######## design 1 ########
Fig. 1: design 1, supply network
(6 px per um) Pins as bars on the die edge.
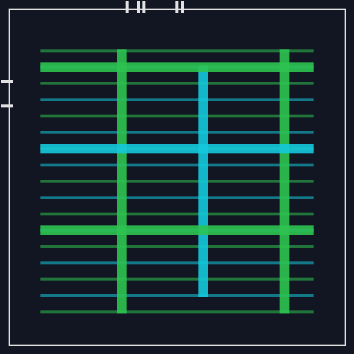
Fig. 2: design 1, cells coloured by class
(4 px per um) Fill, decap, tap and diode cells in grey.
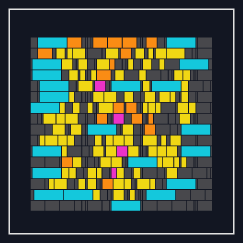
--- src/rtl/input_debouncer_pkg.sv ---
// -----------------------------------------------------------------------------
// input_debouncer_pkg
//   Shared definitions for the input debouncer and the GPIO block that reuses
//   its default timing.
//
//   Contents:
//     state_t                  2-bit debouncer FSM state encoding
//     DEFAULT_CNT_W            default debounce counter width
//     DEFAULT_DEBOUNCE_CYCLES  default number of qualified ticks a new level
//                              must persist before it is accepted
//     debounce_cycles_legal()  range check used at elaboration time
// -----------------------------------------------------------------------------
package input_debouncer_pkg;

    typedef enum logic [1:0] {
        STABLE_LOW  = 2'd0,
        CHECK_HIGH  = 2'd1,
        STABLE_HIGH = 2'd2,
        CHECK_LOW   = 2'd3
    } state_t;

    localparam int DEFAULT_CNT_W           = 16;
    localparam int DEFAULT_DEBOUNCE_CYCLES = 1000;

    // A count of zero would accept a level without any persistence, and a
    // count that does not fit the counter could never reach its terminal value.
    function automatic bit debounce_cycles_legal(input int cycles, input int width);
        longint max_cycles;
        max_cycles = (longint'(1) << width) - longint'(1);
        return (cycles >= 1) && (longint'(cycles) <= max_cycles);
    endfunction

endpackage : input_debouncer_pkg

--- src/rtl/input_debouncer_counter.sv ---
// -----------------------------------------------------------------------------
// debounce_counter
//   Counts qualified ticks while the debouncer is checking a candidate level.
//   The count saturates at DEBOUNCE_CYCLES-1 and never wraps.
//
//   Ports:
//     clk       system clock, rising edge
//     srst      synchronous active-high reset
//     clear     force the count back to zero (priority over enable)
//     enable    advance the count by one (the qualified tick)
//     terminal  high while the count equals DEBOUNCE_CYCLES-1
// -----------------------------------------------------------------------------
module debounce_counter
    import input_debouncer_pkg::*;
#(
    parameter int CNT_W           = DEFAULT_CNT_W,
    parameter int DEBOUNCE_CYCLES = DEFAULT_DEBOUNCE_CYCLES
) (
    input  logic clk,
    input  logic srst,
    input  logic clear,
    input  logic enable,
    output logic terminal
);

    localparam logic [CNT_W-1:0] LAST_COUNT = CNT_W'(DEBOUNCE_CYCLES - 1);

    logic [CNT_W-1:0] count;

    // NOTE: registered state is always assigned with <= so every flop samples
    // the pre-edge values of its neighbours, independent of block ordering.
    always_ff @(posedge clk) begin
        if (srst || clear) begin
            count <= '0;
        end else if (enable && !terminal) begin
            // Holding at the terminal value keeps the counter from wrapping
            // if the FSM lingers on the completing edge.
            count <= count + CNT_W'(1);
        end
    end

    assign terminal = (count == LAST_COUNT);

endmodule : debounce_counter

--- src/rtl/input_debouncer.sv ---
// -----------------------------------------------------------------------------
// input_debouncer
//   Counter-based debounce filter for one synchronised input level. A new
//   level must be seen continuously for DEBOUNCE_CYCLES qualified ticks before
//   the debounced output follows it. Any revert during the check (whether or
//   not tick is high) rejects the change without a pulse.
//
//   Ports:
//     clk    system clock, all logic on the rising edge
//     srst   synchronous active-high reset, priority over all other inputs
//     in     synchronised raw level
//     tick   sample-qualify strobe; tie high for per-clock debounce
//     level  debounced level (registered)
//     rise   one-cycle pulse in the cycle level goes 0->1 (registered)
//     fall   one-cycle pulse in the cycle level goes 1->0 (registered)
// -----------------------------------------------------------------------------
module input_debouncer
    import input_debouncer_pkg::*;
#(
    parameter int CNT_W           = DEFAULT_CNT_W,
    parameter int DEBOUNCE_CYCLES = DEFAULT_DEBOUNCE_CYCLES
) (
    input  logic clk,
    input  logic srst,
    input  logic in,
    input  logic tick,
    output logic level,
    output logic rise,
    output logic fall
);

    if (!debounce_cycles_legal(DEBOUNCE_CYCLES, CNT_W)) begin : g_bad_cycles
        $error("input_debouncer: DEBOUNCE_CYCLES=%0d outside 1..2^%0d-1",
               DEBOUNCE_CYCLES, CNT_W);
    end

    state_t state;
    logic   cnt_clear;
    logic   cnt_enable;
    logic   cnt_terminal;

    // The counter only runs while a candidate level is being held; in the
    // stable states and on a revert it is parked at zero, so every check
    // starts from a clean count.
    // NOTE: every signal written here gets a default first, so no path
    // through the case leaves it unassigned and no latch is inferred.
    always_comb begin
        cnt_clear  = 1'b1;
        cnt_enable = 1'b0;
        unique case (state)
            CHECK_HIGH: begin
                if (in) begin
                    cnt_clear  = 1'b0;
                    cnt_enable = tick;
                end
            end
            CHECK_LOW: begin
                if (!in) begin
                    cnt_clear  = 1'b0;
                    cnt_enable = tick;
                end
            end
            default: ;
        endcase
    end

    debounce_counter #(
        .CNT_W           (CNT_W),
        .DEBOUNCE_CYCLES (DEBOUNCE_CYCLES)
    ) u_counter (
        .clk      (clk),
        .srst     (srst),
        .clear    (cnt_clear),
        .enable   (cnt_enable),
        .terminal (cnt_terminal)
    );

    // FSM and output registers. rise/fall default low every cycle so they
    // can only be one cycle wide. The revert test comes before the
    // completion test, so a bounce on the terminal edge wins.
    always_ff @(posedge clk) begin
        if (srst) begin
            state <= STABLE_LOW;
            level <= 1'b0;
            rise  <= 1'b0;
            fall  <= 1'b0;
        end else begin
            rise <= 1'b0;
            fall <= 1'b0;
            unique case (state)
                STABLE_LOW: begin
                    if (in) state <= CHECK_HIGH;
                end
                CHECK_HIGH: begin
                    if (!in) begin
                        state <= STABLE_LOW;
                    end else if (tick && cnt_terminal) begin
                        state <= STABLE_HIGH;
                        level <= 1'b1;
                        rise  <= 1'b1;
                    end
                end
                STABLE_HIGH: begin
                    if (!in) state <= CHECK_LOW;
                end
                CHECK_LOW: begin
                    if (in) begin
                        state <= STABLE_HIGH;
                    end else if (tick && cnt_terminal) begin
                        state <= STABLE_LOW;
                        level <= 1'b0;
                        fall  <= 1'b1;
                    end
                end
                default: state <= STABLE_LOW;
            endcase
        end
    end

endmodule : input_debouncer

--- config.mk ---
export PLATFORM = sky130hd
export DESIGN_NAME = input_debouncer
export DESIGN_NICKNAME = d
export VERILOG_FILES = /design/src/rtl/input_debouncer_pkg.sv /design/src/rtl/input_debouncer_counter.sv /design/src/rtl/input_debouncer.sv
export SDC_FILE = /design/constraint.sdc
export NUM_CORES = 1
export LEC_CHECK = 0
export CAP_MARGIN = 10
export CORE_MARGIN = 5
export CORE_UTILIZATION = 48
export DETAILED_ROUTE_END_ITERATION = 10
export PLACE_DENSITY_LB_ADDON = 0.12
export RECOVER_POWER = 100
export SYNTH_ARGS = -nofsm -noshare
export SYNTH_HDL_FRONTEND = slang
export SYNTH_SLANG_ARGS = --single-unit
--- constraint.sdc ---
create_clock -name clk -period 2.5 [get_ports clk]
set_clock_uncertainty 0.05 [all_clocks]
set_input_delay 0.5 -clock clk [delete_from_list [all_inputs] [get_ports clk]]
set_output_delay 0.5 -clock clk [all_outputs]
set_load 0.005 [all_outputs]
==> datasheet_impl.txt <==
Table: implementation figures

Parameter                              Value

Layout
  Sequential fraction of total cell area .................. 35.7%
  ANT cells .................. 0
  Non-clock buffer share of cell area .................. 11.5%
  Area of all sequential standard cells .................. 420 um2
  Clock buf count .................. 4

Power
  Switching part of the total .................. 21.3%

Global route
  Global Route met2 Usage .................. 22.0%
  Highest-utilization routing layer at the global route stage .................. met2

Outcome
  Result of the run .................. finished clean

Synth
  Synth Area in Simple Gates .................. 31.9%
  Top flip-flop cell by instance count after synthesis .................. dfxtp_1

Placed design
  Count of buffers from port buffering .................. 6

Die
  Boundary pin count .................. 7

Detailed routing
  Post-route DRC .................. 0

STA
  Minimum setup slack in the final design .................. 278 ps
Notes on Fig. 1 above:
Green shows VSS. Cyan shows VDD.
3 straps on met5. 17 met1 rails follow the rows. 7 signal pins sit on the boundary.

Notes on Fig. 2 above:
Magenta shows clock drivers and dummy loads, cells 4, share of their area 2.3%. Yellow shows combinational and other logic, cells 91, share of their area 49%. Orange shows other buffers and delay cells, cells 17, share of their area 12%. Cyan shows flops, cells 21, share of their area 37%.

[per-stage QoR]
step | area (um2) | total power [mW] | util [%] | hold WS [ps]
floorplan | 1000 | 0.360 | - | 396
global placement | 1160 | 0.382 | 58.7 | 405
detailed placement | 1160 | 0.382 | 58.7 | 418
CTS | 1190 | 0.539 | 60.0 | 437
global route | 1180 | 0.565 | 59.3 | 473
finish | 1180 | 0.530 | 59.3 | 439
[sequential cells by signal (all words and copies together) (netlist names), named ones only]
| signal | count |
|---|---|
| fall | 1 |
| level | 1 |
| rise | 1 |
| state | 1 |
| u_counter.count | 16 |

######## design 2 ########
**config.mk**
```make
export PLATFORM = sky130hd
export DESIGN_NAME = baud_tick_gen_flat
export DESIGN_NICKNAME = d
export VERILOG_FILES = /design/src/rtl/baud_tick_gen_if.sv /design/src/rtl/baud_tick_gen.sv /design/src/flat_wrapper.sv
export SDC_FILE = /design/constraint.sdc
export NUM_CORES = 1
export LEC_CHECK = 0
export CORE_MARGIN = 10
export CORE_UTILIZATION = 63
export DETAILED_ROUTE_END_ITERATION = 10
export PLACE_DENSITY = 0.93
export SYNTH_ARGS = -nofsm -noshare
export SYNTH_HDL_FRONTEND = slang
export SYNTH_SLANG_ARGS = --single-unit
```
**constraint.sdc**
```tcl
create_clock -name CLK_100MHZ -period 7.6 [get_ports CLK_100MHZ]
set_clock_uncertainty 0.05 [all_clocks]
set_input_delay 1.9 -clock CLK_100MHZ [delete_from_list [all_inputs] [get_ports CLK_100MHZ]]
set_output_delay 1.9 -clock CLK_100MHZ [all_outputs]
set_load 0.05 [all_outputs]
```
**src/rtl/baud_tick_gen_if.sv**
```systemverilog
// Signal bundle between the baud tick generator and its UART clients:
// count control, divisor reload handshake, and the generated ticks.
interface baud_tick_gen_if #(
  parameter int DIV_W      = 16,
  parameter int FRAC_BITS  = 8,
  parameter int OVERSAMPLE = 16
);
  logic                                en;
  logic                                resync;
  logic                                cfg_valid;
  logic [DIV_W+FRAC_BITS-1:0]          cfg_div;
  logic                                cfg_ready;
  logic                                tick_os;
  logic                                tick_mid;
  logic                                tick_bit;
  logic [$clog2(OVERSAMPLE)-1:0]       os_idx;
  logic [DIV_W+FRAC_BITS-1:0]          div_active;

  modport master (
    output en, resync, cfg_valid, cfg_div,
    input  cfg_ready, tick_os, tick_mid, tick_bit, os_idx, div_active
  );

  modport slave (
    input  en, resync, cfg_valid, cfg_div,
    output cfg_ready, tick_os, tick_mid, tick_bit, os_idx, div_active
  );
endinterface

```
**src/rtl/baud_tick_gen.sv**
```systemverilog
// Fractional-accumulator baud tick generator: oversample, mid-bit and bit
// ticks from one clock, with a handshaked divisor reload and phase resync.
module baud_tick_gen #(
  parameter int CLK_RATE   = 100000000,
  parameter int BAUD_RATE  = 9600,
  parameter int OVERSAMPLE = 16,
  parameter int FRAC_BITS  = 8,
  parameter int DIV_W      = 16,
  parameter logic [DIV_W+FRAC_BITS-1:0] DEFAULT_DIV = (DIV_W+FRAC_BITS)'(
    ((64'(CLK_RATE) << (FRAC_BITS + 1)) + 64'(BAUD_RATE) * 64'(OVERSAMPLE))
    / (64'(BAUD_RATE) * 64'(OVERSAMPLE) * 64'd2))
) (
  input  logic            CLK_100MHZ,
  input  logic            reset,
  baud_tick_gen_if.slave  bus
);

  localparam int CFG_W = DIV_W + FRAC_BITS;
  localparam int ACC_W = CFG_W + 1;
  localparam int IDX_W = $clog2(OVERSAMPLE);

  localparam logic [ACC_W-1:0] ONE     = ACC_W'(1 << FRAC_BITS);
  localparam logic [CFG_W-1:0] MIN_DIV = CFG_W'(2 << FRAC_BITS);
  localparam logic [IDX_W-1:0] MID_IDX = IDX_W'(OVERSAMPLE / 2);

  localparam logic [0:0] ST_IDLE = 1'b0;
  localparam logic [0:0] ST_PEND = 1'b1;

  logic [0:0]       state;
  logic             ready_q;
  logic [CFG_W-1:0] div_q;
  logic [CFG_W-1:0] pend_div;
  logic [ACC_W-1:0] acc;
  logic [IDX_W-1:0] idx_q;
  logic             tick_os_q;
  logic             tick_mid_q;
  logic             tick_bit_q;

  logic [CFG_W-1:0] cfg_clamped;
  logic [ACC_W-1:0] sum;
  logic [ACC_W-1:0] acc_next;
  logic [IDX_W-1:0] idx_next;
  logic             hit;
  logic             tick_now;
  logic             take_cfg;
  logic             apply_now;

  always_comb begin
    // NOTE: every signal driven here gets a default first, so no path through
    // the block can leave one unassigned and infer a latch.
    cfg_clamped = bus.cfg_div;
    take_cfg    = bus.cfg_valid && ready_q;
    sum         = acc + ONE;
    hit         = (sum >= {1'b0, div_q});
    tick_now    = bus.en && !bus.resync && hit;
    idx_next    = idx_q + IDX_W'(1);
    apply_now   = (state == ST_PEND) && (bus.resync || !bus.en || tick_now);
    acc_next    = acc;

    if (bus.cfg_div < MIN_DIV) cfg_clamped = MIN_DIV;

    if (bus.resync) begin
      acc_next = '0;
    end else if (bus.en) begin
      acc_next = hit ? (sum - {1'b0, div_q}) : sum;
    end else if (apply_now && (acc >= {1'b0, pend_div})) begin
      // A smaller divisor loaded while idle must not leave acc above it,
      // otherwise ticks would fire back-to-back until the excess drained.
      acc_next = {1'b0, pend_div} - ONE;
    end
  end

  // NOTE: sequential state uses non-blocking assignments only, so every
  // register samples the pre-edge values regardless of statement order.
  always_ff @(posedge CLK_100MHZ) begin
    if (reset) begin
      acc        <= '0;
      idx_q      <= '0;
      tick_os_q  <= 1'b0;
      tick_mid_q <= 1'b0;
      tick_bit_q <= 1'b0;
      div_q      <= DEFAULT_DIV;
      state      <= ST_IDLE;
      ready_q    <= 1'b1;
      // NOTE: the pending divisor is cleared too, so a reset can never let
      // a stale value slip into div_active later.
      pend_div   <= '0;
    end else begin
      acc        <= acc_next;
      tick_os_q  <= tick_now;
      tick_bit_q <= tick_now && (idx_next == '0);
      tick_mid_q <= tick_now && (idx_next == MID_IDX);

      if (bus.resync)    idx_q <= '0;
      else if (tick_now) idx_q <= idx_next;

      // A resync coinciding with a handshake takes the new value directly.
      if (bus.resync && take_cfg) begin
        div_q <= cfg_clamped;
      end else if (apply_now) begin
        div_q   <= pend_div;
        state   <= ST_IDLE;
        ready_q <= 1'b1;
      end else if (take_cfg) begin
        pend_div <= cfg_clamped;
        state    <= ST_PEND;
        ready_q  <= 1'b0;
      end
    end
  end

  assign bus.cfg_ready  = ready_q;
  assign bus.tick_os    = tick_os_q;
  assign bus.tick_mid   = tick_mid_q;
  assign bus.tick_bit   = tick_bit_q;
  assign bus.os_idx     = idx_q;
  assign bus.div_active = div_q;

endmodule

```
**src/flat_wrapper.sv**
```systemverilog
// flat-port wrapper written by rule: the top's interface ports become plain ports
module baud_tick_gen_flat 
#(
  parameter int CLK_RATE   = 100000000,
  parameter int BAUD_RATE  = 9600,
  parameter int OVERSAMPLE = 16,
  parameter int FRAC_BITS  = 8,
  parameter int DIV_W      = 16,
  parameter logic [DIV_W+FRAC_BITS-1:0] DEFAULT_DIV = (DIV_W+FRAC_BITS)'(
    ((64'(CLK_RATE) << (FRAC_BITS + 1)) + 64'(BAUD_RATE) * 64'(OVERSAMPLE))
    / (64'(BAUD_RATE) * 64'(OVERSAMPLE) * 64'd2))
)
  (CLK_100MHZ, reset, bus_en, bus_resync, bus_cfg_valid, bus_cfg_div, bus_cfg_ready, bus_tick_os, bus_tick_mid, bus_tick_bit, bus_os_idx, bus_div_active);
  baud_tick_gen_if #(.DIV_W(DIV_W), .FRAC_BITS(FRAC_BITS), .OVERSAMPLE(OVERSAMPLE)) bus_i ();
  input  logic CLK_100MHZ;
  input  logic reset;
  input wire logic [$bits(bus_i.en)-1:0] bus_en;
  input wire logic [$bits(bus_i.resync)-1:0] bus_resync;
  input wire logic [$bits(bus_i.cfg_valid)-1:0] bus_cfg_valid;
  input wire logic [$bits(bus_i.cfg_div)-1:0] bus_cfg_div;
  output wire logic [$bits(bus_i.cfg_ready)-1:0] bus_cfg_ready;
  output wire logic [$bits(bus_i.tick_os)-1:0] bus_tick_os;
  output wire logic [$bits(bus_i.tick_mid)-1:0] bus_tick_mid;
  output wire logic [$bits(bus_i.tick_bit)-1:0] bus_tick_bit;
  output wire logic [$bits(bus_i.os_idx)-1:0] bus_os_idx;
  output wire logic [$bits(bus_i.div_active)-1:0] bus_div_active;
  assign bus_i.en = bus_en;
  assign bus_i.resync = bus_resync;
  assign bus_i.cfg_valid = bus_cfg_valid;
  assign bus_i.cfg_div = bus_cfg_div;
  assign bus_cfg_ready = bus_i.cfg_ready;
  assign bus_tick_os = bus_i.tick_os;
  assign bus_tick_mid = bus_i.tick_mid;
  assign bus_tick_bit = bus_i.tick_bit;
  assign bus_os_idx = bus_i.os_idx;
  assign bus_div_active = bus_i.div_active;
  baud_tick_gen #(.CLK_RATE(CLK_RATE), .BAUD_RATE(BAUD_RATE), .OVERSAMPLE(OVERSAMPLE), .FRAC_BITS(FRAC_BITS), .DIV_W(DIV_W), .DEFAULT_DIV(DEFAULT_DIV)) u_core (.CLK_100MHZ(CLK_100MHZ), .reset(reset), .bus(bus_i));
endmodule
```
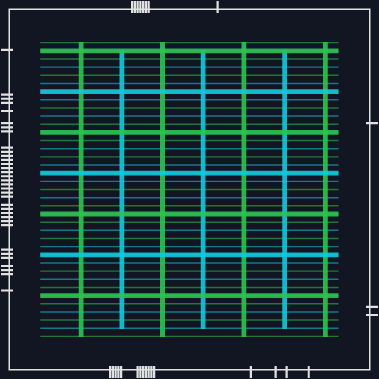
Fig. 3. Supply network (design 2).
(3 px per um) Pins as bars on the die edge.
Green shows VSS. Cyan shows VDD.
7 straps on met5. 37 met1 rails follow the rows. 61 signal pins sit on the boundary. The core has 36 rows.

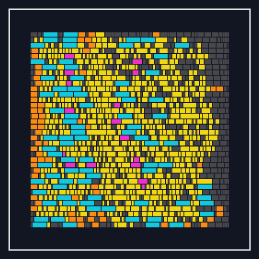
Fig. 4. Cells coloured by class (design 2).
(2 px per um) Fill, decap, tap and diode cells in grey.
Cyan shows flops, cells 82, share of their area 24%. Yellow shows combinational and other logic, cells 680, share of their area 64%. Orange shows other buffers and delay cells, cells 66, share of their area 9.4%. Magenta shows clock drivers and dummy loads, cells 16, share of their area 2.6%.

==> datasheet_impl.txt <==
Table: implementation figures

Parameter                              Value

Outcome
  Result of the run .................. finished clean

Critical path
  Length in cells of the worst reg-to-reg path .................. 14
  Most frequent CP cell .................. nand3_1
  Capturing instance or port of the critical path .................. u_core.pend_div[7]

Power
  Power Density .................. 193 nW/um2
  Switching part of the total .................. 41.0%
  Combinational gate power .................. 569 uW

Synth
  Fraction of the mapped netlist area in compound gates .................. 24.6%
  Post-synthesis async set-or-reset flop share .................. 0%
  Yosys synthesis warning count .................. 0
  Synth Area in Simple Gates .................. 20.4%
  Fraction of post-synthesis cell area in the top cell type by area .................. 26.2%

Clock network
  Sinks on Clock Net .................. 82
  Clock insertion delay at the later pin of the skew report .................. 360 ps
  H-tree depth .................. 3

Detailed routing
  Routed wirelength normalized by instance count .................. 19.4 um
  Post-DR vias/cell .................. 6.55
  Antenna Nets Post-Route .................. 0
  Uppermost routed layer .................. met4

STA
  Maximum frequency from static timing analysis .................. 0.220 GHz
  Setup TNS after final layout .................. 0 ps
  Unrepaired setup endpoints after global routing .................. false
  Slew @ Worst Pin .................. 941 ps

Run
  Maxcap violations .................. 0

Placed design
  Post-place instance area .................. 6880 um2
  DP Wirelength .................. 14200 um
-- sequential cells by signal, summed over array words and instances, names as in the netlist --
| name | cells |
|---|---|
| u_core.bus.tick_bit | 1 |
| u_core.bus.div_active | 24 |
| u_core.bus.os_idx | 4 |
| u_core.bus.tick_mid | 1 |
| u_core.bus.tick_os | 1 |
| u_core.state | 1 |
| u_core.acc | 25 |
| u_core.bus.cfg_ready | 1 |
| u_core.pend_div | 24 |
-- layout make-up --
cell class              count  area, um2
multi-input cells         625       4220
fillers                   766       2670
flip-flops and latches     82       1640
repair buffers             66        646
inverters                  55        206
well taps                 133        166
clock buffers              11        141
clock inverters             5       38.8

######## design 3 ########
Fig. 5: design 3, supply network
(3 px per um) Pins as bars on the die edge.
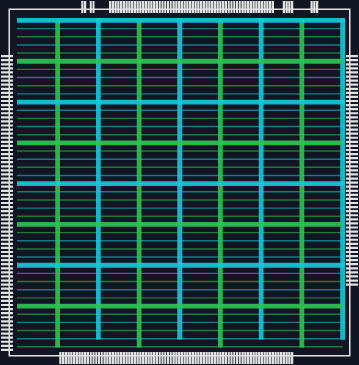
Fig. 6: design 3, cells coloured by class
(2 px per um) Fill, decap, tap and diode cells in grey.
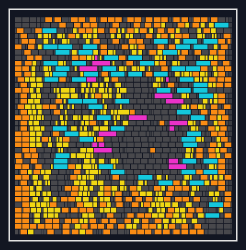
Fig. 7: design 3, clock network drawn from the DEF
(4 px per um)
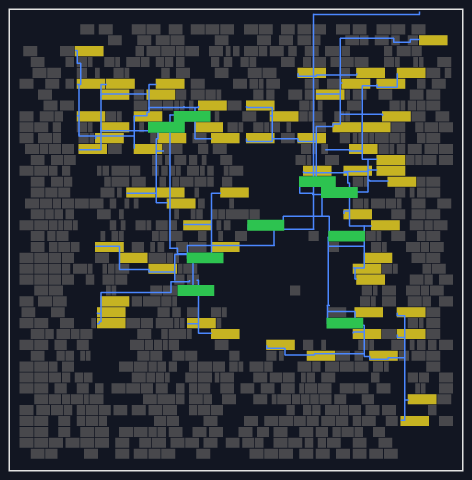
$ cat config.mk
export PLATFORM = sky130hd
export DESIGN_NAME = seq_treino
export DESIGN_NICKNAME = d
export VERILOG_FILES = /design/src/rtl/treino_pkg.sv /design/src/rtl/conta_erros.sv /design/src/rtl/seq_treino.sv
export SDC_FILE = /design/constraint.sdc
export NUM_CORES = 1
export LEC_CHECK = 0
export CORE_AREA = 2 2 111 113
export DETAILED_ROUTE_END_ITERATION = 7
export DIE_AREA = 0 0 113 115
export GPL_ROUTABILITY_DRIVEN = 0
export HOLD_SLACK_MARGIN = 0.05
export PLACE_DENSITY_LB_ADDON = 0.25
export SETUP_SLACK_MARGIN = 0.1
export SLEW_MARGIN = 10
export SYNTH_ARGS = -nofsm -noshare
export SYNTH_HDL_FRONTEND = slang
export SYNTH_SLANG_ARGS = --single-unit
$ cat constraint.sdc
create_clock -name clk -period 5.13 [get_ports clk]
set_clock_uncertainty 0.2 [all_clocks]
set_input_delay 0.7695 -clock clk [delete_from_list [all_inputs] [get_ports clk]]
set_output_delay 0.7695 -clock clk [all_outputs]
set_load 0.01 [all_outputs]
$ cat src/rtl/treino_pkg.sv
// Shared constants, state encoding and half-precision helpers for the
// perceptron training sequencer.
package treino_pkg;

   localparam int unsigned HALF_W = 16;

   localparam logic [HALF_W-1:0] HALF_ONE   = 16'h3C00;
   localparam logic [HALF_W-1:0] HALF_ZERO  = 16'h0000;
   localparam logic [HALF_W-1:0] HALF_NZERO = 16'h8000;

   typedef enum logic [2:0] {
      ST_IDLE,
      ST_LOAD,
      ST_SETTLE,
      ST_AVAL,
      ST_ATUALIZA,
      ST_DONE
   } estado_t;

   // Exponent field saturated: value is NaN or +/-Inf.
   function automatic logic half_nan_inf(input logic [HALF_W-1:0] x);
      return x[14:10] == 5'h1F;
   endfunction

   // Bitwise equality, except that +0 and -0 compare equal.
   function automatic logic half_eq(input logic [HALF_W-1:0] a,
                                    input logic [HALF_W-1:0] b);
      return (a == b) || ((a[14:0] == 15'd0) && (b[14:0] == 15'd0));
   endfunction

endpackage

$ cat src/rtl/conta_erros.sv
// Counts how many of the four epoch-stage outputs differ from their targets.
module conta_erros
   import treino_pkg::*;
(
   input  logic [3:0][HALF_W-1:0] d,
   input  logic [3:0][HALF_W-1:0] result,
   output logic [2:0]             cnt_c
);

   always_comb begin
      cnt_c = 3'd0;
      for (int i = 0; i < 4; i++) begin
         if (!half_eq(result[i], d[i])) begin
            cnt_c = cnt_c + 3'd1;
         end
      end
   end

endmodule

$ cat src/rtl/seq_treino.sv
// Epoch sequencer: holds the weights, waits for the epoch stage to settle,
// evaluates its outputs and either captures updated weights or stops.
module seq_treino
   import treino_pkg::*;
#(
   parameter int unsigned tam        = 16,
   parameter int unsigned MAX_EPOCAS = 10,
   parameter int unsigned SETTLE     = 4
) (
   input  logic                clk,
   input  logic                rst,
   input  logic                start,
   input  logic [tam-1:0]      w0_init,
   input  logic [tam-1:0]      w1_init,
   input  logic [tam-1:0]      w2_init,
   input  logic [3:0][tam-1:0] d,
   output logic [tam-1:0]      w0,
   output logic [tam-1:0]      w1,
   output logic [tam-1:0]      w2,
   input  logic [tam-1:0]      w0_upd,
   input  logic [tam-1:0]      w1_upd,
   input  logic [tam-1:0]      w2_upd,
   input  logic [3:0][tam-1:0] result,
   output logic                busy,
   output logic                done,
   output logic                convergiu,
   output logic                fp_err,
   output logic [3:0]          epocas,
   output logic [2:0]          erros
);

   localparam int unsigned CW = (SETTLE > 1) ? $clog2(SETTLE) : 1;
   localparam logic [CW-1:0] SETTLE_ULT = CW'(SETTLE - 1);
   localparam logic [3:0]    EPOCA_ULT  = 4'(MAX_EPOCAS - 1);

   estado_t       state;
   logic [CW-1:0] cont;
   logic [2:0]    cnt_c;
   logic          fault_c;

   conta_erros u_conta_erros (
      .d      (d),
      .result (result),
      .cnt_c  (cnt_c)
   );

   assign fault_c = half_nan_inf(w0_upd) | half_nan_inf(w1_upd) | half_nan_inf(w2_upd);

   always_ff @(posedge clk) begin
      if (rst) begin
         state     <= ST_IDLE;
         cont      <= '0;
         w0        <= '0;
         w1        <= '0;
         w2        <= '0;
         busy      <= 1'b0;
         done      <= 1'b0;
         convergiu <= 1'b0;
         fp_err    <= 1'b0;
         epocas    <= 4'd0;
         erros     <= 3'd0;
      end else begin
         case (state)
            ST_IDLE, ST_DONE: begin
               if (start) begin
                  state <= ST_LOAD;
                  busy  <= 1'b1;
                  done  <= 1'b0;
               end
            end
            ST_LOAD: begin
               w0        <= w0_init;
               w1        <= w1_init;
               w2        <= w2_init;
               epocas    <= 4'd0;
               erros     <= 3'd0;
               convergiu <= 1'b0;
               fp_err    <= 1'b0;
               cont      <= '0;
               state     <= ST_SETTLE;
            end
            ST_SETTLE: begin
               cont <= cont + CW'(1);
               if (cont == SETTLE_ULT) begin
                  state <= ST_AVAL;
               end
            end
            ST_AVAL: begin
               epocas <= epocas + 4'd1;
               erros  <= cnt_c;
               // Exit priority: convergence, then FP fault, then epoch limit.
               if (cnt_c == 3'd0) begin
                  convergiu <= 1'b1;
                  state     <= ST_DONE;
                  busy      <= 1'b0;
                  done      <= 1'b1;
               end else if (fault_c) begin
                  fp_err <= 1'b1;
                  state  <= ST_DONE;
                  busy   <= 1'b0;
                  done   <= 1'b1;
               end else if (epocas == EPOCA_ULT) begin
                  state <= ST_DONE;
                  busy  <= 1'b0;
                  done  <= 1'b1;
               end else begin
                  state <= ST_ATUALIZA;
               end
            end
            ST_ATUALIZA: begin
               w0    <= w0_upd;
               w1    <= w1_upd;
               w2    <= w2_upd;
               cont  <= '0;
               state <= ST_SETTLE;
            end
            default: begin
               state <= ST_IDLE;
               busy  <= 1'b0;
               done  <= 1'b0;
            end
         endcase
      end
   end

endmodule

==> datasheet_impl.txt <==
Table: implementation figures

Parameter                              Value

Outcome
  Result of the run .................. finished, violations left
  Violations in the final reports .................. DRC

Synth
  Main logic family after synthesis .................. AND-OR/OR-AND gates
  Number of enable-type register cells in the synthesized netlist .................. 0
  Synth Area in Simple Gates .................. 21.7%
  Cell count listed in synth_stat.txt .................. 477
  Synthesized-area fraction occupied by adder cells .................. 1.96%
  Xor and xnor fraction of the mapped netlist area .................. 15.3%
  Fraction of post-synthesis cell area in the top cell type by area .................. 33.5%
  Count of distinct cell types in the synthesized netlist .................. 38
  Mux cell area share after synthesis .................. 0.523%
  Yosys synthesis warning count .................. 0

Critical path
  Reg2Reg Capture Point .................. w2[3]
  Critical path fanouts, max .................. 5
  Crit Path Class .................. input pin to flip-flop

Detailed routing
  Post-route DRC .................. 13
  Antenna Nets Post-Route .................. 0
  Wire length on met2 .................. 7440 um
  DRT Pass-1 Iters .................. 8
  Total Routed Length .................. 14200 um

Power
  Switching part of the total .................. 28.7%
  Power consumed by sequential cells .................. 598 uW
  Main power-consuming group .................. combinational cells

Global route
  Highest-utilization routing layer at the global route stage .................. met2
  Global-route wire length before repair .................. 22900 um
  Overall fraction of global-route tracks in use .................. 21.3%
  Met1 Usage GRT .................. 23.1%
  Via count of the first global-routing pass .................. 4846

Layout
  Non-clock buffer share of cell area .................. 40.7%
  Share of layout cells above drive strength 1 .................. 3.61%
  Multi-In Gates .................. 374
  Final cell count without fillers .................. 894
  Number of fillers in the final layout .................. 1047
  Comb gate area .................. 2420 um2
  Number of sequential cells in the layout .................. 64

STA
  Final period util .................. 76.6%
  Post-route minimum period .................. 3930 ps
  Max-slew headroom at the worst pin .................. 32.1%
  Setup TNS after final layout .................. 0 ps
  Number of max-slew violations in the final report .................. 0
  Minimum setup slack in the final design .................. 1200 ps

Clock network
  Total of hold buffers inserted after clock tree synthesis .................. 0
  Maximum buffer depth of the clock tree .................. 2
  Number of buffers inserted by post-CTS setup repair .................. 0

Placed design
  Post-place instance area .................. 6770 um2
## Picture notes: Fig. 5
Green shows VSS. Cyan shows VDD.
The core has 40 rows. 8 straps on met4. 286 signal pins sit on the boundary. 41 met1 rails follow the rows. 8 straps on met5.
core box area: 11800 um2
die boundary height: 115 um
Peak VDD IR: 0.000186 V
Chip Width: 113 um

## Picture notes: Fig. 6
Cyan shows flops, cells 64, share of their area 19%. Magenta shows clock drivers and dummy loads, cells 16, share of their area 4.2%. Yellow shows combinational and other logic, cells 379, share of their area 35%. Orange shows other buffers and delay cells, cells 288, share of their area 42%.
number of cell rows: 40
final non-filler cell area: 7060 um2
end-of-flow core utilization: 59.7%

## Picture notes: Fig. 7
Blue shows clock wires, length 892 um. Green shows clock drivers, count 9. Yellow shows flip-flops, count 64.
There are 10 routed clock nets.

critical path, cell delays in order:
cell,delay [ps]
clkdlybuf4s50_1,530
xnor2_1,140
nand4_1,120
nor4_1,320
nor2_1,180
inv_1,110
ha_1,280
xnor2_1,310
ha_1,260
nor3_1,70
o32a_1,360
a211o_1,320
a211oi_2,200
worst max-delay path by stage:
stage	startpoint	to	slack (ps)
global route	d[16]	fp_err	1020
CTS	d[16]	fp_err	1260
detailed placement	d[16]	fp_err	950
global placement	result[24]	fp_err	1120
floorplan	d[24]	fp_err	1790
finish	d[16]	fp_err	1200

######## design 4 ########
File: config.mk
export PLATFORM = sky130hd
export DESIGN_NAME = seg_scan_mux
export DESIGN_NICKNAME = d
export VERILOG_FILES = /design/src/rtl/seg_pkg.sv /design/src/rtl/tick_gen.sv /design/src/rtl/seg_scan_mux.sv
export SDC_FILE = /design/constraint.sdc
export NUM_CORES = 1
export LEC_CHECK = 0
export ABC_AREA = 1
export CAP_MARGIN = 20
export CORE_MARGIN = 3
export CORE_UTILIZATION = 43
export DETAILED_ROUTE_END_ITERATION = 10
export PLACE_DENSITY = 0.76
export SLEW_MARGIN = 5
export SYNTH_ARGS = -nofsm -noshare
export SYNTH_HDL_FRONTEND = slang
export SYNTH_SLANG_ARGS = --single-unit
File: constraint.sdc
create_clock -name clk -period 5.33 [get_ports clk]
set_input_delay 0.7995 -clock clk [delete_from_list [all_inputs] [get_ports clk]]
set_output_delay 0.7995 -clock clk [all_outputs]
set_load 0.01 [all_outputs]
File: src/rtl/seg_pkg.sv
// seg_pkg: shared constants and helpers for the
// scanned 7-segment data selector.
package seg_pkg;

  localparam int   DIV_SIM   = 4;
  localparam int   DIV_BOARD = 50000;
  localparam logic BLANK_BIT = 1'b1;

  function automatic int clog2(input int n);
    int r;
    r = 0;
    while ((1 << r) < n) r++;
    return r;
  endfunction

endpackage

File: src/rtl/tick_gen.sv
// tick_gen: parametrised prescaler, one-cycle tick
// at terminal count, frozen while hold is high.
module tick_gen
  import seg_pkg::*;
#(
  parameter int DIV = DIV_BOARD
) (
  input  logic clk,
  input  logic rst,
  input  logic hold,
  output logic tick
);

  localparam int CW = clog2(DIV);
  localparam logic [CW-1:0] LAST = CW'(DIV - 1);

  logic [CW-1:0] cnt;

  always_ff @(posedge clk) begin
    if (rst) begin
      cnt <= '0;
    end else if (!hold) begin
      cnt <= (cnt == LAST) ? '0 : cnt + CW'(1);
    end
  end

  assign tick = !hold && (cnt == LAST);

endmodule

File: src/rtl/seg_scan_mux.sv
// seg_scan_mux: time-multiplexed N-channel selector
// with registered word and active-low digit strobe.
module seg_scan_mux
  import seg_pkg::*;
#(
  parameter int CHANNELS = 4,
  parameter int WIDTH    = 8,
  parameter int DIV      = DIV_BOARD,
  parameter logic [WIDTH-1:0] BLANK = {WIDTH{BLANK_BIT}}
) (
  input  logic                         clk,
  input  logic                         rst,
  input  logic [CHANNELS*WIDTH-1:0]    data,
  input  logic [CHANNELS-1:0]          en,
  input  logic                         scan,
  input  logic [clog2(CHANNELS)-1:0]   sel,
  input  logic                         hold,
  output logic [WIDTH-1:0]             o,
  output logic [CHANNELS-1:0]          an,
  output logic [clog2(CHANNELS)-1:0]   ch,
  output logic                         tick
);

  localparam int SW = clog2(CHANNELS);

  logic [SW-1:0] nxt;
  logic [SW-1:0] fix_sel;

  tick_gen #(
    .DIV (DIV)
  ) u_tick (
    .clk  (clk),
    .rst  (rst),
    .hold (hold),
    .tick (tick)
  );

  // first enabled channel after ch, wrapping; ch if none
  always_comb begin
    int  j;
    logic found;
    nxt   = ch;
    found = 1'b0;
    j     = 0;
    for (int i = 1; i < CHANNELS; i++) begin
      j = int'(ch) + i;
      if (j >= CHANNELS) j = j - CHANNELS;
      if (!found && en[j]) begin
        nxt   = SW'(j);
        found = 1'b1;
      end
    end
  end

  assign fix_sel = (int'(sel) >= CHANNELS) ? '0 : sel;

  always_ff @(posedge clk) begin
    if (rst) begin
      ch <= '0;
    end else if (!hold) begin
      if (!scan) begin
        ch <= fix_sel;
      end else if (tick) begin
        ch <= nxt;
      end
    end
  end

  always_ff @(posedge clk) begin
    if (rst) begin
      o  <= BLANK;
      an <= '1;
    end else if (en[ch]) begin
      o  <= data[int'(ch)*WIDTH +: WIDTH];
      an <= ~(CHANNELS'(1) << ch);
    end else begin
      o  <= BLANK;
      an <= '1;
    end
  end

endmodule

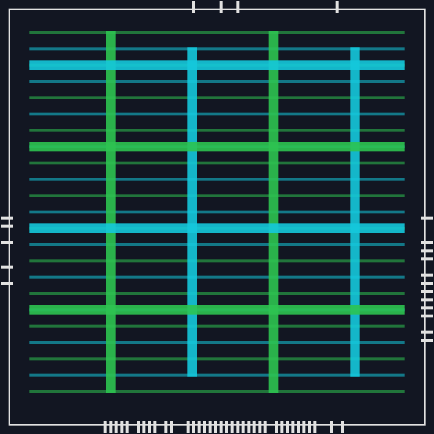
Fig. 8. Supply network (design 4).
(6 px per um) Pins as bars on the die edge.
Cyan shows VDD. Green shows VSS.
23 met1 rails follow the rows. 4 straps on met4. The core has 22 rows. 4 straps on met5. 57 signal pins sit on the boundary.

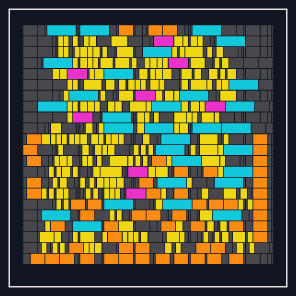
Fig. 9. Cells coloured by class (design 4).
(4 px per um) Fill, decap, tap and diode cells in grey.
Yellow shows combinational and other logic, cells 208, share of their area 46%. Orange shows other buffers and delay cells, cells 56, share of their area 24%. Magenta shows clock drivers and dummy loads, cells 8, share of their area 4.7%. Cyan shows flops, cells 30, share of their area 26%.

==> datasheet_impl.txt <==
Table: implementation figures

Parameter                              Value

Outcome
  Result of the run .................. finished clean

Critical path
  Peak per-stage delay on the critical path .................. 550 ps
  Flop2flop setup slack .................. 2640 ps
  Launch point of the critical path .................. hold

Synth
  Synth Area in Simple Gates .................. 37.9%
  Fraction of post-synthesis cell area in the top cell type by area .................. 35.2%
  Synthesized Nets .................. 292
  Cell count listed in synth_stat.txt .................. 245
  Total standard cell area after synthesis .................. 1710 um2
  Most common library cells after synthesis .................. nand2_1 (61), dfxtp_1 (30), nor2_1 (30), inv_1 (20)

Die
  Chip Width .................. 69.0 um
  Die Size .................. 4760 um2
  Core box area .................. 3740 um2

Placed design
  DP Wirelength .................. 3120 um
  Final weighted congestion of routability-driven global placement .................. 0.847

Clock network
  Root Buffer Master .................. clkbuf_8
  Total of hold buffers inserted after clock tree synthesis .................. 0
  Clock-pin transition on the worst setup and hold timing paths .................. 60 ps
  H-tree depth .................. 2

Layout
  Number of fillers in the final layout .................. 345
  Regs by FF count .................. u_tick.cnt: 16 flops, o: 8 flops, an: 4 flops
  Most used logic cell in the final layout .................. nand2_1
  Final cell count without fillers .................. 350

Power
  Main power-consuming group .................. sequential cells
  Combinational gate power .................. 112 uW
  Seq pwr share .................. 42.7%

Global route
  Number of antenna violations at the first check in global routing .................. 0
  Global-route wire length before repair .................. 7290 um
  Overall fraction of global-route tracks in use .................. 18.4%

Detailed routing
  Antenna Nets Post-Route .................. 0

STA
  Post-route minimum period .................. 3140 ps
[area by class of cell]
class	count	area (um2)	area share (%)
Clock buffer	8	110	4.60
Sequential cell	30	601	25.1
Inverter	24	90.1	3.76
Multi-Input combinational cell	184	975	40.7
Timing Repair Buffer	56	561	23.4
Tap cell	48	60.1	2.51
[metal layers]
metal	routed length [um]	GRT usage [%]	vias up
li1	-	-	916
met1	1920	24.6	773
met2	1950	29.4	32
met3	181	4.52	7
met4	53	5.21	0
met5	0	0	-
[critical path, delay by kind of cell]
family | cells | cell delay (ps)
buffers and inverters | 2 | 1070
AND/OR/NAND/NOR | 3 | 480

######## design 5 ########
--- src/rtl/mem_arb_pkg.sv ---
// Shared types and constants for the two-master data memory / IO bus arbiter.
package mem_arb_pkg;

    localparam int MEM_ARB_NUM_M   = 2;
    localparam int MEM_ARB_TIMEOUT = 64;

    typedef enum logic [1:0] {
        IDLE  = 2'd0,
        ISSUE = 2'd1,
        WAIT  = 2'd2
    } mem_arb_state_e;

    function automatic logic [MEM_ARB_NUM_M-1:0] owner_onehot(input logic owner);
        return owner ? 2'b10 : 2'b01;
    endfunction

endpackage

--- src/rtl/mem_arb_pick.sv ---
// Combinational winner select for the arbiter, one-hot result, zero when nobody requests.
// MEM_ARB_RR_EN selects round-robin tie breaking; otherwise master 0 has fixed priority.
module mem_arb_pick
    import mem_arb_pkg::*;
(
    input  logic [MEM_ARB_NUM_M-1:0] req,
`ifdef MEM_ARB_RR_EN
    input  logic                     last_owner,
`endif
    output logic [MEM_ARB_NUM_M-1:0] win
);

    always_comb begin
        win = '0;
`ifdef MEM_ARB_RR_EN
        // On a tie the master that was not served last goes first.
        if (&req) begin
            win = last_owner ? 2'b01 : 2'b10;
        end else begin
            win = req;
        end
`else
        if (req[0]) begin
            win = 2'b01;
        end else if (req[1]) begin
            win = 2'b10;
        end
`endif
    end

endmodule

--- src/rtl/mem_arbiter.sv ---
// Two-master/one-slave memory arbiter, one transaction in flight; grant is combinational in IDLE,
// response passes through combinationally; slave backpressure holds s_req_o; MEM_ARB_RR_EN = round-robin.
module mem_arbiter
    import mem_arb_pkg::*;
#(
    parameter int ADDR_W      = 32,
    parameter int DATA_W      = 32,
    parameter int TIMEOUT_CYC = MEM_ARB_TIMEOUT
)(
    input  logic                                        clk_i,
    input  logic                                        rst_i,
    input  logic [MEM_ARB_NUM_M-1:0]                    m_req_i,
    input  logic [MEM_ARB_NUM_M-1:0]                    m_we_i,
    input  logic [MEM_ARB_NUM_M-1:0][ADDR_W-1:0]        m_addr_i,
    input  logic [MEM_ARB_NUM_M-1:0][DATA_W-1:0]        m_wdata_i,
    input  logic [MEM_ARB_NUM_M-1:0][DATA_W/8-1:0]      m_be_i,
    output logic [MEM_ARB_NUM_M-1:0]                    m_gnt_o,
    output logic [MEM_ARB_NUM_M-1:0]                    m_rvalid_o,
    output logic [DATA_W-1:0]                           m_rdata_o,
    output logic                                        m_err_o,
    output logic                                        s_req_o,
    output logic                                        s_we_o,
    output logic [ADDR_W-1:0]                           s_addr_o,
    output logic [DATA_W-1:0]                           s_wdata_o,
    output logic [DATA_W/8-1:0]                         s_be_o,
    input  logic                                        s_gnt_i,
    input  logic                                        s_rvalid_i,
    input  logic [DATA_W-1:0]                           s_rdata_i,
    output logic                                        busy_o
);

    localparam int              CNT_W   = $clog2(TIMEOUT_CYC + 1);
    localparam logic [CNT_W-1:0] CNT_MAX = CNT_W'(TIMEOUT_CYC);

    mem_arb_state_e             state;
    logic                       owner;
    logic [CNT_W-1:0]           cnt;
    logic [MEM_ARB_NUM_M-1:0]   win;
    logic                       timeout;
    logic                       rsp_ok;
    logic                       rsp_err;
    logic                       rsp_any;
`ifdef MEM_ARB_RR_EN
    logic                       last_owner;
`endif

    mem_arb_pick u_pick (
        .req        (m_req_i),
`ifdef MEM_ARB_RR_EN
        .last_owner (last_owner),
`endif
        .win        (win)
    );

    assign timeout = (cnt == CNT_MAX);
    assign rsp_ok  = (state == WAIT) && s_rvalid_i;
    // A real response beats a simultaneous timeout.
    assign rsp_err = ((state == ISSUE) || (state == WAIT)) && timeout && !rsp_ok;
    assign rsp_any = rsp_ok || rsp_err;

    always_comb begin
        m_gnt_o    = '0;
        m_rvalid_o = '0;
        m_rdata_o  = '0;
        m_err_o    = 1'b0;
        if (!rst_i && (state == IDLE)) begin
            m_gnt_o = win;
        end
        if (rsp_any) begin
            m_rvalid_o = owner_onehot(owner);
            m_err_o    = rsp_err;
        end
        if (rsp_ok) begin
            m_rdata_o = s_rdata_i;
        end
    end

    always_ff @(posedge clk_i or posedge rst_i) begin
        if (rst_i) begin
            state      <= IDLE;
            owner      <= 1'b0;
            cnt        <= '0;
            s_req_o    <= 1'b0;
            s_we_o     <= 1'b0;
            s_addr_o   <= '0;
            s_wdata_o  <= '0;
            s_be_o     <= '0;
            busy_o     <= 1'b0;
`ifdef MEM_ARB_RR_EN
            last_owner <= 1'b1;
`endif
        end else begin
            case (state)
                IDLE: begin
                    if (|win) begin
                        // win is one-hot, so its upper bit is the winner index.
                        owner      <= win[1];
                        s_we_o     <= m_we_i[win[1]];
                        s_addr_o   <= m_addr_i[win[1]];
                        s_wdata_o  <= m_wdata_i[win[1]];
                        s_be_o     <= m_be_i[win[1]];
                        cnt        <= '0;
                        s_req_o    <= 1'b1;
                        busy_o     <= 1'b1;
                        state      <= ISSUE;
`ifdef MEM_ARB_RR_EN
                        last_owner <= win[1];
`endif
                    end
                end
                ISSUE: begin
                    if (!timeout) begin
                        cnt <= cnt + 1'b1;
                    end
                    if (timeout) begin
                        s_req_o <= 1'b0;
                        busy_o  <= 1'b0;
                        state   <= IDLE;
                    end else if (s_gnt_i) begin
                        s_req_o <= 1'b0;
                        state   <= WAIT;
                    end
                end
                WAIT: begin
                    if (!timeout) begin
                        cnt <= cnt + 1'b1;
                    end
                    if (rsp_any) begin
                        busy_o <= 1'b0;
                        state  <= IDLE;
                    end
                end
                default: begin
                    s_req_o <= 1'b0;
                    busy_o  <= 1'b0;
                    state   <= IDLE;
                end
            endcase
        end
    end

endmodule

--- config.mk ---
export PLATFORM = sky130hd
export DESIGN_NAME = mem_arbiter
export DESIGN_NICKNAME = d
export VERILOG_FILES = /design/src/rtl/mem_arb_pkg.sv /design/src/rtl/mem_arb_pick.sv /design/src/rtl/mem_arbiter.sv
export SDC_FILE = /design/constraint.sdc
export NUM_CORES = 1
export LEC_CHECK = 0
export ABC_CLOCK_PERIOD_IN_PS = 2700
export CAP_MARGIN = 20
export CORE_MARGIN = 2
export CORE_UTILIZATION = 32
export DETAILED_ROUTE_END_ITERATION = 12
export GPL_TIMING_DRIVEN = 1
export PLACE_DENSITY = 0.88
export SYNTH_ARGS = -nofsm -noshare
export SYNTH_HDL_FRONTEND = slang
export SYNTH_SLANG_ARGS = --single-unit
--- constraint.sdc ---
create_clock -name clk_i -period 2.7 [get_ports clk_i]
set_clock_uncertainty 0.1 [all_clocks]
set_input_delay 0.27 -clock clk_i [delete_from_list [all_inputs] [get_ports clk_i]]
set_output_delay 0.27 -clock clk_i [all_outputs]
set_load 0.02 [all_outputs]
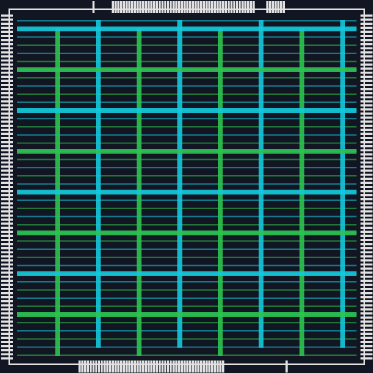
Fig. 10. Supply network (design 5).
(3 px per um) Pins as bars on the die edge.
Cyan shows VDD. Green shows VSS.
42 met1 rails follow the rows. The core has 41 rows. 8 straps on met4. 8 straps on met5.

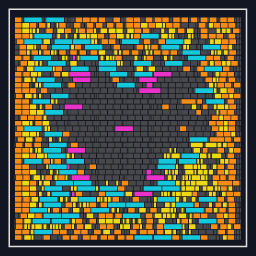
Fig. 11. Cells coloured by class (design 5).
(2 px per um) Fill, decap, tap and diode cells in grey.
Magenta shows clock drivers and dummy loads, cells 16, share of their area 4.3%. Yellow shows combinational and other logic, cells 313, share of their area 27%. Orange shows other buffers and delay cells, cells 292, share of their area 40%. Cyan shows flops, cells 81, share of their area 28%.
final non-filler cell area: 7490 um2
number of cell rows: 41
sequential fraction of total cell area: 27.1%
end-of-flow core utilization: 59.4%

==> datasheet_impl.txt <==
Table: implementation figures

Parameter                              Value

Outcome
  Result of the run .................. finished clean

Layout
  Most used logic cell in the final layout .................. clkdlybuf4s50_1
  Final cell count without fillers .................. 875

Synth
  Post-synthesis async set-or-reset flop share .................. 100%
  Yosys top cell by area .................. dfrtp_1
  Xor and xnor fraction of the mapped netlist area .................. 0%

Detailed routing
  Routed vias .................. 4204
  Wire length on met2 .................. 6870 um

Critical path
  Critical-path top delay cell .................. clkdlybuf4s50_1
  Reg2Reg Capture Point .................. cnt[4]
  Peak per-stage delay on the critical path .................. 610 ps
  Capturing instance or port of the critical path .................. m_rdata_o[6]

Placed design
  Pre-CTS setup slack .................. 279 ps

STA
  Max-slew headroom at the worst pin .................. 59.4%

Die
  Boundary pin count .................. 284

Clock network
  Root Buffer Master .................. clkbuf_16

Power
  Net Sw Power .................. 2.71 mW
  Power Density .................. 930 nW/um2

Global route
  Met1 Usage GRT .................. 19.7%
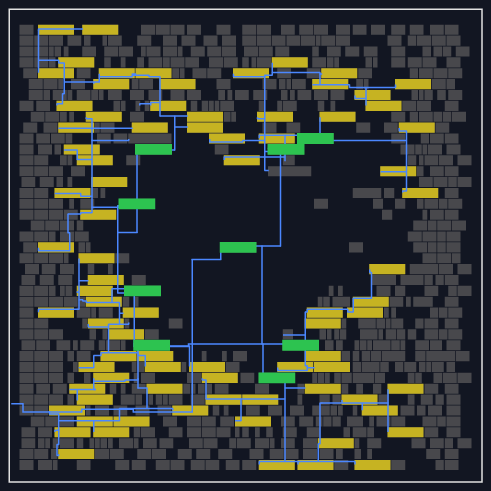
Fig. 12. Clock network drawn from the DEF (design 5).
(4 px per um)
Blue shows clock wires, length 1090 um. Green shows clock drivers, count 9. Yellow shows flip-flops, count 81.
There are 10 routed clock nets. Position of the flops: widely spread.
part of the power in the clock network: 18.6%
clock insertion delay at the later pin of the skew report: 330 ps

final cells by class:
class	instances	area, um2	share of cell area, %
Multi-Input combinational cell	305	1970	26.2
Timing Repair Buffer	292	2930	39.2
Inverter	8	33.8	0.451
Antenna cell	1	2.50	0.0334
Clock buffer	12	236	3.16
Tap cell	172	215	2.87
Sequential cell	81	2030	27.1
Clock inverter	4	76.3	1.02
critical path, delay by kind of cell, from the launching register on:
family | cells | cell delay (ps)
flip-flops | 1 | 380
AND/OR/NAND/NOR | 1 | 200
buffers and inverters | 3 | 1000
adder cells (fa/ha/maj) | 1 | 240

######## design 6 ########
==> config.mk <==
export PLATFORM = sky130hd
export DESIGN_NAME = hpdcache_flush_walker_flat
export DESIGN_NICKNAME = d
export VERILOG_FILES = /design/src/rtl/hpdcache_flush_walker_if.sv /design/src/rtl/hpdcache_flush_walker.sv /design/src/flat_wrapper.sv
export SDC_FILE = /design/constraint.sdc
export NUM_CORES = 1
export LEC_CHECK = 0
export ABC_CLOCK_PERIOD_IN_PS = 1500
export CAP_MARGIN = 25
export CORE_MARGIN = 2
export CORE_UTILIZATION = 43
export CTS_CLUSTER_DIAMETER = 200
export CTS_CLUSTER_SIZE = 30
export DETAILED_ROUTE_END_ITERATION = 8
export PLACE_DENSITY = 0.8
export SYNTH_ARGS = -nofsm -noshare
export SYNTH_HDL_FRONTEND = slang
export SYNTH_SLANG_ARGS = --single-unit
==> constraint.sdc <==
create_clock -name clk_i -period 1.5 [get_ports clk_i]
set_input_delay 0.15 -clock clk_i [delete_from_list [all_inputs] [get_ports clk_i]]
set_output_delay 0.15 -clock clk_i [all_outputs]
set_load 0.01 [all_outputs]
==> src/rtl/hpdcache_flush_walker_if.sv <==
// Bundle of the flush walker's command, directory and flush-controller signals.
// The master side is the walker itself; the slave side is its environment.
interface hpdcache_flush_walker_if #(
    parameter int unsigned SETS      = 64,
    parameter int unsigned WAYS      = 4,
    parameter int unsigned TAG_WIDTH = 30
);
    localparam int unsigned SET_WIDTH   = $clog2(SETS);
    localparam int unsigned NLINE_WIDTH = TAG_WIDTH + SET_WIDTH;

    logic                        start;
    logic                        start_ready;
    logic                        busy;
    logic                        done;

    logic                        dir_req;
    logic                        dir_gnt;
    logic [SET_WIDTH-1:0]        dir_set;
    logic [WAYS-1:0]             dir_valid;
    logic [WAYS-1:0]             dir_dirty;
    logic [WAYS*TAG_WIDTH-1:0]   dir_tags;
    logic                        dir_clr_dirty;
    logic [WAYS-1:0]             dir_clr_way;

    logic                        flush_alloc;
    logic                        flush_alloc_ready;
    logic [NLINE_WIDTH-1:0]      flush_alloc_nline;
    logic [WAYS-1:0]             flush_alloc_way;
    logic                        flush_empty;

    modport master (
        input  start, dir_gnt, dir_valid, dir_dirty, dir_tags,
               flush_alloc_ready, flush_empty,
        output start_ready, busy, done, dir_req, dir_set, dir_clr_dirty,
               dir_clr_way, flush_alloc, flush_alloc_nline, flush_alloc_way
    );

    modport slave (
        output start, dir_gnt, dir_valid, dir_dirty, dir_tags,
               flush_alloc_ready, flush_empty,
        input  start_ready, busy, done, dir_req, dir_set, dir_clr_dirty,
               dir_clr_way, flush_alloc, flush_alloc_nline, flush_alloc_way
    );
endinterface

==> src/rtl/hpdcache_flush_walker.sv <==
// Cache-wide flush sequencer: visits every directory set once, hands each
// valid+dirty line to the flush controller and clears its dirty bit, then
// waits for the flush controller to drain before pulsing done.
//
// state     | meaning
// ----------+-----------------------------------------------------------
// ST_IDLE   | waiting for a flush-all command
// ST_REQ    | directory read of the current set, held until granted
// ST_SAMPLE | cycle after grant: capture valid&dirty mask and tags
// ST_ALLOC  | issue one alloc per pending way, lowest way first
// ST_NEXT   | advance to the next set or leave the walk after the last
// ST_DRAIN  | wait for the flush controller to become empty
// ST_DONE   | one-cycle completion pulse
module hpdcache_flush_walker #(
    parameter int unsigned SETS      = 64,
    parameter int unsigned WAYS      = 4,
    parameter int unsigned TAG_WIDTH = 30
) (
    input  logic                    clk_i,
    input  logic                    rst_ni,
    hpdcache_flush_walker_if.master bus
);
    localparam int unsigned SET_WIDTH = $clog2(SETS);
    localparam logic [SET_WIDTH-1:0] SET_LAST = SET_WIDTH'(SETS - 1);

    typedef enum logic [2:0] {
        ST_IDLE,
        ST_REQ,
        ST_SAMPLE,
        ST_ALLOC,
        ST_NEXT,
        ST_DRAIN,
        ST_DONE
    } state_t;

    state_t                     state_q, state_d;
    logic [SET_WIDTH-1:0]       set_q;
    logic [WAYS-1:0]            pending_q;
    logic [WAYS*TAG_WIDTH-1:0]  tags_q;

    logic [WAYS-1:0]            sel_way;
    logic [WAYS-1:0]            pending_rem;
    logic [TAG_WIDTH-1:0]       sel_tag;
    logic                       accept;

    // Lowest pending way (two's-complement isolation) and its latched tag.
    always_comb begin
        sel_way     = pending_q & (~pending_q + WAYS'(1));
        pending_rem = pending_q & ~sel_way;
        sel_tag     = '0;
        for (int unsigned w = 0; w < WAYS; w++) begin
            if (sel_way[w]) begin
                sel_tag = tags_q[w*TAG_WIDTH +: TAG_WIDTH];
            end
        end
    end

    assign accept      = (state_q == ST_ALLOC) && bus.flush_alloc_ready;
    assign bus.dir_set = set_q;

    // State register.
    always_ff @(posedge clk_i or negedge rst_ni) begin
        if (!rst_ni) begin
            state_q <= ST_IDLE;
        end else begin
            state_q <= state_d;
        end
    end

    // Next-state decode and handshake outputs.
    always_comb begin
        state_d               = state_q;
        bus.start_ready       = 1'b0;
        bus.busy              = (state_q != ST_IDLE);
        bus.done              = 1'b0;
        bus.dir_req           = 1'b0;
        bus.dir_clr_dirty     = 1'b0;
        bus.dir_clr_way       = '0;
        bus.flush_alloc       = 1'b0;
        bus.flush_alloc_nline = '0;
        bus.flush_alloc_way   = '0;
        case (state_q)
            ST_IDLE: begin
                bus.start_ready = 1'b1;
                if (bus.start) state_d = ST_REQ;
            end
            ST_REQ: begin
                bus.dir_req = 1'b1;
                if (bus.dir_gnt) state_d = ST_SAMPLE;
            end
            ST_SAMPLE: begin
                state_d = ((bus.dir_valid & bus.dir_dirty) != '0) ? ST_ALLOC : ST_NEXT;
            end
            ST_ALLOC: begin
                bus.flush_alloc       = 1'b1;
                bus.flush_alloc_nline = {sel_tag, set_q};
                bus.flush_alloc_way   = sel_way;
                if (accept) begin
                    bus.dir_clr_dirty = 1'b1;
                    bus.dir_clr_way   = sel_way;
                    if (pending_rem == '0) state_d = ST_NEXT;
                end
            end
            ST_NEXT: begin
                state_d = (set_q == SET_LAST) ? ST_DRAIN : ST_REQ;
            end
            ST_DRAIN: begin
                if (bus.flush_empty) state_d = ST_DONE;
            end
            ST_DONE: begin
                bus.done = 1'b1;
                state_d  = ST_IDLE;
            end
            default: state_d = ST_IDLE;
        endcase
    end

    // Set counter, pending-way mask and latched tags.
    always_ff @(posedge clk_i or negedge rst_ni) begin
        if (!rst_ni) begin
            set_q     <= '0;
            pending_q <= '0;
            tags_q    <= '0;
        end else begin
            case (state_q)
                ST_IDLE: begin
                    if (bus.start) set_q <= '0;
                end
                ST_SAMPLE: begin
                    pending_q <= bus.dir_valid & bus.dir_dirty;
                    tags_q    <= bus.dir_tags;
                end
                ST_ALLOC: begin
                    if (accept) pending_q <= pending_rem;
                end
                ST_NEXT: begin
                    if (set_q != SET_LAST) set_q <= set_q + SET_WIDTH'(1);
                end
                default: ;
            endcase
        end
    end
endmodule

==> src/flat_wrapper.sv <==
// flat-port wrapper written by rule: the top's interface ports become plain ports
module hpdcache_flush_walker_flat 
#(
    parameter int unsigned SETS      = 64,
    parameter int unsigned WAYS      = 4,
    parameter int unsigned TAG_WIDTH = 30
)
  (clk_i, rst_ni, bus_start, bus_dir_gnt, bus_dir_valid, bus_dir_dirty, bus_dir_tags, bus_flush_alloc_ready, bus_flush_empty, bus_start_ready, bus_busy, bus_done, bus_dir_req, bus_dir_set, bus_dir_clr_dirty, bus_dir_clr_way, bus_flush_alloc, bus_flush_alloc_nline, bus_flush_alloc_way);
  hpdcache_flush_walker_if #(.SETS(SETS), .WAYS(WAYS), .TAG_WIDTH(TAG_WIDTH)) bus_i ();
  input  logic clk_i;
  input  logic rst_ni;
  input wire logic [$bits(bus_i.start)-1:0] bus_start;
  input wire logic [$bits(bus_i.dir_gnt)-1:0] bus_dir_gnt;
  input wire logic [$bits(bus_i.dir_valid)-1:0] bus_dir_valid;
  input wire logic [$bits(bus_i.dir_dirty)-1:0] bus_dir_dirty;
  input wire logic [$bits(bus_i.dir_tags)-1:0] bus_dir_tags;
  input wire logic [$bits(bus_i.flush_alloc_ready)-1:0] bus_flush_alloc_ready;
  input wire logic [$bits(bus_i.flush_empty)-1:0] bus_flush_empty;
  output wire logic [$bits(bus_i.start_ready)-1:0] bus_start_ready;
  output wire logic [$bits(bus_i.busy)-1:0] bus_busy;
  output wire logic [$bits(bus_i.done)-1:0] bus_done;
  output wire logic [$bits(bus_i.dir_req)-1:0] bus_dir_req;
  output wire logic [$bits(bus_i.dir_set)-1:0] bus_dir_set;
  output wire logic [$bits(bus_i.dir_clr_dirty)-1:0] bus_dir_clr_dirty;
  output wire logic [$bits(bus_i.dir_clr_way)-1:0] bus_dir_clr_way;
  output wire logic [$bits(bus_i.flush_alloc)-1:0] bus_flush_alloc;
  output wire logic [$bits(bus_i.flush_alloc_nline)-1:0] bus_flush_alloc_nline;
  output wire logic [$bits(bus_i.flush_alloc_way)-1:0] bus_flush_alloc_way;
  assign bus_i.start = bus_start;
  assign bus_i.dir_gnt = bus_dir_gnt;
  assign bus_i.dir_valid = bus_dir_valid;
  assign bus_i.dir_dirty = bus_dir_dirty;
  assign bus_i.dir_tags = bus_dir_tags;
  assign bus_i.flush_alloc_ready = bus_flush_alloc_ready;
  assign bus_i.flush_empty = bus_flush_empty;
  assign bus_start_ready = bus_i.start_ready;
  assign bus_busy = bus_i.busy;
  assign bus_done = bus_i.done;
  assign bus_dir_req = bus_i.dir_req;
  assign bus_dir_set = bus_i.dir_set;
  assign bus_dir_clr_dirty = bus_i.dir_clr_dirty;
  assign bus_dir_clr_way = bus_i.dir_clr_way;
  assign bus_flush_alloc = bus_i.flush_alloc;
  assign bus_flush_alloc_nline = bus_i.flush_alloc_nline;
  assign bus_flush_alloc_way = bus_i.flush_alloc_way;
  hpdcache_flush_walker #(.SETS(SETS), .WAYS(WAYS), .TAG_WIDTH(TAG_WIDTH)) u_core (.clk_i(clk_i), .rst_ni(rst_ni), .bus(bus_i));
endmodule
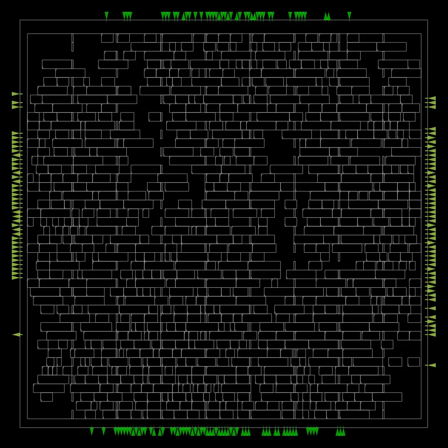
Fig. 13. Placed standard cells (design 6).
number of fillers in the final layout: 948
sequential fraction of total cell area: 31.1%
final cell count without fillers: 986
end-of-flow core utilization: 73.3%
number of well taps: 184

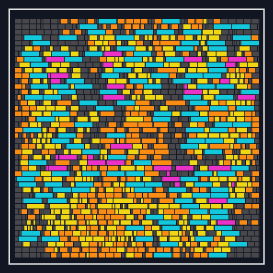
Fig. 14. Cells coloured by class (design 6).
(2 px per um) Fill, decap, tap and diode cells in grey.
Cyan shows flops, cells 133, share of their area 32%. Orange shows other buffers and delay cells, cells 299, share of their area 30%. Magenta shows clock drivers and dummy loads, cells 32, share of their area 5.8%. Yellow shows combinational and other logic, cells 338, share of their area 32%.

==> datasheet_impl.txt <==
Table: implementation figures

Parameter                              Value

Outcome
  Result of the run .................. finished, violations left
  Violations in the final reports .................. setup timing

Power
  Combinational gate power .................. 12.0 mW
  Power Density .................. 2140 nW/um2

Layout
  Non-clock buffer share of cell area .................. 29.8%

STA
  Post-route minimum period .................. 2110 ps
  Minimum setup slack in the final design .................. -610 ps
  # setup viols final .................. 183

Global route
  Via count of the first global-routing pass .................. 5953

Synth
  Count of mapped cells out of synthesis .................. 510
  Yosys synthesis warning count .................. 0

Clock network
  Total of hold buffers inserted after clock tree synthesis .................. 1
  Sinks on Clock Net .................. 133
  Cell resize tally after clock tree synthesis .................. 358

Detailed routing
  Antenna Nets Post-Route .................. 0
  DRT Pass-1 Iters .................. 4

Die
  Core box area .................. 14600 um2
  Chip Width .................. 127 um

Placed design
  Count of buffers from port buffering .................. 189
  Inst Count DP .................. 878
==> critical path: stages (launching register included) <==
cell,delay [ps]
dfrtp_2,430
nor4b_4,280
buf_6,140
buf_4,110
buf_12,120
a22oi_2,60
o21ai_1,110
and2_4,170
buf_2,120
==> path summary, 6_finish.rpt <==
kind	endpoint	slack, ps	cells past startpoint
setup / recovery	bus_flush_alloc_nline[10]	-610	8
hold / removal	u_core.tags_q[52]	200	2
setup reg to reg	u_core.pending_q[3]	-340	7
hold reg to reg	u_core.tags_q[103]	500	1
max in group asynchronous	u_core.tags_q[118]	720	3
min in group clk_i	u_core.tags_q[92]	340	2

######## design 7 ########
Fig. 15: design 7, supply network
(6 px per um) Pins as bars on the die edge.
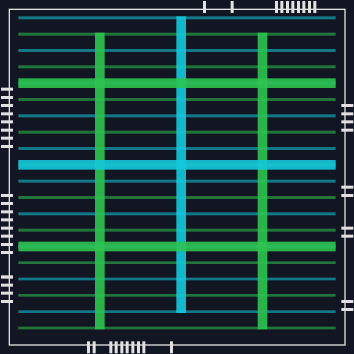
Fig. 16: design 7, cells coloured by class
(4 px per um) Fill, decap, tap and diode cells in grey.
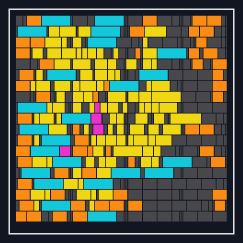
<file path="config.mk">
export PLATFORM = sky130hd
export DESIGN_NAME = ram_fifo_ctrl_flat
export DESIGN_NICKNAME = d
export VERILOG_FILES = /design/src/rtl/ram_fifo_ctrl_if.sv /design/src/rtl/ram_fifo_ctrl.sv /design/src/flat_wrapper.sv
export SDC_FILE = /design/constraint.sdc
export NUM_CORES = 1
export LEC_CHECK = 0
export CAP_MARGIN = 10
export CORE_UTILIZATION = 45
export DETAILED_ROUTE_END_ITERATION = 16
export GPL_TIMING_DRIVEN = 0
export MAX_ROUTING_LAYER = met4
export PLACE_DENSITY = 0.94
export SLEW_MARGIN = 5
export SYNTH_ARGS = -nofsm -noshare
export SYNTH_HDL_FRONTEND = slang
export SYNTH_SLANG_ARGS = --single-unit
</file>
<file path="constraint.sdc">
create_clock -name clk -period 6.9 [get_ports clk]
set_input_delay 1.725 -clock clk [delete_from_list [all_inputs] [get_ports clk]]
set_output_delay 1.725 -clock clk [all_outputs]
set_load 0.01 [all_outputs]
</file>
<file path="src/rtl/ram_fifo_ctrl_if.sv">
// ram_fifo_ctrl_if: the push stream, the pop stream, the RAM pin bundle and the
// occupancy status, grouped so the controller and its environment share one bus.
// The master view belongs to the controller (it drives s_ready, m_*, ram_* and
// the status). The slave view belongs to whatever feeds it and hosts the RAM.
interface ram_fifo_ctrl_if #(
    parameter int DATA_W = 8,
    parameter int ADDR_W = 4
);
    logic              s_valid;
    logic              s_ready;
    logic [DATA_W-1:0] s_data;
    logic              m_valid;
    logic              m_ready;
    logic [DATA_W-1:0] m_data;
    logic              ram_we;
    logic [ADDR_W-1:0] ram_addr;
    logic [DATA_W-1:0] ram_data_in;
    logic [DATA_W-1:0] ram_data_out;
    logic [ADDR_W:0]   count;
    logic              full;
    logic              empty;

    modport master (
        input  s_valid, s_data, m_ready, ram_data_out,
        output s_ready, m_valid, m_data, ram_we, ram_addr, ram_data_in,
               count, full, empty
    );

    modport slave (
        output s_valid, s_data, m_ready, ram_data_out,
        input  s_ready, m_valid, m_data, ram_we, ram_addr, ram_data_in,
               count, full, empty
    );
endinterface

</file>
<file path="src/rtl/ram_fifo_ctrl.sv">
// ram_fifo_ctrl: FIFO controller in front of a single-port synchronous RAM
// (registered read data). It arbitrates one RAM access per cycle, giving reads
// priority, and exposes the stored bytes through a one-entry output register.
// Optional feature: define RAM_FIFO_BYPASS_EN so that a push into a completely
// drained FIFO loads the output register directly, skipping the RAM round trip.
module ram_fifo_ctrl #(
    parameter int DATA_W = 8,
    parameter int ADDR_W = 4
) (
    input  logic            clk,
    input  logic            rst,
    ram_fifo_ctrl_if.master bus
);
    localparam logic [ADDR_W:0]   DEPTH_C = {1'b1, {ADDR_W{1'b0}}};
    localparam logic [ADDR_W:0]   CNT_ONE = (ADDR_W+1)'(1);
    localparam logic [ADDR_W-1:0] PTR_ONE = ADDR_W'(1);

    logic [ADDR_W-1:0] wr_ptr;
    logic [ADDR_W-1:0] rd_ptr;
    logic [ADDR_W:0]   count;
    logic              rd_inflight;
    logic              out_valid;
    logic [DATA_W-1:0] out_data;

    logic pop;
    logic slot_free;
    logic rd_issue;
    logic full_c;
    logic s_ready_c;
    logic accept;
    logic byp_load;
    logic ram_write;

    // Read/write arbitration: a read is issued whenever the output register will
    // be free when the data comes back; pushes take the port otherwise.
    always_comb begin
        pop       = out_valid && bus.m_ready;
        slot_free = !rd_inflight && (!out_valid || pop);
        rd_issue  = (count != '0) && slot_free;
        full_c    = (count == DEPTH_C);
        s_ready_c = !full_c && !rd_issue;
        accept    = bus.s_valid && s_ready_c && !rst;
`ifdef RAM_FIFO_BYPASS_EN
        // Nothing is stored or in flight ahead of this word, so it may skip the RAM.
        byp_load  = accept && (count == '0) && slot_free;
`else
        byp_load  = 1'b0;
`endif
        ram_write = accept && !byp_load;
    end

    assign bus.s_ready     = s_ready_c;
    assign bus.m_valid     = out_valid;
    assign bus.m_data      = out_data;
    assign bus.ram_we      = ram_write;
    assign bus.ram_addr    = rd_issue ? rd_ptr : wr_ptr;
    assign bus.ram_data_in = bus.s_data;
    assign bus.count       = count;
    assign bus.full        = full_c;
    assign bus.empty       = (count == '0) && !rd_inflight && !out_valid;

    // RAM bookkeeping: pointers wrap naturally at DEPTH; writes and read issue
    // never coincide, so count moves by at most one per cycle.
    always_ff @(posedge clk) begin
        if (rst) begin
            wr_ptr <= '0;
            rd_ptr <= '0;
            count  <= '0;
        end else begin
            if (ram_write) wr_ptr <= wr_ptr + PTR_ONE;
            if (rd_issue)  rd_ptr <= rd_ptr + PTR_ONE;
            if (ram_write)     count <= count + CNT_ONE;
            else if (rd_issue) count <= count - CNT_ONE;
        end
    end

    // Output register: RAM return data wins (the slot was reserved at issue),
    // then a bypass load, otherwise a pop empties it.
    always_ff @(posedge clk) begin
        if (rst) begin
            rd_inflight <= 1'b0;
            out_valid   <= 1'b0;
            out_data    <= '0;
        end else begin
            rd_inflight <= rd_issue;
            if (rd_inflight) begin
                out_data  <= bus.ram_data_out;
                out_valid <= 1'b1;
            end else if (byp_load) begin
                out_data  <= bus.s_data;
                out_valid <= 1'b1;
            end else if (pop) begin
                out_valid <= 1'b0;
            end
        end
    end
endmodule

</file>
<file path="src/flat_wrapper.sv">
// flat-port wrapper written by rule: the top's interface ports become plain ports
module ram_fifo_ctrl_flat 
#(
    parameter int DATA_W = 8,
    parameter int ADDR_W = 4
)
  (clk, rst, bus_s_valid, bus_s_data, bus_m_ready, bus_ram_data_out, bus_s_ready, bus_m_valid, bus_m_data, bus_ram_we, bus_ram_addr, bus_ram_data_in, bus_count, bus_full, bus_empty);
  ram_fifo_ctrl_if #(.DATA_W(DATA_W), .ADDR_W(ADDR_W)) bus_i ();
  input  logic clk;
  input  logic rst;
  input wire logic [$bits(bus_i.s_valid)-1:0] bus_s_valid;
  input wire logic [$bits(bus_i.s_data)-1:0] bus_s_data;
  input wire logic [$bits(bus_i.m_ready)-1:0] bus_m_ready;
  input wire logic [$bits(bus_i.ram_data_out)-1:0] bus_ram_data_out;
  output wire logic [$bits(bus_i.s_ready)-1:0] bus_s_ready;
  output wire logic [$bits(bus_i.m_valid)-1:0] bus_m_valid;
  output wire logic [$bits(bus_i.m_data)-1:0] bus_m_data;
  output wire logic [$bits(bus_i.ram_we)-1:0] bus_ram_we;
  output wire logic [$bits(bus_i.ram_addr)-1:0] bus_ram_addr;
  output wire logic [$bits(bus_i.ram_data_in)-1:0] bus_ram_data_in;
  output wire logic [$bits(bus_i.count)-1:0] bus_count;
  output wire logic [$bits(bus_i.full)-1:0] bus_full;
  output wire logic [$bits(bus_i.empty)-1:0] bus_empty;
  assign bus_i.s_valid = bus_s_valid;
  assign bus_i.s_data = bus_s_data;
  assign bus_i.m_ready = bus_m_ready;
  assign bus_i.ram_data_out = bus_ram_data_out;
  assign bus_s_ready = bus_i.s_ready;
  assign bus_m_valid = bus_i.m_valid;
  assign bus_m_data = bus_i.m_data;
  assign bus_ram_we = bus_i.ram_we;
  assign bus_ram_addr = bus_i.ram_addr;
  assign bus_ram_data_in = bus_i.ram_data_in;
  assign bus_count = bus_i.count;
  assign bus_full = bus_i.full;
  assign bus_empty = bus_i.empty;
  ram_fifo_ctrl #(.DATA_W(DATA_W), .ADDR_W(ADDR_W)) u_core (.clk(clk), .rst(rst), .bus(bus_i));
endmodule
</file>
==> datasheet_impl.txt <==
Table: implementation figures

Parameter                              Value

STA
  Final Hold Violation Tally .................. 0
  Minimum setup slack in the final design .................. 1320 ps
  Setup TNS after final layout .................. 0 ps

Clock network
  Maximum buffer depth of the clock tree .................. 2
  Cell resize tally after clock tree synthesis .................. 0

Critical path
  Length in cells of the worst reg-to-reg path .................. 8
  Data arrival, critical path .................. 3850 ps

Layout
  Largest register FFs .................. 8
  Final cell count without fillers .................. 215
  End-of-flow core utilization .................. 64.9%

Detailed routing
  DRT Pass-1 Iters .................. 4

Synth
  Yosys top cell by area .................. dfxtp_1
  Mux cell area share after synthesis .................. 12.4%
  Cell count listed in synth_stat.txt .................. 139

Outcome
  Result of the run .................. finished clean

Die
  Chip Width .................. 55.7 um
  Die Size .................. 3100 um2

Global route
  GRT Residual Overflow .................. 0
About Fig. 15:
Green shows VSS. Cyan shows VDD.
20 met1 rails follow the rows. 3 straps on met4.

About Fig. 16:
Magenta shows clock drivers and dummy loads, cells 4, share of their area 1.5%. Yellow shows combinational and other logic, cells 101, share of their area 43%. Cyan shows flops, cells 23, share of their area 27%. Orange shows other buffers and delay cells, cells 56, share of their area 29%.
final non-filler cell area: 1770 um2
core box area: 2730 um2

-- area by class of cell --
cell class	instances	area (um2)	share of cell area, %
Multi-Input combinational cell	94	723	40.8
Timing Repair Buffer	41	410	23.1
Sequential cell	23	460	26.0
Clock buffer	4	26.3	1.48
Buffer	15	88.8	5.01
Tap cell	31	38.8	2.19
Inverter	7	26.3	1.48
-- worst max-delay path: stages --
cell             delay, ps
clkdlybuf4s50_1        480
nor2b_1                100
a211oi_2               380
buf_2                  310
mux2_1                 360
clkdlybuf4s50_1        500

######## design 8 ########
Fig. 17: design 8, supply network
(1 px per um) Pins as bars on the die edge.
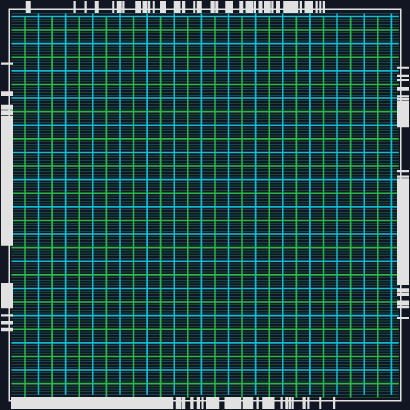
Fig. 18: design 8, cells coloured by class
(1 px per um) Fill, decap, tap and diode cells in grey.
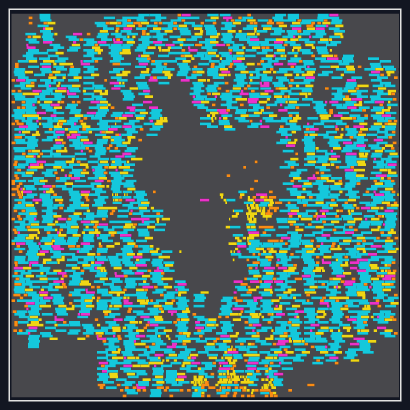
==> src/rtl/rvfi_cmp_pkg.sv <==
// Shared types for the RVFI retirement comparator: the retirement record, mask bit
// positions, FSM states and the field-by-field compare. Mem fields count only with RVFI_CMP_MEM_EN.
package rvfi_cmp_pkg;

  localparam int XLEN = 32;

  typedef struct packed {
    logic [63:0]     order;
    logic [XLEN-1:0] insn;
    logic [XLEN-1:0] pc_rdata;
    logic [XLEN-1:0] pc_wdata;
    logic [4:0]      rd1_addr;
    logic [XLEN-1:0] rd1_wdata;
    logic            trap;
    logic [XLEN-1:0] mem_addr;
    logic [XLEN-1:0] mem_wdata;
    logic [3:0]      mem_wmask;
  } rvfi_cmp_entry_t;

  localparam int MASK_W         = 8;
  localparam int MASK_ORDER     = 0;
  localparam int MASK_INSN      = 1;
  localparam int MASK_PC_RDATA  = 2;
  localparam int MASK_PC_WDATA  = 3;
  localparam int MASK_RD1_ADDR  = 4;
  localparam int MASK_RD1_WDATA = 5;
  localparam int MASK_TRAP      = 6;
  localparam int MASK_MEM       = 7;

  typedef enum logic {
    ST_RUN  = 1'b0,
    ST_HALT = 1'b1
  } cmp_state_e;

  function automatic logic [MASK_W-1:0] entry_mismatch(input rvfi_cmp_entry_t a,
                                                       input rvfi_cmp_entry_t b);
    logic [MASK_W-1:0] m;
    m                 = '0;
    m[MASK_ORDER]     = (a.order    != b.order);
    m[MASK_INSN]      = (a.insn     != b.insn);
    m[MASK_PC_RDATA]  = (a.pc_rdata != b.pc_rdata);
    m[MASK_PC_WDATA]  = (a.pc_wdata != b.pc_wdata);
    m[MASK_RD1_ADDR]  = (a.rd1_addr != b.rd1_addr);
    // x0 writes carry no architectural value, so their data is not compared.
    m[MASK_RD1_WDATA] = ((a.rd1_addr != 5'd0) || (b.rd1_addr != 5'd0)) &&
                        (a.rd1_wdata != b.rd1_wdata);
    m[MASK_TRAP]      = (a.trap     != b.trap);
`ifdef RVFI_CMP_MEM_EN
    m[MASK_MEM]       = (a.mem_addr  != b.mem_addr)  ||
                        (a.mem_wdata != b.mem_wdata) ||
                        (a.mem_wmask != b.mem_wmask);
`else
    m[MASK_MEM]       = 1'b0;
`endif
    return m;
  endfunction

endpackage

==> src/rtl/rvfi_comparator_if.sv <==
// Retirement stream bundle: one valid strobe plus the retirement record.
// The producer drives through master; a FIFO push port consumes through slave.
interface rvfi_comparator_if;
  import rvfi_cmp_pkg::*;

  logic            valid;
  rvfi_cmp_entry_t entry;

  modport master (output valid, output entry);
  modport slave  (input  valid, input  entry);

endinterface

==> src/rtl/rvfi_cmp_fifo.sv <==
// Retirement FIFO with an extra pointer bit separating full from empty.
// A push into a full FIFO succeeds only when a pop happens in the same cycle.
module rvfi_cmp_fifo
  import rvfi_cmp_pkg::*;
#(
  parameter int DEPTH = 4
) (
  input  logic                    clk_i,
  input  logic                    rst_ni,
  rvfi_comparator_if.slave        push_if,
  input  logic                    pop_i,
  input  logic                    flush_i,
  output logic                    empty_o,
  output logic                    full_o,
  output logic                    drop_o,
  output rvfi_cmp_entry_t         head_o
);

  localparam int          AW      = $clog2(DEPTH);
  localparam logic [AW:0] PTR_ONE = (AW + 1)'(1);

  logic [AW:0]     wptr_q, wptr_d;
  logic [AW:0]     rptr_q, rptr_d;
  logic            do_push, do_pop;
  rvfi_cmp_entry_t mem_q [DEPTH];

  assign empty_o = (wptr_q == rptr_q);
  assign full_o  = (wptr_q[AW] != rptr_q[AW]) && (wptr_q[AW-1:0] == rptr_q[AW-1:0]);
  assign do_pop  = pop_i && !empty_o;
  assign do_push = push_if.valid && !flush_i && (!full_o || do_pop);
  assign drop_o  = push_if.valid && !flush_i && !do_push;
  assign head_o  = mem_q[rptr_q[AW-1:0]];

  always_comb begin
    // NOTE: every combinational output gets a default first, so no path can infer a latch.
    wptr_d = wptr_q;
    rptr_d = rptr_q;
    if (flush_i) begin
      wptr_d = '0;
      rptr_d = '0;
    end else begin
      if (do_push) wptr_d = wptr_q + PTR_ONE;
      if (do_pop)  rptr_d = rptr_q + PTR_ONE;
    end
  end

  // NOTE: sequential state uses non-blocking assignments so all flops sample pre-edge values.
  always_ff @(posedge clk_i or negedge rst_ni) begin
    if (!rst_ni) begin
      wptr_q <= '0;
      rptr_q <= '0;
    end else begin
      wptr_q <= wptr_d;
      rptr_q <= rptr_d;
    end
  end

  // NOTE: storage is not reset; the pointers alone decide which slots hold live entries.
  always_ff @(posedge clk_i) begin
    if (do_push) mem_q[wptr_q[AW-1:0]] <= push_if.entry;
  end

endmodule

==> src/rtl/rvfi_comparator.sv <==
// Lock-step RVFI checker: buffers DUT and reference retirements, compares heads pairwise
// and halts on mismatch or overflow. Define RVFI_CMP_MEM_EN to include mem fields in bit 7.
module rvfi_comparator
  import rvfi_cmp_pkg::*;
#(
  parameter int DEPTH            = 4,
  parameter int STOP_ON_MISMATCH = 1
) (
  input  logic              clk_i,
  input  logic              rst_ni,
  input  logic              dut_valid_i,
  input  rvfi_cmp_entry_t   dut_entry_i,
  input  logic              ref_valid_i,
  input  rvfi_cmp_entry_t   ref_entry_i,
  input  logic              clear_i,
  output logic              cmp_valid_o,
  output logic              mismatch_o,
  output logic [MASK_W-1:0] mismatch_mask_o,
  output logic              err_sticky_o,
  output logic              overflow_o,
  output logic              halted_o,
  output logic [31:0]       cmp_count_o
);

  cmp_state_e        state_q, state_d;
  logic              cmp_valid_q, cmp_valid_d;
  logic [MASK_W-1:0] mask_q, mask_d;
  logic              err_q, err_d;
  logic              ovf_q, ovf_d;
  logic [31:0]       count_q, count_d;

  logic              dut_empty, dut_full, dut_drop;
  logic              ref_empty, ref_full, ref_drop;
  rvfi_cmp_entry_t   dut_head, ref_head;
  logic              do_cmp, ovf_evt;
  logic [MASK_W-1:0] mask_now;

  rvfi_comparator_if dut_push_if ();
  rvfi_comparator_if ref_push_if ();

  // Clear wins over everything, so pushes are suppressed while it is high.
  assign dut_push_if.valid = dut_valid_i && !clear_i;
  assign dut_push_if.entry = dut_entry_i;
  assign ref_push_if.valid = ref_valid_i && !clear_i;
  assign ref_push_if.entry = ref_entry_i;

  assign do_cmp   = (state_q == ST_RUN) && !dut_empty && !ref_empty && !clear_i;
  assign mask_now = entry_mismatch(dut_head, ref_head);
  // Drops while halted are expected backpressure, not overflow.
  assign ovf_evt  = (state_q == ST_RUN) && (dut_drop || ref_drop);

  rvfi_cmp_fifo #(.DEPTH(DEPTH)) u_dut_fifo (
    .clk_i   (clk_i),
    .rst_ni  (rst_ni),
    .push_if (dut_push_if),
    .pop_i   (do_cmp),
    .flush_i (clear_i),
    .empty_o (dut_empty),
    .full_o  (dut_full),
    .drop_o  (dut_drop),
    .head_o  (dut_head)
  );

  rvfi_cmp_fifo #(.DEPTH(DEPTH)) u_ref_fifo (
    .clk_i   (clk_i),
    .rst_ni  (rst_ni),
    .push_if (ref_push_if),
    .pop_i   (do_cmp),
    .flush_i (clear_i),
    .empty_o (ref_empty),
    .full_o  (ref_full),
    .drop_o  (ref_drop),
    .head_o  (ref_head)
  );

  always_comb begin
    state_d     = state_q;
    cmp_valid_d = do_cmp;
    mask_d      = do_cmp ? mask_now : '0;
    err_d       = err_q;
    ovf_d       = ovf_q;
    count_d     = count_q;
    if (clear_i) begin
      state_d = ST_RUN;
      err_d   = 1'b0;
      ovf_d   = 1'b0;
    end else begin
      if (do_cmp && (count_q != 32'hFFFF_FFFF)) count_d = count_q + 32'd1;
      if (do_cmp && (mask_now != '0)) begin
        err_d = 1'b1;
        if (STOP_ON_MISMATCH != 0) state_d = ST_HALT;
      end
      if (ovf_evt) begin
        ovf_d   = 1'b1;
        err_d   = 1'b1;
        state_d = ST_HALT;
      end
    end
  end

  always_ff @(posedge clk_i or negedge rst_ni) begin
    if (!rst_ni) begin
      state_q     <= ST_RUN;
      cmp_valid_q <= 1'b0;
      mask_q      <= '0;
      err_q       <= 1'b0;
      ovf_q       <= 1'b0;
      count_q     <= '0;
    end else begin
      state_q     <= state_d;
      cmp_valid_q <= cmp_valid_d;
      mask_q      <= mask_d;
      err_q       <= err_d;
      ovf_q       <= ovf_d;
      count_q     <= count_d;
    end
  end

  assign cmp_valid_o     = cmp_valid_q;
  assign mismatch_mask_o = mask_q;
  assign mismatch_o      = |mask_q;
  assign err_sticky_o    = err_q;
  assign overflow_o      = ovf_q;
  assign halted_o        = (state_q == ST_HALT);
  assign cmp_count_o     = count_q;

endmodule

==> config.mk <==
export PLATFORM = sky130hd
export DESIGN_NAME = rvfi_comparator
export DESIGN_NICKNAME = d
export VERILOG_FILES = /design/src/rtl/rvfi_cmp_pkg.sv /design/src/rtl/rvfi_comparator_if.sv /design/src/rtl/rvfi_cmp_fifo.sv /design/src/rtl/rvfi_comparator.sv
export SDC_FILE = /design/constraint.sdc
export NUM_CORES = 1
export LEC_CHECK = 0
export CORE_UTILIZATION = 41
export CTS_CLUSTER_DIAMETER = 100
export DETAILED_ROUTE_END_ITERATION = 10
export SLEW_MARGIN = 5
export SYNTH_ARGS = -nofsm -noshare
export SYNTH_HDL_FRONTEND = slang
export SYNTH_SLANG_ARGS = --single-unit
==> constraint.sdc <==
create_clock -name clk_i -period 35.5 [get_ports clk_i]
set_input_delay 5.325 -clock clk_i [delete_from_list [all_inputs] [get_ports clk_i]]
set_output_delay 5.325 -clock clk_i [all_outputs]
set_load 0.02 [all_outputs]
==> datasheet_impl.txt <==
Table: implementation figures

Parameter                              Value

Detailed routing
  Number of design-rule violations left by the first detailed-router iteration .................. 1924
  Wire length on met2 .................. 70400 um
  Routed wirelength normalized by instance count .................. 27.2 um

Critical path
  Critical path fanouts, max .................. 112
  R2r startpoint .................. u_dut_fifo.rptr_q[1]

STA
  Final Hold Violation Tally .................. 0
  # setup viols final .................. 0

Hold path
  Startpoint of the worst hold path .................. cmp_count_o[29]

Layout
  Clock tree cell share of total cell area .................. 7.39%
  Non-clock buffer count in the final layout .................. 481
  Final cell count without fillers .................. 5293
  Share of layout cells above drive strength 1 .................. 20.7%
  ANT cells .................. 23

Clock network
  H-tree depth .................. 4
  Maximum buffer depth of the clock tree .................. 3
  Clock insertion delay at the later pin of the skew report .................. 800 ps
  Number of buffers created by CTS .................. 170

Power
  Net Sw Power .................. 1.23 mW
  Part of the power in the clock network .................. 35.5%
  Switching part of the total .................. 25.4%
  Power Density .................. 65.3 nW/um2
  Main power-consuming group .................. sequential cells

Synth
  Fraction of post-synthesis cell area in the top cell type by area .................. 77.1%
  Number of enable-type register cells in the synthesized netlist .................. 1584
  Synthesized-area fraction occupied by adder cells .................. 0.223%
  Top flip-flop cell by instance count after synthesis .................. edfxtp_1
  Total standard cell area after synthesis .................. 61700 um2
  Synthesized Nets .................. 3127
  Yosys synthesis warning count .................. 0
  Cell count listed in synth_stat.txt .................. 2579
  Post-synthesis async set-or-reset flop share .................. 3.30%

Outcome
  Result of the run .................. finished clean

Placed design
  Pre-CTS setup slack .................. 25800 ps
  DP Wirelength .................. 84600 um

Die
  Chip Width .................. 390 um

Global route
  Met1 Usage GRT .................. 25.1%
About Fig. 17:
Green shows VSS. Cyan shows VDD.
142 met1 rails follow the rows. 28 straps on met5. The core has 141 rows. 582 signal pins sit on the boundary.

About Fig. 18:
Yellow shows combinational and other logic, cells 844, share of their area 17%. Magenta shows clock drivers and dummy loads, cells 305, share of their area 7.7%. Orange shows other buffers and delay cells, cells 481, share of their area 6.8%. Cyan shows flops, cells 1638, share of their area 68%.
final non-filler cell area: 74200 um2
end-of-flow core utilization: 49.9%
number of cell rows: 141
sequential fraction of total cell area: 66.0%

==> worst max-delay path by stage <==
stage,cells past startpoint,end,start
floorplan,5,u_dut_fifo.mem_q[2][100],clear_i
global placement,7,u_ref_fifo.mem_q[3][158],clear_i
detailed placement,7,u_ref_fifo.mem_q[1][147],clear_i
CTS,7,u_ref_fifo.mem_q[1][140],clear_i
global route,7,u_ref_fifo.mem_q[1][140],clear_i
finish,7,u_ref_fifo.mem_q[1][121],clear_i

######## design 9 ########
Fig. 19: design 9, supply network
(3 px per um) Pins as bars on the die edge.
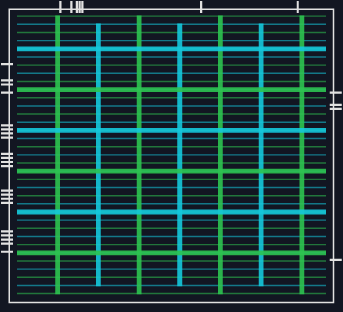
Fig. 20: design 9, cells coloured by class
(2 px per um) Fill, decap, tap and diode cells in grey.
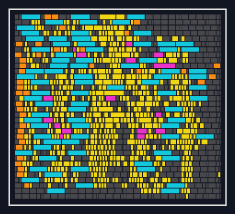
===== config.mk =====
export PLATFORM = sky130hd
export DESIGN_NAME = uart_baud_gen
export DESIGN_NICKNAME = d
export VERILOG_FILES = /design/src/rtl/uart_baud_gen.sv
export SDC_FILE = /design/constraint.sdc
export NUM_CORES = 1
export LEC_CHECK = 0
export ABC_AREA = 1
export CAP_MARGIN = 20
export CORE_ASPECT_RATIO = 0.9
export CORE_MARGIN = 2
export CORE_UTILIZATION = 54
export CTS_CLUSTER_SIZE = 28
export DETAILED_ROUTE_END_ITERATION = 8
export HOLD_SLACK_MARGIN = 0.03
export PLACE_DENSITY = 0.82
export SETUP_SLACK_MARGIN = 0.02
export SYNTH_ARGS = -nofsm -noshare
export SYNTH_HDL_FRONTEND = slang
export SYNTH_SLANG_ARGS = --single-unit

===== constraint.sdc =====
create_clock -name clk -period 3.4 [get_ports clk]
set_input_delay 0.68 -clock clk [delete_from_list [all_inputs] [get_ports clk]]
set_output_delay 0.68 -clock clk [all_outputs]
set_load 0.005 [all_outputs]

===== src/rtl/uart_baud_gen.sv =====
// Fractional baud tick generator: rx_tick at OVERSAMPLE x baud, tx_tick at baud.
// Optional one-second strobe on sec_tick when UART_SEC_TICK_EN is defined.
module uart_baud_gen #(
  parameter int unsigned CLK_FREQ   = 24_000_000,
  parameter int unsigned BAUD       = 115200,
  parameter int unsigned OVERSAMPLE = 16,
  parameter int unsigned DIV_W      = 16,
  parameter int unsigned FRAC_W     = 8
) (
  input  logic              clk,
  input  logic              rst,
  input  logic              en,
  input  logic              div_wr,
  input  logic [DIV_W-1:0]  div_int,
  input  logic [FRAC_W-1:0] div_frac,
  output logic              div_pend,
  output logic              rx_tick,
  output logic              tx_tick,
  output logic              sec_tick
);

  localparam int unsigned OS_W = $clog2(OVERSAMPLE);

  localparam logic [63:0] DEF_D =
    (64'(CLK_FREQ) << FRAC_W) / (64'(BAUD) * 64'(OVERSAMPLE));

  localparam logic [DIV_W-1:0]  DEF_INT  = DEF_D[FRAC_W +: DIV_W];
  localparam logic [FRAC_W-1:0] DEF_FRAC = DEF_D[FRAC_W-1:0];
  localparam logic [DIV_W:0]    DEF_CNT  =
    {1'b0, DEF_INT} - (DIV_W+1)'(1);

  logic [DIV_W-1:0]  int_a;
  logic [FRAC_W-1:0] frac_a;
  logic [DIV_W-1:0]  int_s;
  logic [FRAC_W-1:0] frac_s;
  logic [DIV_W:0]    cnt;
  logic [OS_W-1:0]   os;
  logic [FRAC_W-1:0] acc;

  logic [DIV_W-1:0]  wr_int;
  logic [FRAC_W:0]   acc_sum;
  logic              carry;
  logic              cnt_zero;
  logic              os_last;
  logic              bit_end;
  logic              apply;
  logic [DIV_W:0]    reload_a;
  logic [DIV_W:0]    reload_i;
  logic [DIV_W:0]    reload_s;

  assign wr_int   = (div_int < DIV_W'(2)) ? DIV_W'(2) : div_int;
  assign acc_sum  = {1'b0, acc} + {1'b0, frac_a};
  assign carry    = acc_sum[FRAC_W];
  assign cnt_zero = (cnt == '0);
  assign os_last  = (os == OS_W'(OVERSAMPLE - 1));
  assign bit_end  = en & cnt_zero & os_last;
  assign apply    = div_pend & (~en | bit_end);

  assign reload_i = {1'b0, int_a} - (DIV_W+1)'(1);
  assign reload_a = reload_i + (DIV_W+1)'(carry);
  assign reload_s = {1'b0, int_s} - (DIV_W+1)'(1);

  // Shadow takes writes any time; active only changes on a bit boundary or idle
  always_ff @(posedge clk or posedge rst) begin
    if (rst) begin
      int_a    <= DEF_INT;
      frac_a   <= DEF_FRAC;
      int_s    <= DEF_INT;
      frac_s   <= DEF_FRAC;
      div_pend <= 1'b0;
    end else begin
      if (apply) begin
        int_a  <= int_s;
        frac_a <= frac_s;
      end
      if (div_wr) begin
        int_s  <= wr_int;
        frac_s <= div_frac;
      end
      if (div_wr)
        div_pend <= 1'b1;
      else if (apply)
        div_pend <= 1'b0;
    end
  end

  always_ff @(posedge clk or posedge rst) begin
    if (rst) begin
      cnt     <= DEF_CNT;
      os      <= '0;
      acc     <= '0;
      rx_tick <= 1'b0;
      tx_tick <= 1'b0;
    end else begin
      unique case (1'b1)
        !en: begin
          cnt     <= apply ? reload_s : reload_i;
          os      <= '0;
          acc     <= '0;
          rx_tick <= 1'b0;
          tx_tick <= 1'b0;
        end
        cnt_zero: begin
          rx_tick <= 1'b1;
          tx_tick <= os_last;
          os      <= os_last ? '0 : os + OS_W'(1);
          // A newly applied divisor starts its first bit with a clean phase
          if (apply) begin
            acc <= '0;
            cnt <= reload_s;
          end else begin
            acc <= acc_sum[FRAC_W-1:0];
            cnt <= reload_a;
          end
        end
        default: begin
          cnt     <= cnt - (DIV_W+1)'(1);
          rx_tick <= 1'b0;
          tx_tick <= 1'b0;
        end
      endcase
    end
  end

`ifdef UART_SEC_TICK_EN
  logic [31:0] sec_cnt;

  always_ff @(posedge clk or posedge rst) begin
    if (rst) begin
      sec_cnt  <= '0;
      sec_tick <= 1'b0;
    end else if (sec_cnt == 32'(CLK_FREQ - 1)) begin
      sec_cnt  <= '0;
      sec_tick <= 1'b1;
    end else begin
      sec_cnt  <= sec_cnt + 32'd1;
      sec_tick <= 1'b0;
    end
  end
`else
  assign sec_tick = 1'b0;
`endif

endmodule

==> datasheet_impl.txt <==
Table: implementation figures

Parameter                              Value

STA
  Post-route minimum period .................. 3250 ps
  Final period util .................. 95.4%
  Unrepaired setup endpoints after global routing .................. true
  Maximum frequency from static timing analysis .................. 0.308 GHz
  Final Hold Violation Tally .................. 0

Layout
  Most used logic cell in the final layout .................. nand2_1
  Inverters excl. clock .................. 92
  Combinational fraction of the cell area .................. 47.6%
  Final #Nets .................. 778
  Clock tree cell share of total cell area .................. 3.43%
  Non-clock buffer share of cell area .................. 6.02%
  Area of all sequential standard cells .................. 2020 um2

Hold path
  Class of the tightest hold or removal check .................. flip-flop to flip-flop

Clock network
  Clock insertion delay at the later pin of the skew report .................. 360 ps
  Clock-pin transition on the worst setup and hold timing paths .................. 90 ps
  TritonCTS clock tree .................. built

Synth
  Most common library cells after synthesis .................. nand2_1 (160), inv_1 (86), o21ai_0 (80), dfrtp_1 (68), nand3_1 (59)
  Yosys top cell by area .................. dfrtp_1
  Total standard cell area after synthesis .................. 5220 um2
  Area figure in the yosys stat output .................. 5220 um2

Placed design
  Final weighted congestion of routability-driven global placement .................. 1.00
  DP Wirelength .................. 9280 um

Die
  Number of well taps .................. 126
  Chip Width .................. 108 um

Power
  Net Sw Power .................. 942 uW

Run
  Number of warnings in the stage logs .................. 28

Detailed routing
  Post-DR vias/cell .................. 5.40
  Total Routed Length .................. 12200 um
  Routed wirelength normalized by instance count .................. 14.1 um

Outcome
  Result of the run .................. finished clean

Critical path
  Sort of element at the end of the critical path .................. flip-flop
## Picture notes: Fig. 19
Green shows VSS. Cyan shows VDD.
The core has 34 rows. 35 met1 rails follow the rows. 32 signal pins sit on the boundary. 6 straps on met5. 7 straps on met4.
die boundary height: 97.3 um
Peak VDD IR: 0.000323 V

## Picture notes: Fig. 20
Cyan shows flops, cells 80, share of their area 35%. Magenta shows clock drivers and dummy loads, cells 16, share of their area 3.5%. Yellow shows combinational and other logic, cells 606, share of their area 55%. Orange shows other buffers and delay cells, cells 37, share of their area 6.2%.

-- kinds of logic after synthesis --
logic type / Yosys count / share of synthesized area (%)
simple gates: 354 / 32.3
buf+inv: 110 / 8.39
flops: 80 / 38.7
fa+ha+maj: 16 / 3.98
mux: 1 / 0.192
compound gates: 124 / 13.0
other cells: 1 / 0.0719
xor+xnor: 18 / 3.38
-- repair_timing --
action                     4_1_cts  5_1_grt
cloned                           0        0
resized                          3        5
setup endpoints to repair        7       11
hold buffers                     0        0
pin swaps                        0        4
hold endpoints to repair         0        0

######## design 10 ########
Fig. 21: design 10, cells coloured by class
(2 px per um) Fill, decap, tap and diode cells in grey.
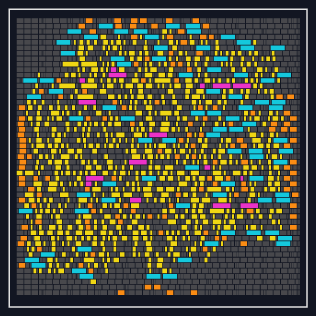
`src/rtl/gcd_pkg.sv`:
```
// Shared types and constants for the GCD engine: FSM state encoding and
// per-operation algorithm select.
package gcd_pkg;

  typedef enum logic [1:0] {
    IDLE = 2'd0,
    CALC = 2'd1,
    DONE = 2'd2
  } state_e;

  localparam logic MODE_SUB = 1'b0;
  localparam logic MODE_BIN = 1'b1;

endpackage

```
`src/rtl/gcd_engine_if.sv`:
```
// Operand/result handshake bundle between a producer/consumer and gcd_engine.
interface gcd_engine_if #(
  parameter int WIDTH = 16,
  parameter int CW    = WIDTH
);
  logic             in_valid;
  logic             in_ready;
  logic             mode;
  logic [WIDTH-1:0] a_in;
  logic [WIDTH-1:0] b_in;
  logic             out_valid;
  logic             out_ready;
  logic [WIDTH-1:0] gcd;
  logic [CW-1:0]    iter;
  logic             busy;

  modport master (
    output in_valid, mode, a_in, b_in, out_ready,
    input  in_ready, out_valid, gcd, iter, busy
  );

  modport slave (
    input  in_valid, mode, a_in, b_in, out_ready,
    output in_ready, out_valid, gcd, iter, busy
  );
endinterface

```
`src/rtl/gcd_step.sv`:
```
// One combinational reduction step of either subtractive Euclid or binary
// (Stein) GCD, plus the shared termination test.
module gcd_step
  import gcd_pkg::*;
#(
  parameter int WIDTH = 16
) (
  input  logic [WIDTH-1:0] a,
  input  logic [WIDTH-1:0] b,
  input  logic             mode,
  output logic [WIDTH-1:0] next_a,
  output logic [WIDTH-1:0] next_b,
  output logic             inc_k,
  output logic             term
);

  logic             a_gt_b;
  logic [WIDTH-1:0] diff_ab;
  logic [WIDTH-1:0] diff_ba;

  assign a_gt_b  = (a > b);
  assign diff_ab = a - b;
  assign diff_ba = b - a;
  assign term    = (a == b) || (a == '0) || (b == '0);

  always_comb begin
    next_a = a;
    next_b = b;
    inc_k  = 1'b0;
    case (mode)
      MODE_SUB: begin
        // larger operand is always the minuend, so no underflow
        if (a_gt_b) next_a = diff_ab;
        else        next_b = diff_ba;
      end
      MODE_BIN: begin
        case ({a[0], b[0]})
          2'b00: begin
            next_a = a >> 1;
            next_b = b >> 1;
            inc_k  = 1'b1;
          end
          2'b01: next_a = a >> 1;
          2'b10: next_b = b >> 1;
          default: begin
            // odd - odd is even, so fold the halving into the same step
            if (a_gt_b) next_a = diff_ab >> 1;
            else        next_b = diff_ba >> 1;
          end
        endcase
      end
      default: ;
    endcase
  end

endmodule

```
`src/rtl/gcd_engine.sv`:
```
// Handshaked iterative GCD: accepts an operand pair, reduces one step per
// cycle in CALC, and presents gcd/iter in DONE until the consumer takes it.
module gcd_engine
  import gcd_pkg::*;
#(
  parameter int WIDTH = 16,
  parameter int CW    = WIDTH
) (
  input logic        clk,
  input logic        rst_n,
  gcd_engine_if.slave io
);

  localparam logic [1:0] S_IDLE = IDLE;
  localparam logic [1:0] S_CALC = CALC;
  localparam logic [1:0] S_DONE = DONE;

  logic [1:0]       state;
  logic [WIDTH-1:0] a_r, b_r, gcd_r;
  logic [CW-1:0]    k_r, iter_r;
  logic             mode_r;

  logic [WIDTH-1:0] next_a, next_b;
  logic             inc_k, term;

  gcd_step #(.WIDTH(WIDTH)) u_step (
    .a      (a_r),
    .b      (b_r),
    .mode   (mode_r),
    .next_a (next_a),
    .next_b (next_b),
    .inc_k  (inc_k),
    .term   (term)
  );

  always_ff @(posedge clk) begin
    if (!rst_n) begin
      state  <= S_IDLE;
      a_r    <= '0;
      b_r    <= '0;
      k_r    <= '0;
      mode_r <= MODE_SUB;
      gcd_r  <= '0;
      iter_r <= '0;
    end else begin
      case (state)
        S_IDLE: begin
          if (io.in_valid) begin
            a_r    <= io.a_in;
            b_r    <= io.b_in;
            mode_r <= io.mode;
            k_r    <= '0;
            iter_r <= '0;
            state  <= S_CALC;
          end
        end
        S_CALC: begin
          if (term) begin
            // common power of two factored out by the binary mode is restored here
            gcd_r <= ((a_r == '0) ? b_r : a_r) << k_r;
            state <= S_DONE;
          end else begin
            a_r <= next_a;
            b_r <= next_b;
            if (inc_k)         k_r    <= k_r + 1'b1;
            if (iter_r != '1)  iter_r <= iter_r + 1'b1;
          end
        end
        S_DONE: begin
          if (io.out_ready) state <= S_IDLE;
        end
        default: state <= S_IDLE;
      endcase
    end
  end

  assign io.in_ready  = (state == S_IDLE);
  assign io.busy      = (state == S_CALC);
  assign io.out_valid = (state == S_DONE);
  assign io.gcd       = gcd_r;
  assign io.iter      = iter_r;

endmodule

```
`src/flat_wrapper.sv`:
```
// flat-port wrapper written by rule: the top's interface ports become plain ports
module gcd_engine_flat import gcd_pkg::*;
#(
  parameter int WIDTH = 16,
  parameter int CW    = WIDTH
)
  (clk, rst_n, io_in_valid, io_mode, io_a_in, io_b_in, io_out_ready, io_in_ready, io_out_valid, io_gcd, io_iter, io_busy);
  gcd_engine_if #(.WIDTH(WIDTH), .CW(CW)) io_i ();
  input logic clk;
  input logic rst_n;
  input wire logic [$bits(io_i.in_valid)-1:0] io_in_valid;
  input wire logic [$bits(io_i.mode)-1:0] io_mode;
  input wire logic [$bits(io_i.a_in)-1:0] io_a_in;
  input wire logic [$bits(io_i.b_in)-1:0] io_b_in;
  input wire logic [$bits(io_i.out_ready)-1:0] io_out_ready;
  output wire logic [$bits(io_i.in_ready)-1:0] io_in_ready;
  output wire logic [$bits(io_i.out_valid)-1:0] io_out_valid;
  output wire logic [$bits(io_i.gcd)-1:0] io_gcd;
  output wire logic [$bits(io_i.iter)-1:0] io_iter;
  output wire logic [$bits(io_i.busy)-1:0] io_busy;
  assign io_i.in_valid = io_in_valid;
  assign io_i.mode = io_mode;
  assign io_i.a_in = io_a_in;
  assign io_i.b_in = io_b_in;
  assign io_i.out_ready = io_out_ready;
  assign io_in_ready = io_i.in_ready;
  assign io_out_valid = io_i.out_valid;
  assign io_gcd = io_i.gcd;
  assign io_iter = io_i.iter;
  assign io_busy = io_i.busy;
  gcd_engine #(.WIDTH(WIDTH), .CW(CW)) u_core (.clk(clk), .rst_n(rst_n), .io(io_i));
endmodule
```
`config.mk`:
```
export PLATFORM = sky130hd
export DESIGN_NAME = gcd_engine_flat
export DESIGN_NICKNAME = d
export VERILOG_FILES = /design/src/rtl/gcd_pkg.sv /design/src/rtl/gcd_engine_if.sv /design/src/rtl/gcd_step.sv /design/src/rtl/gcd_engine.sv /design/src/flat_wrapper.sv
export SDC_FILE = /design/constraint.sdc
export NUM_CORES = 1
export LEC_CHECK = 0
export CELL_PAD_IN_SITES_DETAIL_PLACEMENT = 1
export CELL_PAD_IN_SITES_GLOBAL_PLACEMENT = 2
export CORE_MARGIN = 3
export CORE_UTILIZATION = 33
export CTS_CLUSTER_DIAMETER = 60
export DETAILED_ROUTE_END_ITERATION = 10
export PLACE_DENSITY = 0.87
export SLEW_MARGIN = 20
export SYNTH_ARGS = -nofsm -noshare
export SYNTH_HDL_FRONTEND = slang
export SYNTH_SLANG_ARGS = --single-unit
export TNS_END_PERCENT = 20
```
`constraint.sdc`:
```
create_clock -name clk -period 3.2 [get_ports clk]
set_input_delay 0.64 -clock clk [delete_from_list [all_inputs] [get_ports clk]]
set_output_delay 0.64 -clock clk [all_outputs]
set_load 0.05 [all_outputs]
```
==> datasheet_impl.txt <==
Table: implementation figures

Parameter                              Value

Critical path
  Critical-path top delay cell .................. dfxtp_1
  R2r startpoint .................. u_core.a_r[3]
  Peak per-stage delay on the critical path .................. 570 ps

Synth
  Synthesized-area fraction occupied by adder cells .................. 6.98%

Layout
  Most area-hungry cell class in the final design .................. logic gates
  Final cell count without fillers .................. 1257

Global route
  Met3 track utilization from global routing .................. 4.05%
  Via count of the first global-routing pass .................. 7215

Power
  Leakage power summed over all cells .................. 3.03 nW
  Combinational gate power .................. 5.08 mW
  Main power-consuming group .................. combinational cells

Detailed routing
  Uppermost routed layer .................. met4

Clock network
  Clock insertion delay at the later pin of the skew report .................. 360 ps

STA
  Slew @ Worst Pin .................. 802 ps
  Final period util .................. 97.7%
  Post-route minimum period .................. 3130 ps

Outcome
  Result of the run .................. finished clean

Placed design
  Final weighted congestion of routability-driven global placement .................. 0.902
Notes on Fig. 21 above:
Orange shows other buffers and delay cells, cells 138, share of their area 15%. Magenta shows clock drivers and dummy loads, cells 16, share of their area 3.6%. Yellow shows combinational and other logic, cells 755, share of their area 60%. Cyan shows flops, cells 83, share of their area 21%.
core box area: 19700 um2
final non-filler cell area: 8260 um2
end-of-flow core utilization: 42.0%
sequential fraction of total cell area: 20.1%
number of cell rows: 51

-- synth_stat cells, drive strengths merged (6+ instances only) --
cell and n:
inv 44, clkbuf 45, ha 34, nand3 25, nor2 83, a22oi 11, buf 14, nand2 91
o21a 9, nand4 12, nor4 13, o211ai 8, or3 13, o21ai 74, nor3 15, mux4 6
nand2b 7, xor2 24, and3 10, o22ai 6, a31oi 16, a211oi 14, dfxtp 83, mux2i 26
o221ai 7, a311oi 7, a21o 6, a221oi 9, xnor2 18, nor2b 11, a21oi 89

######## design 11 ########
Fig. 22: design 11, supply network
(4 px per um) Pins as bars on the die edge.
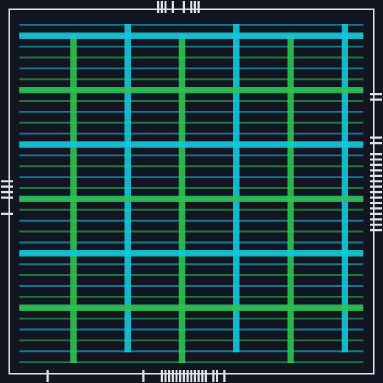
[src/rtl/lib_switch_allocator_rr_pkg.sv]
// Shared types and constants for the round-robin switch allocator.
package lib_switch_pkg;

   localparam int N_DEF = 4;
   localparam int M_DEF = 4;
   localparam int PTR_W = $clog2(N_DEF);

   typedef logic [0:N_DEF-1] sel_t;

   typedef enum logic {
      IDLE = 1'b0,
      BUSY = 1'b1
   } state_t;

endpackage

[src/rtl/lib_switch_allocator_rr_if.sv]
// Request/select bundle between input buffers, allocator and crossbar.
interface lib_switch_allocator_rr_if #(
   parameter int N = 4,
   parameter int M = 4
);
   logic [0:N-1][0:M-1] i_req;
   logic [0:N-1]        i_tail;
   logic [0:M-1]        i_out_ready;
   logic [0:M-1][0:N-1] o_sel;
   logic [0:N-1]        o_grant;
   logic [0:M-1]        o_out_valid;

   modport master (
      output i_req, i_tail, i_out_ready,
      input  o_sel, o_grant, o_out_valid
   );

   modport slave (
      input  i_req, i_tail, i_out_ready,
      output o_sel, o_grant, o_out_valid
   );

   modport mon (
      input i_req, i_tail, i_out_ready, o_sel, o_grant, o_out_valid
   );
endinterface

[src/rtl/lib_switch_allocator_rr_arbiter.sv]
// Combinational N-way round-robin arbiter: first requester at or after ptr wins.
module lib_arbiter_rr #(
   parameter int N  = 4,
   parameter int PW = 2
) (
   input  logic [0:N-1]  req,
   input  logic [PW-1:0] ptr,
   output logic [0:N-1]  gnt,
   output logic [PW-1:0] idx,
   output logic          valid
);
   logic [PW-1:0] cand;

   // Scan N positions starting at ptr, wrapping N-1 -> 0; latch the first hit.
   always_comb begin
      gnt   = '0;
      idx   = '0;
      valid = 1'b0;
      cand  = '0;
      for (int k = 0; k < N; k++) begin
         cand = PW'((int'(ptr) + k) % N);
         if (!valid && req[cand]) begin
            valid     = 1'b1;
            gnt[cand] = 1'b1;
            idx       = cand;
         end else begin
            valid = valid;
         end
      end
   end
endmodule

[src/rtl/lib_switch_allocator_rr.sv]
// Per-output round-robin allocator: each output locks to one input from head to tail flit.
module lib_switch_allocator_rr
   import lib_switch_pkg::*;
#(
   parameter int N = N_DEF,
   parameter int M = M_DEF
) (
   input logic                      clk,
   input logic                      reset,
   lib_switch_allocator_rr_if.slave bus
);
   localparam int PW = (N > 1) ? $clog2(N) : 1;

   state_t              state_r   [M];
   state_t              state_nx  [M];
   logic [PW-1:0]       owner_r   [M];
   logic [PW-1:0]       owner_nx  [M];
   logic [PW-1:0]       ptr_r     [M];
   logic [PW-1:0]       ptr_nx    [M];
   logic [0:N-1]        sel_r     [M];
   logic [0:N-1]        sel_nx    [M];
   logic [0:N-1]        col_req   [M];
   logic [0:N-1]        arb_gnt   [M];
   logic [PW-1:0]       arb_idx   [M];
   logic [0:M-1]        arb_valid;
   logic [0:M-1]        xfer;
   logic [0:N-1][0:M-1] eff_req;
   logic [0:N-1]        seen;
   logic [0:N-1]        grant;

   // A multi-hot request row is trimmed to its lowest-indexed output, then transposed per output.
   always_comb begin
      eff_req = '0;
      seen    = '0;
      for (int i = 0; i < M; i++) begin
         col_req[i] = '0;
      end
      for (int j = 0; j < N; j++) begin
         for (int i = 0; i < M; i++) begin
            eff_req[j][i] = bus.i_req[j][i] & ~seen[j];
            seen[j]       = seen[j] | bus.i_req[j][i];
            col_req[i][j] = eff_req[j][i];
         end
      end
   end

   for (genvar g = 0; g < M; g++) begin : g_arb
      lib_arbiter_rr #(.N(N), .PW(PW)) u_arb (
         .req   (col_req[g]),
         .ptr   (ptr_r[g]),
         .gnt   (arb_gnt[g]),
         .idx   (arb_idx[g]),
         .valid (arb_valid[g])
      );
   end

   // Transfers and the input-side pop: an input owns at most one output, so OR is safe.
   always_comb begin
      xfer  = '0;
      grant = '0;
      for (int i = 0; i < M; i++) begin
         xfer[i] = (state_r[i] == BUSY) & eff_req[owner_r[i]][i] & bus.i_out_ready[i];
         for (int j = 0; j < N; j++) begin
            grant[j] = grant[j] | (xfer[i] & (owner_r[i] == PW'(j)));
         end
      end
   end

   // Drive interface outputs; o_sel comes straight from the select register.
   always_comb begin
      for (int i = 0; i < M; i++) begin
         bus.o_sel[i] = sel_r[i];
      end
      bus.o_grant     = grant;
      bus.o_out_valid = xfer;
   end

   // Per-output FSM next state: arbitrate when idle, hold the lock until the tail moves.
   always_comb begin
      for (int i = 0; i < M; i++) begin
         state_nx[i] = state_r[i];
         owner_nx[i] = owner_r[i];
         ptr_nx[i]   = ptr_r[i];
         sel_nx[i]   = sel_r[i];
         case (state_r[i])
            IDLE: begin
               if (arb_valid[i]) begin
                  state_nx[i] = BUSY;
                  owner_nx[i] = arb_idx[i];
                  ptr_nx[i]   = (arb_idx[i] == PW'(N - 1)) ? '0 : arb_idx[i] + PW'(1);
                  sel_nx[i]   = arb_gnt[i];
               end else begin
                  sel_nx[i] = '0;
               end
            end
            BUSY: begin
               if (xfer[i] && bus.i_tail[owner_r[i]]) begin
                  state_nx[i] = IDLE;
                  sel_nx[i]   = '0;
               end else begin
                  state_nx[i] = BUSY;
               end
            end
            default: begin
               state_nx[i] = IDLE;
               sel_nx[i]   = '0;
            end
         endcase
      end
   end

   // State, owner, pointer and select registers.
   always_ff @(posedge clk or posedge reset) begin
      if (reset) begin
         for (int i = 0; i < M; i++) begin
            state_r[i] <= IDLE;
            owner_r[i] <= '0;
            ptr_r[i]   <= '0;
            sel_r[i]   <= '0;
         end
      end else begin
         for (int i = 0; i < M; i++) begin
            state_r[i] <= state_nx[i];
            owner_r[i] <= owner_nx[i];
            ptr_r[i]   <= ptr_nx[i];
            sel_r[i]   <= sel_nx[i];
         end
      end
   end
endmodule

[src/flat_wrapper.sv]
// flat-port wrapper written by rule: the top's interface ports become plain ports
module lib_switch_allocator_rr_flat import lib_switch_pkg::*;
#(
   parameter int N = N_DEF,
   parameter int M = M_DEF
)
  (clk, reset, bus_i_req, bus_i_tail, bus_i_out_ready, bus_o_sel, bus_o_grant, bus_o_out_valid);
  lib_switch_allocator_rr_if #(.N(N), .M(M)) bus_i ();
  input logic clk;
  input logic reset;
  input wire logic [$bits(bus_i.i_req)-1:0] bus_i_req;
  input wire logic [$bits(bus_i.i_tail)-1:0] bus_i_tail;
  input wire logic [$bits(bus_i.i_out_ready)-1:0] bus_i_out_ready;
  output wire logic [$bits(bus_i.o_sel)-1:0] bus_o_sel;
  output wire logic [$bits(bus_i.o_grant)-1:0] bus_o_grant;
  output wire logic [$bits(bus_i.o_out_valid)-1:0] bus_o_out_valid;
  assign bus_i.i_req = bus_i_req;
  assign bus_i.i_tail = bus_i_tail;
  assign bus_i.i_out_ready = bus_i_out_ready;
  assign bus_o_sel = bus_i.o_sel;
  assign bus_o_grant = bus_i.o_grant;
  assign bus_o_out_valid = bus_i.o_out_valid;
  lib_switch_allocator_rr #(.N(N), .M(M)) u_core (.clk(clk), .reset(reset), .bus(bus_i));
endmodule
[config.mk]
export PLATFORM = sky130hd
export DESIGN_NAME = lib_switch_allocator_rr_flat
export DESIGN_NICKNAME = d
export VERILOG_FILES = /design/src/rtl/lib_switch_allocator_rr_pkg.sv /design/src/rtl/lib_switch_allocator_rr_if.sv /design/src/rtl/lib_switch_allocator_rr_arbiter.sv /design/src/rtl/lib_switch_allocator_rr.sv /design/src/flat_wrapper.sv
export SDC_FILE = /design/constraint.sdc
export NUM_CORES = 1
export LEC_CHECK = 0
export CAP_MARGIN = 20
export CORE_MARGIN = 2
export CORE_UTILIZATION = 48
export DETAILED_ROUTE_END_ITERATION = 10
export GPL_TIMING_DRIVEN = 0
export PLACE_DENSITY = 0.82
export SLEW_MARGIN = 20
export SYNTH_ARGS = -nofsm -noshare
export SYNTH_HDL_FRONTEND = slang
export SYNTH_SLANG_ARGS = --single-unit
[constraint.sdc]
create_clock -name clk -period 6.31 [get_ports clk]
set_input_delay 0.631 -clock clk [delete_from_list [all_inputs] [get_ports clk]]
set_output_delay 0.631 -clock clk [all_outputs]
set_load 0.02 [all_outputs]
==> datasheet_impl.txt <==
Table: implementation figures

Parameter                              Value

Outcome
  Result of the run .................. finished clean

Layout
  Clock tree cell share of total cell area .................. 2.47%
  Combinational fraction of the cell area .................. 58.9%
  ANT cells .................. 0
  Most used logic cell in the final layout .................. clkdlybuf4s50_1

Clock network
  Maximum buffer depth of the clock tree .................. 2
  Cell resize tally after clock tree synthesis .................. 0

Synth
  Post-synthesis cell type with the largest instance count .................. dfrtp_1
  Yosys synthesis warning count .................. 0

Detailed routing
  Routed vias .................. 3444
  Antenna Nets Post-Route .................. 0
  Post-route DRC .................. 0
  Routed wirelength normalized by instance count .................. 17.1 um
  Uppermost routed layer .................. met4

Hold path
  Class of the tightest hold or removal check .................. flip-flop to flip-flop

Power
  Main power-consuming group .................. combinational cells
  Portion of total power attributed to combinational logic .................. 65.1%
  Part of the power in the clock network .................. 11.4%
  Net Sw Power .................. 872 uW

Global route
  GRT Residual Overflow .................. 0
  Global-route wire length before repair .................. 15800 um

STA
  # setup viols final .................. 0
  Max-slew headroom at the worst pin .................. 35.0%
  Slew @ Worst Pin .................. 962 ps
  Maximum frequency from static timing analysis .................. 0.243 GHz

Die
  Number of cell rows .................. 31
  Number of well taps .................. 99
  Die Size .................. 8240 um2

Critical path
  Crit Path Class .................. input pin to output pin
  Critical Path Start Type .................. input pin
  Capturing instance or port of the critical path .................. bus_o_grant[1]
  Sort of element at the end of the critical path .................. output pin
  Critical path fanouts, max .................. 10

Placed design
  Count of buffers from port buffering .................. 49
## Picture notes: Fig. 22
Green shows VSS. Cyan shows VDD.
The core has 31 rows. 6 straps on met4. 6 straps on met5.
Peak VDD IR: 0.000139 V
core box area: 7250 um2
Chip Width: 90.8 um
die boundary height: 90.8 um

through the flow:
| step | worst slack, ps | total power [mW] | instance area [um2] | hold slack [ps] |
|---|---|---|---|---|
| after floorplan | 3230 | 1.31 | 3610 | 555 |
| after global placement | 2310 | 1.58 | 4230 | 469 |
| after detailed placement | 2270 | 1.63 | 4250 | 475 |
| after CTS | 2270 | 1.84 | 4350 | 490 |
| after global routing | 2070 | 2.01 | 4350 | 531 |
| final | 2200 | 1.86 | 4350 | 485 |

######## design 12 ########
Fig. 23: design 12, supply network
(3 px per um) Pins as bars on the die edge.
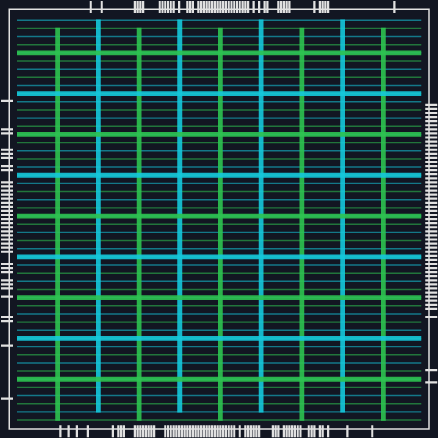
Fig. 24: design 12, cells coloured by class
(2 px per um) Fill, decap, tap and diode cells in grey.
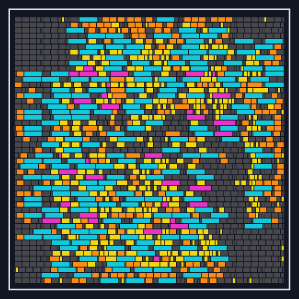
### config.mk
export PLATFORM = sky130hd
export DESIGN_NAME = mc_bus_responder
export DESIGN_NICKNAME = d
export VERILOG_FILES = /design/src/rtl/mc_bus_responder.sv
export SDC_FILE = /design/constraint.sdc
export NUM_CORES = 1
export LEC_CHECK = 0
export CORE_MARGIN = 2
export CORE_UTILIZATION = 44
export DETAILED_ROUTE_END_ITERATION = 16
export GPL_ROUTABILITY_DRIVEN = 0
export HOLD_SLACK_MARGIN = 0.03
export PLACE_DENSITY = 0.84
export SLEW_MARGIN = 20
export SYNTH_ARGS = -nofsm -noshare
export SYNTH_HDL_FRONTEND = slang
export SYNTH_SLANG_ARGS = --single-unit
### constraint.sdc
create_clock -name clock -period 2.3 [get_ports clock]
set_clock_uncertainty 0.2 [all_clocks]
set_input_delay 0.345 -clock clock [delete_from_list [all_inputs] [get_ports clock]]
set_output_delay 0.345 -clock clock [all_outputs]
set_load 0.01 [all_outputs]
### src/rtl/mc_bus_responder.sv
// MCU async parallel bus responder: synchronises the bus strobes,
// commits writes to a register file and serves reads (regs or FIFO).
//
// Ports:
//   clock, reset_n      system clock, async active-low reset
//   mc_ce/mc_we/mc_oe   async active-low bus strobes (raw pins)
//   mc_add, mc_data_in  async bus address and write data
//   mc_data_out         registered read data to the pad
//   mc_data_oe          pad driver enable (raw-pin gated)
//   reg_q               flattened register file, reg n at [n*W +: W]
//   wr_strobe           one-cycle pulse per committed register write
//   rd_strobe           one-cycle pulse per started register read
//   fifo_data           FIFO head word
//   fifo_empty          FIFO empty flag
//   fifo_pop            one-cycle pop pulse
//   fifo_underflow      one-cycle pulse on a read of an empty FIFO
//   protocol_error      sticky: we and oe seen low together
module mc_bus_responder #(
    parameter int MC_DATA_WIDTH = 16,
    parameter int MC_ADD_WIDTH  = 6,
    parameter int REG_COUNT     = 8,
    parameter int FIFO_ADDR     = 2,
    parameter int SYNC_STAGES   = 2
) (
    input  logic                               clock,
    input  logic                               reset_n,
    input  logic                               mc_ce,
    input  logic                               mc_we,
    input  logic                               mc_oe,
    input  logic [MC_ADD_WIDTH-1:0]            mc_add,
    input  logic [MC_DATA_WIDTH-1:0]           mc_data_in,
    output logic [MC_DATA_WIDTH-1:0]           mc_data_out,
    output logic                               mc_data_oe,
    output logic [REG_COUNT*MC_DATA_WIDTH-1:0] reg_q,
    output logic [REG_COUNT-1:0]               wr_strobe,
    output logic [REG_COUNT-1:0]               rd_strobe,
    input  logic [MC_DATA_WIDTH-1:0]           fifo_data,
    input  logic                               fifo_empty,
    output logic                               fifo_pop,
    output logic                               fifo_underflow,
    output logic                               protocol_error
);

    localparam int W  = MC_DATA_WIDTH;
    localparam int AW = MC_ADD_WIDTH;
    localparam int SS = SYNC_STAGES;

    typedef enum logic [1:0] {
        IDLE  = 2'd0,
        WRITE = 2'd1,
        READ  = 2'd2
    } state_t;

    state_t state, state_n;

    logic [SS-1:0] ce_p, we_p, oe_p;
    logic [AW-1:0] add_p [SS];
    logic [W-1:0]  din_p [SS];

    logic ce_s, we_s, oe_s;
    logic we_d, oe_d;
    logic we_rise, oe_fall, oe_rise;
    logic [AW-1:0] add_s;
    logic [W-1:0]  din_s;

    logic [W-1:0] regs [REG_COUNT];

    logic [REG_COUNT-1:0] addr_hit, wr_hit;
    logic                 is_fifo;
    logic [W-1:0]         rd_word;
    logic                 do_commit, do_read, set_err;

    // Strobes idle high, so the synchronisers reset to 1 to avoid
    // phantom edges right after reset release.
    always_ff @(posedge clock or negedge reset_n) begin
        if (!reset_n) begin
            ce_p <= '1;
            we_p <= '1;
            oe_p <= '1;
            we_d <= 1'b1;
            oe_d <= 1'b1;
            for (int i = 0; i < SS; i++) begin
                add_p[i] <= '0;
                din_p[i] <= '0;
            end
        end else begin
            ce_p     <= {ce_p[SS-2:0], mc_ce};
            we_p     <= {we_p[SS-2:0], mc_we};
            oe_p     <= {oe_p[SS-2:0], mc_oe};
            we_d     <= we_s;
            oe_d     <= oe_s;
            add_p[0] <= mc_add;
            din_p[0] <= mc_data_in;
            for (int i = 1; i < SS; i++) begin
                add_p[i] <= add_p[i-1];
                din_p[i] <= din_p[i-1];
            end
        end
    end

    assign ce_s    = ce_p[SS-1];
    assign we_s    = we_p[SS-1];
    assign oe_s    = oe_p[SS-1];
    assign add_s   = add_p[SS-1];
    assign din_s   = din_p[SS-1];
    assign we_rise = we_s & ~we_d;
    assign oe_fall = ~oe_s & oe_d;
    assign oe_rise = oe_s & ~oe_d;

    always_comb begin
        addr_hit = '0;
        for (int i = 0; i < REG_COUNT; i++) begin
            addr_hit[i] = (add_s == AW'(i));
        end
        is_fifo = (add_s == AW'(FIFO_ADDR));
        wr_hit  = is_fifo ? '0 : addr_hit;
    end

    always_comb begin
        rd_word = '0;
        for (int i = 0; i < REG_COUNT; i++) begin
            if (addr_hit[i]) rd_word = regs[i];
        end
        if (is_fifo) rd_word = fifo_empty ? '0 : fifo_data;
    end

    always_ff @(posedge clock or negedge reset_n) begin
        if (!reset_n) state <= IDLE;
        else          state <= state_n;
    end

    // A we/oe overlap overrides every state so a conflicting cycle
    // can neither commit nor read.
    always_comb begin
        state_n   = state;
        do_commit = 1'b0;
        do_read   = 1'b0;
        set_err   = 1'b0;
        if (!we_s && !oe_s) begin
            set_err = 1'b1;
            state_n = IDLE;
        end else begin
            unique case (state)
                IDLE: begin
                    if (!we_s && !ce_s) begin
                        state_n = WRITE;
                    end else if (oe_fall && !ce_s) begin
                        state_n = READ;
                        do_read = 1'b1;
                    end
                end
                WRITE: begin
                    if (we_rise) begin
                        do_commit = 1'b1;
                        state_n   = IDLE;
                    end else if (ce_s) begin
                        state_n = IDLE;
                    end
                end
                READ: begin
                    if (oe_rise) state_n = IDLE;
                end
                default: state_n = IDLE;
            endcase
        end
    end

    always_ff @(posedge clock or negedge reset_n) begin
        if (!reset_n) begin
            for (int i = 0; i < REG_COUNT; i++) regs[i] <= '0;
            wr_strobe      <= '0;
            rd_strobe      <= '0;
            mc_data_out    <= '0;
            fifo_pop       <= 1'b0;
            fifo_underflow <= 1'b0;
            protocol_error <= 1'b0;
        end else begin
            for (int i = 0; i < REG_COUNT; i++) begin
                if (do_commit && wr_hit[i]) regs[i] <= din_s;
            end
            wr_strobe      <= do_commit ? wr_hit : '0;
            rd_strobe      <= do_read ? addr_hit : '0;
            fifo_pop       <= do_read & is_fifo & ~fifo_empty;
            fifo_underflow <= do_read & is_fifo & fifo_empty;
            if (do_read) mc_data_out    <= rd_word;
            if (set_err) protocol_error <= 1'b1;
        end
    end

    always_comb begin
        for (int i = 0; i < REG_COUNT; i++) begin
            reg_q[i*W +: W] = regs[i];
        end
    end

    // Raw pins gate the driver so the pad is released the moment the
    // MCU lets go, without waiting for the synchroniser.
    assign mc_data_oe = (state == READ) & ~mc_ce & ~mc_oe;

endmodule

==> datasheet_impl.txt <==
Table: implementation figures

Parameter                              Value

Global route
  Met3 track utilization from global routing .................. 5.78%

Clock network
  Number of buffers created by CTS .................. 17
  Number of buffers inserted by post-CTS setup repair .................. 0

Die
  Number of well taps .................. 229

Detailed routing
  Wire length on met2 .................. 9750 um
  Routed length on met3 .................. 1340 um

Layout
  Comb gate area .................. 2800 um2
  Most area-hungry cell class in the final design .................. registers
  Share of layout cells above drive strength 1 .................. 26.2%
  Clock buf count .................. 23

Outcome
  Result of the run .................. finished clean

Power
  Combinational gate power .................. 565 uW

STA
  Number of max-slew violations in the final report .................. 0

Run
  Maxcap violations .................. 0

Synth
  Number of enable-type register cells in the synthesized netlist .................. 0
## Picture notes: Fig. 23
Cyan shows VDD. Green shows VSS.
208 signal pins sit on the boundary. 9 straps on met5. The core has 49 rows.

## Picture notes: Fig. 24
Yellow shows combinational and other logic, cells 339, share of their area 26%. Cyan shows flops, cells 200, share of their area 47%. Magenta shows clock drivers and dummy loads, cells 32, share of their area 5.6%. Orange shows other buffers and delay cells, cells 219, share of their area 21%.
final non-filler cell area: 11000 um2
end-of-flow core utilization: 61.0%

flip-flops by register name (all words and copies together), names as in the netlist:
| signal | cells |
|---|---|
| state | 2 |
| add_s | 6 |
| fifo_underflow | 1 |
| fifo_pop | 1 |
| reg_q | 112 |
| we_p | 2 |
| oe_p | 2 |
| mc_data_out | 16 |
| din_s | 16 |
| rd_strobe | 8 |
| protocol_error | 1 |
| wr_strobe | 7 |
| oe_d | 1 |
| ce_p | 2 |
| add_p | 6 |
| we_d | 1 |
| din_p | 16 |

######## design 13 ########
Fig. 25: design 13, supply network
(2 px per um) Pins as bars on the die edge.
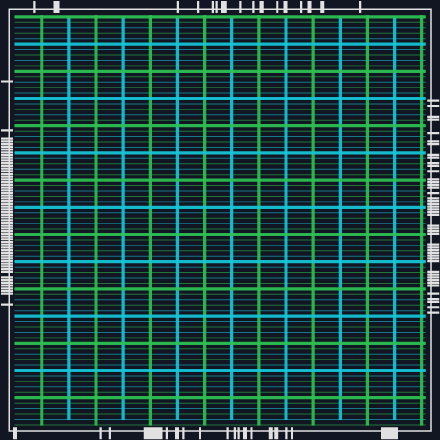
Fig. 26: design 13, cells coloured by class
(1.5 px per um) Fill, decap, tap and diode cells in grey.
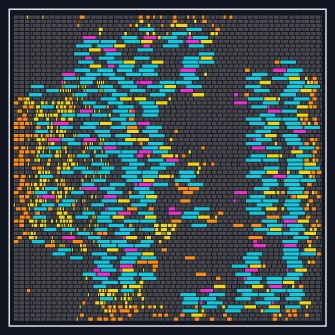
<file path="src/rtl/ifetch_queue.sv">
// Instruction fetch queue: issues sequential fetches and buffers {pc, insn} pairs for decode.
// Latency: request in cycle N is enqueued in N+1 and presented on valid_o in N+2 (no bypass).
// Backpressure: issue is credit-gated on count+inflight < DEPTH; a full queue with ready_i=0 holds.
module ifetch_queue #(
    parameter int                 AWIDTH   = 32,
    parameter int                 DWIDTH   = 32,
    parameter logic [AWIDTH-1:0]  BASEADDR = AWIDTH'(32'h01000000),
    parameter int                 DEPTH    = 4
) (
    input  logic                        clk,
    input  logic                        rst,
    output logic                        imem_req_o,
    output logic [AWIDTH-1:0]           imem_addr_o,
    input  logic [DWIDTH-1:0]           imem_rdata_i,
    input  logic                        redirect_i,
    input  logic [AWIDTH-1:0]           redirect_pc_i,
    input  logic                        halt_i,
    output logic                        valid_o,
    input  logic                        ready_i,
    output logic [AWIDTH-1:0]           pc_o,
    output logic [DWIDTH-1:0]           insn_o,
    output logic [$clog2(DEPTH+1)-1:0]  count_o
);

    localparam int PW = $clog2(DEPTH);
    localparam int CW = $clog2(DEPTH+1);

    logic [AWIDTH-1:0] fetch_pc;
    logic [AWIDTH-1:0] inflight_pc;   // address of the request whose data arrives this cycle
    logic              inflight;
    logic [PW-1:0]     head;
    logic [PW-1:0]     tail;
    logic [CW-1:0]     count;

    logic [AWIDTH-1:0] mem_pc   [DEPTH];
    logic [DWIDTH-1:0] mem_insn [DEPTH];

    logic [CW:0]       credits_used;
    logic              issue;
    logic              enq;
    logic              deq;

    // Credit check: outstanding request plus stored entries must leave room for one more.
    always_comb begin
        credits_used = {1'b0, count} + {{CW{1'b0}}, inflight};
        issue        = !rst && !redirect_i && !halt_i && (credits_used < (CW+1)'(DEPTH));
        enq          = inflight && !redirect_i;
        valid_o      = (count != '0) && !redirect_i;
        deq          = valid_o && ready_i;
    end

    // Output view of the head entry; zeros when empty so decode never sees stale data.
    always_comb begin
        imem_req_o  = issue;
        imem_addr_o = fetch_pc;
        count_o     = count;
        pc_o        = (count != '0) ? mem_pc[head]   : '0;
        insn_o      = (count != '0) ? mem_insn[head] : '0;
    end

    // Fetch PC and in-flight tracking; redirect overrides everything and word-aligns the target.
    always_ff @(posedge clk or posedge rst) begin
        if (rst) begin
            fetch_pc    <= BASEADDR;
            inflight    <= 1'b0;
            inflight_pc <= '0;
        end else if (redirect_i) begin
            fetch_pc    <= {redirect_pc_i[AWIDTH-1:2], 2'b00};
            inflight    <= 1'b0;
        end else begin
            inflight <= issue;
            if (issue) begin
                inflight_pc <= fetch_pc;
                fetch_pc    <= fetch_pc + AWIDTH'(4);
            end
        end
    end

    // Queue pointers and occupancy; pointers wrap naturally because DEPTH is a power of two.
    always_ff @(posedge clk or posedge rst) begin
        if (rst) begin
            head  <= '0;
            tail  <= '0;
            count <= '0;
        end else if (redirect_i) begin
            head  <= '0;
            tail  <= '0;
            count <= '0;
        end else begin
            if (enq) tail <= tail + PW'(1);
            if (deq) head <= head + PW'(1);
            case ({enq, deq})
                2'b10:   count <= count + CW'(1);
                2'b01:   count <= count - CW'(1);
                default: count <= count;
            endcase
        end
    end

    // Entry storage; validity is tracked by count, so the array itself needs no reset.
    always_ff @(posedge clk) begin
        if (enq) begin
            mem_pc[tail]   <= inflight_pc;
            mem_insn[tail] <= imem_rdata_i;
        end
    end

endmodule
</file>
<file path="config.mk">
export PLATFORM = sky130hd
export DESIGN_NAME = ifetch_queue
export DESIGN_NICKNAME = d
export VERILOG_FILES = /design/src/rtl/ifetch_queue.sv
export SDC_FILE = /design/constraint.sdc
export NUM_CORES = 1
export LEC_CHECK = 0
export CAP_MARGIN = 0
export CORE_MARGIN = 2
export CORE_UTILIZATION = 30
export DETAILED_ROUTE_END_ITERATION = 8
export HOLD_SLACK_MARGIN = 0.02
export SLEW_MARGIN = 20
export SYNTH_ARGS = -nofsm -noshare
export SYNTH_HDL_FRONTEND = slang
export SYNTH_SLANG_ARGS = --single-unit
</file>
<file path="constraint.sdc">
create_clock -name clk -period 2.99 [get_ports clk]
set_input_delay 0.598 -clock clk [delete_from_list [all_inputs] [get_ports clk]]
set_output_delay 0.598 -clock clk [all_outputs]
set_load 0.02 [all_outputs]
</file>
==> datasheet_impl.txt <==
Table: implementation figures

Parameter                              Value

STA
  Setup TNS after final layout .................. 0 ps
  Minimum setup slack in the final design .................. 79.4 ps
  Max-slew headroom at the worst pin .................. 61.3%
  Slew @ Worst Pin .................. 578 ps

Die
  Die Size .................. 44200 um2
  Effective utilization at floorplan .................. 30.4%
  Chip Width .................. 210 um
  Number of well taps .................. 539

Power
  Power Density .................. 795 nW/um2
  Leakage power summed over all cells .................. 5.98 nW

Outcome
  Result of the run .................. finished clean

Detailed routing
  Number of design-rule violations left by the first detailed-router iteration .................. 492
  DRT Pass-1 Iters .................. 5
  Routed wirelength normalized by instance count .................. 19.1 um
  Total Routed Length .................. 29600 um

Synth
  Top post-synthesis cells by area .................. edfxtp_1 (58%), dfrtp_1 (13%), mux4_2 (11%)
  Number of enable-type register cells in the synthesized netlist .................. 248
  Count of distinct cell types in the synthesized netlist .................. 50

Critical path
  Launch point of the critical path .................. head[0]

Layout
  Number of fillers in the final layout .................. 3848
  Clock buf count .................. 52
  Area growth from synthesis to final layout .................. 29.1%
  Non-clock buffer share of cell area .................. 12.4%
  Number of sequential cells in the layout .................. 316
  Highest-count cells in the layout ignoring fill and taps .................. edfxtp_1 (248), nand2_1 (119), clkdlybuf4s50_1 (100)

Global route
  GRT Residual Overflow .................. 0
  Global-route wire length before repair .................. 46000 um
  Met1 Usage GRT .................. 19.4%
  Met3 track utilization from global routing .................. 3.05%

Run
  Number of warnings in the stage logs .................. 33

Placed design
  Post-place instance area .................. 15300 um2

Clock network
  Total of hold buffers inserted after clock tree synthesis .................. 0
Notes on Fig. 25 above:
Cyan shows VDD. Green shows VSS.
15 straps on met5. The core has 75 rows. 15 straps on met4.

Notes on Fig. 26 above:
Yellow shows combinational and other logic, cells 423, share of their area 22%. Orange shows other buffers and delay cells, cells 205, share of their area 13%. Cyan shows flops, cells 316, share of their area 58%. Magenta shows clock drivers and dummy loads, cells 67, share of their area 7.4%.

repair_timing:
| action | CTS | global route |
|---|---|---|
| cloned | 2 | 1 |
| resized | 135 | 15 |
| endpoints found under the setup margin | 57 | 17 |
| setup buffers | 9 | 0 |
| endpoints found under the hold margin | 0 | 0 |
power by group through the flow:
| stage | logic [mW] | clock network [mW] | registers (mW) |
|---|---|---|---|
| floorplan | 1.91 | 0 | 5.45 |
| global placement | 3.46 | 0 | 5.53 |
| detailed placement | 3.48 | 0 | 5.56 |
| CTS | 3.47 | 4.43 | 5.45 |
| global route | 3.65 | 4.59 | 5.50 |
| finish | 3.36 | 4.29 | 5.45 |

######## design 14 ########
File: config.mk
export PLATFORM = sky130hd
export DESIGN_NAME = sa_row_feeder
export DESIGN_NICKNAME = d
export VERILOG_FILES = /design/src/rtl/sa_pkg.sv /design/src/rtl/sa_skew_line.sv /design/src/rtl/sa_row_feeder.sv
export SDC_FILE = /design/constraint.sdc
export NUM_CORES = 1
export LEC_CHECK = 0
export ABC_AREA = 1
export CORE_MARGIN = 5
export CORE_UTILIZATION = 50
export CTS_BUF_LIST = sky130_fd_sc_hd__clkbuf_4
export CTS_CLUSTER_DIAMETER = 120
export DETAILED_ROUTE_END_ITERATION = 6
export GPL_ROUTABILITY_DRIVEN = 0
export PLACE_DENSITY = 0.7
export SYNTH_ARGS = -nofsm -noshare
export SYNTH_HDL_FRONTEND = slang
export SYNTH_SLANG_ARGS = --single-unit
export TNS_END_PERCENT = 5
File: constraint.sdc
create_clock -name clk -period 7.7 [get_ports clk]
set_clock_uncertainty 0.2 [all_clocks]
set_input_delay 0.77 -clock clk [delete_from_list [all_inputs] [get_ports clk]]
set_output_delay 0.77 -clock clk [all_outputs]
set_load 0.01 [all_outputs]
File: src/rtl/sa_pkg.sv
// Shared systolic-array constants, feeder state type and lane slicing helper.
package sa_pkg;

  localparam int SA_DATA_W = 8;
  localparam int SA_N      = 4;

  typedef enum logic [1:0] {
    IDLE,
    STREAM,
    FLUSH
  } feed_state_t;

  function automatic int lane_lo(input int lane, input int w);
    return lane * w;
  endfunction

endpackage

File: src/rtl/sa_skew_line.sv
// DELAY-deep {valid, data} register chain used to skew one feeder lane.
module sa_skew_line
  import sa_pkg::*;
#(
  parameter int DELAY  = 1,
  parameter int DATA_W = SA_DATA_W
) (
  input  logic              clk,
  input  logic              reset,
  input  logic              src_valid,
  input  logic [DATA_W-1:0] src_data,
  output logic              valid,
  output logic [DATA_W-1:0] data
);

  if (DELAY == 0) begin : g_pass
    logic unused_ok;
    assign unused_ok = ^{clk, reset};
    assign valid = src_valid;
    assign data  = src_data;
  end else begin : g_chain
    logic [DELAY-1:0]             v_q;
    logic [DELAY-1:0][DATA_W-1:0] d_q;

    always_ff @(posedge clk or posedge reset) begin
      if (reset) begin
        v_q <= '0;
        d_q <= '0;
      end else begin
        v_q[0] <= src_valid;
        d_q[0] <= src_data;
        for (int i = 1; i < DELAY; i++) begin
          v_q[i] <= v_q[i-1];
          d_q[i] <= d_q[i-1];
        end
      end
    end

    assign valid = v_q[DELAY-1];
    assign data  = d_q[DELAY-1];
  end

endmodule

File: src/rtl/sa_row_feeder.sv
// Vector FIFO + diagonal skew feeder for the PE rows; N-1 zero cycles after last.
// SA_FEEDER_PERF_EN adds a saturating 16-bit bubble_count output.
module sa_row_feeder
  import sa_pkg::*;
#(
  parameter int N      = SA_N,
  parameter int DATA_W = SA_DATA_W,
  parameter int DEPTH  = 4
) (
  input  logic                clk,
  input  logic                reset,
  input  logic                in_valid,
  output logic                in_ready,
  input  logic [N*DATA_W-1:0] in_data,
  input  logic                in_last,
  output logic [N*DATA_W-1:0] lane_data,
  output logic [N-1:0]        lane_valid,
  output logic                busy,
  output logic                done
`ifdef SA_FEEDER_PERF_EN
  ,
  output logic [15:0]         bubble_count
`endif
);

  localparam int AW = $clog2(DEPTH);
  localparam int EW = N * DATA_W + 1;
  localparam int CW = $clog2(N);
  localparam logic [AW:0] PTR_ONE = (AW+1)'(1);

  logic [EW-1:0] mem [DEPTH];
  logic [AW:0]   wr_ptr, rd_ptr, fill;
  logic          empty, full, push, pop;
  logic [EW-1:0] head;

  assign fill     = wr_ptr - rd_ptr;
  assign empty    = (fill == '0);
  assign full     = (fill == (AW+1)'(DEPTH));
  assign in_ready = !full;
  assign push     = in_valid && in_ready;
  assign head     = mem[rd_ptr[AW-1:0]];

  always_ff @(posedge clk or posedge reset) begin
    if (reset) begin
      wr_ptr <= '0;
      rd_ptr <= '0;
    end else begin
      if (push) wr_ptr <= wr_ptr + PTR_ONE;
      if (pop)  rd_ptr <= rd_ptr + PTR_ONE;
    end
  end

  always_ff @(posedge clk or posedge reset) begin
    if (reset) begin
      for (int i = 0; i < DEPTH; i++) mem[i] <= '0;
    end else if (push) begin
      mem[wr_ptr[AW-1:0]] <= {in_last, in_data};
    end
  end

  feed_state_t   state, state_nx;
  logic [CW-1:0] cnt, cnt_nx;
  logic          done_nx;

  always_ff @(posedge clk or posedge reset) begin
    if (reset) begin
      state <= IDLE;
      cnt   <= '0;
      done  <= 1'b0;
    end else begin
      state <= state_nx;
      cnt   <= cnt_nx;
      done  <= done_nx;
    end
  end

  always_comb begin
    state_nx = state;
    cnt_nx   = cnt;
    pop      = 1'b0;
    done_nx  = 1'b0;
    unique case (state)
      IDLE, STREAM: begin
        if (!empty) begin
          pop = 1'b1;
          if (head[EW-1]) begin
            state_nx = FLUSH;
            cnt_nx   = CW'(N - 2);
          end else begin
            state_nx = STREAM;
          end
        end
      end
      FLUSH: begin
        // final flush edge lines up with the last vector reaching lane N-1
        if (cnt == '0) begin
          state_nx = IDLE;
          done_nx  = 1'b1;
        end else begin
          cnt_nx = cnt - CW'(1);
        end
      end
      default: state_nx = IDLE;
    endcase
  end

  assign busy = (state != IDLE);

  logic                stage_valid;
  logic [N*DATA_W-1:0] stage_data;

  always_ff @(posedge clk or posedge reset) begin
    if (reset) begin
      stage_valid <= 1'b0;
      stage_data  <= '0;
    end else begin
      stage_valid <= pop;
      stage_data  <= pop ? head[EW-2:0] : '0;
    end
  end

  for (genvar i = 0; i < N; i++) begin : g_lane
    sa_skew_line #(
      .DELAY (i),
      .DATA_W(DATA_W)
    ) u_skew (
      .clk      (clk),
      .reset    (reset),
      .src_valid(stage_valid),
      .src_data (stage_data[lane_lo(i, DATA_W) +: DATA_W]),
      .valid    (lane_valid[i]),
      .data     (lane_data[lane_lo(i, DATA_W) +: DATA_W])
    );
  end

`ifdef SA_FEEDER_PERF_EN
  always_ff @(posedge clk or posedge reset) begin
    if (reset) begin
      bubble_count <= '0;
    end else if (state == IDLE && pop) begin
      bubble_count <= '0;
    end else if (state == STREAM && empty && bubble_count != 16'hFFFF) begin
      bubble_count <= bubble_count + 16'd1;
    end
  end
`endif

endmodule

==> datasheet_impl.txt <==
Table: implementation figures

Parameter                              Value

STA
  Max-slew headroom at the worst pin .................. 27.0%
  Minimum setup slack in the final design .................. 2900 ps

Power
  Switching part of the total .................. 41.2%
  Tot Pwr .................. 4.87 mW
  Seq pwr share .................. 39.6%
  Combinational gate power .................. 1.98 mW

Die
  Chip Width .................. 148 um
  Number of well taps .................. 234
  Die boundary height .................. 148 um

Clock network
  Number of buffers inserted by post-CTS setup repair .................. 0
  Root Buffer Master .................. clkbuf_4
  Clock insertion delay at the later pin of the skew report .................. 660 ps

Synth
  Fraction of the mapped netlist area in compound gates .................. 5.22%
  Fraction of post-synthesis cell area in the top cell type by area .................. 59.8%
  Xor and xnor fraction of the mapped netlist area .................. 0.185%
  Area figure in the yosys stat output .................. 9490 um2
  Sequential area share after synthesis .................. 59.8%

Layout
  Non-clock buffer count in the final layout .................. 88
  Most area-hungry cell class in the final design .................. registers
  Area growth from synthesis to final layout .................. 13.6%
  Register name with the most flops .................. mem
  Number of fillers in the final layout .................. 1681

Placed design
  Post-place instance area .................. 10100 um2

Outcome
  Result of the run .................. finished clean

Global route
  Met1 Usage GRT .................. 28.3%
  GRT Residual Overflow .................. 0

Hold path
  Worst-case hold path end point .................. g_lane[3].u_skew.data[2]

Critical path
  Critical path fanouts, max .................. 70
  Instance count on the critical path .................. 8

Detailed routing
  Routed vias .................. 7509
[synthesized netlist by cell type (all sizes together)]
library cell and number:
inv 18, clkinv 1, nand3 13, clkbuf 32, a21oi 33, ha 8
nor2 130, dfrtp 227, buf 70, xnor2 2, nand4 133, nand2 309
o21ai 66
[cell families (layout without fill, tap and decap cells)]
kind of cell             count (synthesis)  after routing
flip-flops                             227            227
XOR/XNOR                                 2              2
buffers and inverters                  121            205
other                                    0              2
adder cells (fa/ha/maj)                  8              8
AND/OR/NAND/NOR                        585            585
AND-OR/OR-AND                           99             99
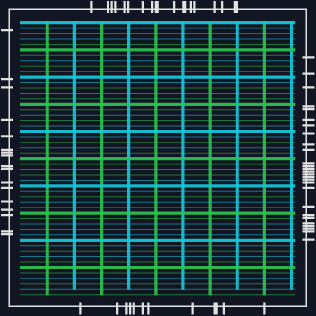
Fig. 27. Supply network (design 14).
(2 px per um) Pins as bars on the die edge.
Cyan shows VDD. Green shows VSS.
The core has 50 rows. 75 signal pins sit on the boundary. 51 met1 rails follow the rows. 10 straps on met5. 10 straps on met4.

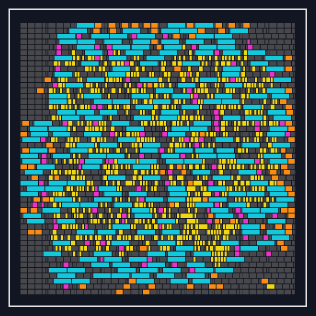
Fig. 28. Cells coloured by class (design 14).
(2 px per um) Fill, decap, tap and diode cells in grey.
Magenta shows clock drivers and dummy loads, cells 98, share of their area 6.6%. Orange shows other buffers and delay cells, cells 88, share of their area 8.0%. Cyan shows flops, cells 227, share of their area 54%. Yellow shows combinational and other logic, cells 713, share of their area 31%.
end-of-flow core utilization: 57.6%
final non-filler cell area: 10800 um2


######## design 15 ########
Fig. 29: design 15, supply network
(3 px per um) Pins as bars on the die edge.
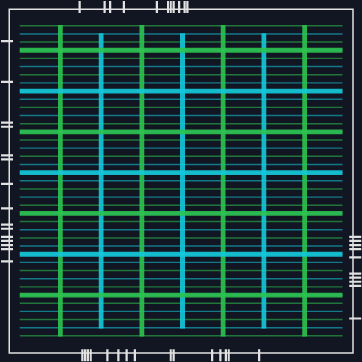
Fig. 30: design 15, cells coloured by class
(2 px per um) Fill, decap, tap and diode cells in grey.
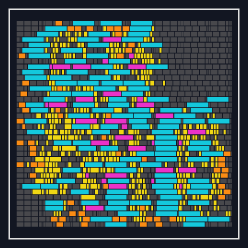
==> src/rtl/lpc_pkg.sv <==
// rtl/lpc_pkg.sv - shared types and reset constants for the low-power multi-channel buffer
package lpc_pkg;

    typedef enum logic [2:0] {
        Q_RUN,
        Q_REQUEST,
        Q_STOPPED,
        Q_EXIT,
        Q_DENIED,
        Q_CONTINUE
    } q_state_t;

    localparam logic QACCEPTN_RST = 1'b1;
    localparam logic QDENY_RST    = 1'b0;

    // Writes are refused while the block is quiescent or unwinding from quiescence
    function automatic logic writes_blocked(input q_state_t s);
        return (s == Q_STOPPED) || (s == Q_EXIT);
    endfunction

endpackage

==> src/rtl/lpc_multi_channel_if.sv <==
// rtl/lpc_multi_channel_if.sv - per-channel write/read stream bundle
interface lpc_multi_channel_if #(
    parameter int NUM_CH = 2,
    parameter int DATA_W = 8
);
    logic [NUM_CH-1:0]        wr_valid_i;
    logic [NUM_CH-1:0]        wr_ready_o;
    logic [NUM_CH*DATA_W-1:0] wr_data_i;
    logic [NUM_CH-1:0]        wr_flush_o;
    logic [NUM_CH-1:0]        wr_done_i;
    logic [NUM_CH-1:0]        rd_valid_o;
    logic [NUM_CH-1:0]        rd_ready_i;
    logic [NUM_CH*DATA_W-1:0] rd_data_o;

    modport slave (
        input  wr_valid_i, wr_data_i, wr_done_i, rd_ready_i,
        output wr_ready_o, wr_flush_o, rd_valid_o, rd_data_o
    );

    modport master (
        output wr_valid_i, wr_data_i, wr_done_i, rd_ready_i,
        input  wr_ready_o, wr_flush_o, rd_valid_o, rd_data_o
    );
endinterface

==> src/rtl/lpc_fifo.sv <==
// rtl/lpc_fifo.sv - single-channel circular FIFO with zeroed head when empty
module lpc_fifo #(
    parameter int DATA_W = 8,
    parameter int DEPTH  = 6
) (
    input  logic              clk,
    input  logic              rst_n,
    input  logic              push_i,
    input  logic [DATA_W-1:0] data_i,
    input  logic              pop_i,
    output logic [DATA_W-1:0] data_o,
    output logic              full_o,
    output logic              empty_o
);
    localparam int PTR_W = (DEPTH > 1) ? $clog2(DEPTH) : 1;
    localparam int CNT_W = $clog2(DEPTH + 1);
    localparam logic [PTR_W-1:0] PTR_LAST = PTR_W'(DEPTH - 1);
    localparam logic [CNT_W-1:0] CNT_FULL = CNT_W'(DEPTH);

    logic [DATA_W-1:0] mem_q [DEPTH];
    logic [PTR_W-1:0]  wptr_q, wptr_d;
    logic [PTR_W-1:0]  rptr_q, rptr_d;
    logic [CNT_W-1:0]  cnt_q, cnt_d;
    logic              do_push, do_pop;

    assign full_o  = (cnt_q == CNT_FULL);
    assign empty_o = (cnt_q == '0);
    // A full FIFO refuses the push even if the head is popped in the same cycle
    assign do_push = push_i & ~full_o;
    assign do_pop  = pop_i & ~empty_o;
    assign data_o  = empty_o ? '0 : mem_q[rptr_q];

    // Pointer advance with wrap at DEPTH, and occupancy update
    always_comb begin
        wptr_d = wptr_q;
        rptr_d = rptr_q;
        cnt_d  = cnt_q;
        if (do_push) begin
            wptr_d = (wptr_q == PTR_LAST) ? '0 : wptr_q + PTR_W'(1);
        end
        if (do_pop) begin
            rptr_d = (rptr_q == PTR_LAST) ? '0 : rptr_q + PTR_W'(1);
        end
        case ({do_push, do_pop})
            2'b10:   cnt_d = cnt_q + CNT_W'(1);
            2'b01:   cnt_d = cnt_q - CNT_W'(1);
            default: cnt_d = cnt_q;
        endcase
    end

    // Pointer and count registers
    always_ff @(posedge clk or negedge rst_n) begin
        if (!rst_n) begin
            wptr_q <= '0;
            rptr_q <= '0;
            cnt_q  <= '0;
        end else begin
            wptr_q <= wptr_d;
            rptr_q <= rptr_d;
            cnt_q  <= cnt_d;
        end
    end

    // Storage needs no reset: the head is masked to zero while empty
    always_ff @(posedge clk) begin
        if (do_push) begin
            mem_q[wptr_q] <= data_i;
        end
    end

endmodule

==> src/rtl/lpc_multi_channel.sv <==
// rtl/lpc_multi_channel.sv - multi-channel buffer with Q-channel quiescence; LPC_DENY_EN adds deny timeout
module lpc_multi_channel
    import lpc_pkg::*;
#(
    parameter int DATA_W       = 8,
    parameter int DEPTH        = 6,
    parameter int NUM_CH       = 2,
    parameter int DENY_TIMEOUT = 32
) (
    input  logic                clk,
    input  logic                reset_n,
    input  logic                if_wakeup_i,
    lpc_multi_channel_if.slave  bus,
    input  logic                qreqn_i,
    output logic                qacceptn_o,
    output logic                qdeny_o,
    output logic                qactive_o
);
    q_state_t                 state_q, state_d;
    logic                     qacceptn_q, qacceptn_d;
    logic [NUM_CH-1:0]        full, empty, push, pop, wr_ready;
    logic [NUM_CH-1:0]        flush_q, flush_d;
    logic [NUM_CH*DATA_W-1:0] rd_data;
    logic                     qactive_q, qactive_d;
    logic                     accept_cond;

`ifdef LPC_DENY_EN
    localparam int TIMER_W = $clog2(DENY_TIMEOUT + 1);
    localparam logic [TIMER_W-1:0] TIMER_LAST = TIMER_W'(DENY_TIMEOUT - 1);
    logic [TIMER_W-1:0] timer_q, timer_d;
    logic               qdeny_q, qdeny_d;
    assign qdeny_o = qdeny_q;
`else
    logic unused_deny_timeout;
    assign unused_deny_timeout = (DENY_TIMEOUT != 0);
    assign qdeny_o = 1'b0;
`endif

    genvar g;
    generate
        for (g = 0; g < NUM_CH; g++) begin : g_ch
            lpc_fifo #(
                .DATA_W(DATA_W),
                .DEPTH (DEPTH)
            ) u_fifo (
                .clk    (clk),
                .rst_n  (reset_n),
                .push_i (push[g]),
                .data_i (bus.wr_data_i[g*DATA_W +: DATA_W]),
                .pop_i  (pop[g]),
                .data_o (rd_data[g*DATA_W +: DATA_W]),
                .full_o (full[g]),
                .empty_o(empty[g])
            );
        end
    endgenerate

    assign wr_ready       = ~full & {NUM_CH{~writes_blocked(state_q)}};
    assign push           = bus.wr_valid_i & wr_ready;
    assign pop            = bus.rd_ready_i & ~empty;
    assign bus.wr_ready_o = wr_ready;
    assign bus.rd_valid_o = ~empty;
    assign bus.rd_data_o  = rd_data;
    assign bus.wr_flush_o = flush_q;
    assign qacceptn_o     = qacceptn_q;
    assign qactive_o      = qactive_q | if_wakeup_i;

    // Quiescence is safe only with nothing buffered and nothing arriving
    assign accept_cond = ~qreqn_i & (&empty) & (&bus.wr_done_i) & ~(|bus.wr_valid_i);

    // Q-channel next state, handshake outputs and deny timer
    always_comb begin
        state_d    = state_q;
        qacceptn_d = qacceptn_q;
`ifdef LPC_DENY_EN
        qdeny_d    = qdeny_q;
        timer_d    = timer_q;
`endif
        case (state_q)
            Q_RUN: begin
                if (!qreqn_i) begin
                    state_d = Q_REQUEST;
`ifdef LPC_DENY_EN
                    timer_d = '0;
`endif
                end
            end
            Q_REQUEST: begin
                if (accept_cond) begin
                    state_d    = Q_STOPPED;
                    qacceptn_d = 1'b0;
                end
`ifdef LPC_DENY_EN
                else if (timer_q == TIMER_LAST) begin
                    state_d = Q_DENIED;
                    qdeny_d = 1'b1;
                end else begin
                    timer_d = timer_q + TIMER_W'(1);
                end
`endif
            end
            Q_STOPPED: begin
                if (qreqn_i) begin
                    state_d = Q_EXIT;
                end
            end
            Q_EXIT: begin
                state_d    = Q_RUN;
                qacceptn_d = 1'b1;
            end
`ifdef LPC_DENY_EN
            Q_DENIED: begin
                if (qreqn_i) begin
                    state_d = Q_CONTINUE;
                    qdeny_d = 1'b0;
                end
            end
            Q_CONTINUE: begin
                state_d = Q_RUN;
            end
`endif
            default: begin
                state_d = Q_RUN;
            end
        endcase
    end

    // Flush stays requested until the producer reports done, even past REQUEST
    always_comb begin
        flush_d   = ({NUM_CH{state_q == Q_REQUEST}} | flush_q) & ~bus.wr_done_i;
        qactive_d = (|(~empty)) | (|bus.wr_valid_i) | (|bus.rd_ready_i);
    end

    // Q-channel state and handshake registers
    always_ff @(posedge clk or negedge reset_n) begin
        if (!reset_n) begin
            state_q    <= Q_RUN;
            qacceptn_q <= QACCEPTN_RST;
`ifdef LPC_DENY_EN
            qdeny_q    <= QDENY_RST;
            timer_q    <= '0;
`endif
        end else begin
            state_q    <= state_d;
            qacceptn_q <= qacceptn_d;
`ifdef LPC_DENY_EN
            qdeny_q    <= qdeny_d;
            timer_q    <= timer_d;
`endif
        end
    end

    // Flush and activity registers
    always_ff @(posedge clk or negedge reset_n) begin
        if (!reset_n) begin
            flush_q   <= '0;
            qactive_q <= 1'b0;
        end else begin
            flush_q   <= flush_d;
            qactive_q <= qactive_d;
        end
    end

endmodule
==> src/flat_wrapper.sv <==
// flat-port wrapper written by rule: the top's interface ports become plain ports
module lpc_multi_channel_flat import lpc_pkg::*;
#(
    parameter int DATA_W       = 8,
    parameter int DEPTH        = 6,
    parameter int NUM_CH       = 2,
    parameter int DENY_TIMEOUT = 32
)
  (clk, reset_n, if_wakeup_i, qreqn_i, qacceptn_o, qdeny_o, qactive_o, bus_wr_valid_i, bus_wr_data_i, bus_wr_done_i, bus_rd_ready_i, bus_wr_ready_o, bus_wr_flush_o, bus_rd_valid_o, bus_rd_data_o);
  lpc_multi_channel_if #(.NUM_CH(NUM_CH), .DATA_W(DATA_W)) bus_i ();
  input  logic clk;
  input  logic reset_n;
  input  logic if_wakeup_i;
  input  logic qreqn_i;
  output logic qacceptn_o;
  output logic qdeny_o;
  output logic qactive_o;
  input wire logic [$bits(bus_i.wr_valid_i)-1:0] bus_wr_valid_i;
  input wire logic [$bits(bus_i.wr_data_i)-1:0] bus_wr_data_i;
  input wire logic [$bits(bus_i.wr_done_i)-1:0] bus_wr_done_i;
  input wire logic [$bits(bus_i.rd_ready_i)-1:0] bus_rd_ready_i;
  output wire logic [$bits(bus_i.wr_ready_o)-1:0] bus_wr_ready_o;
  output wire logic [$bits(bus_i.wr_flush_o)-1:0] bus_wr_flush_o;
  output wire logic [$bits(bus_i.rd_valid_o)-1:0] bus_rd_valid_o;
  output wire logic [$bits(bus_i.rd_data_o)-1:0] bus_rd_data_o;
  assign bus_i.wr_valid_i = bus_wr_valid_i;
  assign bus_i.wr_data_i = bus_wr_data_i;
  assign bus_i.wr_done_i = bus_wr_done_i;
  assign bus_i.rd_ready_i = bus_rd_ready_i;
  assign bus_wr_ready_o = bus_i.wr_ready_o;
  assign bus_wr_flush_o = bus_i.wr_flush_o;
  assign bus_rd_valid_o = bus_i.rd_valid_o;
  assign bus_rd_data_o = bus_i.rd_data_o;
  lpc_multi_channel #(.DATA_W(DATA_W), .DEPTH(DEPTH), .NUM_CH(NUM_CH), .DENY_TIMEOUT(DENY_TIMEOUT)) u_core (.clk(clk), .reset_n(reset_n), .if_wakeup_i(if_wakeup_i), .bus(bus_i), .qreqn_i(qreqn_i), .qacceptn_o(qacceptn_o), .qdeny_o(qdeny_o), .qactive_o(qactive_o));
endmodule
==> config.mk <==
export PLATFORM = sky130hd
export DESIGN_NAME = lpc_multi_channel_flat
export DESIGN_NICKNAME = d
export VERILOG_FILES = /design/src/rtl/lpc_pkg.sv /design/src/rtl/lpc_multi_channel_if.sv /design/src/rtl/lpc_fifo.sv /design/src/rtl/lpc_multi_channel.sv /design/src/flat_wrapper.sv
export SDC_FILE = /design/constraint.sdc
export NUM_CORES = 1
export LEC_CHECK = 0
export ABC_AREA = 1
export CAP_MARGIN = 5
export CORE_MARGIN = 3
export CORE_UTILIZATION = 48
export CTS_CLUSTER_SIZE = 20
export DETAILED_ROUTE_END_ITERATION = 12
export PLACE_DENSITY = 0.73
export SKIP_LAST_GASP = 1
export SLEW_MARGIN = 20
export SYNTH_ARGS = -nofsm -noshare
export SYNTH_HDL_FRONTEND = slang
export SYNTH_HIERARCHICAL = 1
export SYNTH_SLANG_ARGS = --single-unit
==> constraint.sdc <==
create_clock -name clk -period 3.8 [get_ports clk]
set_clock_uncertainty 0.15 [all_clocks]
set_input_delay 0.38 -clock clk [delete_from_list [all_inputs] [get_ports clk]]
set_output_delay 0.38 -clock clk [all_outputs]
set_load 0.005 [all_outputs]
==> datasheet_impl.txt <==
Table: implementation figures

Parameter                              Value

Outcome
  Result of the run .................. finished clean

Synth
  Yosys synthesis warning count .................. 6
  Xor and xnor fraction of the mapped netlist area .................. 0.938%
  Post-synthesis cell type with the largest instance count .................. nand2_1
  Most common library cells after synthesis .................. nand2_1 (98), edfxtp_1 (96), inv_1 (94), nand3_1 (75), nor2_1 (52)
  Fraction of the mapped netlist area in compound gates .................. 2.97%
  Number of enable-type register cells in the synthesized netlist .................. 96

Layout
  Number of sequential cells in the layout .................. 120
  Final #Nets .................. 638
  Inverters excl. clock .................. 101
  Clock tree cell share of total cell area .................. 8.75%

Power
  Switching part of the total .................. 34.9%
  Main power-consuming group .................. sequential cells
  Tot Pwr .................. 5.49 mW

Global route
  GRT Residual Overflow .................. 0

Critical path
  Data arrival, critical path .................. 2480 ps
  Critical-path top delay cell .................. dfrtp_1

Placed design
  DP Wirelength .................. 7380 um

Die
  Die Size .................. 13000 um2

STA
  Post-route minimum period .................. 3010 ps
  Number of max-slew violations in the final report .................. 0
  Slew @ Worst Pin .................. 846 ps

Hold path
  Class of the tightest hold or removal check .................. input pin to asynchronous set/reset pin

Detailed routing
  Routed wirelength normalized by instance count .................. 14.8 um
About Fig. 29:
Green shows VSS. Cyan shows VDD.
39 met1 rails follow the rows. 51 signal pins sit on the boundary. 7 straps on met5.
Chip Width: 114 um
die boundary height: 114 um
core box area: 11100 um2
Peak VDD IR: 0.000439 V

About Fig. 30:
Cyan shows flops, cells 120, share of their area 53%. Magenta shows clock drivers and dummy loads, cells 32, share of their area 9.0%. Yellow shows combinational and other logic, cells 405, share of their area 29%. Orange shows other buffers and delay cells, cells 59, share of their area 8.6%.
number of cell rows: 38
end-of-flow core utilization: 60.4%

==> through the flow <==
step | hold slack [ps] | setup WS [ps] | area, um2 | cells
2_1_floorplan | -65.6 | 1070 | 5600 | 544
3_3_place_gp | 319 | 1050 | 6130 | 723
3_5_place_dp | 335 | 984 | 6130 | 723
4_1_cts | 343 | 757 | 6720 | 755
5_1_grt | 347 | 536 | 6720 | 756
6_report | 341 | 786 | 6720 | 756
==> per-layer routing <==
metal  vias to the layer above  wire [um]  global-route usage, %
met3                        14        699                   5.81
met1                      1808       4690                   22.0
li1                       1887          -                      -
met2                       124       5620                   30.6
met5                         -          0                      0
met4                         0        181                   7.21

######## design 16 ########
Fig. 31: design 16, supply network
(6 px per um) Pins as bars on the die edge.
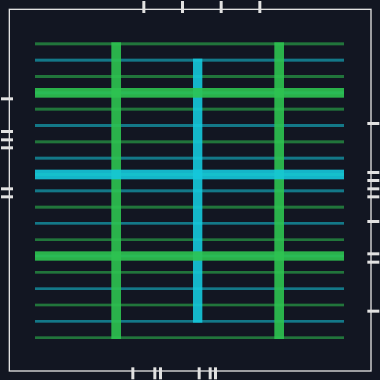
## src/rtl/countdown_timer.sv

```systemverilog
// Loadable down-counter with start/stop control, optional auto-reload and a
// one-cycle expire pulse when the count runs out.
module countdown_timer #(
  parameter int WIDTH = 8
) (
  input  logic             clk,
  input  logic             rst_n,
  input  logic             en,
  input  logic             load,
  input  logic [WIDTH-1:0] load_value,
  input  logic             start,
  input  logic             stop,
  input  logic             auto_reload,
  output logic [WIDTH-1:0] count,
  output logic             busy,
  output logic             expire
);

  typedef enum logic {IDLE = 1'b0, RUN = 1'b1} state_t;

  localparam logic [WIDTH-1:0] ZERO = '0;
  localparam logic [WIDTH-1:0] ONE  = WIDTH'(1);

  state_t           state, state_nxt;
  logic [WIDTH-1:0] reload, reload_nxt, count_nxt;
  logic             expire_nxt;

  always_ff @(posedge clk or negedge rst_n) begin
    if (!rst_n) begin
      state  <= IDLE;
      count  <= '0;
      reload <= '0;
      expire <= 1'b0;
    end else begin
      state  <= state_nxt;
      count  <= count_nxt;
      reload <= reload_nxt;
      expire <= expire_nxt;
    end
  end

  assign busy = (state == RUN);

  always_comb begin
    state_nxt  = state;
    count_nxt  = count;
    reload_nxt = reload;
    expire_nxt = 1'b0;

    // load always lands, whatever else happens this cycle
    if (load) begin
      count_nxt  = load_value;
      reload_nxt = load_value;
    end

    unique case (state)
      IDLE: begin
        // with a simultaneous load, the freshly loaded value decides
        if (start && !stop && (load ? (load_value != ZERO) : (count != ZERO)))
          state_nxt = RUN;
      end
      RUN: begin
        if (stop) begin
          state_nxt = IDLE;
        end else if (load) begin
          if (load_value == ZERO) state_nxt = IDLE;
        end else if (en) begin
          if (count > ONE) begin
            count_nxt = count - ONE;
          end else if (count == ONE) begin
            expire_nxt = 1'b1;
            if (auto_reload) begin
              count_nxt = reload;
            end else begin
              count_nxt = ZERO;
              state_nxt = IDLE;
            end
          end else begin
            // count 0 while running is unreachable; fall back to idle safely
            state_nxt = IDLE;
          end
        end
      end
      default: state_nxt = IDLE;
    endcase
  end

endmodule
```

## config.mk

```make
export PLATFORM = sky130hd
export DESIGN_NAME = countdown_timer
export DESIGN_NICKNAME = d
export VERILOG_FILES = /design/src/rtl/countdown_timer.sv
export SDC_FILE = /design/constraint.sdc
export NUM_CORES = 1
export LEC_CHECK = 0
export CORE_MARGIN = 4
export CORE_UTILIZATION = 40
export DETAILED_ROUTE_END_ITERATION = 8
export HOLD_SLACK_MARGIN = 0.05
export PLACE_DENSITY = 0.66
export SLEW_MARGIN = 40
export SYNTH_ARGS = -nofsm -noshare
export SYNTH_HDL_FRONTEND = slang
export SYNTH_SLANG_ARGS = --single-unit
```

## constraint.sdc

```tcl
create_clock -name clk -period 2.4 [get_ports clk]
set_clock_uncertainty 0.05 [all_clocks]
set_input_delay 0.48 -clock clk [delete_from_list [all_inputs] [get_ports clk]]
set_output_delay 0.48 -clock clk [all_outputs]
set_load 0.05 [all_outputs]
```

==> datasheet_impl.txt <==
Table: implementation figures

Parameter                              Value

Outcome
  Result of the run .................. finished clean

Critical path
  Capturing instance or port of the critical path .................. count[0]
  Sort of element at the end of the critical path .................. output pin

STA
  Maximum frequency from static timing analysis .................. 0.461 GHz
  Post-route minimum period .................. 2170 ps
  Slew @ Worst Pin .................. 634 ps
  Unrepaired setup endpoints after global routing .................. false
  # setup viols final .................. 0

Synth
  Total standard cell area after synthesis .................. 1080 um2
  Number of synthesized register bits .................. 18
  Xor and xnor fraction of the mapped netlist area .................. 3.23%
  Synthesized Nets .................. 128

Die
  Die boundary height .................. 60.0 um
  Number of well taps .................. 30

Layout
  Non-clock buffer share of cell area .................. 18.8%
  Final #Nets .................. 156
  Inverters excl. clock .................. 7
  End-of-flow core utilization .................. 55.4%
  Multi-In Gates .................. 81
  Area growth from synthesis to final layout .................. 28.9%
  Most used logic cell in the final layout .................. clkdlybuf4s50_1

Clock network
  Sinks on Clock Net .................. 18
  Number of buffers inserted by post-CTS setup repair .................. 0

Run
  Number of warnings in the stage logs .................. 28
About Fig. 31:
Green shows VSS. Cyan shows VDD.
3 straps on met5. 19 met1 rails follow the rows. 3 straps on met4. The core has 18 rows.

-- metal layers --
layer / up-vias / part of all wire [%]
met2: 36 / 46
met5: - / 0
li1: 461 / -
met4: 0 / 0.49
met3: 2 / 7.6
met1: 456 / 46
-- report_power, final --
part | switching, mW | internal (mW)
logic | 0.156 | 0.111
registers | 0.0348 | 0.333
clock network | 0.101 | 0.0926
total | 0.292 | 0.536
-- through the flow --
stage               instance area [um2]  worst slack [ps]
finish                             1400               229
global route                       1400               164
CTS                                1400               227
detailed placement                 1360               184
global placement                   1360               185
floorplan                          1080               374

######## design 17 ########
<file path="src/rtl/rf_wb_arbiter_if.sv">
// Bundle of the register-file write-port arbiter signals: pipeline writeback, multi-cycle
// result handshake, issue/decode scoreboard hooks and the Reg_File write port.
interface rf_wb_arbiter_if;
  logic        wb_en;
  logic [4:0]  wb_addr;
  logic [31:0] wb_data;
  logic        mc_valid;
  logic [4:0]  mc_addr;
  logic [31:0] mc_data;
  logic        mc_ready;
  logic        stall_wb;
  logic        iss_en;
  logic [4:0]  iss_rd;
  logic [4:0]  dec_rs1;
  logic [4:0]  dec_rs2;
  logic [4:0]  dec_rd;
  logic        hazard;
  logic        rf_w_en;
  logic [4:0]  rf_w_addr;
  logic [31:0] rf_w_data;

  modport master (
    output wb_en, wb_addr, wb_data,
    output mc_valid, mc_addr, mc_data,
    output iss_en, iss_rd, dec_rs1, dec_rs2, dec_rd,
    input  mc_ready, stall_wb, hazard,
    input  rf_w_en, rf_w_addr, rf_w_data
  );

  modport slave (
    input  wb_en, wb_addr, wb_data,
    input  mc_valid, mc_addr, mc_data,
    input  iss_en, iss_rd, dec_rs1, dec_rs2, dec_rd,
    output mc_ready, stall_wb, hazard,
    output rf_w_en, rf_w_addr, rf_w_data
  );
endinterface

</file>
<file path="src/rtl/rf_wb_arbiter.sv">
// Shares the Reg_File write port between the pipeline writeback (priority) and the multi-cycle
// result port, forcing a one-cycle grant after MAX_WAIT refusals; tracks pending mc writes.
module rf_wb_arbiter #(
  parameter int unsigned MAX_WAIT = 4,
  parameter int unsigned CNT_W    = 4
) (
  input logic            clk,
  input logic            rst,
  rf_wb_arbiter_if.slave bus
);

  localparam logic StIdle  = 1'b0;
  localparam logic StForce = 1'b1;

  localparam logic [CNT_W-1:0] WaitLast = CNT_W'(MAX_WAIT - 1);
  localparam logic [CNT_W-1:0] WaitMax  = CNT_W'(MAX_WAIT);

  logic             state_q, state_d;
  logic [CNT_W-1:0] wait_cnt_q, wait_cnt_d;
  logic [31:0]      busy_q, busy_d;
  logic             stall_wb_q, stall_wb_d;

  logic wb_free;
  logic grant;
  logic xfer;
  logic hazard_raw;

  always_comb begin
    wb_free = !bus.wb_en || (bus.wb_addr == 5'd0);
    grant   = (state_q == StForce) || wb_free;
    xfer    = bus.mc_valid && grant;
  end

  assign bus.mc_ready = grant && !rst;
  assign bus.stall_wb = stall_wb_q;

  // Write port mux; a granted mc result always wins, even when it targets x0 (then discarded).
  always_comb begin
    bus.rf_w_en   = 1'b0;
    bus.rf_w_addr = bus.wb_addr;
    bus.rf_w_data = bus.wb_data;
    if (xfer) begin
      bus.rf_w_en   = (bus.mc_addr != 5'd0);
      bus.rf_w_addr = bus.mc_addr;
      bus.rf_w_data = bus.mc_data;
    end else if (state_q == StIdle) begin
      bus.rf_w_en = bus.wb_en && (bus.wb_addr != 5'd0);
    end
    if (rst) begin
      bus.rf_w_en = 1'b0;
    end
  end

  always_comb begin
    wait_cnt_d = wait_cnt_q;
    if (xfer || !bus.mc_valid) begin
      wait_cnt_d = '0;
    end else if (wait_cnt_q != WaitMax) begin
      wait_cnt_d = wait_cnt_q + 1'b1;
    end
  end

  always_comb begin
    state_d = state_q;
    case (state_q)
      StIdle: begin
        if (bus.mc_valid && !grant && (wait_cnt_q == WaitLast)) begin
          state_d = StForce;
        end
      end
      StForce: begin
        // A dropped mc_valid here is a protocol violation; leave without writing.
        if (xfer || !bus.mc_valid) begin
          state_d = StIdle;
        end
      end
      default: state_d = StIdle;
    endcase
    stall_wb_d = (state_d == StForce);
  end

  // Set is applied after clear so a same-cycle issue to the retiring register keeps it busy.
  always_comb begin
    busy_d = busy_q;
    if (xfer && (bus.mc_addr != 5'd0)) begin
      busy_d[bus.mc_addr] = 1'b0;
    end
    if (bus.iss_en && (bus.iss_rd != 5'd0)) begin
      busy_d[bus.iss_rd] = 1'b1;
    end
    busy_d[0] = 1'b0;
  end

  always_comb begin
    hazard_raw = 1'b0;
    if (bus.dec_rs1 != 5'd0) begin
      hazard_raw = hazard_raw | busy_q[bus.dec_rs1];
    end
    if (bus.dec_rs2 != 5'd0) begin
      hazard_raw = hazard_raw | busy_q[bus.dec_rs2];
    end
    if (bus.dec_rd != 5'd0) begin
      hazard_raw = hazard_raw | busy_q[bus.dec_rd];
    end
  end

  assign bus.hazard = hazard_raw && !rst;

  always_ff @(posedge clk) begin
    if (rst) begin
      state_q    <= StIdle;
      wait_cnt_q <= '0;
      busy_q     <= '0;
      stall_wb_q <= 1'b0;
    end else begin
      state_q    <= state_d;
      wait_cnt_q <= wait_cnt_d;
      busy_q     <= busy_d;
      stall_wb_q <= stall_wb_d;
    end
  end

endmodule
</file>
<file path="src/flat_wrapper.sv">
// flat-port wrapper written by rule: the top's interface ports become plain ports
module rf_wb_arbiter_flat 
#(
  parameter int unsigned MAX_WAIT = 4,
  parameter int unsigned CNT_W    = 4
)
  (clk, rst, bus_wb_en, bus_wb_addr, bus_wb_data, bus_mc_valid, bus_mc_addr, bus_mc_data, bus_iss_en, bus_iss_rd, bus_dec_rs1, bus_dec_rs2, bus_dec_rd, bus_mc_ready, bus_stall_wb, bus_hazard, bus_rf_w_en, bus_rf_w_addr, bus_rf_w_data);
  rf_wb_arbiter_if bus_i ();
  input logic clk;
  input logic rst;
  input wire logic [$bits(bus_i.wb_en)-1:0] bus_wb_en;
  input wire logic [$bits(bus_i.wb_addr)-1:0] bus_wb_addr;
  input wire logic [$bits(bus_i.wb_data)-1:0] bus_wb_data;
  input wire logic [$bits(bus_i.mc_valid)-1:0] bus_mc_valid;
  input wire logic [$bits(bus_i.mc_addr)-1:0] bus_mc_addr;
  input wire logic [$bits(bus_i.mc_data)-1:0] bus_mc_data;
  input wire logic [$bits(bus_i.iss_en)-1:0] bus_iss_en;
  input wire logic [$bits(bus_i.iss_rd)-1:0] bus_iss_rd;
  input wire logic [$bits(bus_i.dec_rs1)-1:0] bus_dec_rs1;
  input wire logic [$bits(bus_i.dec_rs2)-1:0] bus_dec_rs2;
  input wire logic [$bits(bus_i.dec_rd)-1:0] bus_dec_rd;
  output wire logic [$bits(bus_i.mc_ready)-1:0] bus_mc_ready;
  output wire logic [$bits(bus_i.stall_wb)-1:0] bus_stall_wb;
  output wire logic [$bits(bus_i.hazard)-1:0] bus_hazard;
  output wire logic [$bits(bus_i.rf_w_en)-1:0] bus_rf_w_en;
  output wire logic [$bits(bus_i.rf_w_addr)-1:0] bus_rf_w_addr;
  output wire logic [$bits(bus_i.rf_w_data)-1:0] bus_rf_w_data;
  assign bus_i.wb_en = bus_wb_en;
  assign bus_i.wb_addr = bus_wb_addr;
  assign bus_i.wb_data = bus_wb_data;
  assign bus_i.mc_valid = bus_mc_valid;
  assign bus_i.mc_addr = bus_mc_addr;
  assign bus_i.mc_data = bus_mc_data;
  assign bus_i.iss_en = bus_iss_en;
  assign bus_i.iss_rd = bus_iss_rd;
  assign bus_i.dec_rs1 = bus_dec_rs1;
  assign bus_i.dec_rs2 = bus_dec_rs2;
  assign bus_i.dec_rd = bus_dec_rd;
  assign bus_mc_ready = bus_i.mc_ready;
  assign bus_stall_wb = bus_i.stall_wb;
  assign bus_hazard = bus_i.hazard;
  assign bus_rf_w_en = bus_i.rf_w_en;
  assign bus_rf_w_addr = bus_i.rf_w_addr;
  assign bus_rf_w_data = bus_i.rf_w_data;
  rf_wb_arbiter #(.MAX_WAIT(MAX_WAIT), .CNT_W(CNT_W)) u_core (.clk(clk), .rst(rst), .bus(bus_i));
endmodule
</file>
<file path="config.mk">
export PLATFORM = sky130hd
export DESIGN_NAME = rf_wb_arbiter_flat
export DESIGN_NICKNAME = d
export VERILOG_FILES = /design/src/rtl/rf_wb_arbiter_if.sv /design/src/rtl/rf_wb_arbiter.sv /design/src/flat_wrapper.sv
export SDC_FILE = /design/constraint.sdc
export NUM_CORES = 1
export LEC_CHECK = 0
export CORE_UTILIZATION = 45
export CTS_BUF_LIST = sky130_fd_sc_hd__clkbuf_8 sky130_fd_sc_hd__clkbuf_16
export CTS_CLUSTER_DIAMETER = 80
export DETAILED_ROUTE_END_ITERATION = 8
export GPL_TIMING_DRIVEN = 0
export PLACE_DENSITY = 0.88
export SKIP_CTS_REPAIR_TIMING = 1
export SLEW_MARGIN = 20
export SYNTH_ARGS = -nofsm -noshare
export SYNTH_HDL_FRONTEND = slang
export SYNTH_SLANG_ARGS = --single-unit
</file>
<file path="constraint.sdc">
create_clock -name clk -period 7.75 [get_ports clk]
set_input_delay 2.325 -clock clk [delete_from_list [all_inputs] [get_ports clk]]
set_output_delay 2.325 -clock clk [all_outputs]
set_load 0.01 [all_outputs]
</file>
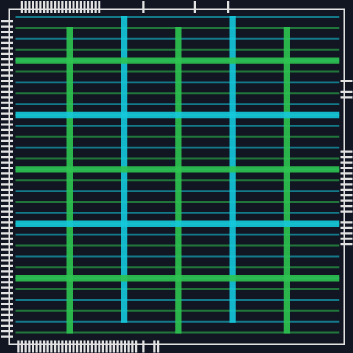
Fig. 32. Supply network (design 17).
(4 px per um) Pins as bars on the die edge.
Green shows VSS. Cyan shows VDD.
140 signal pins sit on the boundary. 30 met1 rails follow the rows. 5 straps on met4. The core has 29 rows.

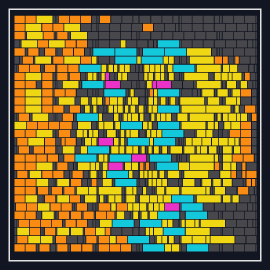
Fig. 33. Cells coloured by class (design 17).
(3 px per um) Fill, decap, tap and diode cells in grey.
Cyan shows flops, cells 36, share of their area 17%. Yellow shows combinational and other logic, cells 265, share of their area 49%. Orange shows other buffers and delay cells, cells 150, share of their area 32%. Magenta shows clock drivers and dummy loads, cells 8, share of their area 2.1%.

==> datasheet_impl.txt <==
Table: implementation figures

Parameter                              Value

Outcome
  Result of the run .................. finished clean

Critical path
  Crit Path Class .................. input pin to output pin

Layout
  Inverters excl. clock .................. 8
  ANT cells .................. 0
  Most used logic cell in the final layout .................. clkdlybuf4s50_1
  Area growth from synthesis to final layout .................. 49.3%

Synth
  Most common library cells after synthesis .................. dfxtp_1 (36), nand2_1 (35), a21oi_1 (28), o21ai_0 (25), mux2_2 (23)
  Count of distinct cell types in the synthesized netlist .................. 49
  Yosys top cell by area .................. dfxtp_1
  Count of mapped cells out of synthesis .................. 323
  Synth Area in Simple Gates .................. 18.2%

Global route
  Number of antenna violations at the first check in global routing .................. 0
  Maximum number of pins on one net before global-route repair .................. 11
  Met1 Usage GRT .................. 32.6%

Placed design
  Final weighted congestion of routability-driven global placement .................. 0.942

Power
  Power dissipated in the clock network .................. 136 uW
  Net Sw Power .................. 139 uW

Hold path
  Startpoint of the worst hold path .................. u_core.wait_cnt_q[3]

Detailed routing
  Antenna Nets Post-Route .................. 0
[worst reg2reg max path: cells and delay by family (launching register included)]
| kind | cells | cell delay [ps] |
|---|---|---|
| simple gates | 2 | 250 |
| flops | 1 | 340 |
| compound gates | 3 | 510 |
| buf+inv | 1 | 190 |
[registers in the layout, summed over array words and instances (netlist names)]
register,cells
u_core.state_q,1
u_core.wait_cnt_q,4
u_core.busy_q,31

######## design 18 ########
Fig. 34: design 18, supply network
(3 px per um) Pins as bars on the die edge.
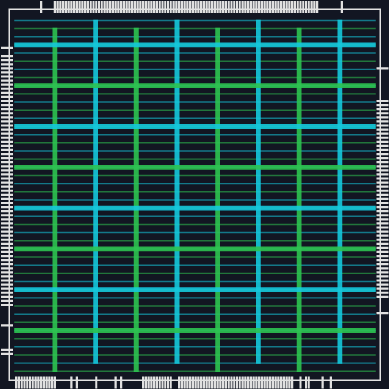
Fig. 35: design 18, placed standard cells
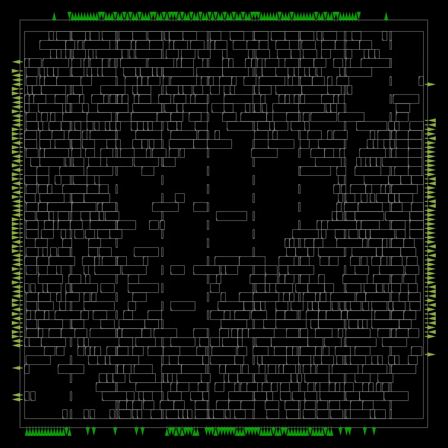
$ cat config.mk
export PLATFORM = sky130hd
export DESIGN_NAME = dmem_axi_master_flat
export DESIGN_NICKNAME = d
export VERILOG_FILES = /design/src/rtl/dmem_axi_master_pkg.sv /design/src/rtl/dmem_axi_master_if.sv /design/src/rtl/dmem_lane_align.sv /design/src/rtl/dmem_axi_master.sv /design/src/flat_wrapper.sv
export SDC_FILE = /design/constraint.sdc
export NUM_CORES = 1
export LEC_CHECK = 0
export CORE_UTILIZATION = 35
export DETAILED_ROUTE_END_ITERATION = 8
export PLACE_DENSITY = 0.75
export RECOVER_POWER = 25
export SETUP_SLACK_MARGIN = 0.5
export SYNTH_ARGS = -nofsm -noshare
export SYNTH_HDL_FRONTEND = slang
export SYNTH_SLANG_ARGS = --single-unit
export TNS_END_PERCENT = 30
$ cat constraint.sdc
create_clock -name clk -period 1.5 [get_ports clk]
set_input_delay 0.3 -clock clk [delete_from_list [all_inputs] [get_ports clk]]
set_output_delay 0.3 -clock clk [all_outputs]
set_load 0.02 [all_outputs]
$ cat src/rtl/dmem_axi_master_pkg.sv
// dmem_axi_master_pkg: FSM state encoding, AXI4 burst/size/response constants
// and the datapath width shared by the data-memory AXI master.
package dmem_axi_master_pkg;

  localparam int data_size = 32;

  typedef enum logic [2:0] {
    IDLE    = 3'd0,
    RD_ADDR = 3'd1,
    RD_DATA = 3'd2,
    WR_REQ  = 3'd3,
    WR_RESP = 3'd4,
    DONE    = 3'd5
  } state_t;

  localparam logic [1:0] BURST_INCR = 2'b01;
  localparam logic [2:0] SIZE_BYTE  = 3'b000;
  localparam logic [2:0] SIZE_WORD  = 3'b010;
  localparam logic [1:0] RESP_OKAY  = 2'b00;

  // AxSIZE encoding for a word (4-byte) or byte access.
  function automatic logic [2:0] axi_size(input logic word);
    if (word) begin
      return SIZE_WORD;
    end else begin
      return SIZE_BYTE;
    end
  endfunction

endpackage

$ cat src/rtl/dmem_axi_master_if.sv
// dmem_axi_master_if: the five AXI4 channels of the CPU data port.
// The master modport is used by dmem_axi_master, the slave modport by the
// interconnect side.
interface dmem_axi_master_if #(
  parameter int data_size = 32,
  parameter int ID_W      = 4
);
  logic [ID_W-1:0]        ARID;
  logic [data_size-1:0]   ARADDR;
  logic [7:0]             ARLEN;
  logic [2:0]             ARSIZE;
  logic [1:0]             ARBURST;
  logic                   ARVALID;
  logic                   ARREADY;

  logic [ID_W-1:0]        RID;
  logic [data_size-1:0]   RDATA;
  logic [1:0]             RRESP;
  logic                   RLAST;
  logic                   RVALID;
  logic                   RREADY;

  logic [ID_W-1:0]        AWID;
  logic [data_size-1:0]   AWADDR;
  logic [7:0]             AWLEN;
  logic [2:0]             AWSIZE;
  logic [1:0]             AWBURST;
  logic                   AWVALID;
  logic                   AWREADY;

  logic [data_size-1:0]   WDATA;
  logic [data_size/8-1:0] WSTRB;
  logic                   WLAST;
  logic                   WVALID;
  logic                   WREADY;

  logic [ID_W-1:0]        BID;
  logic [1:0]             BRESP;
  logic                   BVALID;
  logic                   BREADY;

  modport master (
    output ARID, ARADDR, ARLEN, ARSIZE, ARBURST, ARVALID, input ARREADY,
    input  RID, RDATA, RRESP, RLAST, RVALID, output RREADY,
    output AWID, AWADDR, AWLEN, AWSIZE, AWBURST, AWVALID, input AWREADY,
    output WDATA, WSTRB, WLAST, WVALID, input WREADY,
    input  BID, BRESP, BVALID, output BREADY
  );

  modport slave (
    input  ARID, ARADDR, ARLEN, ARSIZE, ARBURST, ARVALID, output ARREADY,
    output RID, RDATA, RRESP, RLAST, RVALID, input RREADY,
    input  AWID, AWADDR, AWLEN, AWSIZE, AWBURST, AWVALID, output AWREADY,
    input  WDATA, WSTRB, WLAST, WVALID, output WREADY,
    output BID, BRESP, BVALID, input BREADY
  );
endinterface

$ cat src/rtl/dmem_lane_align.sv
// dmem_lane_align: byte-lane steering between the core and the 32-bit bus.
// Stores: byte data is replicated on every lane and a one-hot strobe picks the
// target lane. Loads: the addressed byte lane is selected and sign-extended.
module dmem_lane_align #(
  parameter int data_size = 32
) (
  input  logic [1:0]             st_lane,
  input  logic                   st_word,
  input  logic [data_size-1:0]   st_data,
  output logic [data_size/8-1:0] st_strb,
  output logic [data_size-1:0]   st_wdata,
  input  logic [1:0]             ld_lane,
  input  logic                   ld_word,
  input  logic [data_size-1:0]   ld_rdata,
  output logic [data_size-1:0]   ld_data
);
  localparam int NB = data_size / 8;

  logic [7:0] ld_byte_s;

  // Store lane steering: full word passes through, a byte goes to all lanes.
  always_comb begin
    if (st_word) begin
      st_strb  = {NB{1'b1}};
      st_wdata = st_data;
    end else begin
      st_strb  = {{(NB-1){1'b0}}, 1'b1} << st_lane;
      st_wdata = {NB{st_data[7:0]}};
    end
  end

  // Load byte select from the addressed lane.
  always_comb begin
    case (ld_lane)
      2'd0:    ld_byte_s = ld_rdata[7:0];
      2'd1:    ld_byte_s = ld_rdata[15:8];
      2'd2:    ld_byte_s = ld_rdata[23:16];
      2'd3:    ld_byte_s = ld_rdata[31:24];
      default: ld_byte_s = ld_rdata[7:0];
    endcase
  end

  // Load result: word unchanged, byte sign-extended.
  always_comb begin
    if (ld_word) begin
      ld_data = ld_rdata;
    end else begin
      ld_data = {{(data_size-8){ld_byte_s[7]}}, ld_byte_s};
    end
  end
endmodule

$ cat src/rtl/dmem_axi_master.sv
// dmem_axi_master: converts the EX/MEM load/store request into a single-beat
// AXI4 read or write and holds the pipeline with stall until the response.
// Optional feature macro: DMEM_ERR_FLAG_EN enables the sticky bus_err flag
// (non-OKAY response or foreign ID); without it bus_err is tied low.
module dmem_axi_master #(
  parameter int              data_size = dmem_axi_master_pkg::data_size,
  parameter int              ID_W      = 4,
  parameter logic [ID_W-1:0] MST_ID    = 4'd1
) (
  input  logic                 clk,
  input  logic                 rst,
  input  logic                 mem_memread,
  input  logic                 mem_memwrite,
  input  logic [data_size-1:0] addr,
  input  logic [data_size-1:0] wdata_in,
  input  logic                 ls_word,
  output logic [data_size-1:0] rdata_out,
  output logic                 stall,
  output logic                 bus_err,
  dmem_axi_master_if.master    bus
);
  import dmem_axi_master_pkg::*;

  localparam int NB = data_size / 8;

  state_t               state_r, state_s;
  logic                 arvalid_r, arvalid_s;
  logic                 rready_r, rready_s;
  logic                 awvalid_r, awvalid_s;
  logic                 wvalid_r, wvalid_s;
  logic                 bready_r, bready_s;
  logic [data_size-1:0] addr_r;
  logic [data_size-1:0] wdata_r;
  logic [NB-1:0]        wstrb_r;
  logic                 word_r;
  logic [data_size-1:0] rdata_r;

  logic                 req_s;
  logic                 aw_ok_s;
  logic                 w_ok_s;
  logic                 latch_s;
  logic                 rcap_s;
  logic                 bcap_s;
  logic                 stall_s;
  logic [NB-1:0]        st_strb_s;
  logic [data_size-1:0] st_wdata_s;
  logic [data_size-1:0] ld_data_s;

  assign req_s   = mem_memread | mem_memwrite;
  // A write channel is finished once its VALID has dropped or handshakes now.
  assign aw_ok_s = ~awvalid_r | bus.AWREADY;
  assign w_ok_s  = ~wvalid_r | bus.WREADY;

  dmem_lane_align #(.data_size(data_size)) u_lane_align (
    .st_lane  (addr[1:0]),
    .st_word  (ls_word),
    .st_data  (wdata_in),
    .st_strb  (st_strb_s),
    .st_wdata (st_wdata_s),
    .ld_lane  (addr_r[1:0]),
    .ld_word  (word_r),
    .ld_rdata (bus.RDATA),
    .ld_data  (ld_data_s)
  );

  // FSM state register.
  always_ff @(posedge clk) begin
    if (rst) begin
      state_r <= IDLE;
    end else begin
      state_r <= state_s;
    end
  end

  // FSM next-state decode; a simultaneous read and write request is a write.
  always_comb begin
    state_s = state_r;
    case (state_r)
      IDLE: begin
        if (mem_memwrite) begin
          state_s = WR_REQ;
        end else if (mem_memread) begin
          state_s = RD_ADDR;
        end else begin
          state_s = IDLE;
        end
      end
      RD_ADDR: begin
        if (arvalid_r && bus.ARREADY) begin
          state_s = RD_DATA;
        end else begin
          state_s = RD_ADDR;
        end
      end
      RD_DATA: begin
        if (rready_r && bus.RVALID) begin
          state_s = DONE;
        end else begin
          state_s = RD_DATA;
        end
      end
      WR_REQ: begin
        if (aw_ok_s && w_ok_s) begin
          state_s = WR_RESP;
        end else begin
          state_s = WR_REQ;
        end
      end
      WR_RESP: begin
        if (bready_r && bus.BVALID) begin
          state_s = DONE;
        end else begin
          state_s = WR_RESP;
        end
      end
      DONE:    state_s = IDLE;
      default: state_s = IDLE;
    endcase
  end

  // FSM output decode: stall plus next values of the registered VALID/READY.
  always_comb begin
    stall_s   = 1'b0;
    latch_s   = 1'b0;
    rcap_s    = 1'b0;
    bcap_s    = 1'b0;
    arvalid_s = (state_s == RD_ADDR);
    rready_s  = (state_s == RD_DATA);
    bready_s  = (state_s == WR_RESP);
    awvalid_s = 1'b0;
    wvalid_s  = 1'b0;
    case (state_r)
      IDLE: begin
        stall_s = req_s;
        latch_s = req_s;
        if (state_s == WR_REQ) begin
          awvalid_s = 1'b1;
          wvalid_s  = 1'b1;
        end else begin
          awvalid_s = 1'b0;
          wvalid_s  = 1'b0;
        end
      end
      RD_ADDR: stall_s = 1'b1;
      RD_DATA: begin
        stall_s = 1'b1;
        rcap_s  = rready_r & bus.RVALID;
      end
      WR_REQ: begin
        stall_s   = 1'b1;
        awvalid_s = awvalid_r & ~bus.AWREADY;
        wvalid_s  = wvalid_r & ~bus.WREADY;
      end
      WR_RESP: begin
        stall_s = 1'b1;
        bcap_s  = bready_r & bus.BVALID;
      end
      DONE:    stall_s = 1'b0;
      default: stall_s = 1'b0;
    endcase
  end

  // Registered channel controls, latched request fields and load result.
  always_ff @(posedge clk) begin
    if (rst) begin
      arvalid_r <= 1'b0;
      rready_r  <= 1'b0;
      awvalid_r <= 1'b0;
      wvalid_r  <= 1'b0;
      bready_r  <= 1'b0;
      addr_r    <= {data_size{1'b0}};
      wdata_r   <= {data_size{1'b0}};
      wstrb_r   <= {NB{1'b0}};
      word_r    <= 1'b0;
      rdata_r   <= {data_size{1'b0}};
    end else begin
      arvalid_r <= arvalid_s;
      rready_r  <= rready_s;
      awvalid_r <= awvalid_s;
      wvalid_r  <= wvalid_s;
      bready_r  <= bready_s;
      if (latch_s) begin
        addr_r  <= addr;
        word_r  <= ls_word;
        wdata_r <= st_wdata_s;
        wstrb_r <= st_strb_s;
      end
      if (rcap_s) begin
        rdata_r <= ld_data_s;
      end
    end
  end

  assign stall       = stall_s;
  assign rdata_out   = rdata_r;

  assign bus.ARID    = MST_ID;
  assign bus.ARADDR  = addr_r;
  assign bus.ARLEN   = 8'd0;
  assign bus.ARSIZE  = axi_size(word_r);
  assign bus.ARBURST = BURST_INCR;
  assign bus.ARVALID = arvalid_r;
  assign bus.RREADY  = rready_r;

  assign bus.AWID    = MST_ID;
  assign bus.AWADDR  = addr_r;
  assign bus.AWLEN   = 8'd0;
  assign bus.AWSIZE  = axi_size(word_r);
  assign bus.AWBURST = BURST_INCR;
  assign bus.AWVALID = awvalid_r;

  assign bus.WDATA   = wdata_r;
  assign bus.WSTRB   = wstrb_r;
  assign bus.WLAST   = 1'b1;
  assign bus.WVALID  = wvalid_r;
  assign bus.BREADY  = bready_r;

`ifdef DMEM_ERR_FLAG_EN
  logic bus_err_r;
  logic err_hit_s;
  logic unused_s;

  assign unused_s = bus.RLAST;

  // Flag a completed response carrying an error code or a foreign ID.
  always_comb begin
    err_hit_s = 1'b0;
    if (rcap_s && ((bus.RRESP != RESP_OKAY) || (bus.RID != MST_ID))) begin
      err_hit_s = 1'b1;
    end else if (bcap_s && ((bus.BRESP != RESP_OKAY) || (bus.BID != MST_ID))) begin
      err_hit_s = 1'b1;
    end else begin
      err_hit_s = 1'b0;
    end
  end

  // Sticky error flag; only reset clears it.
  always_ff @(posedge clk) begin
    if (rst) begin
      bus_err_r <= 1'b0;
    end else if (err_hit_s) begin
      bus_err_r <= 1'b1;
    end
  end

  assign bus_err = bus_err_r;
`else
  logic unused_s;

  assign unused_s = ^{bus.RLAST, bus.RID, bus.RRESP, bus.BID, bus.BRESP, bcap_s};
  assign bus_err  = 1'b0;
`endif

endmodule

$ cat src/flat_wrapper.sv
// flat-port wrapper written by rule: the top's interface ports become plain ports
module dmem_axi_master_flat import dmem_axi_master_pkg::*;
#(
  parameter int              data_size = dmem_axi_master_pkg::data_size,
  parameter int              ID_W      = 4,
  parameter logic [ID_W-1:0] MST_ID    = 4'd1
)
  (clk, rst, mem_memread, mem_memwrite, addr, wdata_in, ls_word, rdata_out, stall, bus_err, bus_ARID, bus_ARADDR, bus_ARLEN, bus_ARSIZE, bus_ARBURST, bus_ARVALID, bus_ARREADY, bus_RID, bus_RDATA, bus_RRESP, bus_RLAST, bus_RVALID, bus_RREADY, bus_AWID, bus_AWADDR, bus_AWLEN, bus_AWSIZE, bus_AWBURST, bus_AWVALID, bus_AWREADY, bus_WDATA, bus_WSTRB, bus_WLAST, bus_WVALID, bus_WREADY, bus_BID, bus_BRESP, bus_BVALID, bus_BREADY);
  dmem_axi_master_if #(.data_size(data_size), .ID_W(ID_W)) bus_i ();
  input  logic clk;
  input  logic rst;
  input  logic mem_memread;
  input  logic mem_memwrite;
  input  logic [data_size-1:0] addr;
  input  logic [data_size-1:0] wdata_in;
  input  logic ls_word;
  output logic [data_size-1:0] rdata_out;
  output logic stall;
  output logic bus_err;
  output wire logic [$bits(bus_i.ARID)-1:0] bus_ARID;
  output wire logic [$bits(bus_i.ARADDR)-1:0] bus_ARADDR;
  output wire logic [$bits(bus_i.ARLEN)-1:0] bus_ARLEN;
  output wire logic [$bits(bus_i.ARSIZE)-1:0] bus_ARSIZE;
  output wire logic [$bits(bus_i.ARBURST)-1:0] bus_ARBURST;
  output wire logic [$bits(bus_i.ARVALID)-1:0] bus_ARVALID;
  input wire logic [$bits(bus_i.ARREADY)-1:0] bus_ARREADY;
  input wire logic [$bits(bus_i.RID)-1:0] bus_RID;
  input wire logic [$bits(bus_i.RDATA)-1:0] bus_RDATA;
  input wire logic [$bits(bus_i.RRESP)-1:0] bus_RRESP;
  input wire logic [$bits(bus_i.RLAST)-1:0] bus_RLAST;
  input wire logic [$bits(bus_i.RVALID)-1:0] bus_RVALID;
  output wire logic [$bits(bus_i.RREADY)-1:0] bus_RREADY;
  output wire logic [$bits(bus_i.AWID)-1:0] bus_AWID;
  output wire logic [$bits(bus_i.AWADDR)-1:0] bus_AWADDR;
  output wire logic [$bits(bus_i.AWLEN)-1:0] bus_AWLEN;
  output wire logic [$bits(bus_i.AWSIZE)-1:0] bus_AWSIZE;
  output wire logic [$bits(bus_i.AWBURST)-1:0] bus_AWBURST;
  output wire logic [$bits(bus_i.AWVALID)-1:0] bus_AWVALID;
  input wire logic [$bits(bus_i.AWREADY)-1:0] bus_AWREADY;
  output wire logic [$bits(bus_i.WDATA)-1:0] bus_WDATA;
  output wire logic [$bits(bus_i.WSTRB)-1:0] bus_WSTRB;
  output wire logic [$bits(bus_i.WLAST)-1:0] bus_WLAST;
  output wire logic [$bits(bus_i.WVALID)-1:0] bus_WVALID;
  input wire logic [$bits(bus_i.WREADY)-1:0] bus_WREADY;
  input wire logic [$bits(bus_i.BID)-1:0] bus_BID;
  input wire logic [$bits(bus_i.BRESP)-1:0] bus_BRESP;
  input wire logic [$bits(bus_i.BVALID)-1:0] bus_BVALID;
  output wire logic [$bits(bus_i.BREADY)-1:0] bus_BREADY;
  assign bus_ARID = bus_i.ARID;
  assign bus_ARADDR = bus_i.ARADDR;
  assign bus_ARLEN = bus_i.ARLEN;
  assign bus_ARSIZE = bus_i.ARSIZE;
  assign bus_ARBURST = bus_i.ARBURST;
  assign bus_ARVALID = bus_i.ARVALID;
  assign bus_i.ARREADY = bus_ARREADY;
  assign bus_i.RID = bus_RID;
  assign bus_i.RDATA = bus_RDATA;
  assign bus_i.RRESP = bus_RRESP;
  assign bus_i.RLAST = bus_RLAST;
  assign bus_i.RVALID = bus_RVALID;
  assign bus_RREADY = bus_i.RREADY;
  assign bus_AWID = bus_i.AWID;
  assign bus_AWADDR = bus_i.AWADDR;
  assign bus_AWLEN = bus_i.AWLEN;
  assign bus_AWSIZE = bus_i.AWSIZE;
  assign bus_AWBURST = bus_i.AWBURST;
  assign bus_AWVALID = bus_i.AWVALID;
  assign bus_i.AWREADY = bus_AWREADY;
  assign bus_WDATA = bus_i.WDATA;
  assign bus_WSTRB = bus_i.WSTRB;
  assign bus_WLAST = bus_i.WLAST;
  assign bus_WVALID = bus_i.WVALID;
  assign bus_i.WREADY = bus_WREADY;
  assign bus_i.BID = bus_BID;
  assign bus_i.BRESP = bus_BRESP;
  assign bus_i.BVALID = bus_BVALID;
  assign bus_BREADY = bus_i.BREADY;
  dmem_axi_master #(.data_size(data_size), .ID_W(ID_W), .MST_ID(MST_ID)) u_core (.clk(clk), .rst(rst), .mem_memread(mem_memread), .mem_memwrite(mem_memwrite), .addr(addr), .wdata_in(wdata_in), .ls_word(ls_word), .rdata_out(rdata_out), .stall(stall), .bus_err(bus_err), .bus(bus_i));
endmodule
==> datasheet_impl.txt <==
Table: implementation figures

Parameter                              Value

Global route
  GRT Residual Overflow .................. 0
  Met3 track utilization from global routing .................. 6.00%

Placed design
  Inst Count DP .................. 981

STA
  Setup TNS after final layout .................. -92.4 ps
  Fin Clk Skew .................. 5.62 ps
  Minimum setup slack in the final design .................. -41.4 ps
  Unrepaired setup endpoints after global routing .................. true
  # setup viols final .................. 4

Synth
  Sequential area share after synthesis .................. 42.5%

Critical path
  Capturing instance or port of the critical path .................. stall
  Critical Path Start Type .................. flip-flop

Detailed routing
  Total Routed Length .................. 16100 um
  Post-route DRC .................. 0
  Number of design-rule violations left by the first detailed-router iteration .................. 272

Clock network
  TritonCTS clock tree .................. built
  Maximum buffer depth of the clock tree .................. 2
  Clock insertion delay at the later pin of the skew report .................. 350 ps

Power
  Leakage power summed over all cells .................. 3.43 nW

Outcome
  Violations in the final reports .................. setup timing
  Result of the run .................. finished, violations left

Layout
  Non-clock buffer count in the final layout .................. 290
About Fig. 34:
Green shows VSS. Cyan shows VDD.
8 straps on met5. 293 signal pins sit on the boundary. 44 met1 rails follow the rows. 8 straps on met4.

About Fig. 35:
number of fillers in the final layout: 1267
final cell count without fillers: 1007
core box area: 14100 um2
number of cell rows: 43

-- what timing repair did --
item | CTS | global route
setup buffers | 6 | 0
pin swaps | 3 | 0
setup endpoints to repair | 249 | 249
gates resized | 613 | 123
cloned | 4 | 0
-- critical path, stage by stage, from the launching register on --
cell	delay, ps
dfxtp_2	350
nor3_4	230
o21ai_4	110
nand2_2	70
buf_6	120
-- report_power, final --
group / switching, mW / internal (mW) / total, mW
clock network: 1.09 / 1.30 / 2.39
logic: 2.03 / 1.75 / 3.78
registers: 0.302 / 3.31 / 3.61

######## design 19 ########
$ cat config.mk
export PLATFORM = sky130hd
export DESIGN_NAME = iot_event_arbiter
export DESIGN_NICKNAME = d
export VERILOG_FILES = /design/src/rtl/iot_event_arbiter.sv
export SDC_FILE = /design/constraint.sdc
export NUM_CORES = 1
export LEC_CHECK = 0
export CORE_ASPECT_RATIO = 1.25
export CORE_MARGIN = 2
export CORE_UTILIZATION = 45
export CTS_CLUSTER_DIAMETER = 200
export DETAILED_ROUTE_END_ITERATION = 7
export GPL_TIMING_DRIVEN = 0
export PLACE_DENSITY = 0.75
export SYNTH_ARGS = -nofsm -noshare
export SYNTH_HDL_FRONTEND = slang
export SYNTH_SLANG_ARGS = --single-unit
$ cat constraint.sdc
create_clock -name clk -period 3.7 [get_ports clk]
set_input_delay 0.74 -clock clk [delete_from_list [all_inputs] [get_ports clk]]
set_output_delay 0.74 -clock clk [all_outputs]
set_load 0.005 [all_outputs]
$ cat src/rtl/iot_event_arbiter.sv
// Round-robin arbiter for device on/off events feeding the active-device monitor; registered outputs, 1-cycle grant latency.
// Events that would wrap the shadow count are refused with nack; freeze stalls new grants.
module iot_event_arbiter #(
    parameter int N     = 4,
    parameter int WIDTH = 8
) (
    input  logic             clk,
    input  logic             rst,
    input  logic [N-1:0]     req,
    input  logic [N-1:0]     dir,
    input  logic             freeze,
    output logic [N-1:0]     ack,
    output logic [N-1:0]     nack,
    output logic             change,
    output logic             on_off,
    output logic [WIDTH-1:0] count,
    output logic [7:0]       nack_count
);
    localparam int PW = $clog2(N);

    logic [PW-1:0]    ptr_q, ptr_d;
    logic [N-1:0]     ack_q, ack_d;
    logic [N-1:0]     nack_q, nack_d;
    logic             change_q, change_d;
    logic             on_off_q, on_off_d;
    logic [WIDTH-1:0] count_q, count_d;
    logic [7:0]       nack_cnt_q, nack_cnt_d;

    logic [N-1:0]     elig;
    logic             win_vld;
    logic [PW-1:0]    win_idx;
    logic [PW:0]      sum;
    logic             win_dir;
    logic             reject;

    // A requester just answered is masked for one cycle so it can retire its event.
    assign elig = req & ~ack_q & ~nack_q;

    always_comb begin
        win_vld = 1'b0;
        win_idx = '0;
        sum     = '0;
        if (!freeze) begin
            for (int k = 0; k < N; k++) begin
                sum = {1'b0, ptr_q} + (PW+1)'(k);
                if (sum >= (PW+1)'(N)) begin
                    sum = sum - (PW+1)'(N);
                end
                if (!win_vld && elig[sum[PW-1:0]]) begin
                    win_vld = 1'b1;
                    win_idx = sum[PW-1:0];
                end
            end
        end
    end

    assign win_dir = dir[win_idx];
    assign reject  = win_dir ? (count_q == '1) : (count_q == '0);

    always_comb begin
        ack_d      = '0;
        nack_d     = '0;
        change_d   = 1'b0;
        on_off_d   = on_off_q;
        count_d    = count_q;
        nack_cnt_d = nack_cnt_q;
        ptr_d      = ptr_q;
        if (win_vld) begin
            ptr_d = (win_idx == PW'(N-1)) ? '0 : win_idx + 1'b1;
            if (reject) begin
                nack_d[win_idx] = 1'b1;
                if (nack_cnt_q != 8'hFF) begin
                    nack_cnt_d = nack_cnt_q + 8'd1;
                end
            end else begin
                ack_d[win_idx] = 1'b1;
                change_d       = 1'b1;
                on_off_d       = win_dir;
                count_d        = win_dir ? count_q + 1'b1 : count_q - 1'b1;
            end
        end
    end

    always_ff @(posedge clk or posedge rst) begin
        if (rst) begin
            ptr_q      <= '0;
            ack_q      <= '0;
            nack_q     <= '0;
            change_q   <= 1'b0;
            on_off_q   <= 1'b0;
            count_q    <= '0;
            nack_cnt_q <= '0;
        end else begin
            ptr_q      <= ptr_d;
            ack_q      <= ack_d;
            nack_q     <= nack_d;
            change_q   <= change_d;
            on_off_q   <= on_off_d;
            count_q    <= count_d;
            nack_cnt_q <= nack_cnt_d;
        end
    end

    assign ack        = ack_q;
    assign nack       = nack_q;
    assign change     = change_q;
    assign on_off     = on_off_q;
    assign count      = count_q;
    assign nack_count = nack_cnt_q;
endmodule

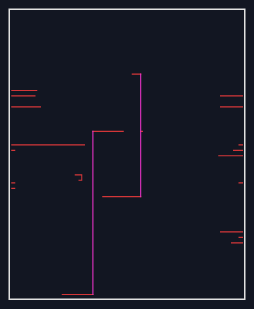
Fig. 36. Wiring by layer (design 19).
(4 px per um) Two of the layers only.
Red shows metal 3, wire length 99.6 um. Magenta shows metal 4, wire length 71.4 um.
overall fraction of global-route tracks in use: 20.4%
routed vias: 1384

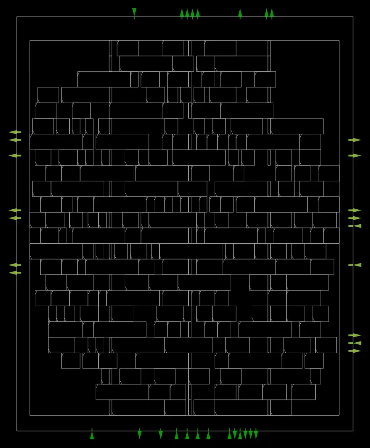
Fig. 37. Placed standard cells (design 19).
sequential fraction of total cell area: 29.2%
final cell count without fillers: 256
number of well taps: 39
core box area: 3510 um2

==> datasheet_impl.txt <==
Table: implementation figures

Parameter                              Value

Outcome
  Result of the run .................. finished, violations left
  Violations in the final reports .................. setup timing

Die
  Chip Width .................. 58.5 um
  Boundary pin count .................. 37
  Die Size .................. 4220 um2
  Die boundary height .................. 72.1 um

Detailed routing
  Uppermost routed layer .................. met4
  Total Routed Length .................. 3960 um
  DRT Pass-1 Iters .................. 4
  Met1 WL .................. 1510 um
  Number of design-rule violations left by the first detailed-router iteration .................. 69

Synth
  Area figure in the yosys stat output .................. 1670 um2
  Per-instance average area after synthesis .................. 10.2 um2
  Yosys top cell by area .................. dfrtp_1
  Total standard cell area after synthesis .................. 1670 um2
  Count of distinct cell types in the synthesized netlist .................. 43
  Fraction of the mapped netlist area in compound gates .................. 10.3%

STA
  Setup TNS after final layout .................. -20.8 ps
  # setup viols final .................. 1
  Minimum setup slack in the final design .................. -20.8 ps

Critical path
  Crit Path Class .................. input pin to flip-flop
  Critical-path top delay cell .................. mux4_2

Layout
  Final non-filler cell area .................. 2400 um2

Placed design
  Pre-CTS setup slack .................. -1040 ps
  DP Wirelength .................. 2700 um

Power
  Tot Pwr .................. 1.69 mW
  Net Sw Power .................. 634 uW

Run
  Number of warnings in the stage logs .................. 32

Global route
  Number of antenna violations at the first check in global routing .................. 0
[path summary, 6_finish.rpt]
| path | endpoint | slack (ps) | cells past startpoint |
|---|---|---|---|
| min in group asynchronous | count[0] | 1010 | 2 |
| max reg2reg | count[7] | 60 | 15 |
| max in group asynchronous | count[4] | 2060 | 2 |
| max | count[7] | -20 | 16 |
| min | nack_count[4] | 500 | 1 |
| min reg2reg | nack_count[4] | 500 | 1 |
[timing repair]
item,CTS,global route
setup endpoints to repair,7,4
buffers inserted,13,4
pin swaps,14,17
gates resized,18,17
gates cloned,0,0

######## design 20 ########
Fig. 38: design 20, clock network drawn from the DEF
(2 px per um)
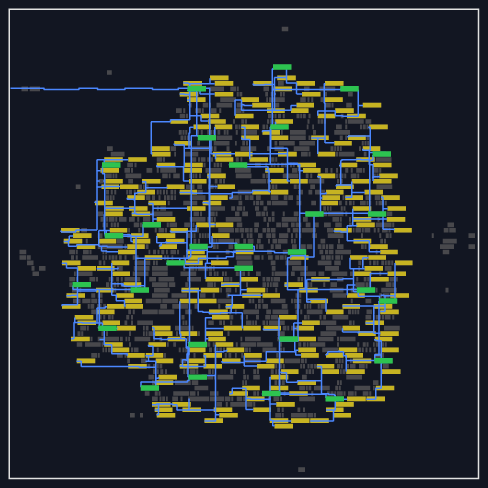
Fig. 39: design 20, placed standard cells
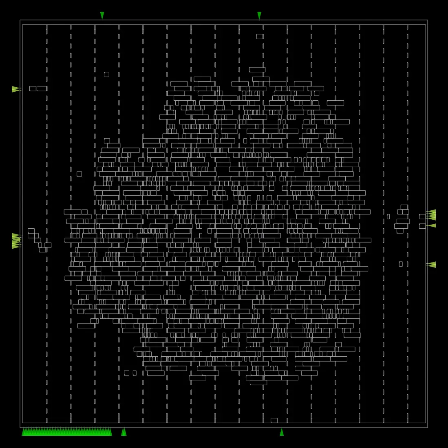
==> config.mk <==
export PLATFORM = sky130hd
export DESIGN_NAME = local_predictor_bank
export DESIGN_NICKNAME = d
export VERILOG_FILES = /design/src/rtl/local_predictor_bank.sv
export SDC_FILE = /design/constraint.sdc
export NUM_CORES = 1
export LEC_CHECK = 0
export CORE_MARGIN = 1
export CORE_UTILIZATION = 25
export DETAILED_ROUTE_END_ITERATION = 16
export SETUP_SLACK_MARGIN = 0.05
export SKIP_CTS_REPAIR_TIMING = 1
export SYNTH_ARGS = -nofsm -noshare
export SYNTH_HDL_FRONTEND = slang
export SYNTH_SLANG_ARGS = --single-unit
==> constraint.sdc <==
create_clock -name clk_i -period 3.4 [get_ports clk_i]
set_clock_uncertainty 0.05 [all_clocks]
set_input_delay 0.34 -clock clk_i [delete_from_list [all_inputs] [get_ports clk_i]]
set_output_delay 0.34 -clock clk_i [all_outputs]
set_load 0.005 [all_outputs]
==> src/rtl/local_predictor_bank.sv <==
// local_predictor_bank
//
// Four tables of 2-bit saturating direction counters, one table per 2-bit
// history value from ghr (00 UU, 01 UT, 10 TU, 11 TT). Fetch reads the entry
// picked by the current history and the fetch PC. Execute trains the entry
// picked by the history and PC that the resolving branch carried down.
//
// Ports:
//   clk_i            clock, rising edge
//   reset_ni         asynchronous active-low reset; all counters -> 01
//   local_src_i      current history, selects the Fetch read table
//   pc_f_i           Fetch PC
//   pc_src_pred_f_o  predicted direction for pc_f_i (1 = taken)
//   stall_e_i        Execute stall, blocks training
//   branch_op_e_i    Execute branch op, bit 0 = conditional branch
//   pc_src_res_e_i   resolved direction (1 = taken)
//   local_src_e_i    history captured at prediction time
//   pc_e_i           Execute PC of the resolving branch
module local_predictor_bank #(
  parameter int unsigned INDEX_WIDTH = 5
) (
  input  logic        clk_i,
  input  logic        reset_ni,
  input  logic [1:0]  local_src_i,
  input  logic [31:0] pc_f_i,
  output logic        pc_src_pred_f_o,
  input  logic        stall_e_i,
  input  logic [1:0]  branch_op_e_i,
  input  logic        pc_src_res_e_i,
  input  logic [1:0]  local_src_e_i,
  input  logic [31:0] pc_e_i
);

  localparam int unsigned Entries = 1 << INDEX_WIDTH;

  logic [INDEX_WIDTH-1:0] w_idx_f;
  logic [INDEX_WIDTH-1:0] w_idx_e;
  logic                   w_train;
  logic [1:0]             w_cur_e;
  logic [1:0]             w_next_e;
  logic [1:0]             w_ctr [4][Entries];

  // Word-aligned index; upper PC bits are dropped, so aliasing is expected.
  assign w_idx_f = pc_f_i[INDEX_WIDTH+1:2];
  assign w_idx_e = pc_e_i[INDEX_WIDTH+1:2];

  assign w_train = branch_op_e_i[0] & ~stall_e_i;

  // No bypass: a same-cycle read of the trained entry sees the old value.
  assign pc_src_pred_f_o = w_ctr[local_src_i][w_idx_f][1];

  assign w_cur_e = w_ctr[local_src_e_i][w_idx_e];

  always_comb begin
    w_next_e = w_cur_e;
    if (pc_src_res_e_i) begin
      if (w_cur_e != 2'b11) w_next_e = w_cur_e + 2'd1;
    end else begin
      if (w_cur_e != 2'b00) w_next_e = w_cur_e - 2'd1;
    end
  end

  // One register per counter so reset can clear every entry asynchronously
  // and each entry has a single driver with a decoded write enable.
  for (genvar t = 0; t < 4; t++) begin : g_table
    for (genvar e = 0; e < Entries; e++) begin : g_entry
      logic [1:0] r_ctr;
      logic       w_we;

      assign w_we = w_train && (local_src_e_i == 2'(t)) &&
                    (w_idx_e == INDEX_WIDTH'(e));

      always_ff @(posedge clk_i or negedge reset_ni) begin
        if (!reset_ni) begin
          r_ctr <= 2'b01;
        end else if (w_we) begin
          r_ctr <= w_next_e;
        end
      end

      assign w_ctr[t][e] = r_ctr;
    end
  end

endmodule

==> datasheet_impl.txt <==
Table: implementation figures

Parameter                              Value

Global route
  Number of antenna violations at the first check in global routing .................. 1
  Highest-utilization routing layer at the global route stage .................. met2
  Via count of the first global-routing pass .................. 9968

Clock network
  Maximum buffer depth of the clock tree .................. 3
  TritonCTS clock tree .................. built
  H-tree depth .................. 1

Synth
  Post-synthesis async set-or-reset flop share .................. 100%
  Count of distinct cell types in the synthesized netlist .................. 48
  Fraction of post-synthesis cell area in the top cell type by area .................. 25.0%
  Area figure in the yosys stat output .................. 13400 um2
  Sequential area share after synthesis .................. 48.8%
  Synth Area in Simple Gates .................. 14.4%
  Number of synthesized register bits .................. 256
  Number of enable-type register cells in the synthesized netlist .................. 0
  Synthesized-area fraction occupied by adder cells .................. 0.158%
  Yosys synthesis warning count .................. 0

Layout
  Largest register FFs .................. 256
  Comb gate area .................. 6420 um2
  Most area-hungry cell class in the final design .................. registers
  Final #Nets .................. 1350
  Area of all sequential standard cells .................. 6570 um2
  Final cell count without fillers .................. 1986
  Register name with the most flops .................. g_table.g_entry.r_ctr

Power
  Seq pwr share .................. 44.2%
  Leakage power summed over all cells .................. 5.90 nW
  Net Sw Power .................. 1.92 mW
  Part of the power in the clock network .................. 44.7%
  Tot Pwr .................. 7.55 mW

Die
  Number of cell rows .................. 84
  Core box area .................. 52900 um2

Critical path
  Cell breakdown of the critical path .................. mux4_2 -> mux4_2 -> mux4_2 -> mux2_4 -> clkbuf_2
  Instance count on the critical path .................. 5
  Sort of element at the end of the critical path .................. output pin
  Reg2Reg Capture Point .................. g_table[2].g_entry[12].r_ctr[0]
  Flop2flop setup slack .................. 490 ps

Outcome
  Result of the run .................. finished clean

Run
  Number of warnings in the stage logs .................. 82

STA
  Final period util .................. 98.8%
  Final Hold Violation Tally .................. 0
  Setup TNS after final layout .................. 0 ps
  Post-route minimum period .................. 3360 ps

Detailed routing
  Number of design-rule violations left by the first detailed-router iteration .................. 749
About Fig. 38:
Green shows clock drivers, count 29. Blue shows clock wires, length 3570 um. Yellow shows flip-flops, count 256.
There are 30 routed clock nets.
power dissipated in the clock network: 3.38 mW
clock insertion delay at the later pin of the skew report: 550 ps

About Fig. 39:
end-of-flow core utilization: 29.7%
number of sequential cells in the layout: 256
number of fillers in the final layout: 5360

## placed cells by master, fill, tap and decap left out, drive strengths merged, types with 7 or more instances in the layout
cell type	count
a22oi	10
mux4	96
clkinv	8
clkbuf	39
buf	60
nand2	404
clkdlybuf4s50	12
nor2b	14
nor2	32
dfrtp	128
o21ai	258
nand3	7
mux2	7
mux2i	22
dfstp	128
nor3	12
## worst max path at each step
stage	end	slack, ps
final	pc_src_pred_f_o	40
after global routing	pc_src_pred_f_o	30
after CTS	pc_src_pred_f_o	-310
after detailed placement	pc_src_pred_f_o	-50
after global placement	pc_src_pred_f_o	-60
after floorplan	pc_src_pred_f_o	170

######## design 21 ########
### src/rtl/pc_fetch_sequencer.sv
// rtl/pc_fetch_sequencer.sv - program counter owner and instruction fetch sequencer
module pc_fetch_sequencer #(
  parameter logic [15:0] RESET_VECTOR = 16'h0000,
  parameter logic [15:0] INC_STEP     = 16'h0001
) (
  input  logic        clk,
  input  logic        rst_n,
  output logic        imem_req,
  output logic [15:0] imem_addr,
  input  logic        imem_ack,
  input  logic [15:0] imem_rdata,
  output logic        instr_valid,
  output logic [15:0] instr,
  output logic [15:0] instr_pc,
  input  logic        instr_ready,
  input  logic        redirect_valid,
  input  logic [15:0] redirect_addr,
  input  logic        halt,
  output logic        halted
);

  typedef enum logic [1:0] {IDLE, FETCH, HOLD, HALTED} state_t;

  state_t      state;
  logic [15:0] pc;

  assign imem_addr = pc;

  always_ff @(posedge clk or negedge rst_n) begin
    if (!rst_n) begin
      state       <= IDLE;
      pc          <= RESET_VECTOR;
      imem_req    <= 1'b0;
      instr_valid <= 1'b0;
      instr       <= 16'h0000;
      instr_pc    <= 16'h0000;
      halted      <= 1'b0;
    end else begin
      case (state)
        IDLE: begin
          if (redirect_valid) pc <= redirect_addr;
          if (halt) begin
            state  <= HALTED;
            halted <= 1'b1;
          end else begin
            state    <= FETCH;
            imem_req <= 1'b1;
          end
        end

        FETCH: begin
          // A redirect wins over a coincident ack; the returned word is dropped.
          if (redirect_valid) begin
            pc <= redirect_addr;
          end else if (imem_ack) begin
            instr       <= imem_rdata;
            instr_pc    <= pc;
            pc          <= pc + INC_STEP;
            instr_valid <= 1'b1;
            imem_req    <= 1'b0;
            state       <= HOLD;
          end
        end

        HOLD: begin
          // Accept delivers the word; redirect without accept squashes it. Both leave HOLD.
          if (instr_ready || redirect_valid) begin
            instr_valid <= 1'b0;
            if (redirect_valid) pc <= redirect_addr;
            if (halt) begin
              state  <= HALTED;
              halted <= 1'b1;
            end else begin
              state    <= FETCH;
              imem_req <= 1'b1;
            end
          end
        end

        HALTED: begin
          if (redirect_valid) pc <= redirect_addr;
          if (!halt) begin
            state    <= FETCH;
            halted   <= 1'b0;
            imem_req <= 1'b1;
          end
        end

        default: begin
          state    <= IDLE;
          imem_req <= 1'b0;
        end
      endcase
    end
  end

endmodule
### config.mk
export PLATFORM = sky130hd
export DESIGN_NAME = pc_fetch_sequencer
export DESIGN_NICKNAME = d
export VERILOG_FILES = /design/src/rtl/pc_fetch_sequencer.sv
export SDC_FILE = /design/constraint.sdc
export NUM_CORES = 1
export LEC_CHECK = 0
export ABC_CLOCK_PERIOD_IN_PS = 2350
export CAP_MARGIN = 5
export CORE_UTILIZATION = 35
export CTS_CLUSTER_DIAMETER = 100
export CTS_CLUSTER_SIZE = 24
export DETAILED_ROUTE_END_ITERATION = 10
export PLACE_DENSITY = 0.72
export SYNTH_ARGS = -nofsm -noshare
export SYNTH_HDL_FRONTEND = slang
export SYNTH_SLANG_ARGS = --single-unit
### constraint.sdc
create_clock -name clk -period 2.35 [get_ports clk]
set_clock_uncertainty 0.15 [all_clocks]
set_input_delay 0.47 -clock clk [delete_from_list [all_inputs] [get_ports clk]]
set_output_delay 0.47 -clock clk [all_outputs]
set_load 0.005 [all_outputs]
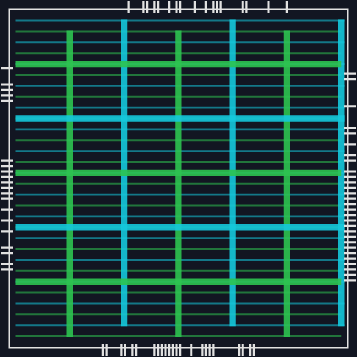
Fig. 40. Supply network (design 21).
(4 px per um) Pins as bars on the die edge.
Green shows VSS. Cyan shows VDD.
30 met1 rails follow the rows. 6 straps on met4. 5 straps on met5. The core has 29 rows. 89 signal pins sit on the boundary.

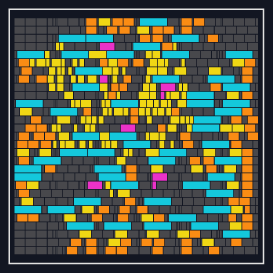
Fig. 41. Cells coloured by class (design 21).
(3 px per um) Fill, decap, tap and diode cells in grey.
Magenta shows clock drivers and dummy loads, cells 8, share of their area 2.5%. Orange shows other buffers and delay cells, cells 99, share of their area 29%. Cyan shows flops, cells 53, share of their area 39%. Yellow shows combinational and other logic, cells 139, share of their area 29%.
end-of-flow core utilization: 53.8%
core box area: 6420 um2

==> datasheet_impl.txt <==
Table: implementation figures

Parameter                              Value

Layout
  Final #Nets .................. 337
  Multi-In Gates .................. 134
  Highest-count cells in the layout ignoring fill and taps .................. clkdlybuf4s50_1 (87), dfrtp_1 (53), mux2_2 (31)
  Area growth from synthesis to final layout .................. 46.0%
  Number of sequential cells in the layout .................. 53
  Comb gate area .................. 972 um2
  ANT cells .................. 0
  Combinational fraction of the cell area .................. 28.1%

Critical path
  Peak per-stage delay on the critical path .................. 560 ps
  Reg2Reg Capture Point .................. imem_addr[15]
  Delay-heaviest family, CP .................. buffers and inverters
  Launch point of the critical path .................. imem_addr[10]

Synth
  Most common library cells after synthesis .................. dfrtp_1 (53), mux2_2 (31), nand2_1 (15), o21ai_0 (13), nor2_1 (10)
  Main logic family after synthesis .................. multiplexers
  Synth Area in Simple Gates .................. 13.6%
  Number of synthesized register bits .................. 53

Clock network
  Total of hold buffers inserted after clock tree synthesis .................. 0
  Number of buffers inserted by post-CTS setup repair .................. 0
  Root Buffer Master .................. clkbuf_8

Outcome
  Violations in the final reports .................. DRC
  Result of the run .................. finished, violations left

Detailed routing
  Post-route DRC .................. 16
  Antenna Nets Post-Route .................. 0
  Routed vias .................. 1968

Die
  Number of cell rows .................. 29

Run
  Maxcap violations .................. 0

STA
  Final period util .................. 85.5%
  Number of max-slew violations in the final report .................. 0
  Setup TNS after final layout .................. 0 ps

Placed design
  Inst Count DP .................. 368

Power
  Portion of total power attributed to combinational logic .................. 35.4%
  Switching part of the total .................. 27.5%
==> power groups by stage <==
stage / clock network [mW] / logic, mW / registers, mW
after floorplan: 0 / 0.337 / 1.35
after global placement: 0 / 0.997 / 1.33
after global routing: 0.562 / 1.08 / 1.37
final: 0.510 / 1.01 / 1.33
after detailed placement: 0 / 1.02 / 1.35
after CTS: 0.528 / 1.02 / 1.33
==> flip-flops by register name (all words and copies together) (netlist names) <==
register     cells
instr           16
instr_pc        16
halted           1
instr_valid      1
imem_addr       16
imem_req         1
state            2

######## design 22 ########
Fig. 42: design 22, supply network
(1.5 px per um) Pins as bars on the die edge.
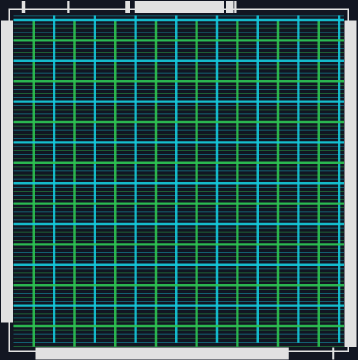
Fig. 43: design 22, cells coloured by class
(1 px per um) Fill, decap, tap and diode cells in grey.
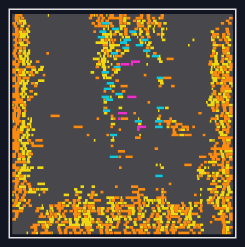
File: src/rtl/i281_pkg.sv
// Shared definitions for the i281 fetch stage: FSM state codes,
// instruction word width and code-ROM bank geometry.
package i281_pkg;

  localparam int I281_INSTR_W    = 16;
  localparam int I281_BANK_WORDS = 16;
  localparam int I281_BANK_W     = I281_INSTR_W * I281_BANK_WORDS;

  localparam logic [1:0] FETCH_IDLE = 2'd0;
  localparam logic [1:0] FETCH_RUN  = 2'd1;
  localparam logic [1:0] FETCH_STOP = 2'd2;

  typedef enum logic [1:0] {
    ST_IDLE = FETCH_IDLE,
    ST_RUN  = FETCH_RUN,
    ST_STOP = FETCH_STOP
  } fetch_state_e;

endpackage

File: src/rtl/i281_fetch_unit_if.sv
// Fetch-to-decode link: the instruction handshake plus the redirect path
// coming back from decode/execute.
//
// Handshake: the fetch side holds instr/instr_pc stable while
// instr_valid=1 and instr_ready=0; a word is transferred on any rising
// edge where instr_valid && instr_ready. instr_ready may depend on
// instr_valid but instr_valid never depends on instr_ready.
interface i281_fetch_unit_if #(
  parameter int PC_W = 5
);
  import i281_pkg::*;

  logic [I281_INSTR_W-1:0] instr;
  logic [PC_W-1:0]         instr_pc;
  logic                    instr_valid;
  logic                    instr_ready;
  logic                    redirect_valid;
  logic [PC_W-1:0]         redirect_pc;

  modport master (
    output instr, instr_pc, instr_valid,
    input  instr_ready, redirect_valid, redirect_pc
  );

  modport slave (
    input  instr, instr_pc, instr_valid,
    output instr_ready, redirect_valid, redirect_pc
  );

endinterface

File: src/rtl/i281_bank_mux.sv
// Combinational word select from the two flattened code banks:
// pc[4] picks the bank, pc[3:0] picks the 16-bit word inside it.
module i281_bank_mux
  import i281_pkg::*;
#(
  parameter int PC_W = 5
) (
  input  logic [I281_BANK_W-1:0]  code_low,
  input  logic [I281_BANK_W-1:0]  code_high,
  input  logic [PC_W-1:0]         pc,
  output logic [I281_INSTR_W-1:0] word
);

  logic [I281_BANK_W-1:0] bank;
  logic [3:0]             idx;

  assign idx = pc[3:0];

  // Pick the bank, then slice out the addressed word.
  always_comb begin
    bank = pc[4] ? code_high : code_low;
    word = bank[{idx, 4'b0000} +: I281_INSTR_W];
  end

endmodule

File: src/rtl/i281_fetch_unit.sv
// i281 instruction-fetch stage: program counter, bank select, instruction
// register and IDLE/RUN/STOP control. Redirects flush the in-flight word.
// Optional accepted-instruction counter: define I281_FETCH_PERF_EN.
module i281_fetch_unit
  import i281_pkg::*;
#(
  parameter int PC_W      = 5,
  parameter bit WRAP_HALT = 1'b1
) (
  input  logic                   clk,
  input  logic                   rst,
  input  logic [I281_BANK_W-1:0] code_low,
  input  logic [I281_BANK_W-1:0] code_high,
  input  logic                   start,
  input  logic                   halt_req,
  i281_fetch_unit_if.master      fif,
  output logic [PC_W-1:0]        pc,
  output logic [1:0]             state,
  output logic [15:0]            fetch_count
);

  fetch_state_e            state_q, state_d;
  logic [PC_W-1:0]         pc_q, pc_d;
  logic [I281_INSTR_W-1:0] instr_q, instr_d;
  logic [PC_W-1:0]         ipc_q, ipc_d;
  logic                    valid_q, valid_d;

  logic [I281_INSTR_W-1:0] word;
  logic                    hs;
  logic                    last_accept;

  i281_bank_mux #(.PC_W(PC_W)) u_bank_mux (
    .code_low  (code_low),
    .code_high (code_high),
    .pc        (pc_q),
    .word      (word)
  );

  assign hs          = valid_q && fif.instr_ready;
  assign last_accept = (WRAP_HALT == 1'b1) && hs && (ipc_q == {PC_W{1'b1}});

  // Next-state, PC and instruction register; redirect beats fetch, halt beats redirect.
  always_comb begin
    state_d = state_q;
    pc_d    = pc_q;
    instr_d = instr_q;
    ipc_d   = ipc_q;
    valid_d = valid_q;
    case (state_q)
      ST_IDLE: begin
        if (start) state_d = ST_RUN;
      end
      ST_RUN: begin
        if (halt_req) begin
          state_d = ST_STOP;
          if (fif.redirect_valid) begin
            pc_d    = fif.redirect_pc;
            valid_d = 1'b0;
          end else if (hs) begin
            valid_d = 1'b0;
          end
        end else if (fif.redirect_valid) begin
          pc_d    = fif.redirect_pc;
          valid_d = 1'b0;
        end else if (last_accept) begin
          state_d = ST_STOP;
          valid_d = 1'b0;
        end else if (!valid_q || fif.instr_ready) begin
          instr_d = word;
          ipc_d   = pc_q;
          valid_d = 1'b1;
          pc_d    = pc_q + PC_W'(1);
        end
      end
      ST_STOP: begin
        // Let a pending word drain, never fetch again.
        if (hs) valid_d = 1'b0;
      end
      default: begin
        state_d = ST_IDLE;
      end
    endcase
  end

  // State and datapath registers with synchronous reset.
  always_ff @(posedge clk) begin
    if (rst) begin
      state_q <= ST_IDLE;
      pc_q    <= '0;
      instr_q <= '0;
      ipc_q   <= '0;
      valid_q <= 1'b0;
    end else begin
      state_q <= state_d;
      pc_q    <= pc_d;
      instr_q <= instr_d;
      ipc_q   <= ipc_d;
      valid_q <= valid_d;
    end
  end

  assign fif.instr       = instr_q;
  assign fif.instr_pc    = ipc_q;
  assign fif.instr_valid = valid_q;
  assign pc              = pc_q;
  assign state           = state_q;

`ifdef I281_FETCH_PERF_EN
  logic [15:0] count_q;

  // Saturating count of accepted instructions.
  always_ff @(posedge clk) begin
    if (rst) begin
      count_q <= '0;
    end else if (hs && (count_q != 16'hFFFF)) begin
      count_q <= count_q + 16'd1;
    end
  end

  assign fetch_count = count_q;
`else
  assign fetch_count = '0;
`endif

endmodule

File: src/flat_wrapper.sv
// flat-port wrapper written by rule: the top's interface ports become plain ports
module i281_fetch_unit_flat import i281_pkg::*;
#(
  parameter int PC_W      = 5,
  parameter bit WRAP_HALT = 1'b1
)
  (clk, rst, code_low, code_high, start, halt_req, pc, state, fetch_count, fif_instr, fif_instr_pc, fif_instr_valid, fif_instr_ready, fif_redirect_valid, fif_redirect_pc);
  i281_fetch_unit_if #(.PC_W(PC_W)) fif_i ();
  input  logic clk;
  input  logic rst;
  input  logic [I281_BANK_W-1:0] code_low;
  input  logic [I281_BANK_W-1:0] code_high;
  input  logic start;
  input  logic halt_req;
  output logic [PC_W-1:0] pc;
  output logic [1:0] state;
  output logic [15:0] fetch_count;
  output wire logic [$bits(fif_i.instr)-1:0] fif_instr;
  output wire logic [$bits(fif_i.instr_pc)-1:0] fif_instr_pc;
  output wire logic [$bits(fif_i.instr_valid)-1:0] fif_instr_valid;
  input wire logic [$bits(fif_i.instr_ready)-1:0] fif_instr_ready;
  input wire logic [$bits(fif_i.redirect_valid)-1:0] fif_redirect_valid;
  input wire logic [$bits(fif_i.redirect_pc)-1:0] fif_redirect_pc;
  assign fif_instr = fif_i.instr;
  assign fif_instr_pc = fif_i.instr_pc;
  assign fif_instr_valid = fif_i.instr_valid;
  assign fif_i.instr_ready = fif_instr_ready;
  assign fif_i.redirect_valid = fif_redirect_valid;
  assign fif_i.redirect_pc = fif_redirect_pc;
  i281_fetch_unit #(.PC_W(PC_W), .WRAP_HALT(WRAP_HALT)) u_core (.clk(clk), .rst(rst), .code_low(code_low), .code_high(code_high), .start(start), .halt_req(halt_req), .fif(fif_i), .pc(pc), .state(state), .fetch_count(fetch_count));
endmodule
File: config.mk
export PLATFORM = sky130hd
export DESIGN_NAME = i281_fetch_unit_flat
export DESIGN_NICKNAME = d
export VERILOG_FILES = /design/src/rtl/i281_pkg.sv /design/src/rtl/i281_fetch_unit_if.sv /design/src/rtl/i281_bank_mux.sv /design/src/rtl/i281_fetch_unit.sv /design/src/flat_wrapper.sv
export SDC_FILE = /design/constraint.sdc
export NUM_CORES = 1
export LEC_CHECK = 0
export CAP_MARGIN = 5
export CORE_AREA = 2 2 223 225
export DETAILED_ROUTE_END_ITERATION = 7
export DIE_AREA = 0 0 225 227
export HOLD_SLACK_MARGIN = 0.06
export SYNTH_ARGS = -nofsm -noshare
export SYNTH_HDL_FRONTEND = slang
export SYNTH_HIERARCHICAL = 1
export SYNTH_SLANG_ARGS = --single-unit
File: constraint.sdc
create_clock -name clk -period 1.9 [get_ports clk]
set_clock_uncertainty 0.05 [all_clocks]
set_input_delay 0.38 -clock clk [delete_from_list [all_inputs] [get_ports clk]]
set_output_delay 0.38 -clock clk [all_outputs]
set_load 0.03 [all_outputs]
==> datasheet_impl.txt <==
Table: implementation figures

Parameter                              Value

Die
  Effective utilization at floorplan .................. 12.3%

Critical path
  Cell breakdown of the critical path .................. buf_12 -> buf_12 -> buf_12 -> buf_8 -> mux2i_1 -> a22oi_1 -> nand4_1 -> nand3_2 -> mux2i_1 -> nor2_1
  Number of buffers and inverters on the critical path .................. 4

Power
  Leakage power summed over all cells .................. 4.95 nW
  Combinational gate power .................. 3.27 mW

Global route
  Number of antenna violations at the first check in global routing .................. 7
  Met3 track utilization from global routing .................. 2.36%

Layout
  Share of layout cells above drive strength 1 .................. 17.9%
  Final cell count without fillers .................. 1975
  End-of-flow core utilization .................. 28.7%

Synth
  Per-instance average area after synthesis .................. 8.39 um2

Placed design
  Post-place instance area .................. 12700 um2

STA
  Minimum setup slack in the final design .................. -217 ps
  # setup viols final .................. 17
  Post-route minimum period .................. 2120 ps

Outcome
  Violations in the final reports .................. setup timing
  Result of the run .................. finished, violations left

Detailed routing
  Post-route DRC .................. 0
  Met1 WL .................. 18200 um
  Uppermost routed layer .................. met5
Notes on Fig. 42 above:
Green shows VSS. Cyan shows VDD.
568 signal pins sit on the boundary. 82 met1 rails follow the rows. 16 straps on met5.
core box area: 48500 um2
Chip Width: 225 um
die boundary height: 227 um
Peak VDD IR: 0.000350 V

Notes on Fig. 43 above:
Cyan shows flops, cells 29, share of their area 4.5%. Yellow shows combinational and other logic, cells 612, share of their area 39%. Magenta shows clock drivers and dummy loads, cells 8, share of their area 1.1%. Orange shows other buffers and delay cells, cells 700, share of their area 55%.
final non-filler cell area: 13900 um2
sequential fraction of total cell area: 4.23%

## final cells by class
class / count / share of cell area, %
Clock inverter: 3 / 0.126
Inverter: 1 / 0.0269
Tap cell: 622 / 5.58
Antenna cell: 4 / 0.0718
Multi-Input combinational cell: 611 / 37.2
Clock buffer: 5 / 0.898
Sequential cell: 29 / 4.23
Timing Repair Buffer: 700 / 51.8
## cell families (layout without fill, tap and decap cells)
kind of cell	after synthesis	after routing	share of synthesized area (%)
mux	278	278	46.5
other cells	1	20	0.0626
fa+ha+maj	1	1	0.209
compound gates	164	164	19.4
buf+inv	89	709	11.6
simple gates	152	152	12.6
flops	29	29	9.69

######## design 23 ########
File: config.mk
export PLATFORM = sky130hd
export DESIGN_NAME = imem_loader
export DESIGN_NICKNAME = d
export VERILOG_FILES = /design/src/rtl/imem_loader_pkg.sv /design/src/rtl/imem_loader_byte_assembler.sv /design/src/rtl/imem_loader.sv
export SDC_FILE = /design/constraint.sdc
export NUM_CORES = 1
export LEC_CHECK = 0
export CORE_MARGIN = 5
export CORE_UTILIZATION = 40
export CTS_BUF_LIST = sky130_fd_sc_hd__clkbuf_4 sky130_fd_sc_hd__clkbuf_8
export DETAILED_ROUTE_END_ITERATION = 8
export PLACE_DENSITY_LB_ADDON = 0.1
export SYNTH_ARGS = -nofsm -noshare
export SYNTH_HDL_FRONTEND = slang
export SYNTH_SLANG_ARGS = --single-unit
export TNS_END_PERCENT = 100
File: constraint.sdc
create_clock -name clock -period 3.2 [get_ports clock]
set_input_delay 0.48 -clock clock [delete_from_list [all_inputs] [get_ports clock]]
set_output_delay 0.48 -clock clock [all_outputs]
set_load 0.05 [all_outputs]
File: src/rtl/imem_loader_pkg.sv
// Shared types and constants for the instruction-memory loader and the instruction memory.
package imem_loader_pkg;

    localparam int unsigned BYTES_PER_WORD = 4;
    localparam int unsigned WORD_W         = 8 * BYTES_PER_WORD;
    localparam int unsigned LANE_W         = $clog2(BYTES_PER_WORD);

    // Geometry shared with instruction_memory.
    localparam int unsigned IMEM_ADDR_W = 8;
    localparam int unsigned IMEM_DEPTH  = 256;

    typedef enum logic [2:0] {
        StIdle,
        StHdr,
        StData,
        StWrite,
        StDone,
        StChk
    } state_t;

endpackage

File: src/rtl/imem_loader_byte_assembler.sv
// Little-endian byte-to-word assembler; word_ready pulses on the cycle the last lane is shifted in,
// with word already including that byte.
module byte_assembler
    import imem_loader_pkg::*;
(
    input  logic              clock,
    input  logic              reset,
    input  logic              clear,
    input  logic              shift_en,
    input  logic [7:0]        byte_data,
    output logic [WORD_W-1:0] word,
    output logic              word_ready
);

    logic [LANE_W-1:0] lane_q;
    logic [WORD_W-1:0] word_q;

    always_ff @(posedge clock) begin
        if (reset || clear) begin
            lane_q <= '0;
            word_q <= '0;
        end else if (shift_en) begin
            lane_q                 <= lane_q + LANE_W'(1);
            word_q[8*lane_q +: 8]  <= byte_data;
        end
    end

    // Merge the byte on the bus so the owner can capture a full word on the same edge.
    always_comb begin
        word                 = word_q;
        word[8*lane_q +: 8]  = byte_data;
        word_ready           = shift_en && (lane_q == LANE_W'(BYTES_PER_WORD - 1));
    end

endmodule

File: src/rtl/imem_loader.sv
// Loads a framed byte stream (count header + words) into instruction memory while holding the CPU.
// Optional trailing XOR checksum byte and csum_err port: define IMEM_LOADER_CHECKSUM_EN.
module imem_loader
    import imem_loader_pkg::*;
#(
    parameter int unsigned ADDR_W    = IMEM_ADDR_W,
    parameter int unsigned DEPTH     = IMEM_DEPTH,
    parameter int unsigned BASE_ADDR = 0
) (
    input  logic              clock,
    input  logic              reset,
    input  logic              start,
    input  logic              byte_valid,
    input  logic [7:0]        byte_data,
    output logic              byte_ready,
    output logic              imem_we,
    output logic [ADDR_W-1:0] imem_addr,
    output logic [WORD_W-1:0] imem_wdata,
    output logic              cpu_hold,
    output logic              busy,
    output logic              done,
`ifdef IMEM_LOADER_CHECKSUM_EN
    output logic              overflow,
    output logic              csum_err
`else
    output logic              overflow
`endif
);

    state_t            state_q;
    logic [WORD_W-1:0] count_q;
    logic [WORD_W-1:0] wcnt_q;
    logic              xfer;
    logic              asm_clear;
    logic              asm_shift;
    logic [WORD_W-1:0] asm_word;
    logic              asm_ready;
`ifdef IMEM_LOADER_CHECKSUM_EN
    logic [7:0]        csum_q;
`endif

    assign xfer      = byte_valid && byte_ready;
    assign asm_clear = start && (state_q == StIdle || state_q == StDone);
    assign asm_shift = xfer && (state_q == StHdr || state_q == StData);

    byte_assembler u_asm (
        .clock      (clock),
        .reset      (reset),
        .clear      (asm_clear),
        .shift_en   (asm_shift),
        .byte_data  (byte_data),
        .word       (asm_word),
        .word_ready (asm_ready)
    );

    always_ff @(posedge clock) begin
        if (reset) begin
            state_q    <= StIdle;
            count_q    <= '0;
            wcnt_q     <= '0;
            byte_ready <= 1'b0;
            imem_we    <= 1'b0;
            imem_addr  <= ADDR_W'(BASE_ADDR);
            imem_wdata <= '0;
            cpu_hold   <= 1'b0;
            busy       <= 1'b0;
            done       <= 1'b0;
            overflow   <= 1'b0;
`ifdef IMEM_LOADER_CHECKSUM_EN
            csum_q     <= '0;
            csum_err   <= 1'b0;
`endif
        end else begin
            imem_we <= 1'b0;
`ifdef IMEM_LOADER_CHECKSUM_EN
            if (xfer) begin
                csum_q <= csum_q ^ byte_data;
            end
`endif
            unique case (state_q)
                StIdle, StDone: begin
                    if (start) begin
                        state_q    <= StHdr;
                        wcnt_q     <= '0;
                        byte_ready <= 1'b1;
                        cpu_hold   <= 1'b1;
                        busy       <= 1'b1;
                        done       <= 1'b0;
                        overflow   <= 1'b0;
`ifdef IMEM_LOADER_CHECKSUM_EN
                        csum_q     <= '0;
                        csum_err   <= 1'b0;
`endif
                    end
                end
                StHdr: begin
                    if (asm_ready) begin
                        count_q  <= asm_word;
                        overflow <= (asm_word > DEPTH);
                        if (asm_word == '0) begin
`ifdef IMEM_LOADER_CHECKSUM_EN
                            state_q    <= StChk;
`else
                            state_q    <= StDone;
                            byte_ready <= 1'b0;
                            cpu_hold   <= 1'b0;
                            busy       <= 1'b0;
                            done       <= 1'b1;
`endif
                        end else begin
                            state_q <= StData;
                        end
                    end
                end
                StData: begin
                    if (asm_ready) begin
                        state_q    <= StWrite;
                        byte_ready <= 1'b0;
                        // Words past DEPTH are drained from the stream but never written.
                        imem_we    <= (wcnt_q < DEPTH);
                        imem_addr  <= ADDR_W'(BASE_ADDR + wcnt_q);
                        imem_wdata <= asm_word;
                    end
                end
                StWrite: begin
                    wcnt_q <= wcnt_q + 32'd1;
                    if (wcnt_q + 32'd1 == count_q) begin
`ifdef IMEM_LOADER_CHECKSUM_EN
                        state_q    <= StChk;
                        byte_ready <= 1'b1;
`else
                        state_q    <= StDone;
                        cpu_hold   <= 1'b0;
                        busy       <= 1'b0;
                        done       <= 1'b1;
`endif
                    end else begin
                        state_q    <= StData;
                        byte_ready <= 1'b1;
                    end
                end
`ifdef IMEM_LOADER_CHECKSUM_EN
                StChk: begin
                    if (xfer) begin
                        csum_err   <= (byte_data != csum_q);
                        state_q    <= StDone;
                        byte_ready <= 1'b0;
                        cpu_hold   <= 1'b0;
                        busy       <= 1'b0;
                        done       <= 1'b1;
                    end
                end
`endif
                default: begin
                    state_q    <= StIdle;
                    byte_ready <= 1'b0;
                end
            endcase
        end
    end

endmodule
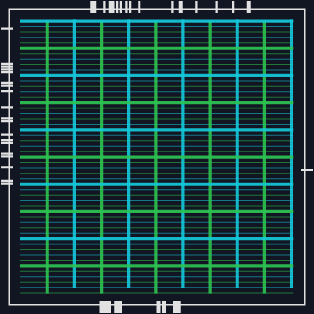
Fig. 44. Supply network (design 23).
(2 px per um) Pins as bars on the die edge.
Green shows VSS. Cyan shows VDD.
The core has 50 rows. 58 signal pins sit on the boundary.

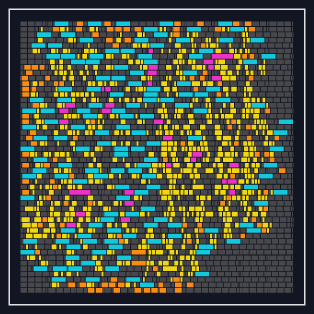
Fig. 45. Cells coloured by class (design 23).
(2 px per um) Fill, decap, tap and diode cells in grey.
Yellow shows combinational and other logic, cells 717, share of their area 49%. Cyan shows flops, cells 146, share of their area 34%. Magenta shows clock drivers and dummy loads, cells 30, share of their area 4.6%. Orange shows other buffers and delay cells, cells 117, share of their area 12%.

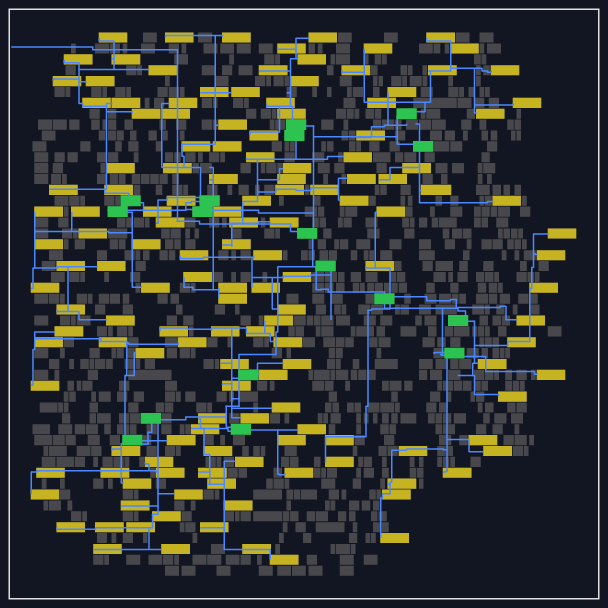
Fig. 46. Clock network drawn from the DEF (design 23).
(4 px per um)
Blue shows clock wires, length 2030 um. Yellow shows flip-flops, count 146. Green shows clock drivers, count 17.
There are 18 routed clock nets. Position of the flops: widely spread.
Fin Clk Skew: 15.3 ps
clock insertion delay at the later pin of the skew report: 440 ps
power dissipated in the clock network: 1.50 mW
part of the power in the clock network: 41.4%

==> datasheet_impl.txt <==
Table: implementation figures

Parameter                              Value

Outcome
  Result of the run .................. finished clean

Power
  Main power-consuming group .................. sequential cells
  Switching part of the total .................. 26.4%
  Seq pwr share .................. 50.9%

STA
  Maximum frequency from static timing analysis .................. 0.335 GHz
  Final period util .................. 93.4%

Layout
  End-of-flow core utilization .................. 47.9%
  Share of layout cells above drive strength 1 .................. 10.7%
  Multi-In Gates .................. 705

Synth
  Synth Area in Simple Gates .................. 25.3%
  Area figure in the yosys stat output .................. 7500 um2
  Fraction of the mapped netlist area in compound gates .................. 24.2%
  Top flip-flop cell by instance count after synthesis .................. dfxtp_1
  Yosys synthesis warning count .................. 0
  Cell count listed in synth_stat.txt .................. 947
  Number of enable-type register cells in the synthesized netlist .................. 0

Critical path
  Critical path fanouts, max .................. 8
  R2r startpoint .................. wcnt_q[9]

Die
  Boundary pin count .................. 58
  Die boundary height .................. 147 um

Placed design
  DP Wirelength .................. 16100 um

Clock network
  TritonCTS clock tree .................. built

Detailed routing
  Total Routed Length .................. 22600 um
[kinds of logic after synthesis]
family | after synthesis
buf+inv | 96
compound gates | 270
flops | 146
fa+ha+maj | 6
simple gates | 384
mux | 4
xor+xnor | 41
[critical path, delay by kind of cell (launching register included)]
family / cells / cell delay [ps]
compound gates: 3 / 650
flops: 1 / 490
simple gates: 5 / 1700
[metal layers]
layer	vias to the layer above	part of all wire, %	wire length (um)	track usage, %
met1	3319	48	10900	29.0
li1	3564	-	-	-
met5	-	0	0	0
met4	0	1.6	354	5.08
met3	24	4.7	1060	4.13
met2	190	45	10300	32.4

######## design 24 ########
Fig. 47: design 24, supply network
(4 px per um) Pins as bars on the die edge.
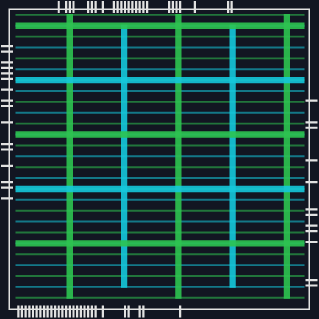
Fig. 48: design 24, placed standard cells
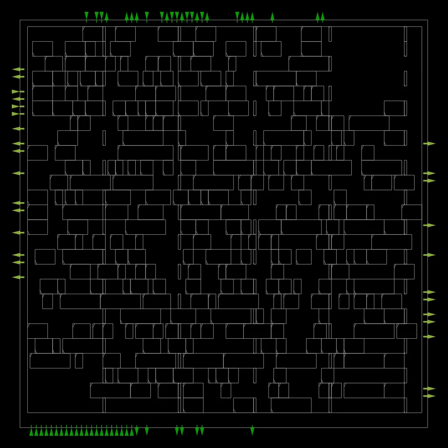
### src/rtl/multicycle_ctrl_if.sv
// Control bundle between the multicycle controller and the datapath.
// The controller owns the control strobes and state; the datapath supplies instr and Zero.
interface multicycle_ctrl_if;
  logic [31:0] instr;
  logic        Zero;
  logic        PCSrc;
  logic        ALUSrc;
  logic        RegWrite;
  logic        MemToReg;
  logic [3:0]  ALUCtrl;
  logic        loadPC;
  logic        MemRead;
  logic        MemWrite;
  logic [2:0]  state;
  logic [31:0] retired;

  modport master (
    input  instr, Zero,
    output PCSrc, ALUSrc, RegWrite, MemToReg, ALUCtrl, loadPC,
           MemRead, MemWrite, state, retired
  );

  modport slave (
    output instr, Zero,
    input  PCSrc, ALUSrc, RegWrite, MemToReg, ALUCtrl, loadPC,
           MemRead, MemWrite, state, retired
  );
endinterface

### src/rtl/multicycle_ctrl.sv
// Five-state multicycle control unit: fixed IF/ID/EX/MEM/WB sequencing, with a
// combinational instruction decode and commit strobes confined to MEM/WB.
module multicycle_ctrl (
  input  logic                   clk,
  input  logic                   rst,
  multicycle_ctrl_if.master      bus
);
  localparam logic [6:0] OPC_R  = 7'b0110011;
  localparam logic [6:0] OPC_I  = 7'b0010011;
  localparam logic [6:0] OPC_LW = 7'b0000011;
  localparam logic [6:0] OPC_S  = 7'b0100011;
  localparam logic [6:0] OPC_B  = 7'b1100011;

  localparam logic [2:0] S_IF  = 3'd0;
  localparam logic [2:0] S_ID  = 3'd1;
  localparam logic [2:0] S_EX  = 3'd2;
  localparam logic [2:0] S_MEM = 3'd3;
  localparam logic [2:0] S_WB  = 3'd4;

  localparam logic [3:0] ALU_AND = 4'b0000;
  localparam logic [3:0] ALU_OR  = 4'b0001;
  localparam logic [3:0] ALU_ADD = 4'b0010;
  localparam logic [3:0] ALU_XOR = 4'b0101;
  localparam logic [3:0] ALU_SUB = 4'b0110;
  localparam logic [3:0] ALU_SLT = 4'b0111;
  localparam logic [3:0] ALU_SLL = 4'b1000;
  localparam logic [3:0] ALU_SRL = 4'b1001;
  localparam logic [3:0] ALU_SRA = 4'b1010;

  logic [2:0]  state_q;
  logic [2:0]  state_d;
  logic [31:0] retired_cnt;

  logic [6:0]  opcode;
  logic [2:0]  funct3;
  logic        funct7b5;
  logic        unused_instr_bits;

  logic [3:0]  alu_ctrl;
  logic        alu_src;
  logic        mem_to_reg;
  logic        writes_reg;
  logic        is_lw;
  logic        is_sw;
  logic        is_beq;
  logic        in_mem;
  logic        in_wb;

  assign opcode            = bus.instr[6:0];
  assign funct3            = bus.instr[14:12];
  assign funct7b5          = bus.instr[30];
  assign unused_instr_bits = ^{bus.instr[31], bus.instr[29:15], bus.instr[11:7]};

  // Shared funct3 mapping for R and I formats; returns {supported, op}.
  function automatic logic [4:0] alu_map(input logic [2:0] f3, input logic f7b5,
                                         input logic allow_sub);
    logic [4:0] r;
    r = {1'b1, ALU_ADD};
    case (f3)
      3'b000:  r = {1'b1, (allow_sub && f7b5) ? ALU_SUB : ALU_ADD};
      3'b111:  r = {1'b1, ALU_AND};
      3'b110:  r = {1'b1, ALU_OR};
      3'b100:  r = {1'b1, ALU_XOR};
      3'b010:  r = {1'b1, ALU_SLT};
      3'b001:  r = {1'b1, ALU_SLL};
      3'b101:  r = {1'b1, f7b5 ? ALU_SRA : ALU_SRL};
      default: r = {1'b0, ALU_ADD};
    endcase
    return r;
  endfunction

  always_comb begin
    logic [4:0] m;
    alu_ctrl   = ALU_ADD;
    alu_src    = 1'b0;
    mem_to_reg = 1'b0;
    writes_reg = 1'b0;
    is_lw      = 1'b0;
    is_sw      = 1'b0;
    is_beq     = 1'b0;
    m          = '0;
    case (opcode)
      OPC_R: begin
        m = alu_map(funct3, funct7b5, 1'b1);
        if (m[4]) begin
          alu_ctrl   = m[3:0];
          writes_reg = 1'b1;
        end
      end
      OPC_I: begin
        m = alu_map(funct3, funct7b5, 1'b0);
        if (m[4]) begin
          alu_ctrl   = m[3:0];
          alu_src    = 1'b1;
          writes_reg = 1'b1;
        end
      end
      OPC_LW: if (funct3 == 3'b010) begin
        alu_src    = 1'b1;
        mem_to_reg = 1'b1;
        writes_reg = 1'b1;
        is_lw      = 1'b1;
      end
      OPC_S: if (funct3 == 3'b010) begin
        alu_src = 1'b1;
        is_sw   = 1'b1;
      end
      OPC_B: if (funct3 == 3'b000) begin
        alu_ctrl = ALU_SUB;
        is_beq   = 1'b1;
      end
      default: ;
    endcase
  end

  always_comb begin
    case (state_q)
      S_IF:    state_d = S_ID;
      S_ID:    state_d = S_EX;
      S_EX:    state_d = S_MEM;
      S_MEM:   state_d = S_WB;
      default: state_d = S_IF;
    endcase
  end

  always_ff @(posedge clk) begin
    if (!rst) begin
      state_q     <= S_IF;
      retired_cnt <= '0;
    end else begin
      state_q <= state_d;
      if (state_q == S_WB)
        retired_cnt <= retired_cnt + 32'd1;
    end
  end

  // Gating with rst keeps a reset that lands in MEM/WB from committing at that edge.
  assign in_mem = rst && (state_q == S_MEM);
  assign in_wb  = rst && (state_q == S_WB);

  assign bus.ALUCtrl  = alu_ctrl;
  assign bus.ALUSrc   = alu_src;
  assign bus.MemToReg = mem_to_reg;
  assign bus.MemRead  = in_mem && is_lw;
  assign bus.MemWrite = in_mem && is_sw;
  assign bus.RegWrite = in_wb && writes_reg;
  assign bus.loadPC   = in_wb;
  assign bus.PCSrc    = in_wb && is_beq && bus.Zero;
  assign bus.state    = state_q;
  assign bus.retired  = retired_cnt;
endmodule

### src/flat_wrapper.sv
// flat-port wrapper written by rule: the top's interface ports become plain ports
module multicycle_ctrl_flat 
  (clk, rst, bus_instr, bus_Zero, bus_PCSrc, bus_ALUSrc, bus_RegWrite, bus_MemToReg, bus_ALUCtrl, bus_loadPC, bus_MemRead, bus_MemWrite, bus_state, bus_retired);
  multicycle_ctrl_if bus_i ();
  input  logic clk;
  input  logic rst;
  input wire logic [$bits(bus_i.instr)-1:0] bus_instr;
  input wire logic [$bits(bus_i.Zero)-1:0] bus_Zero;
  output wire logic [$bits(bus_i.PCSrc)-1:0] bus_PCSrc;
  output wire logic [$bits(bus_i.ALUSrc)-1:0] bus_ALUSrc;
  output wire logic [$bits(bus_i.RegWrite)-1:0] bus_RegWrite;
  output wire logic [$bits(bus_i.MemToReg)-1:0] bus_MemToReg;
  output wire logic [$bits(bus_i.ALUCtrl)-1:0] bus_ALUCtrl;
  output wire logic [$bits(bus_i.loadPC)-1:0] bus_loadPC;
  output wire logic [$bits(bus_i.MemRead)-1:0] bus_MemRead;
  output wire logic [$bits(bus_i.MemWrite)-1:0] bus_MemWrite;
  output wire logic [$bits(bus_i.state)-1:0] bus_state;
  output wire logic [$bits(bus_i.retired)-1:0] bus_retired;
  assign bus_i.instr = bus_instr;
  assign bus_i.Zero = bus_Zero;
  assign bus_PCSrc = bus_i.PCSrc;
  assign bus_ALUSrc = bus_i.ALUSrc;
  assign bus_RegWrite = bus_i.RegWrite;
  assign bus_MemToReg = bus_i.MemToReg;
  assign bus_ALUCtrl = bus_i.ALUCtrl;
  assign bus_loadPC = bus_i.loadPC;
  assign bus_MemRead = bus_i.MemRead;
  assign bus_MemWrite = bus_i.MemWrite;
  assign bus_state = bus_i.state;
  assign bus_retired = bus_i.retired;
  multicycle_ctrl u_core (.clk(clk), .rst(rst), .bus(bus_i));
endmodule
### config.mk
export PLATFORM = sky130hd
export DESIGN_NAME = multicycle_ctrl_flat
export DESIGN_NICKNAME = d
export VERILOG_FILES = /design/src/rtl/multicycle_ctrl_if.sv /design/src/rtl/multicycle_ctrl.sv /design/src/flat_wrapper.sv
export SDC_FILE = /design/constraint.sdc
export NUM_CORES = 1
export LEC_CHECK = 0
export CAP_MARGIN = 10
export CORE_UTILIZATION = 37
export CTS_CLUSTER_SIZE = 14
export DETAILED_ROUTE_END_ITERATION = 10
export GPL_ROUTABILITY_DRIVEN = 0
export PLACE_DENSITY_LB_ADDON = 0.1
export SLEW_MARGIN = 40
export SYNTH_ARGS = -nofsm -noshare
export SYNTH_HDL_FRONTEND = slang
export SYNTH_SLANG_ARGS = --single-unit
### constraint.sdc
create_clock -name clk -period 3.6 [get_ports clk]
set_clock_uncertainty 0.2 [all_clocks]
set_input_delay 0.36 -clock clk [delete_from_list [all_inputs] [get_ports clk]]
set_output_delay 0.36 -clock clk [all_outputs]
set_load 0.005 [all_outputs]
==> datasheet_impl.txt <==
Table: implementation figures

Parameter                              Value

Layout
  Highest-count cells in the layout ignoring fill and taps .................. clkdlybuf4s50_1 (59), dfxtp_1 (35), nand2_1 (27)
  Inverters excl. clock .................. 3
  Combinational fraction of the cell area .................. 44.8%

Synth
  Per-instance average area after synthesis .................. 8.24 um2
  Number of enable-type register cells in the synthesized netlist .................. 0

Critical path
  Critical path fanouts, max .................. 5
  Cell breakdown of the critical path .................. clkdlybuf4s50_1 -> nor4bb_1 -> nor2b_1 -> nand3_1 -> nor4_1 -> clkdlybuf4s50_1
  Sort of element at the end of the critical path .................. output pin
  Worst EP required .................. 3040 ps

Clock network
  TritonCTS clock tree .................. built
  Number of buffers created by CTS .................. 5
  Number of buffers inserted by post-CTS setup repair .................. 0

Power
  Portion of total power attributed to combinational logic .................. 7.6%
  Power dissipated in the clock network .................. 271 uW
  Seq pwr share .................. 54.9%
  Combinational gate power .................. 55.0 uW

Placed design
  DP Wirelength .................. 3710 um
  Post-place instance area .................. 2610 um2

Detailed routing
  Post-route DRC .................. 0
  Routed length on met3 .................. 187 um
  DRT Pass-1 Iters .................. 4

Die
  Chip Width .................. 74.7 um
  Effective utilization at floorplan .................. 38.2%

Outcome
  Result of the run .................. finished clean

STA
  Worst hold slack .................. 274 ps
  Final Hold Violation Tally .................. 0

Global route
  Maximum number of pins on one net before global-route repair .................. 23
About Fig. 47:
Cyan shows VDD. Green shows VSS.
5 straps on met5. The core has 26 rows. 27 met1 rails follow the rows. 81 signal pins sit on the boundary. 5 straps on met4.
core box area: 5110 um2
die boundary height: 74.7 um

About Fig. 48:
number of cell rows: 26
number of fillers in the final layout: 533
end-of-flow core utilization: 52.7%
number of well taps: 70
number of sequential cells in the layout: 35

[final timing paths]
| check | end | slack (ps) |
|---|---|---|
| setup / recovery | bus_MemRead | 510 |
| hold / removal | u_core.bus.retired[31] | 270 |
| setup reg to reg | u_core.bus.retired[28] | 1350 |
| hold reg to reg | u_core.bus.retired[31] | 270 |
[stage by stage]
step                instances  setup WS [ps]
floorplan                 237           1510
global placement          359            499
detailed placement        359            480
CTS                       367            480
global route              367            311
finish                    367            510
[registers in the layout, indices dropped and copies added, names as in the netlist]
signal / flops
u_core.bus.retired: 32
u_core.bus.state: 3


==> gallery <==
Cells coloured by class.
panel A
(3 px per um) Fill, decap, tap and diode cells in grey.
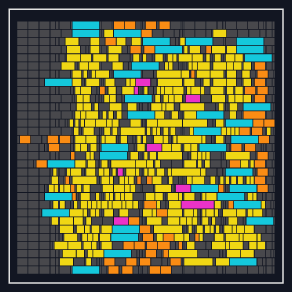
panel B
(1 px per um) Fill, decap, tap and diode cells in grey.
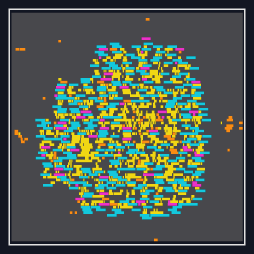
panel C
(4 px per um) Fill, decap, tap and diode cells in grey.
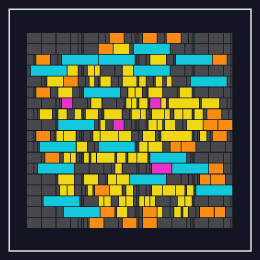
panel D
(4 px per um) Fill, decap, tap and diode cells in grey.
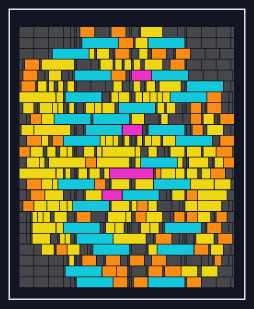
panel E
(4 px per um) Fill, decap, tap and diode cells in grey.
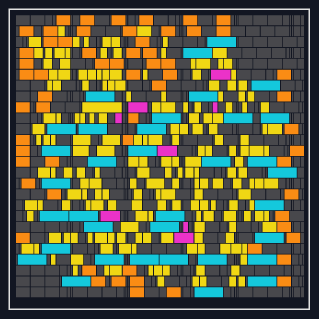
panel F
(2 px per um) Fill, decap, tap and diode cells in grey.
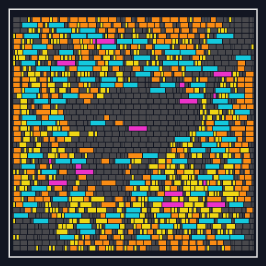
design 24: panel E
design 11: panel A
design 18: panel F
design 16: panel C
design 19: panel D
design 20: panel B
- lowest utilization: panel B


## Gallery

Clock network drawn from the DEF.
Plate I
(10 px per um)
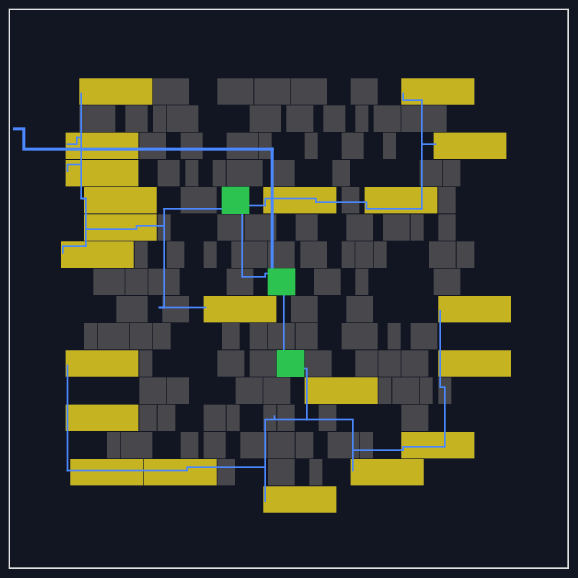
Plate II
(8 px per um)
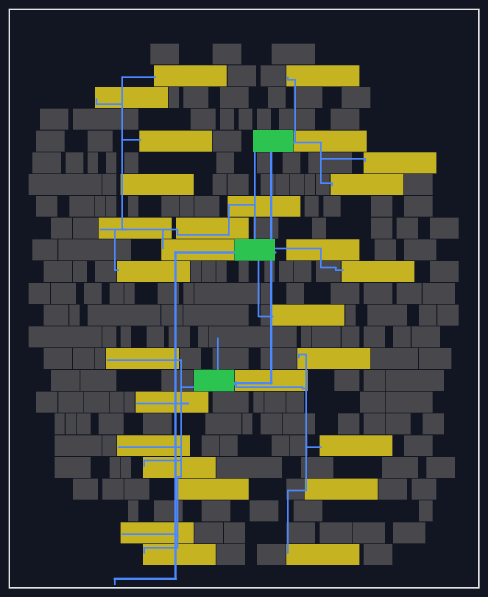
Plate III
(6 px per um)
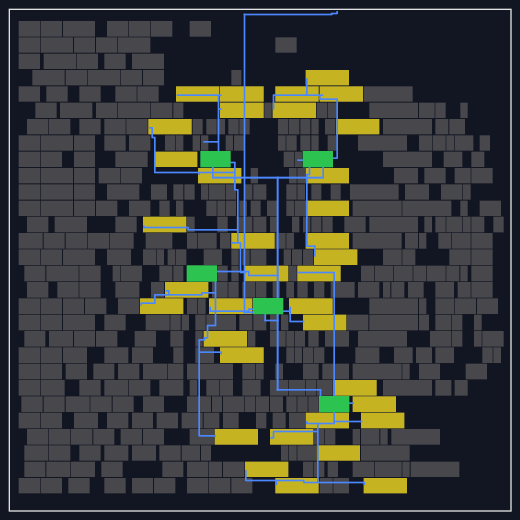
Plate IV
(6 px per um)
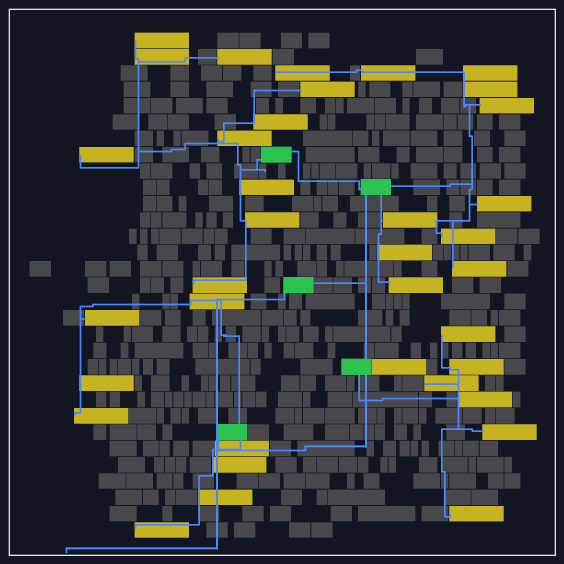
Plate V
(4 px per um)
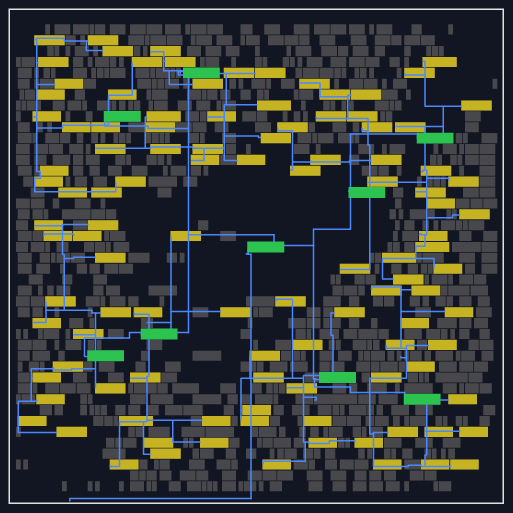
Plate VI
(4 px per um)
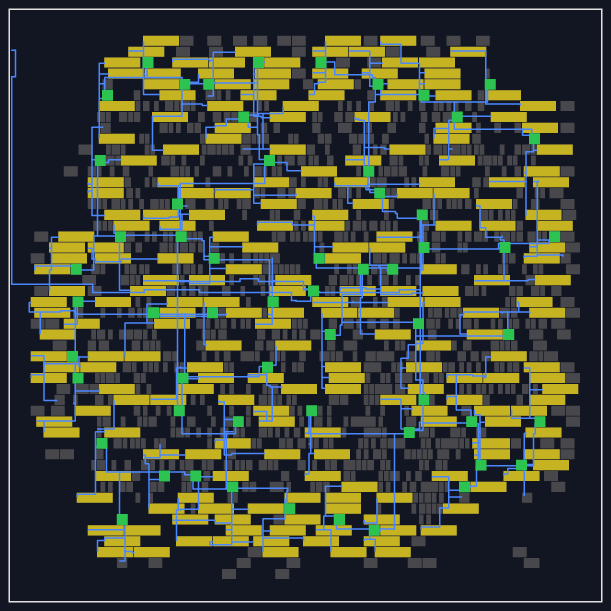
| from | picture |
|---|---|
| design 11 | Plate IV |
| design 1 | Plate I |
| design 17 | Plate III |
| design 14 | Plate VI |
| design 19 | Plate II |
| design 18 | Plate V |
The one with the largest die is Plate VI.
The one with the fewest sequential cells is Plate I.

Key to Plate II:
Yellow shows flip-flops, count 28. Blue shows clock wires, length 348 um. Green shows clock drivers, count 3.
There are 4 routed clock nets.

Power and IR drop assume default switching activity.
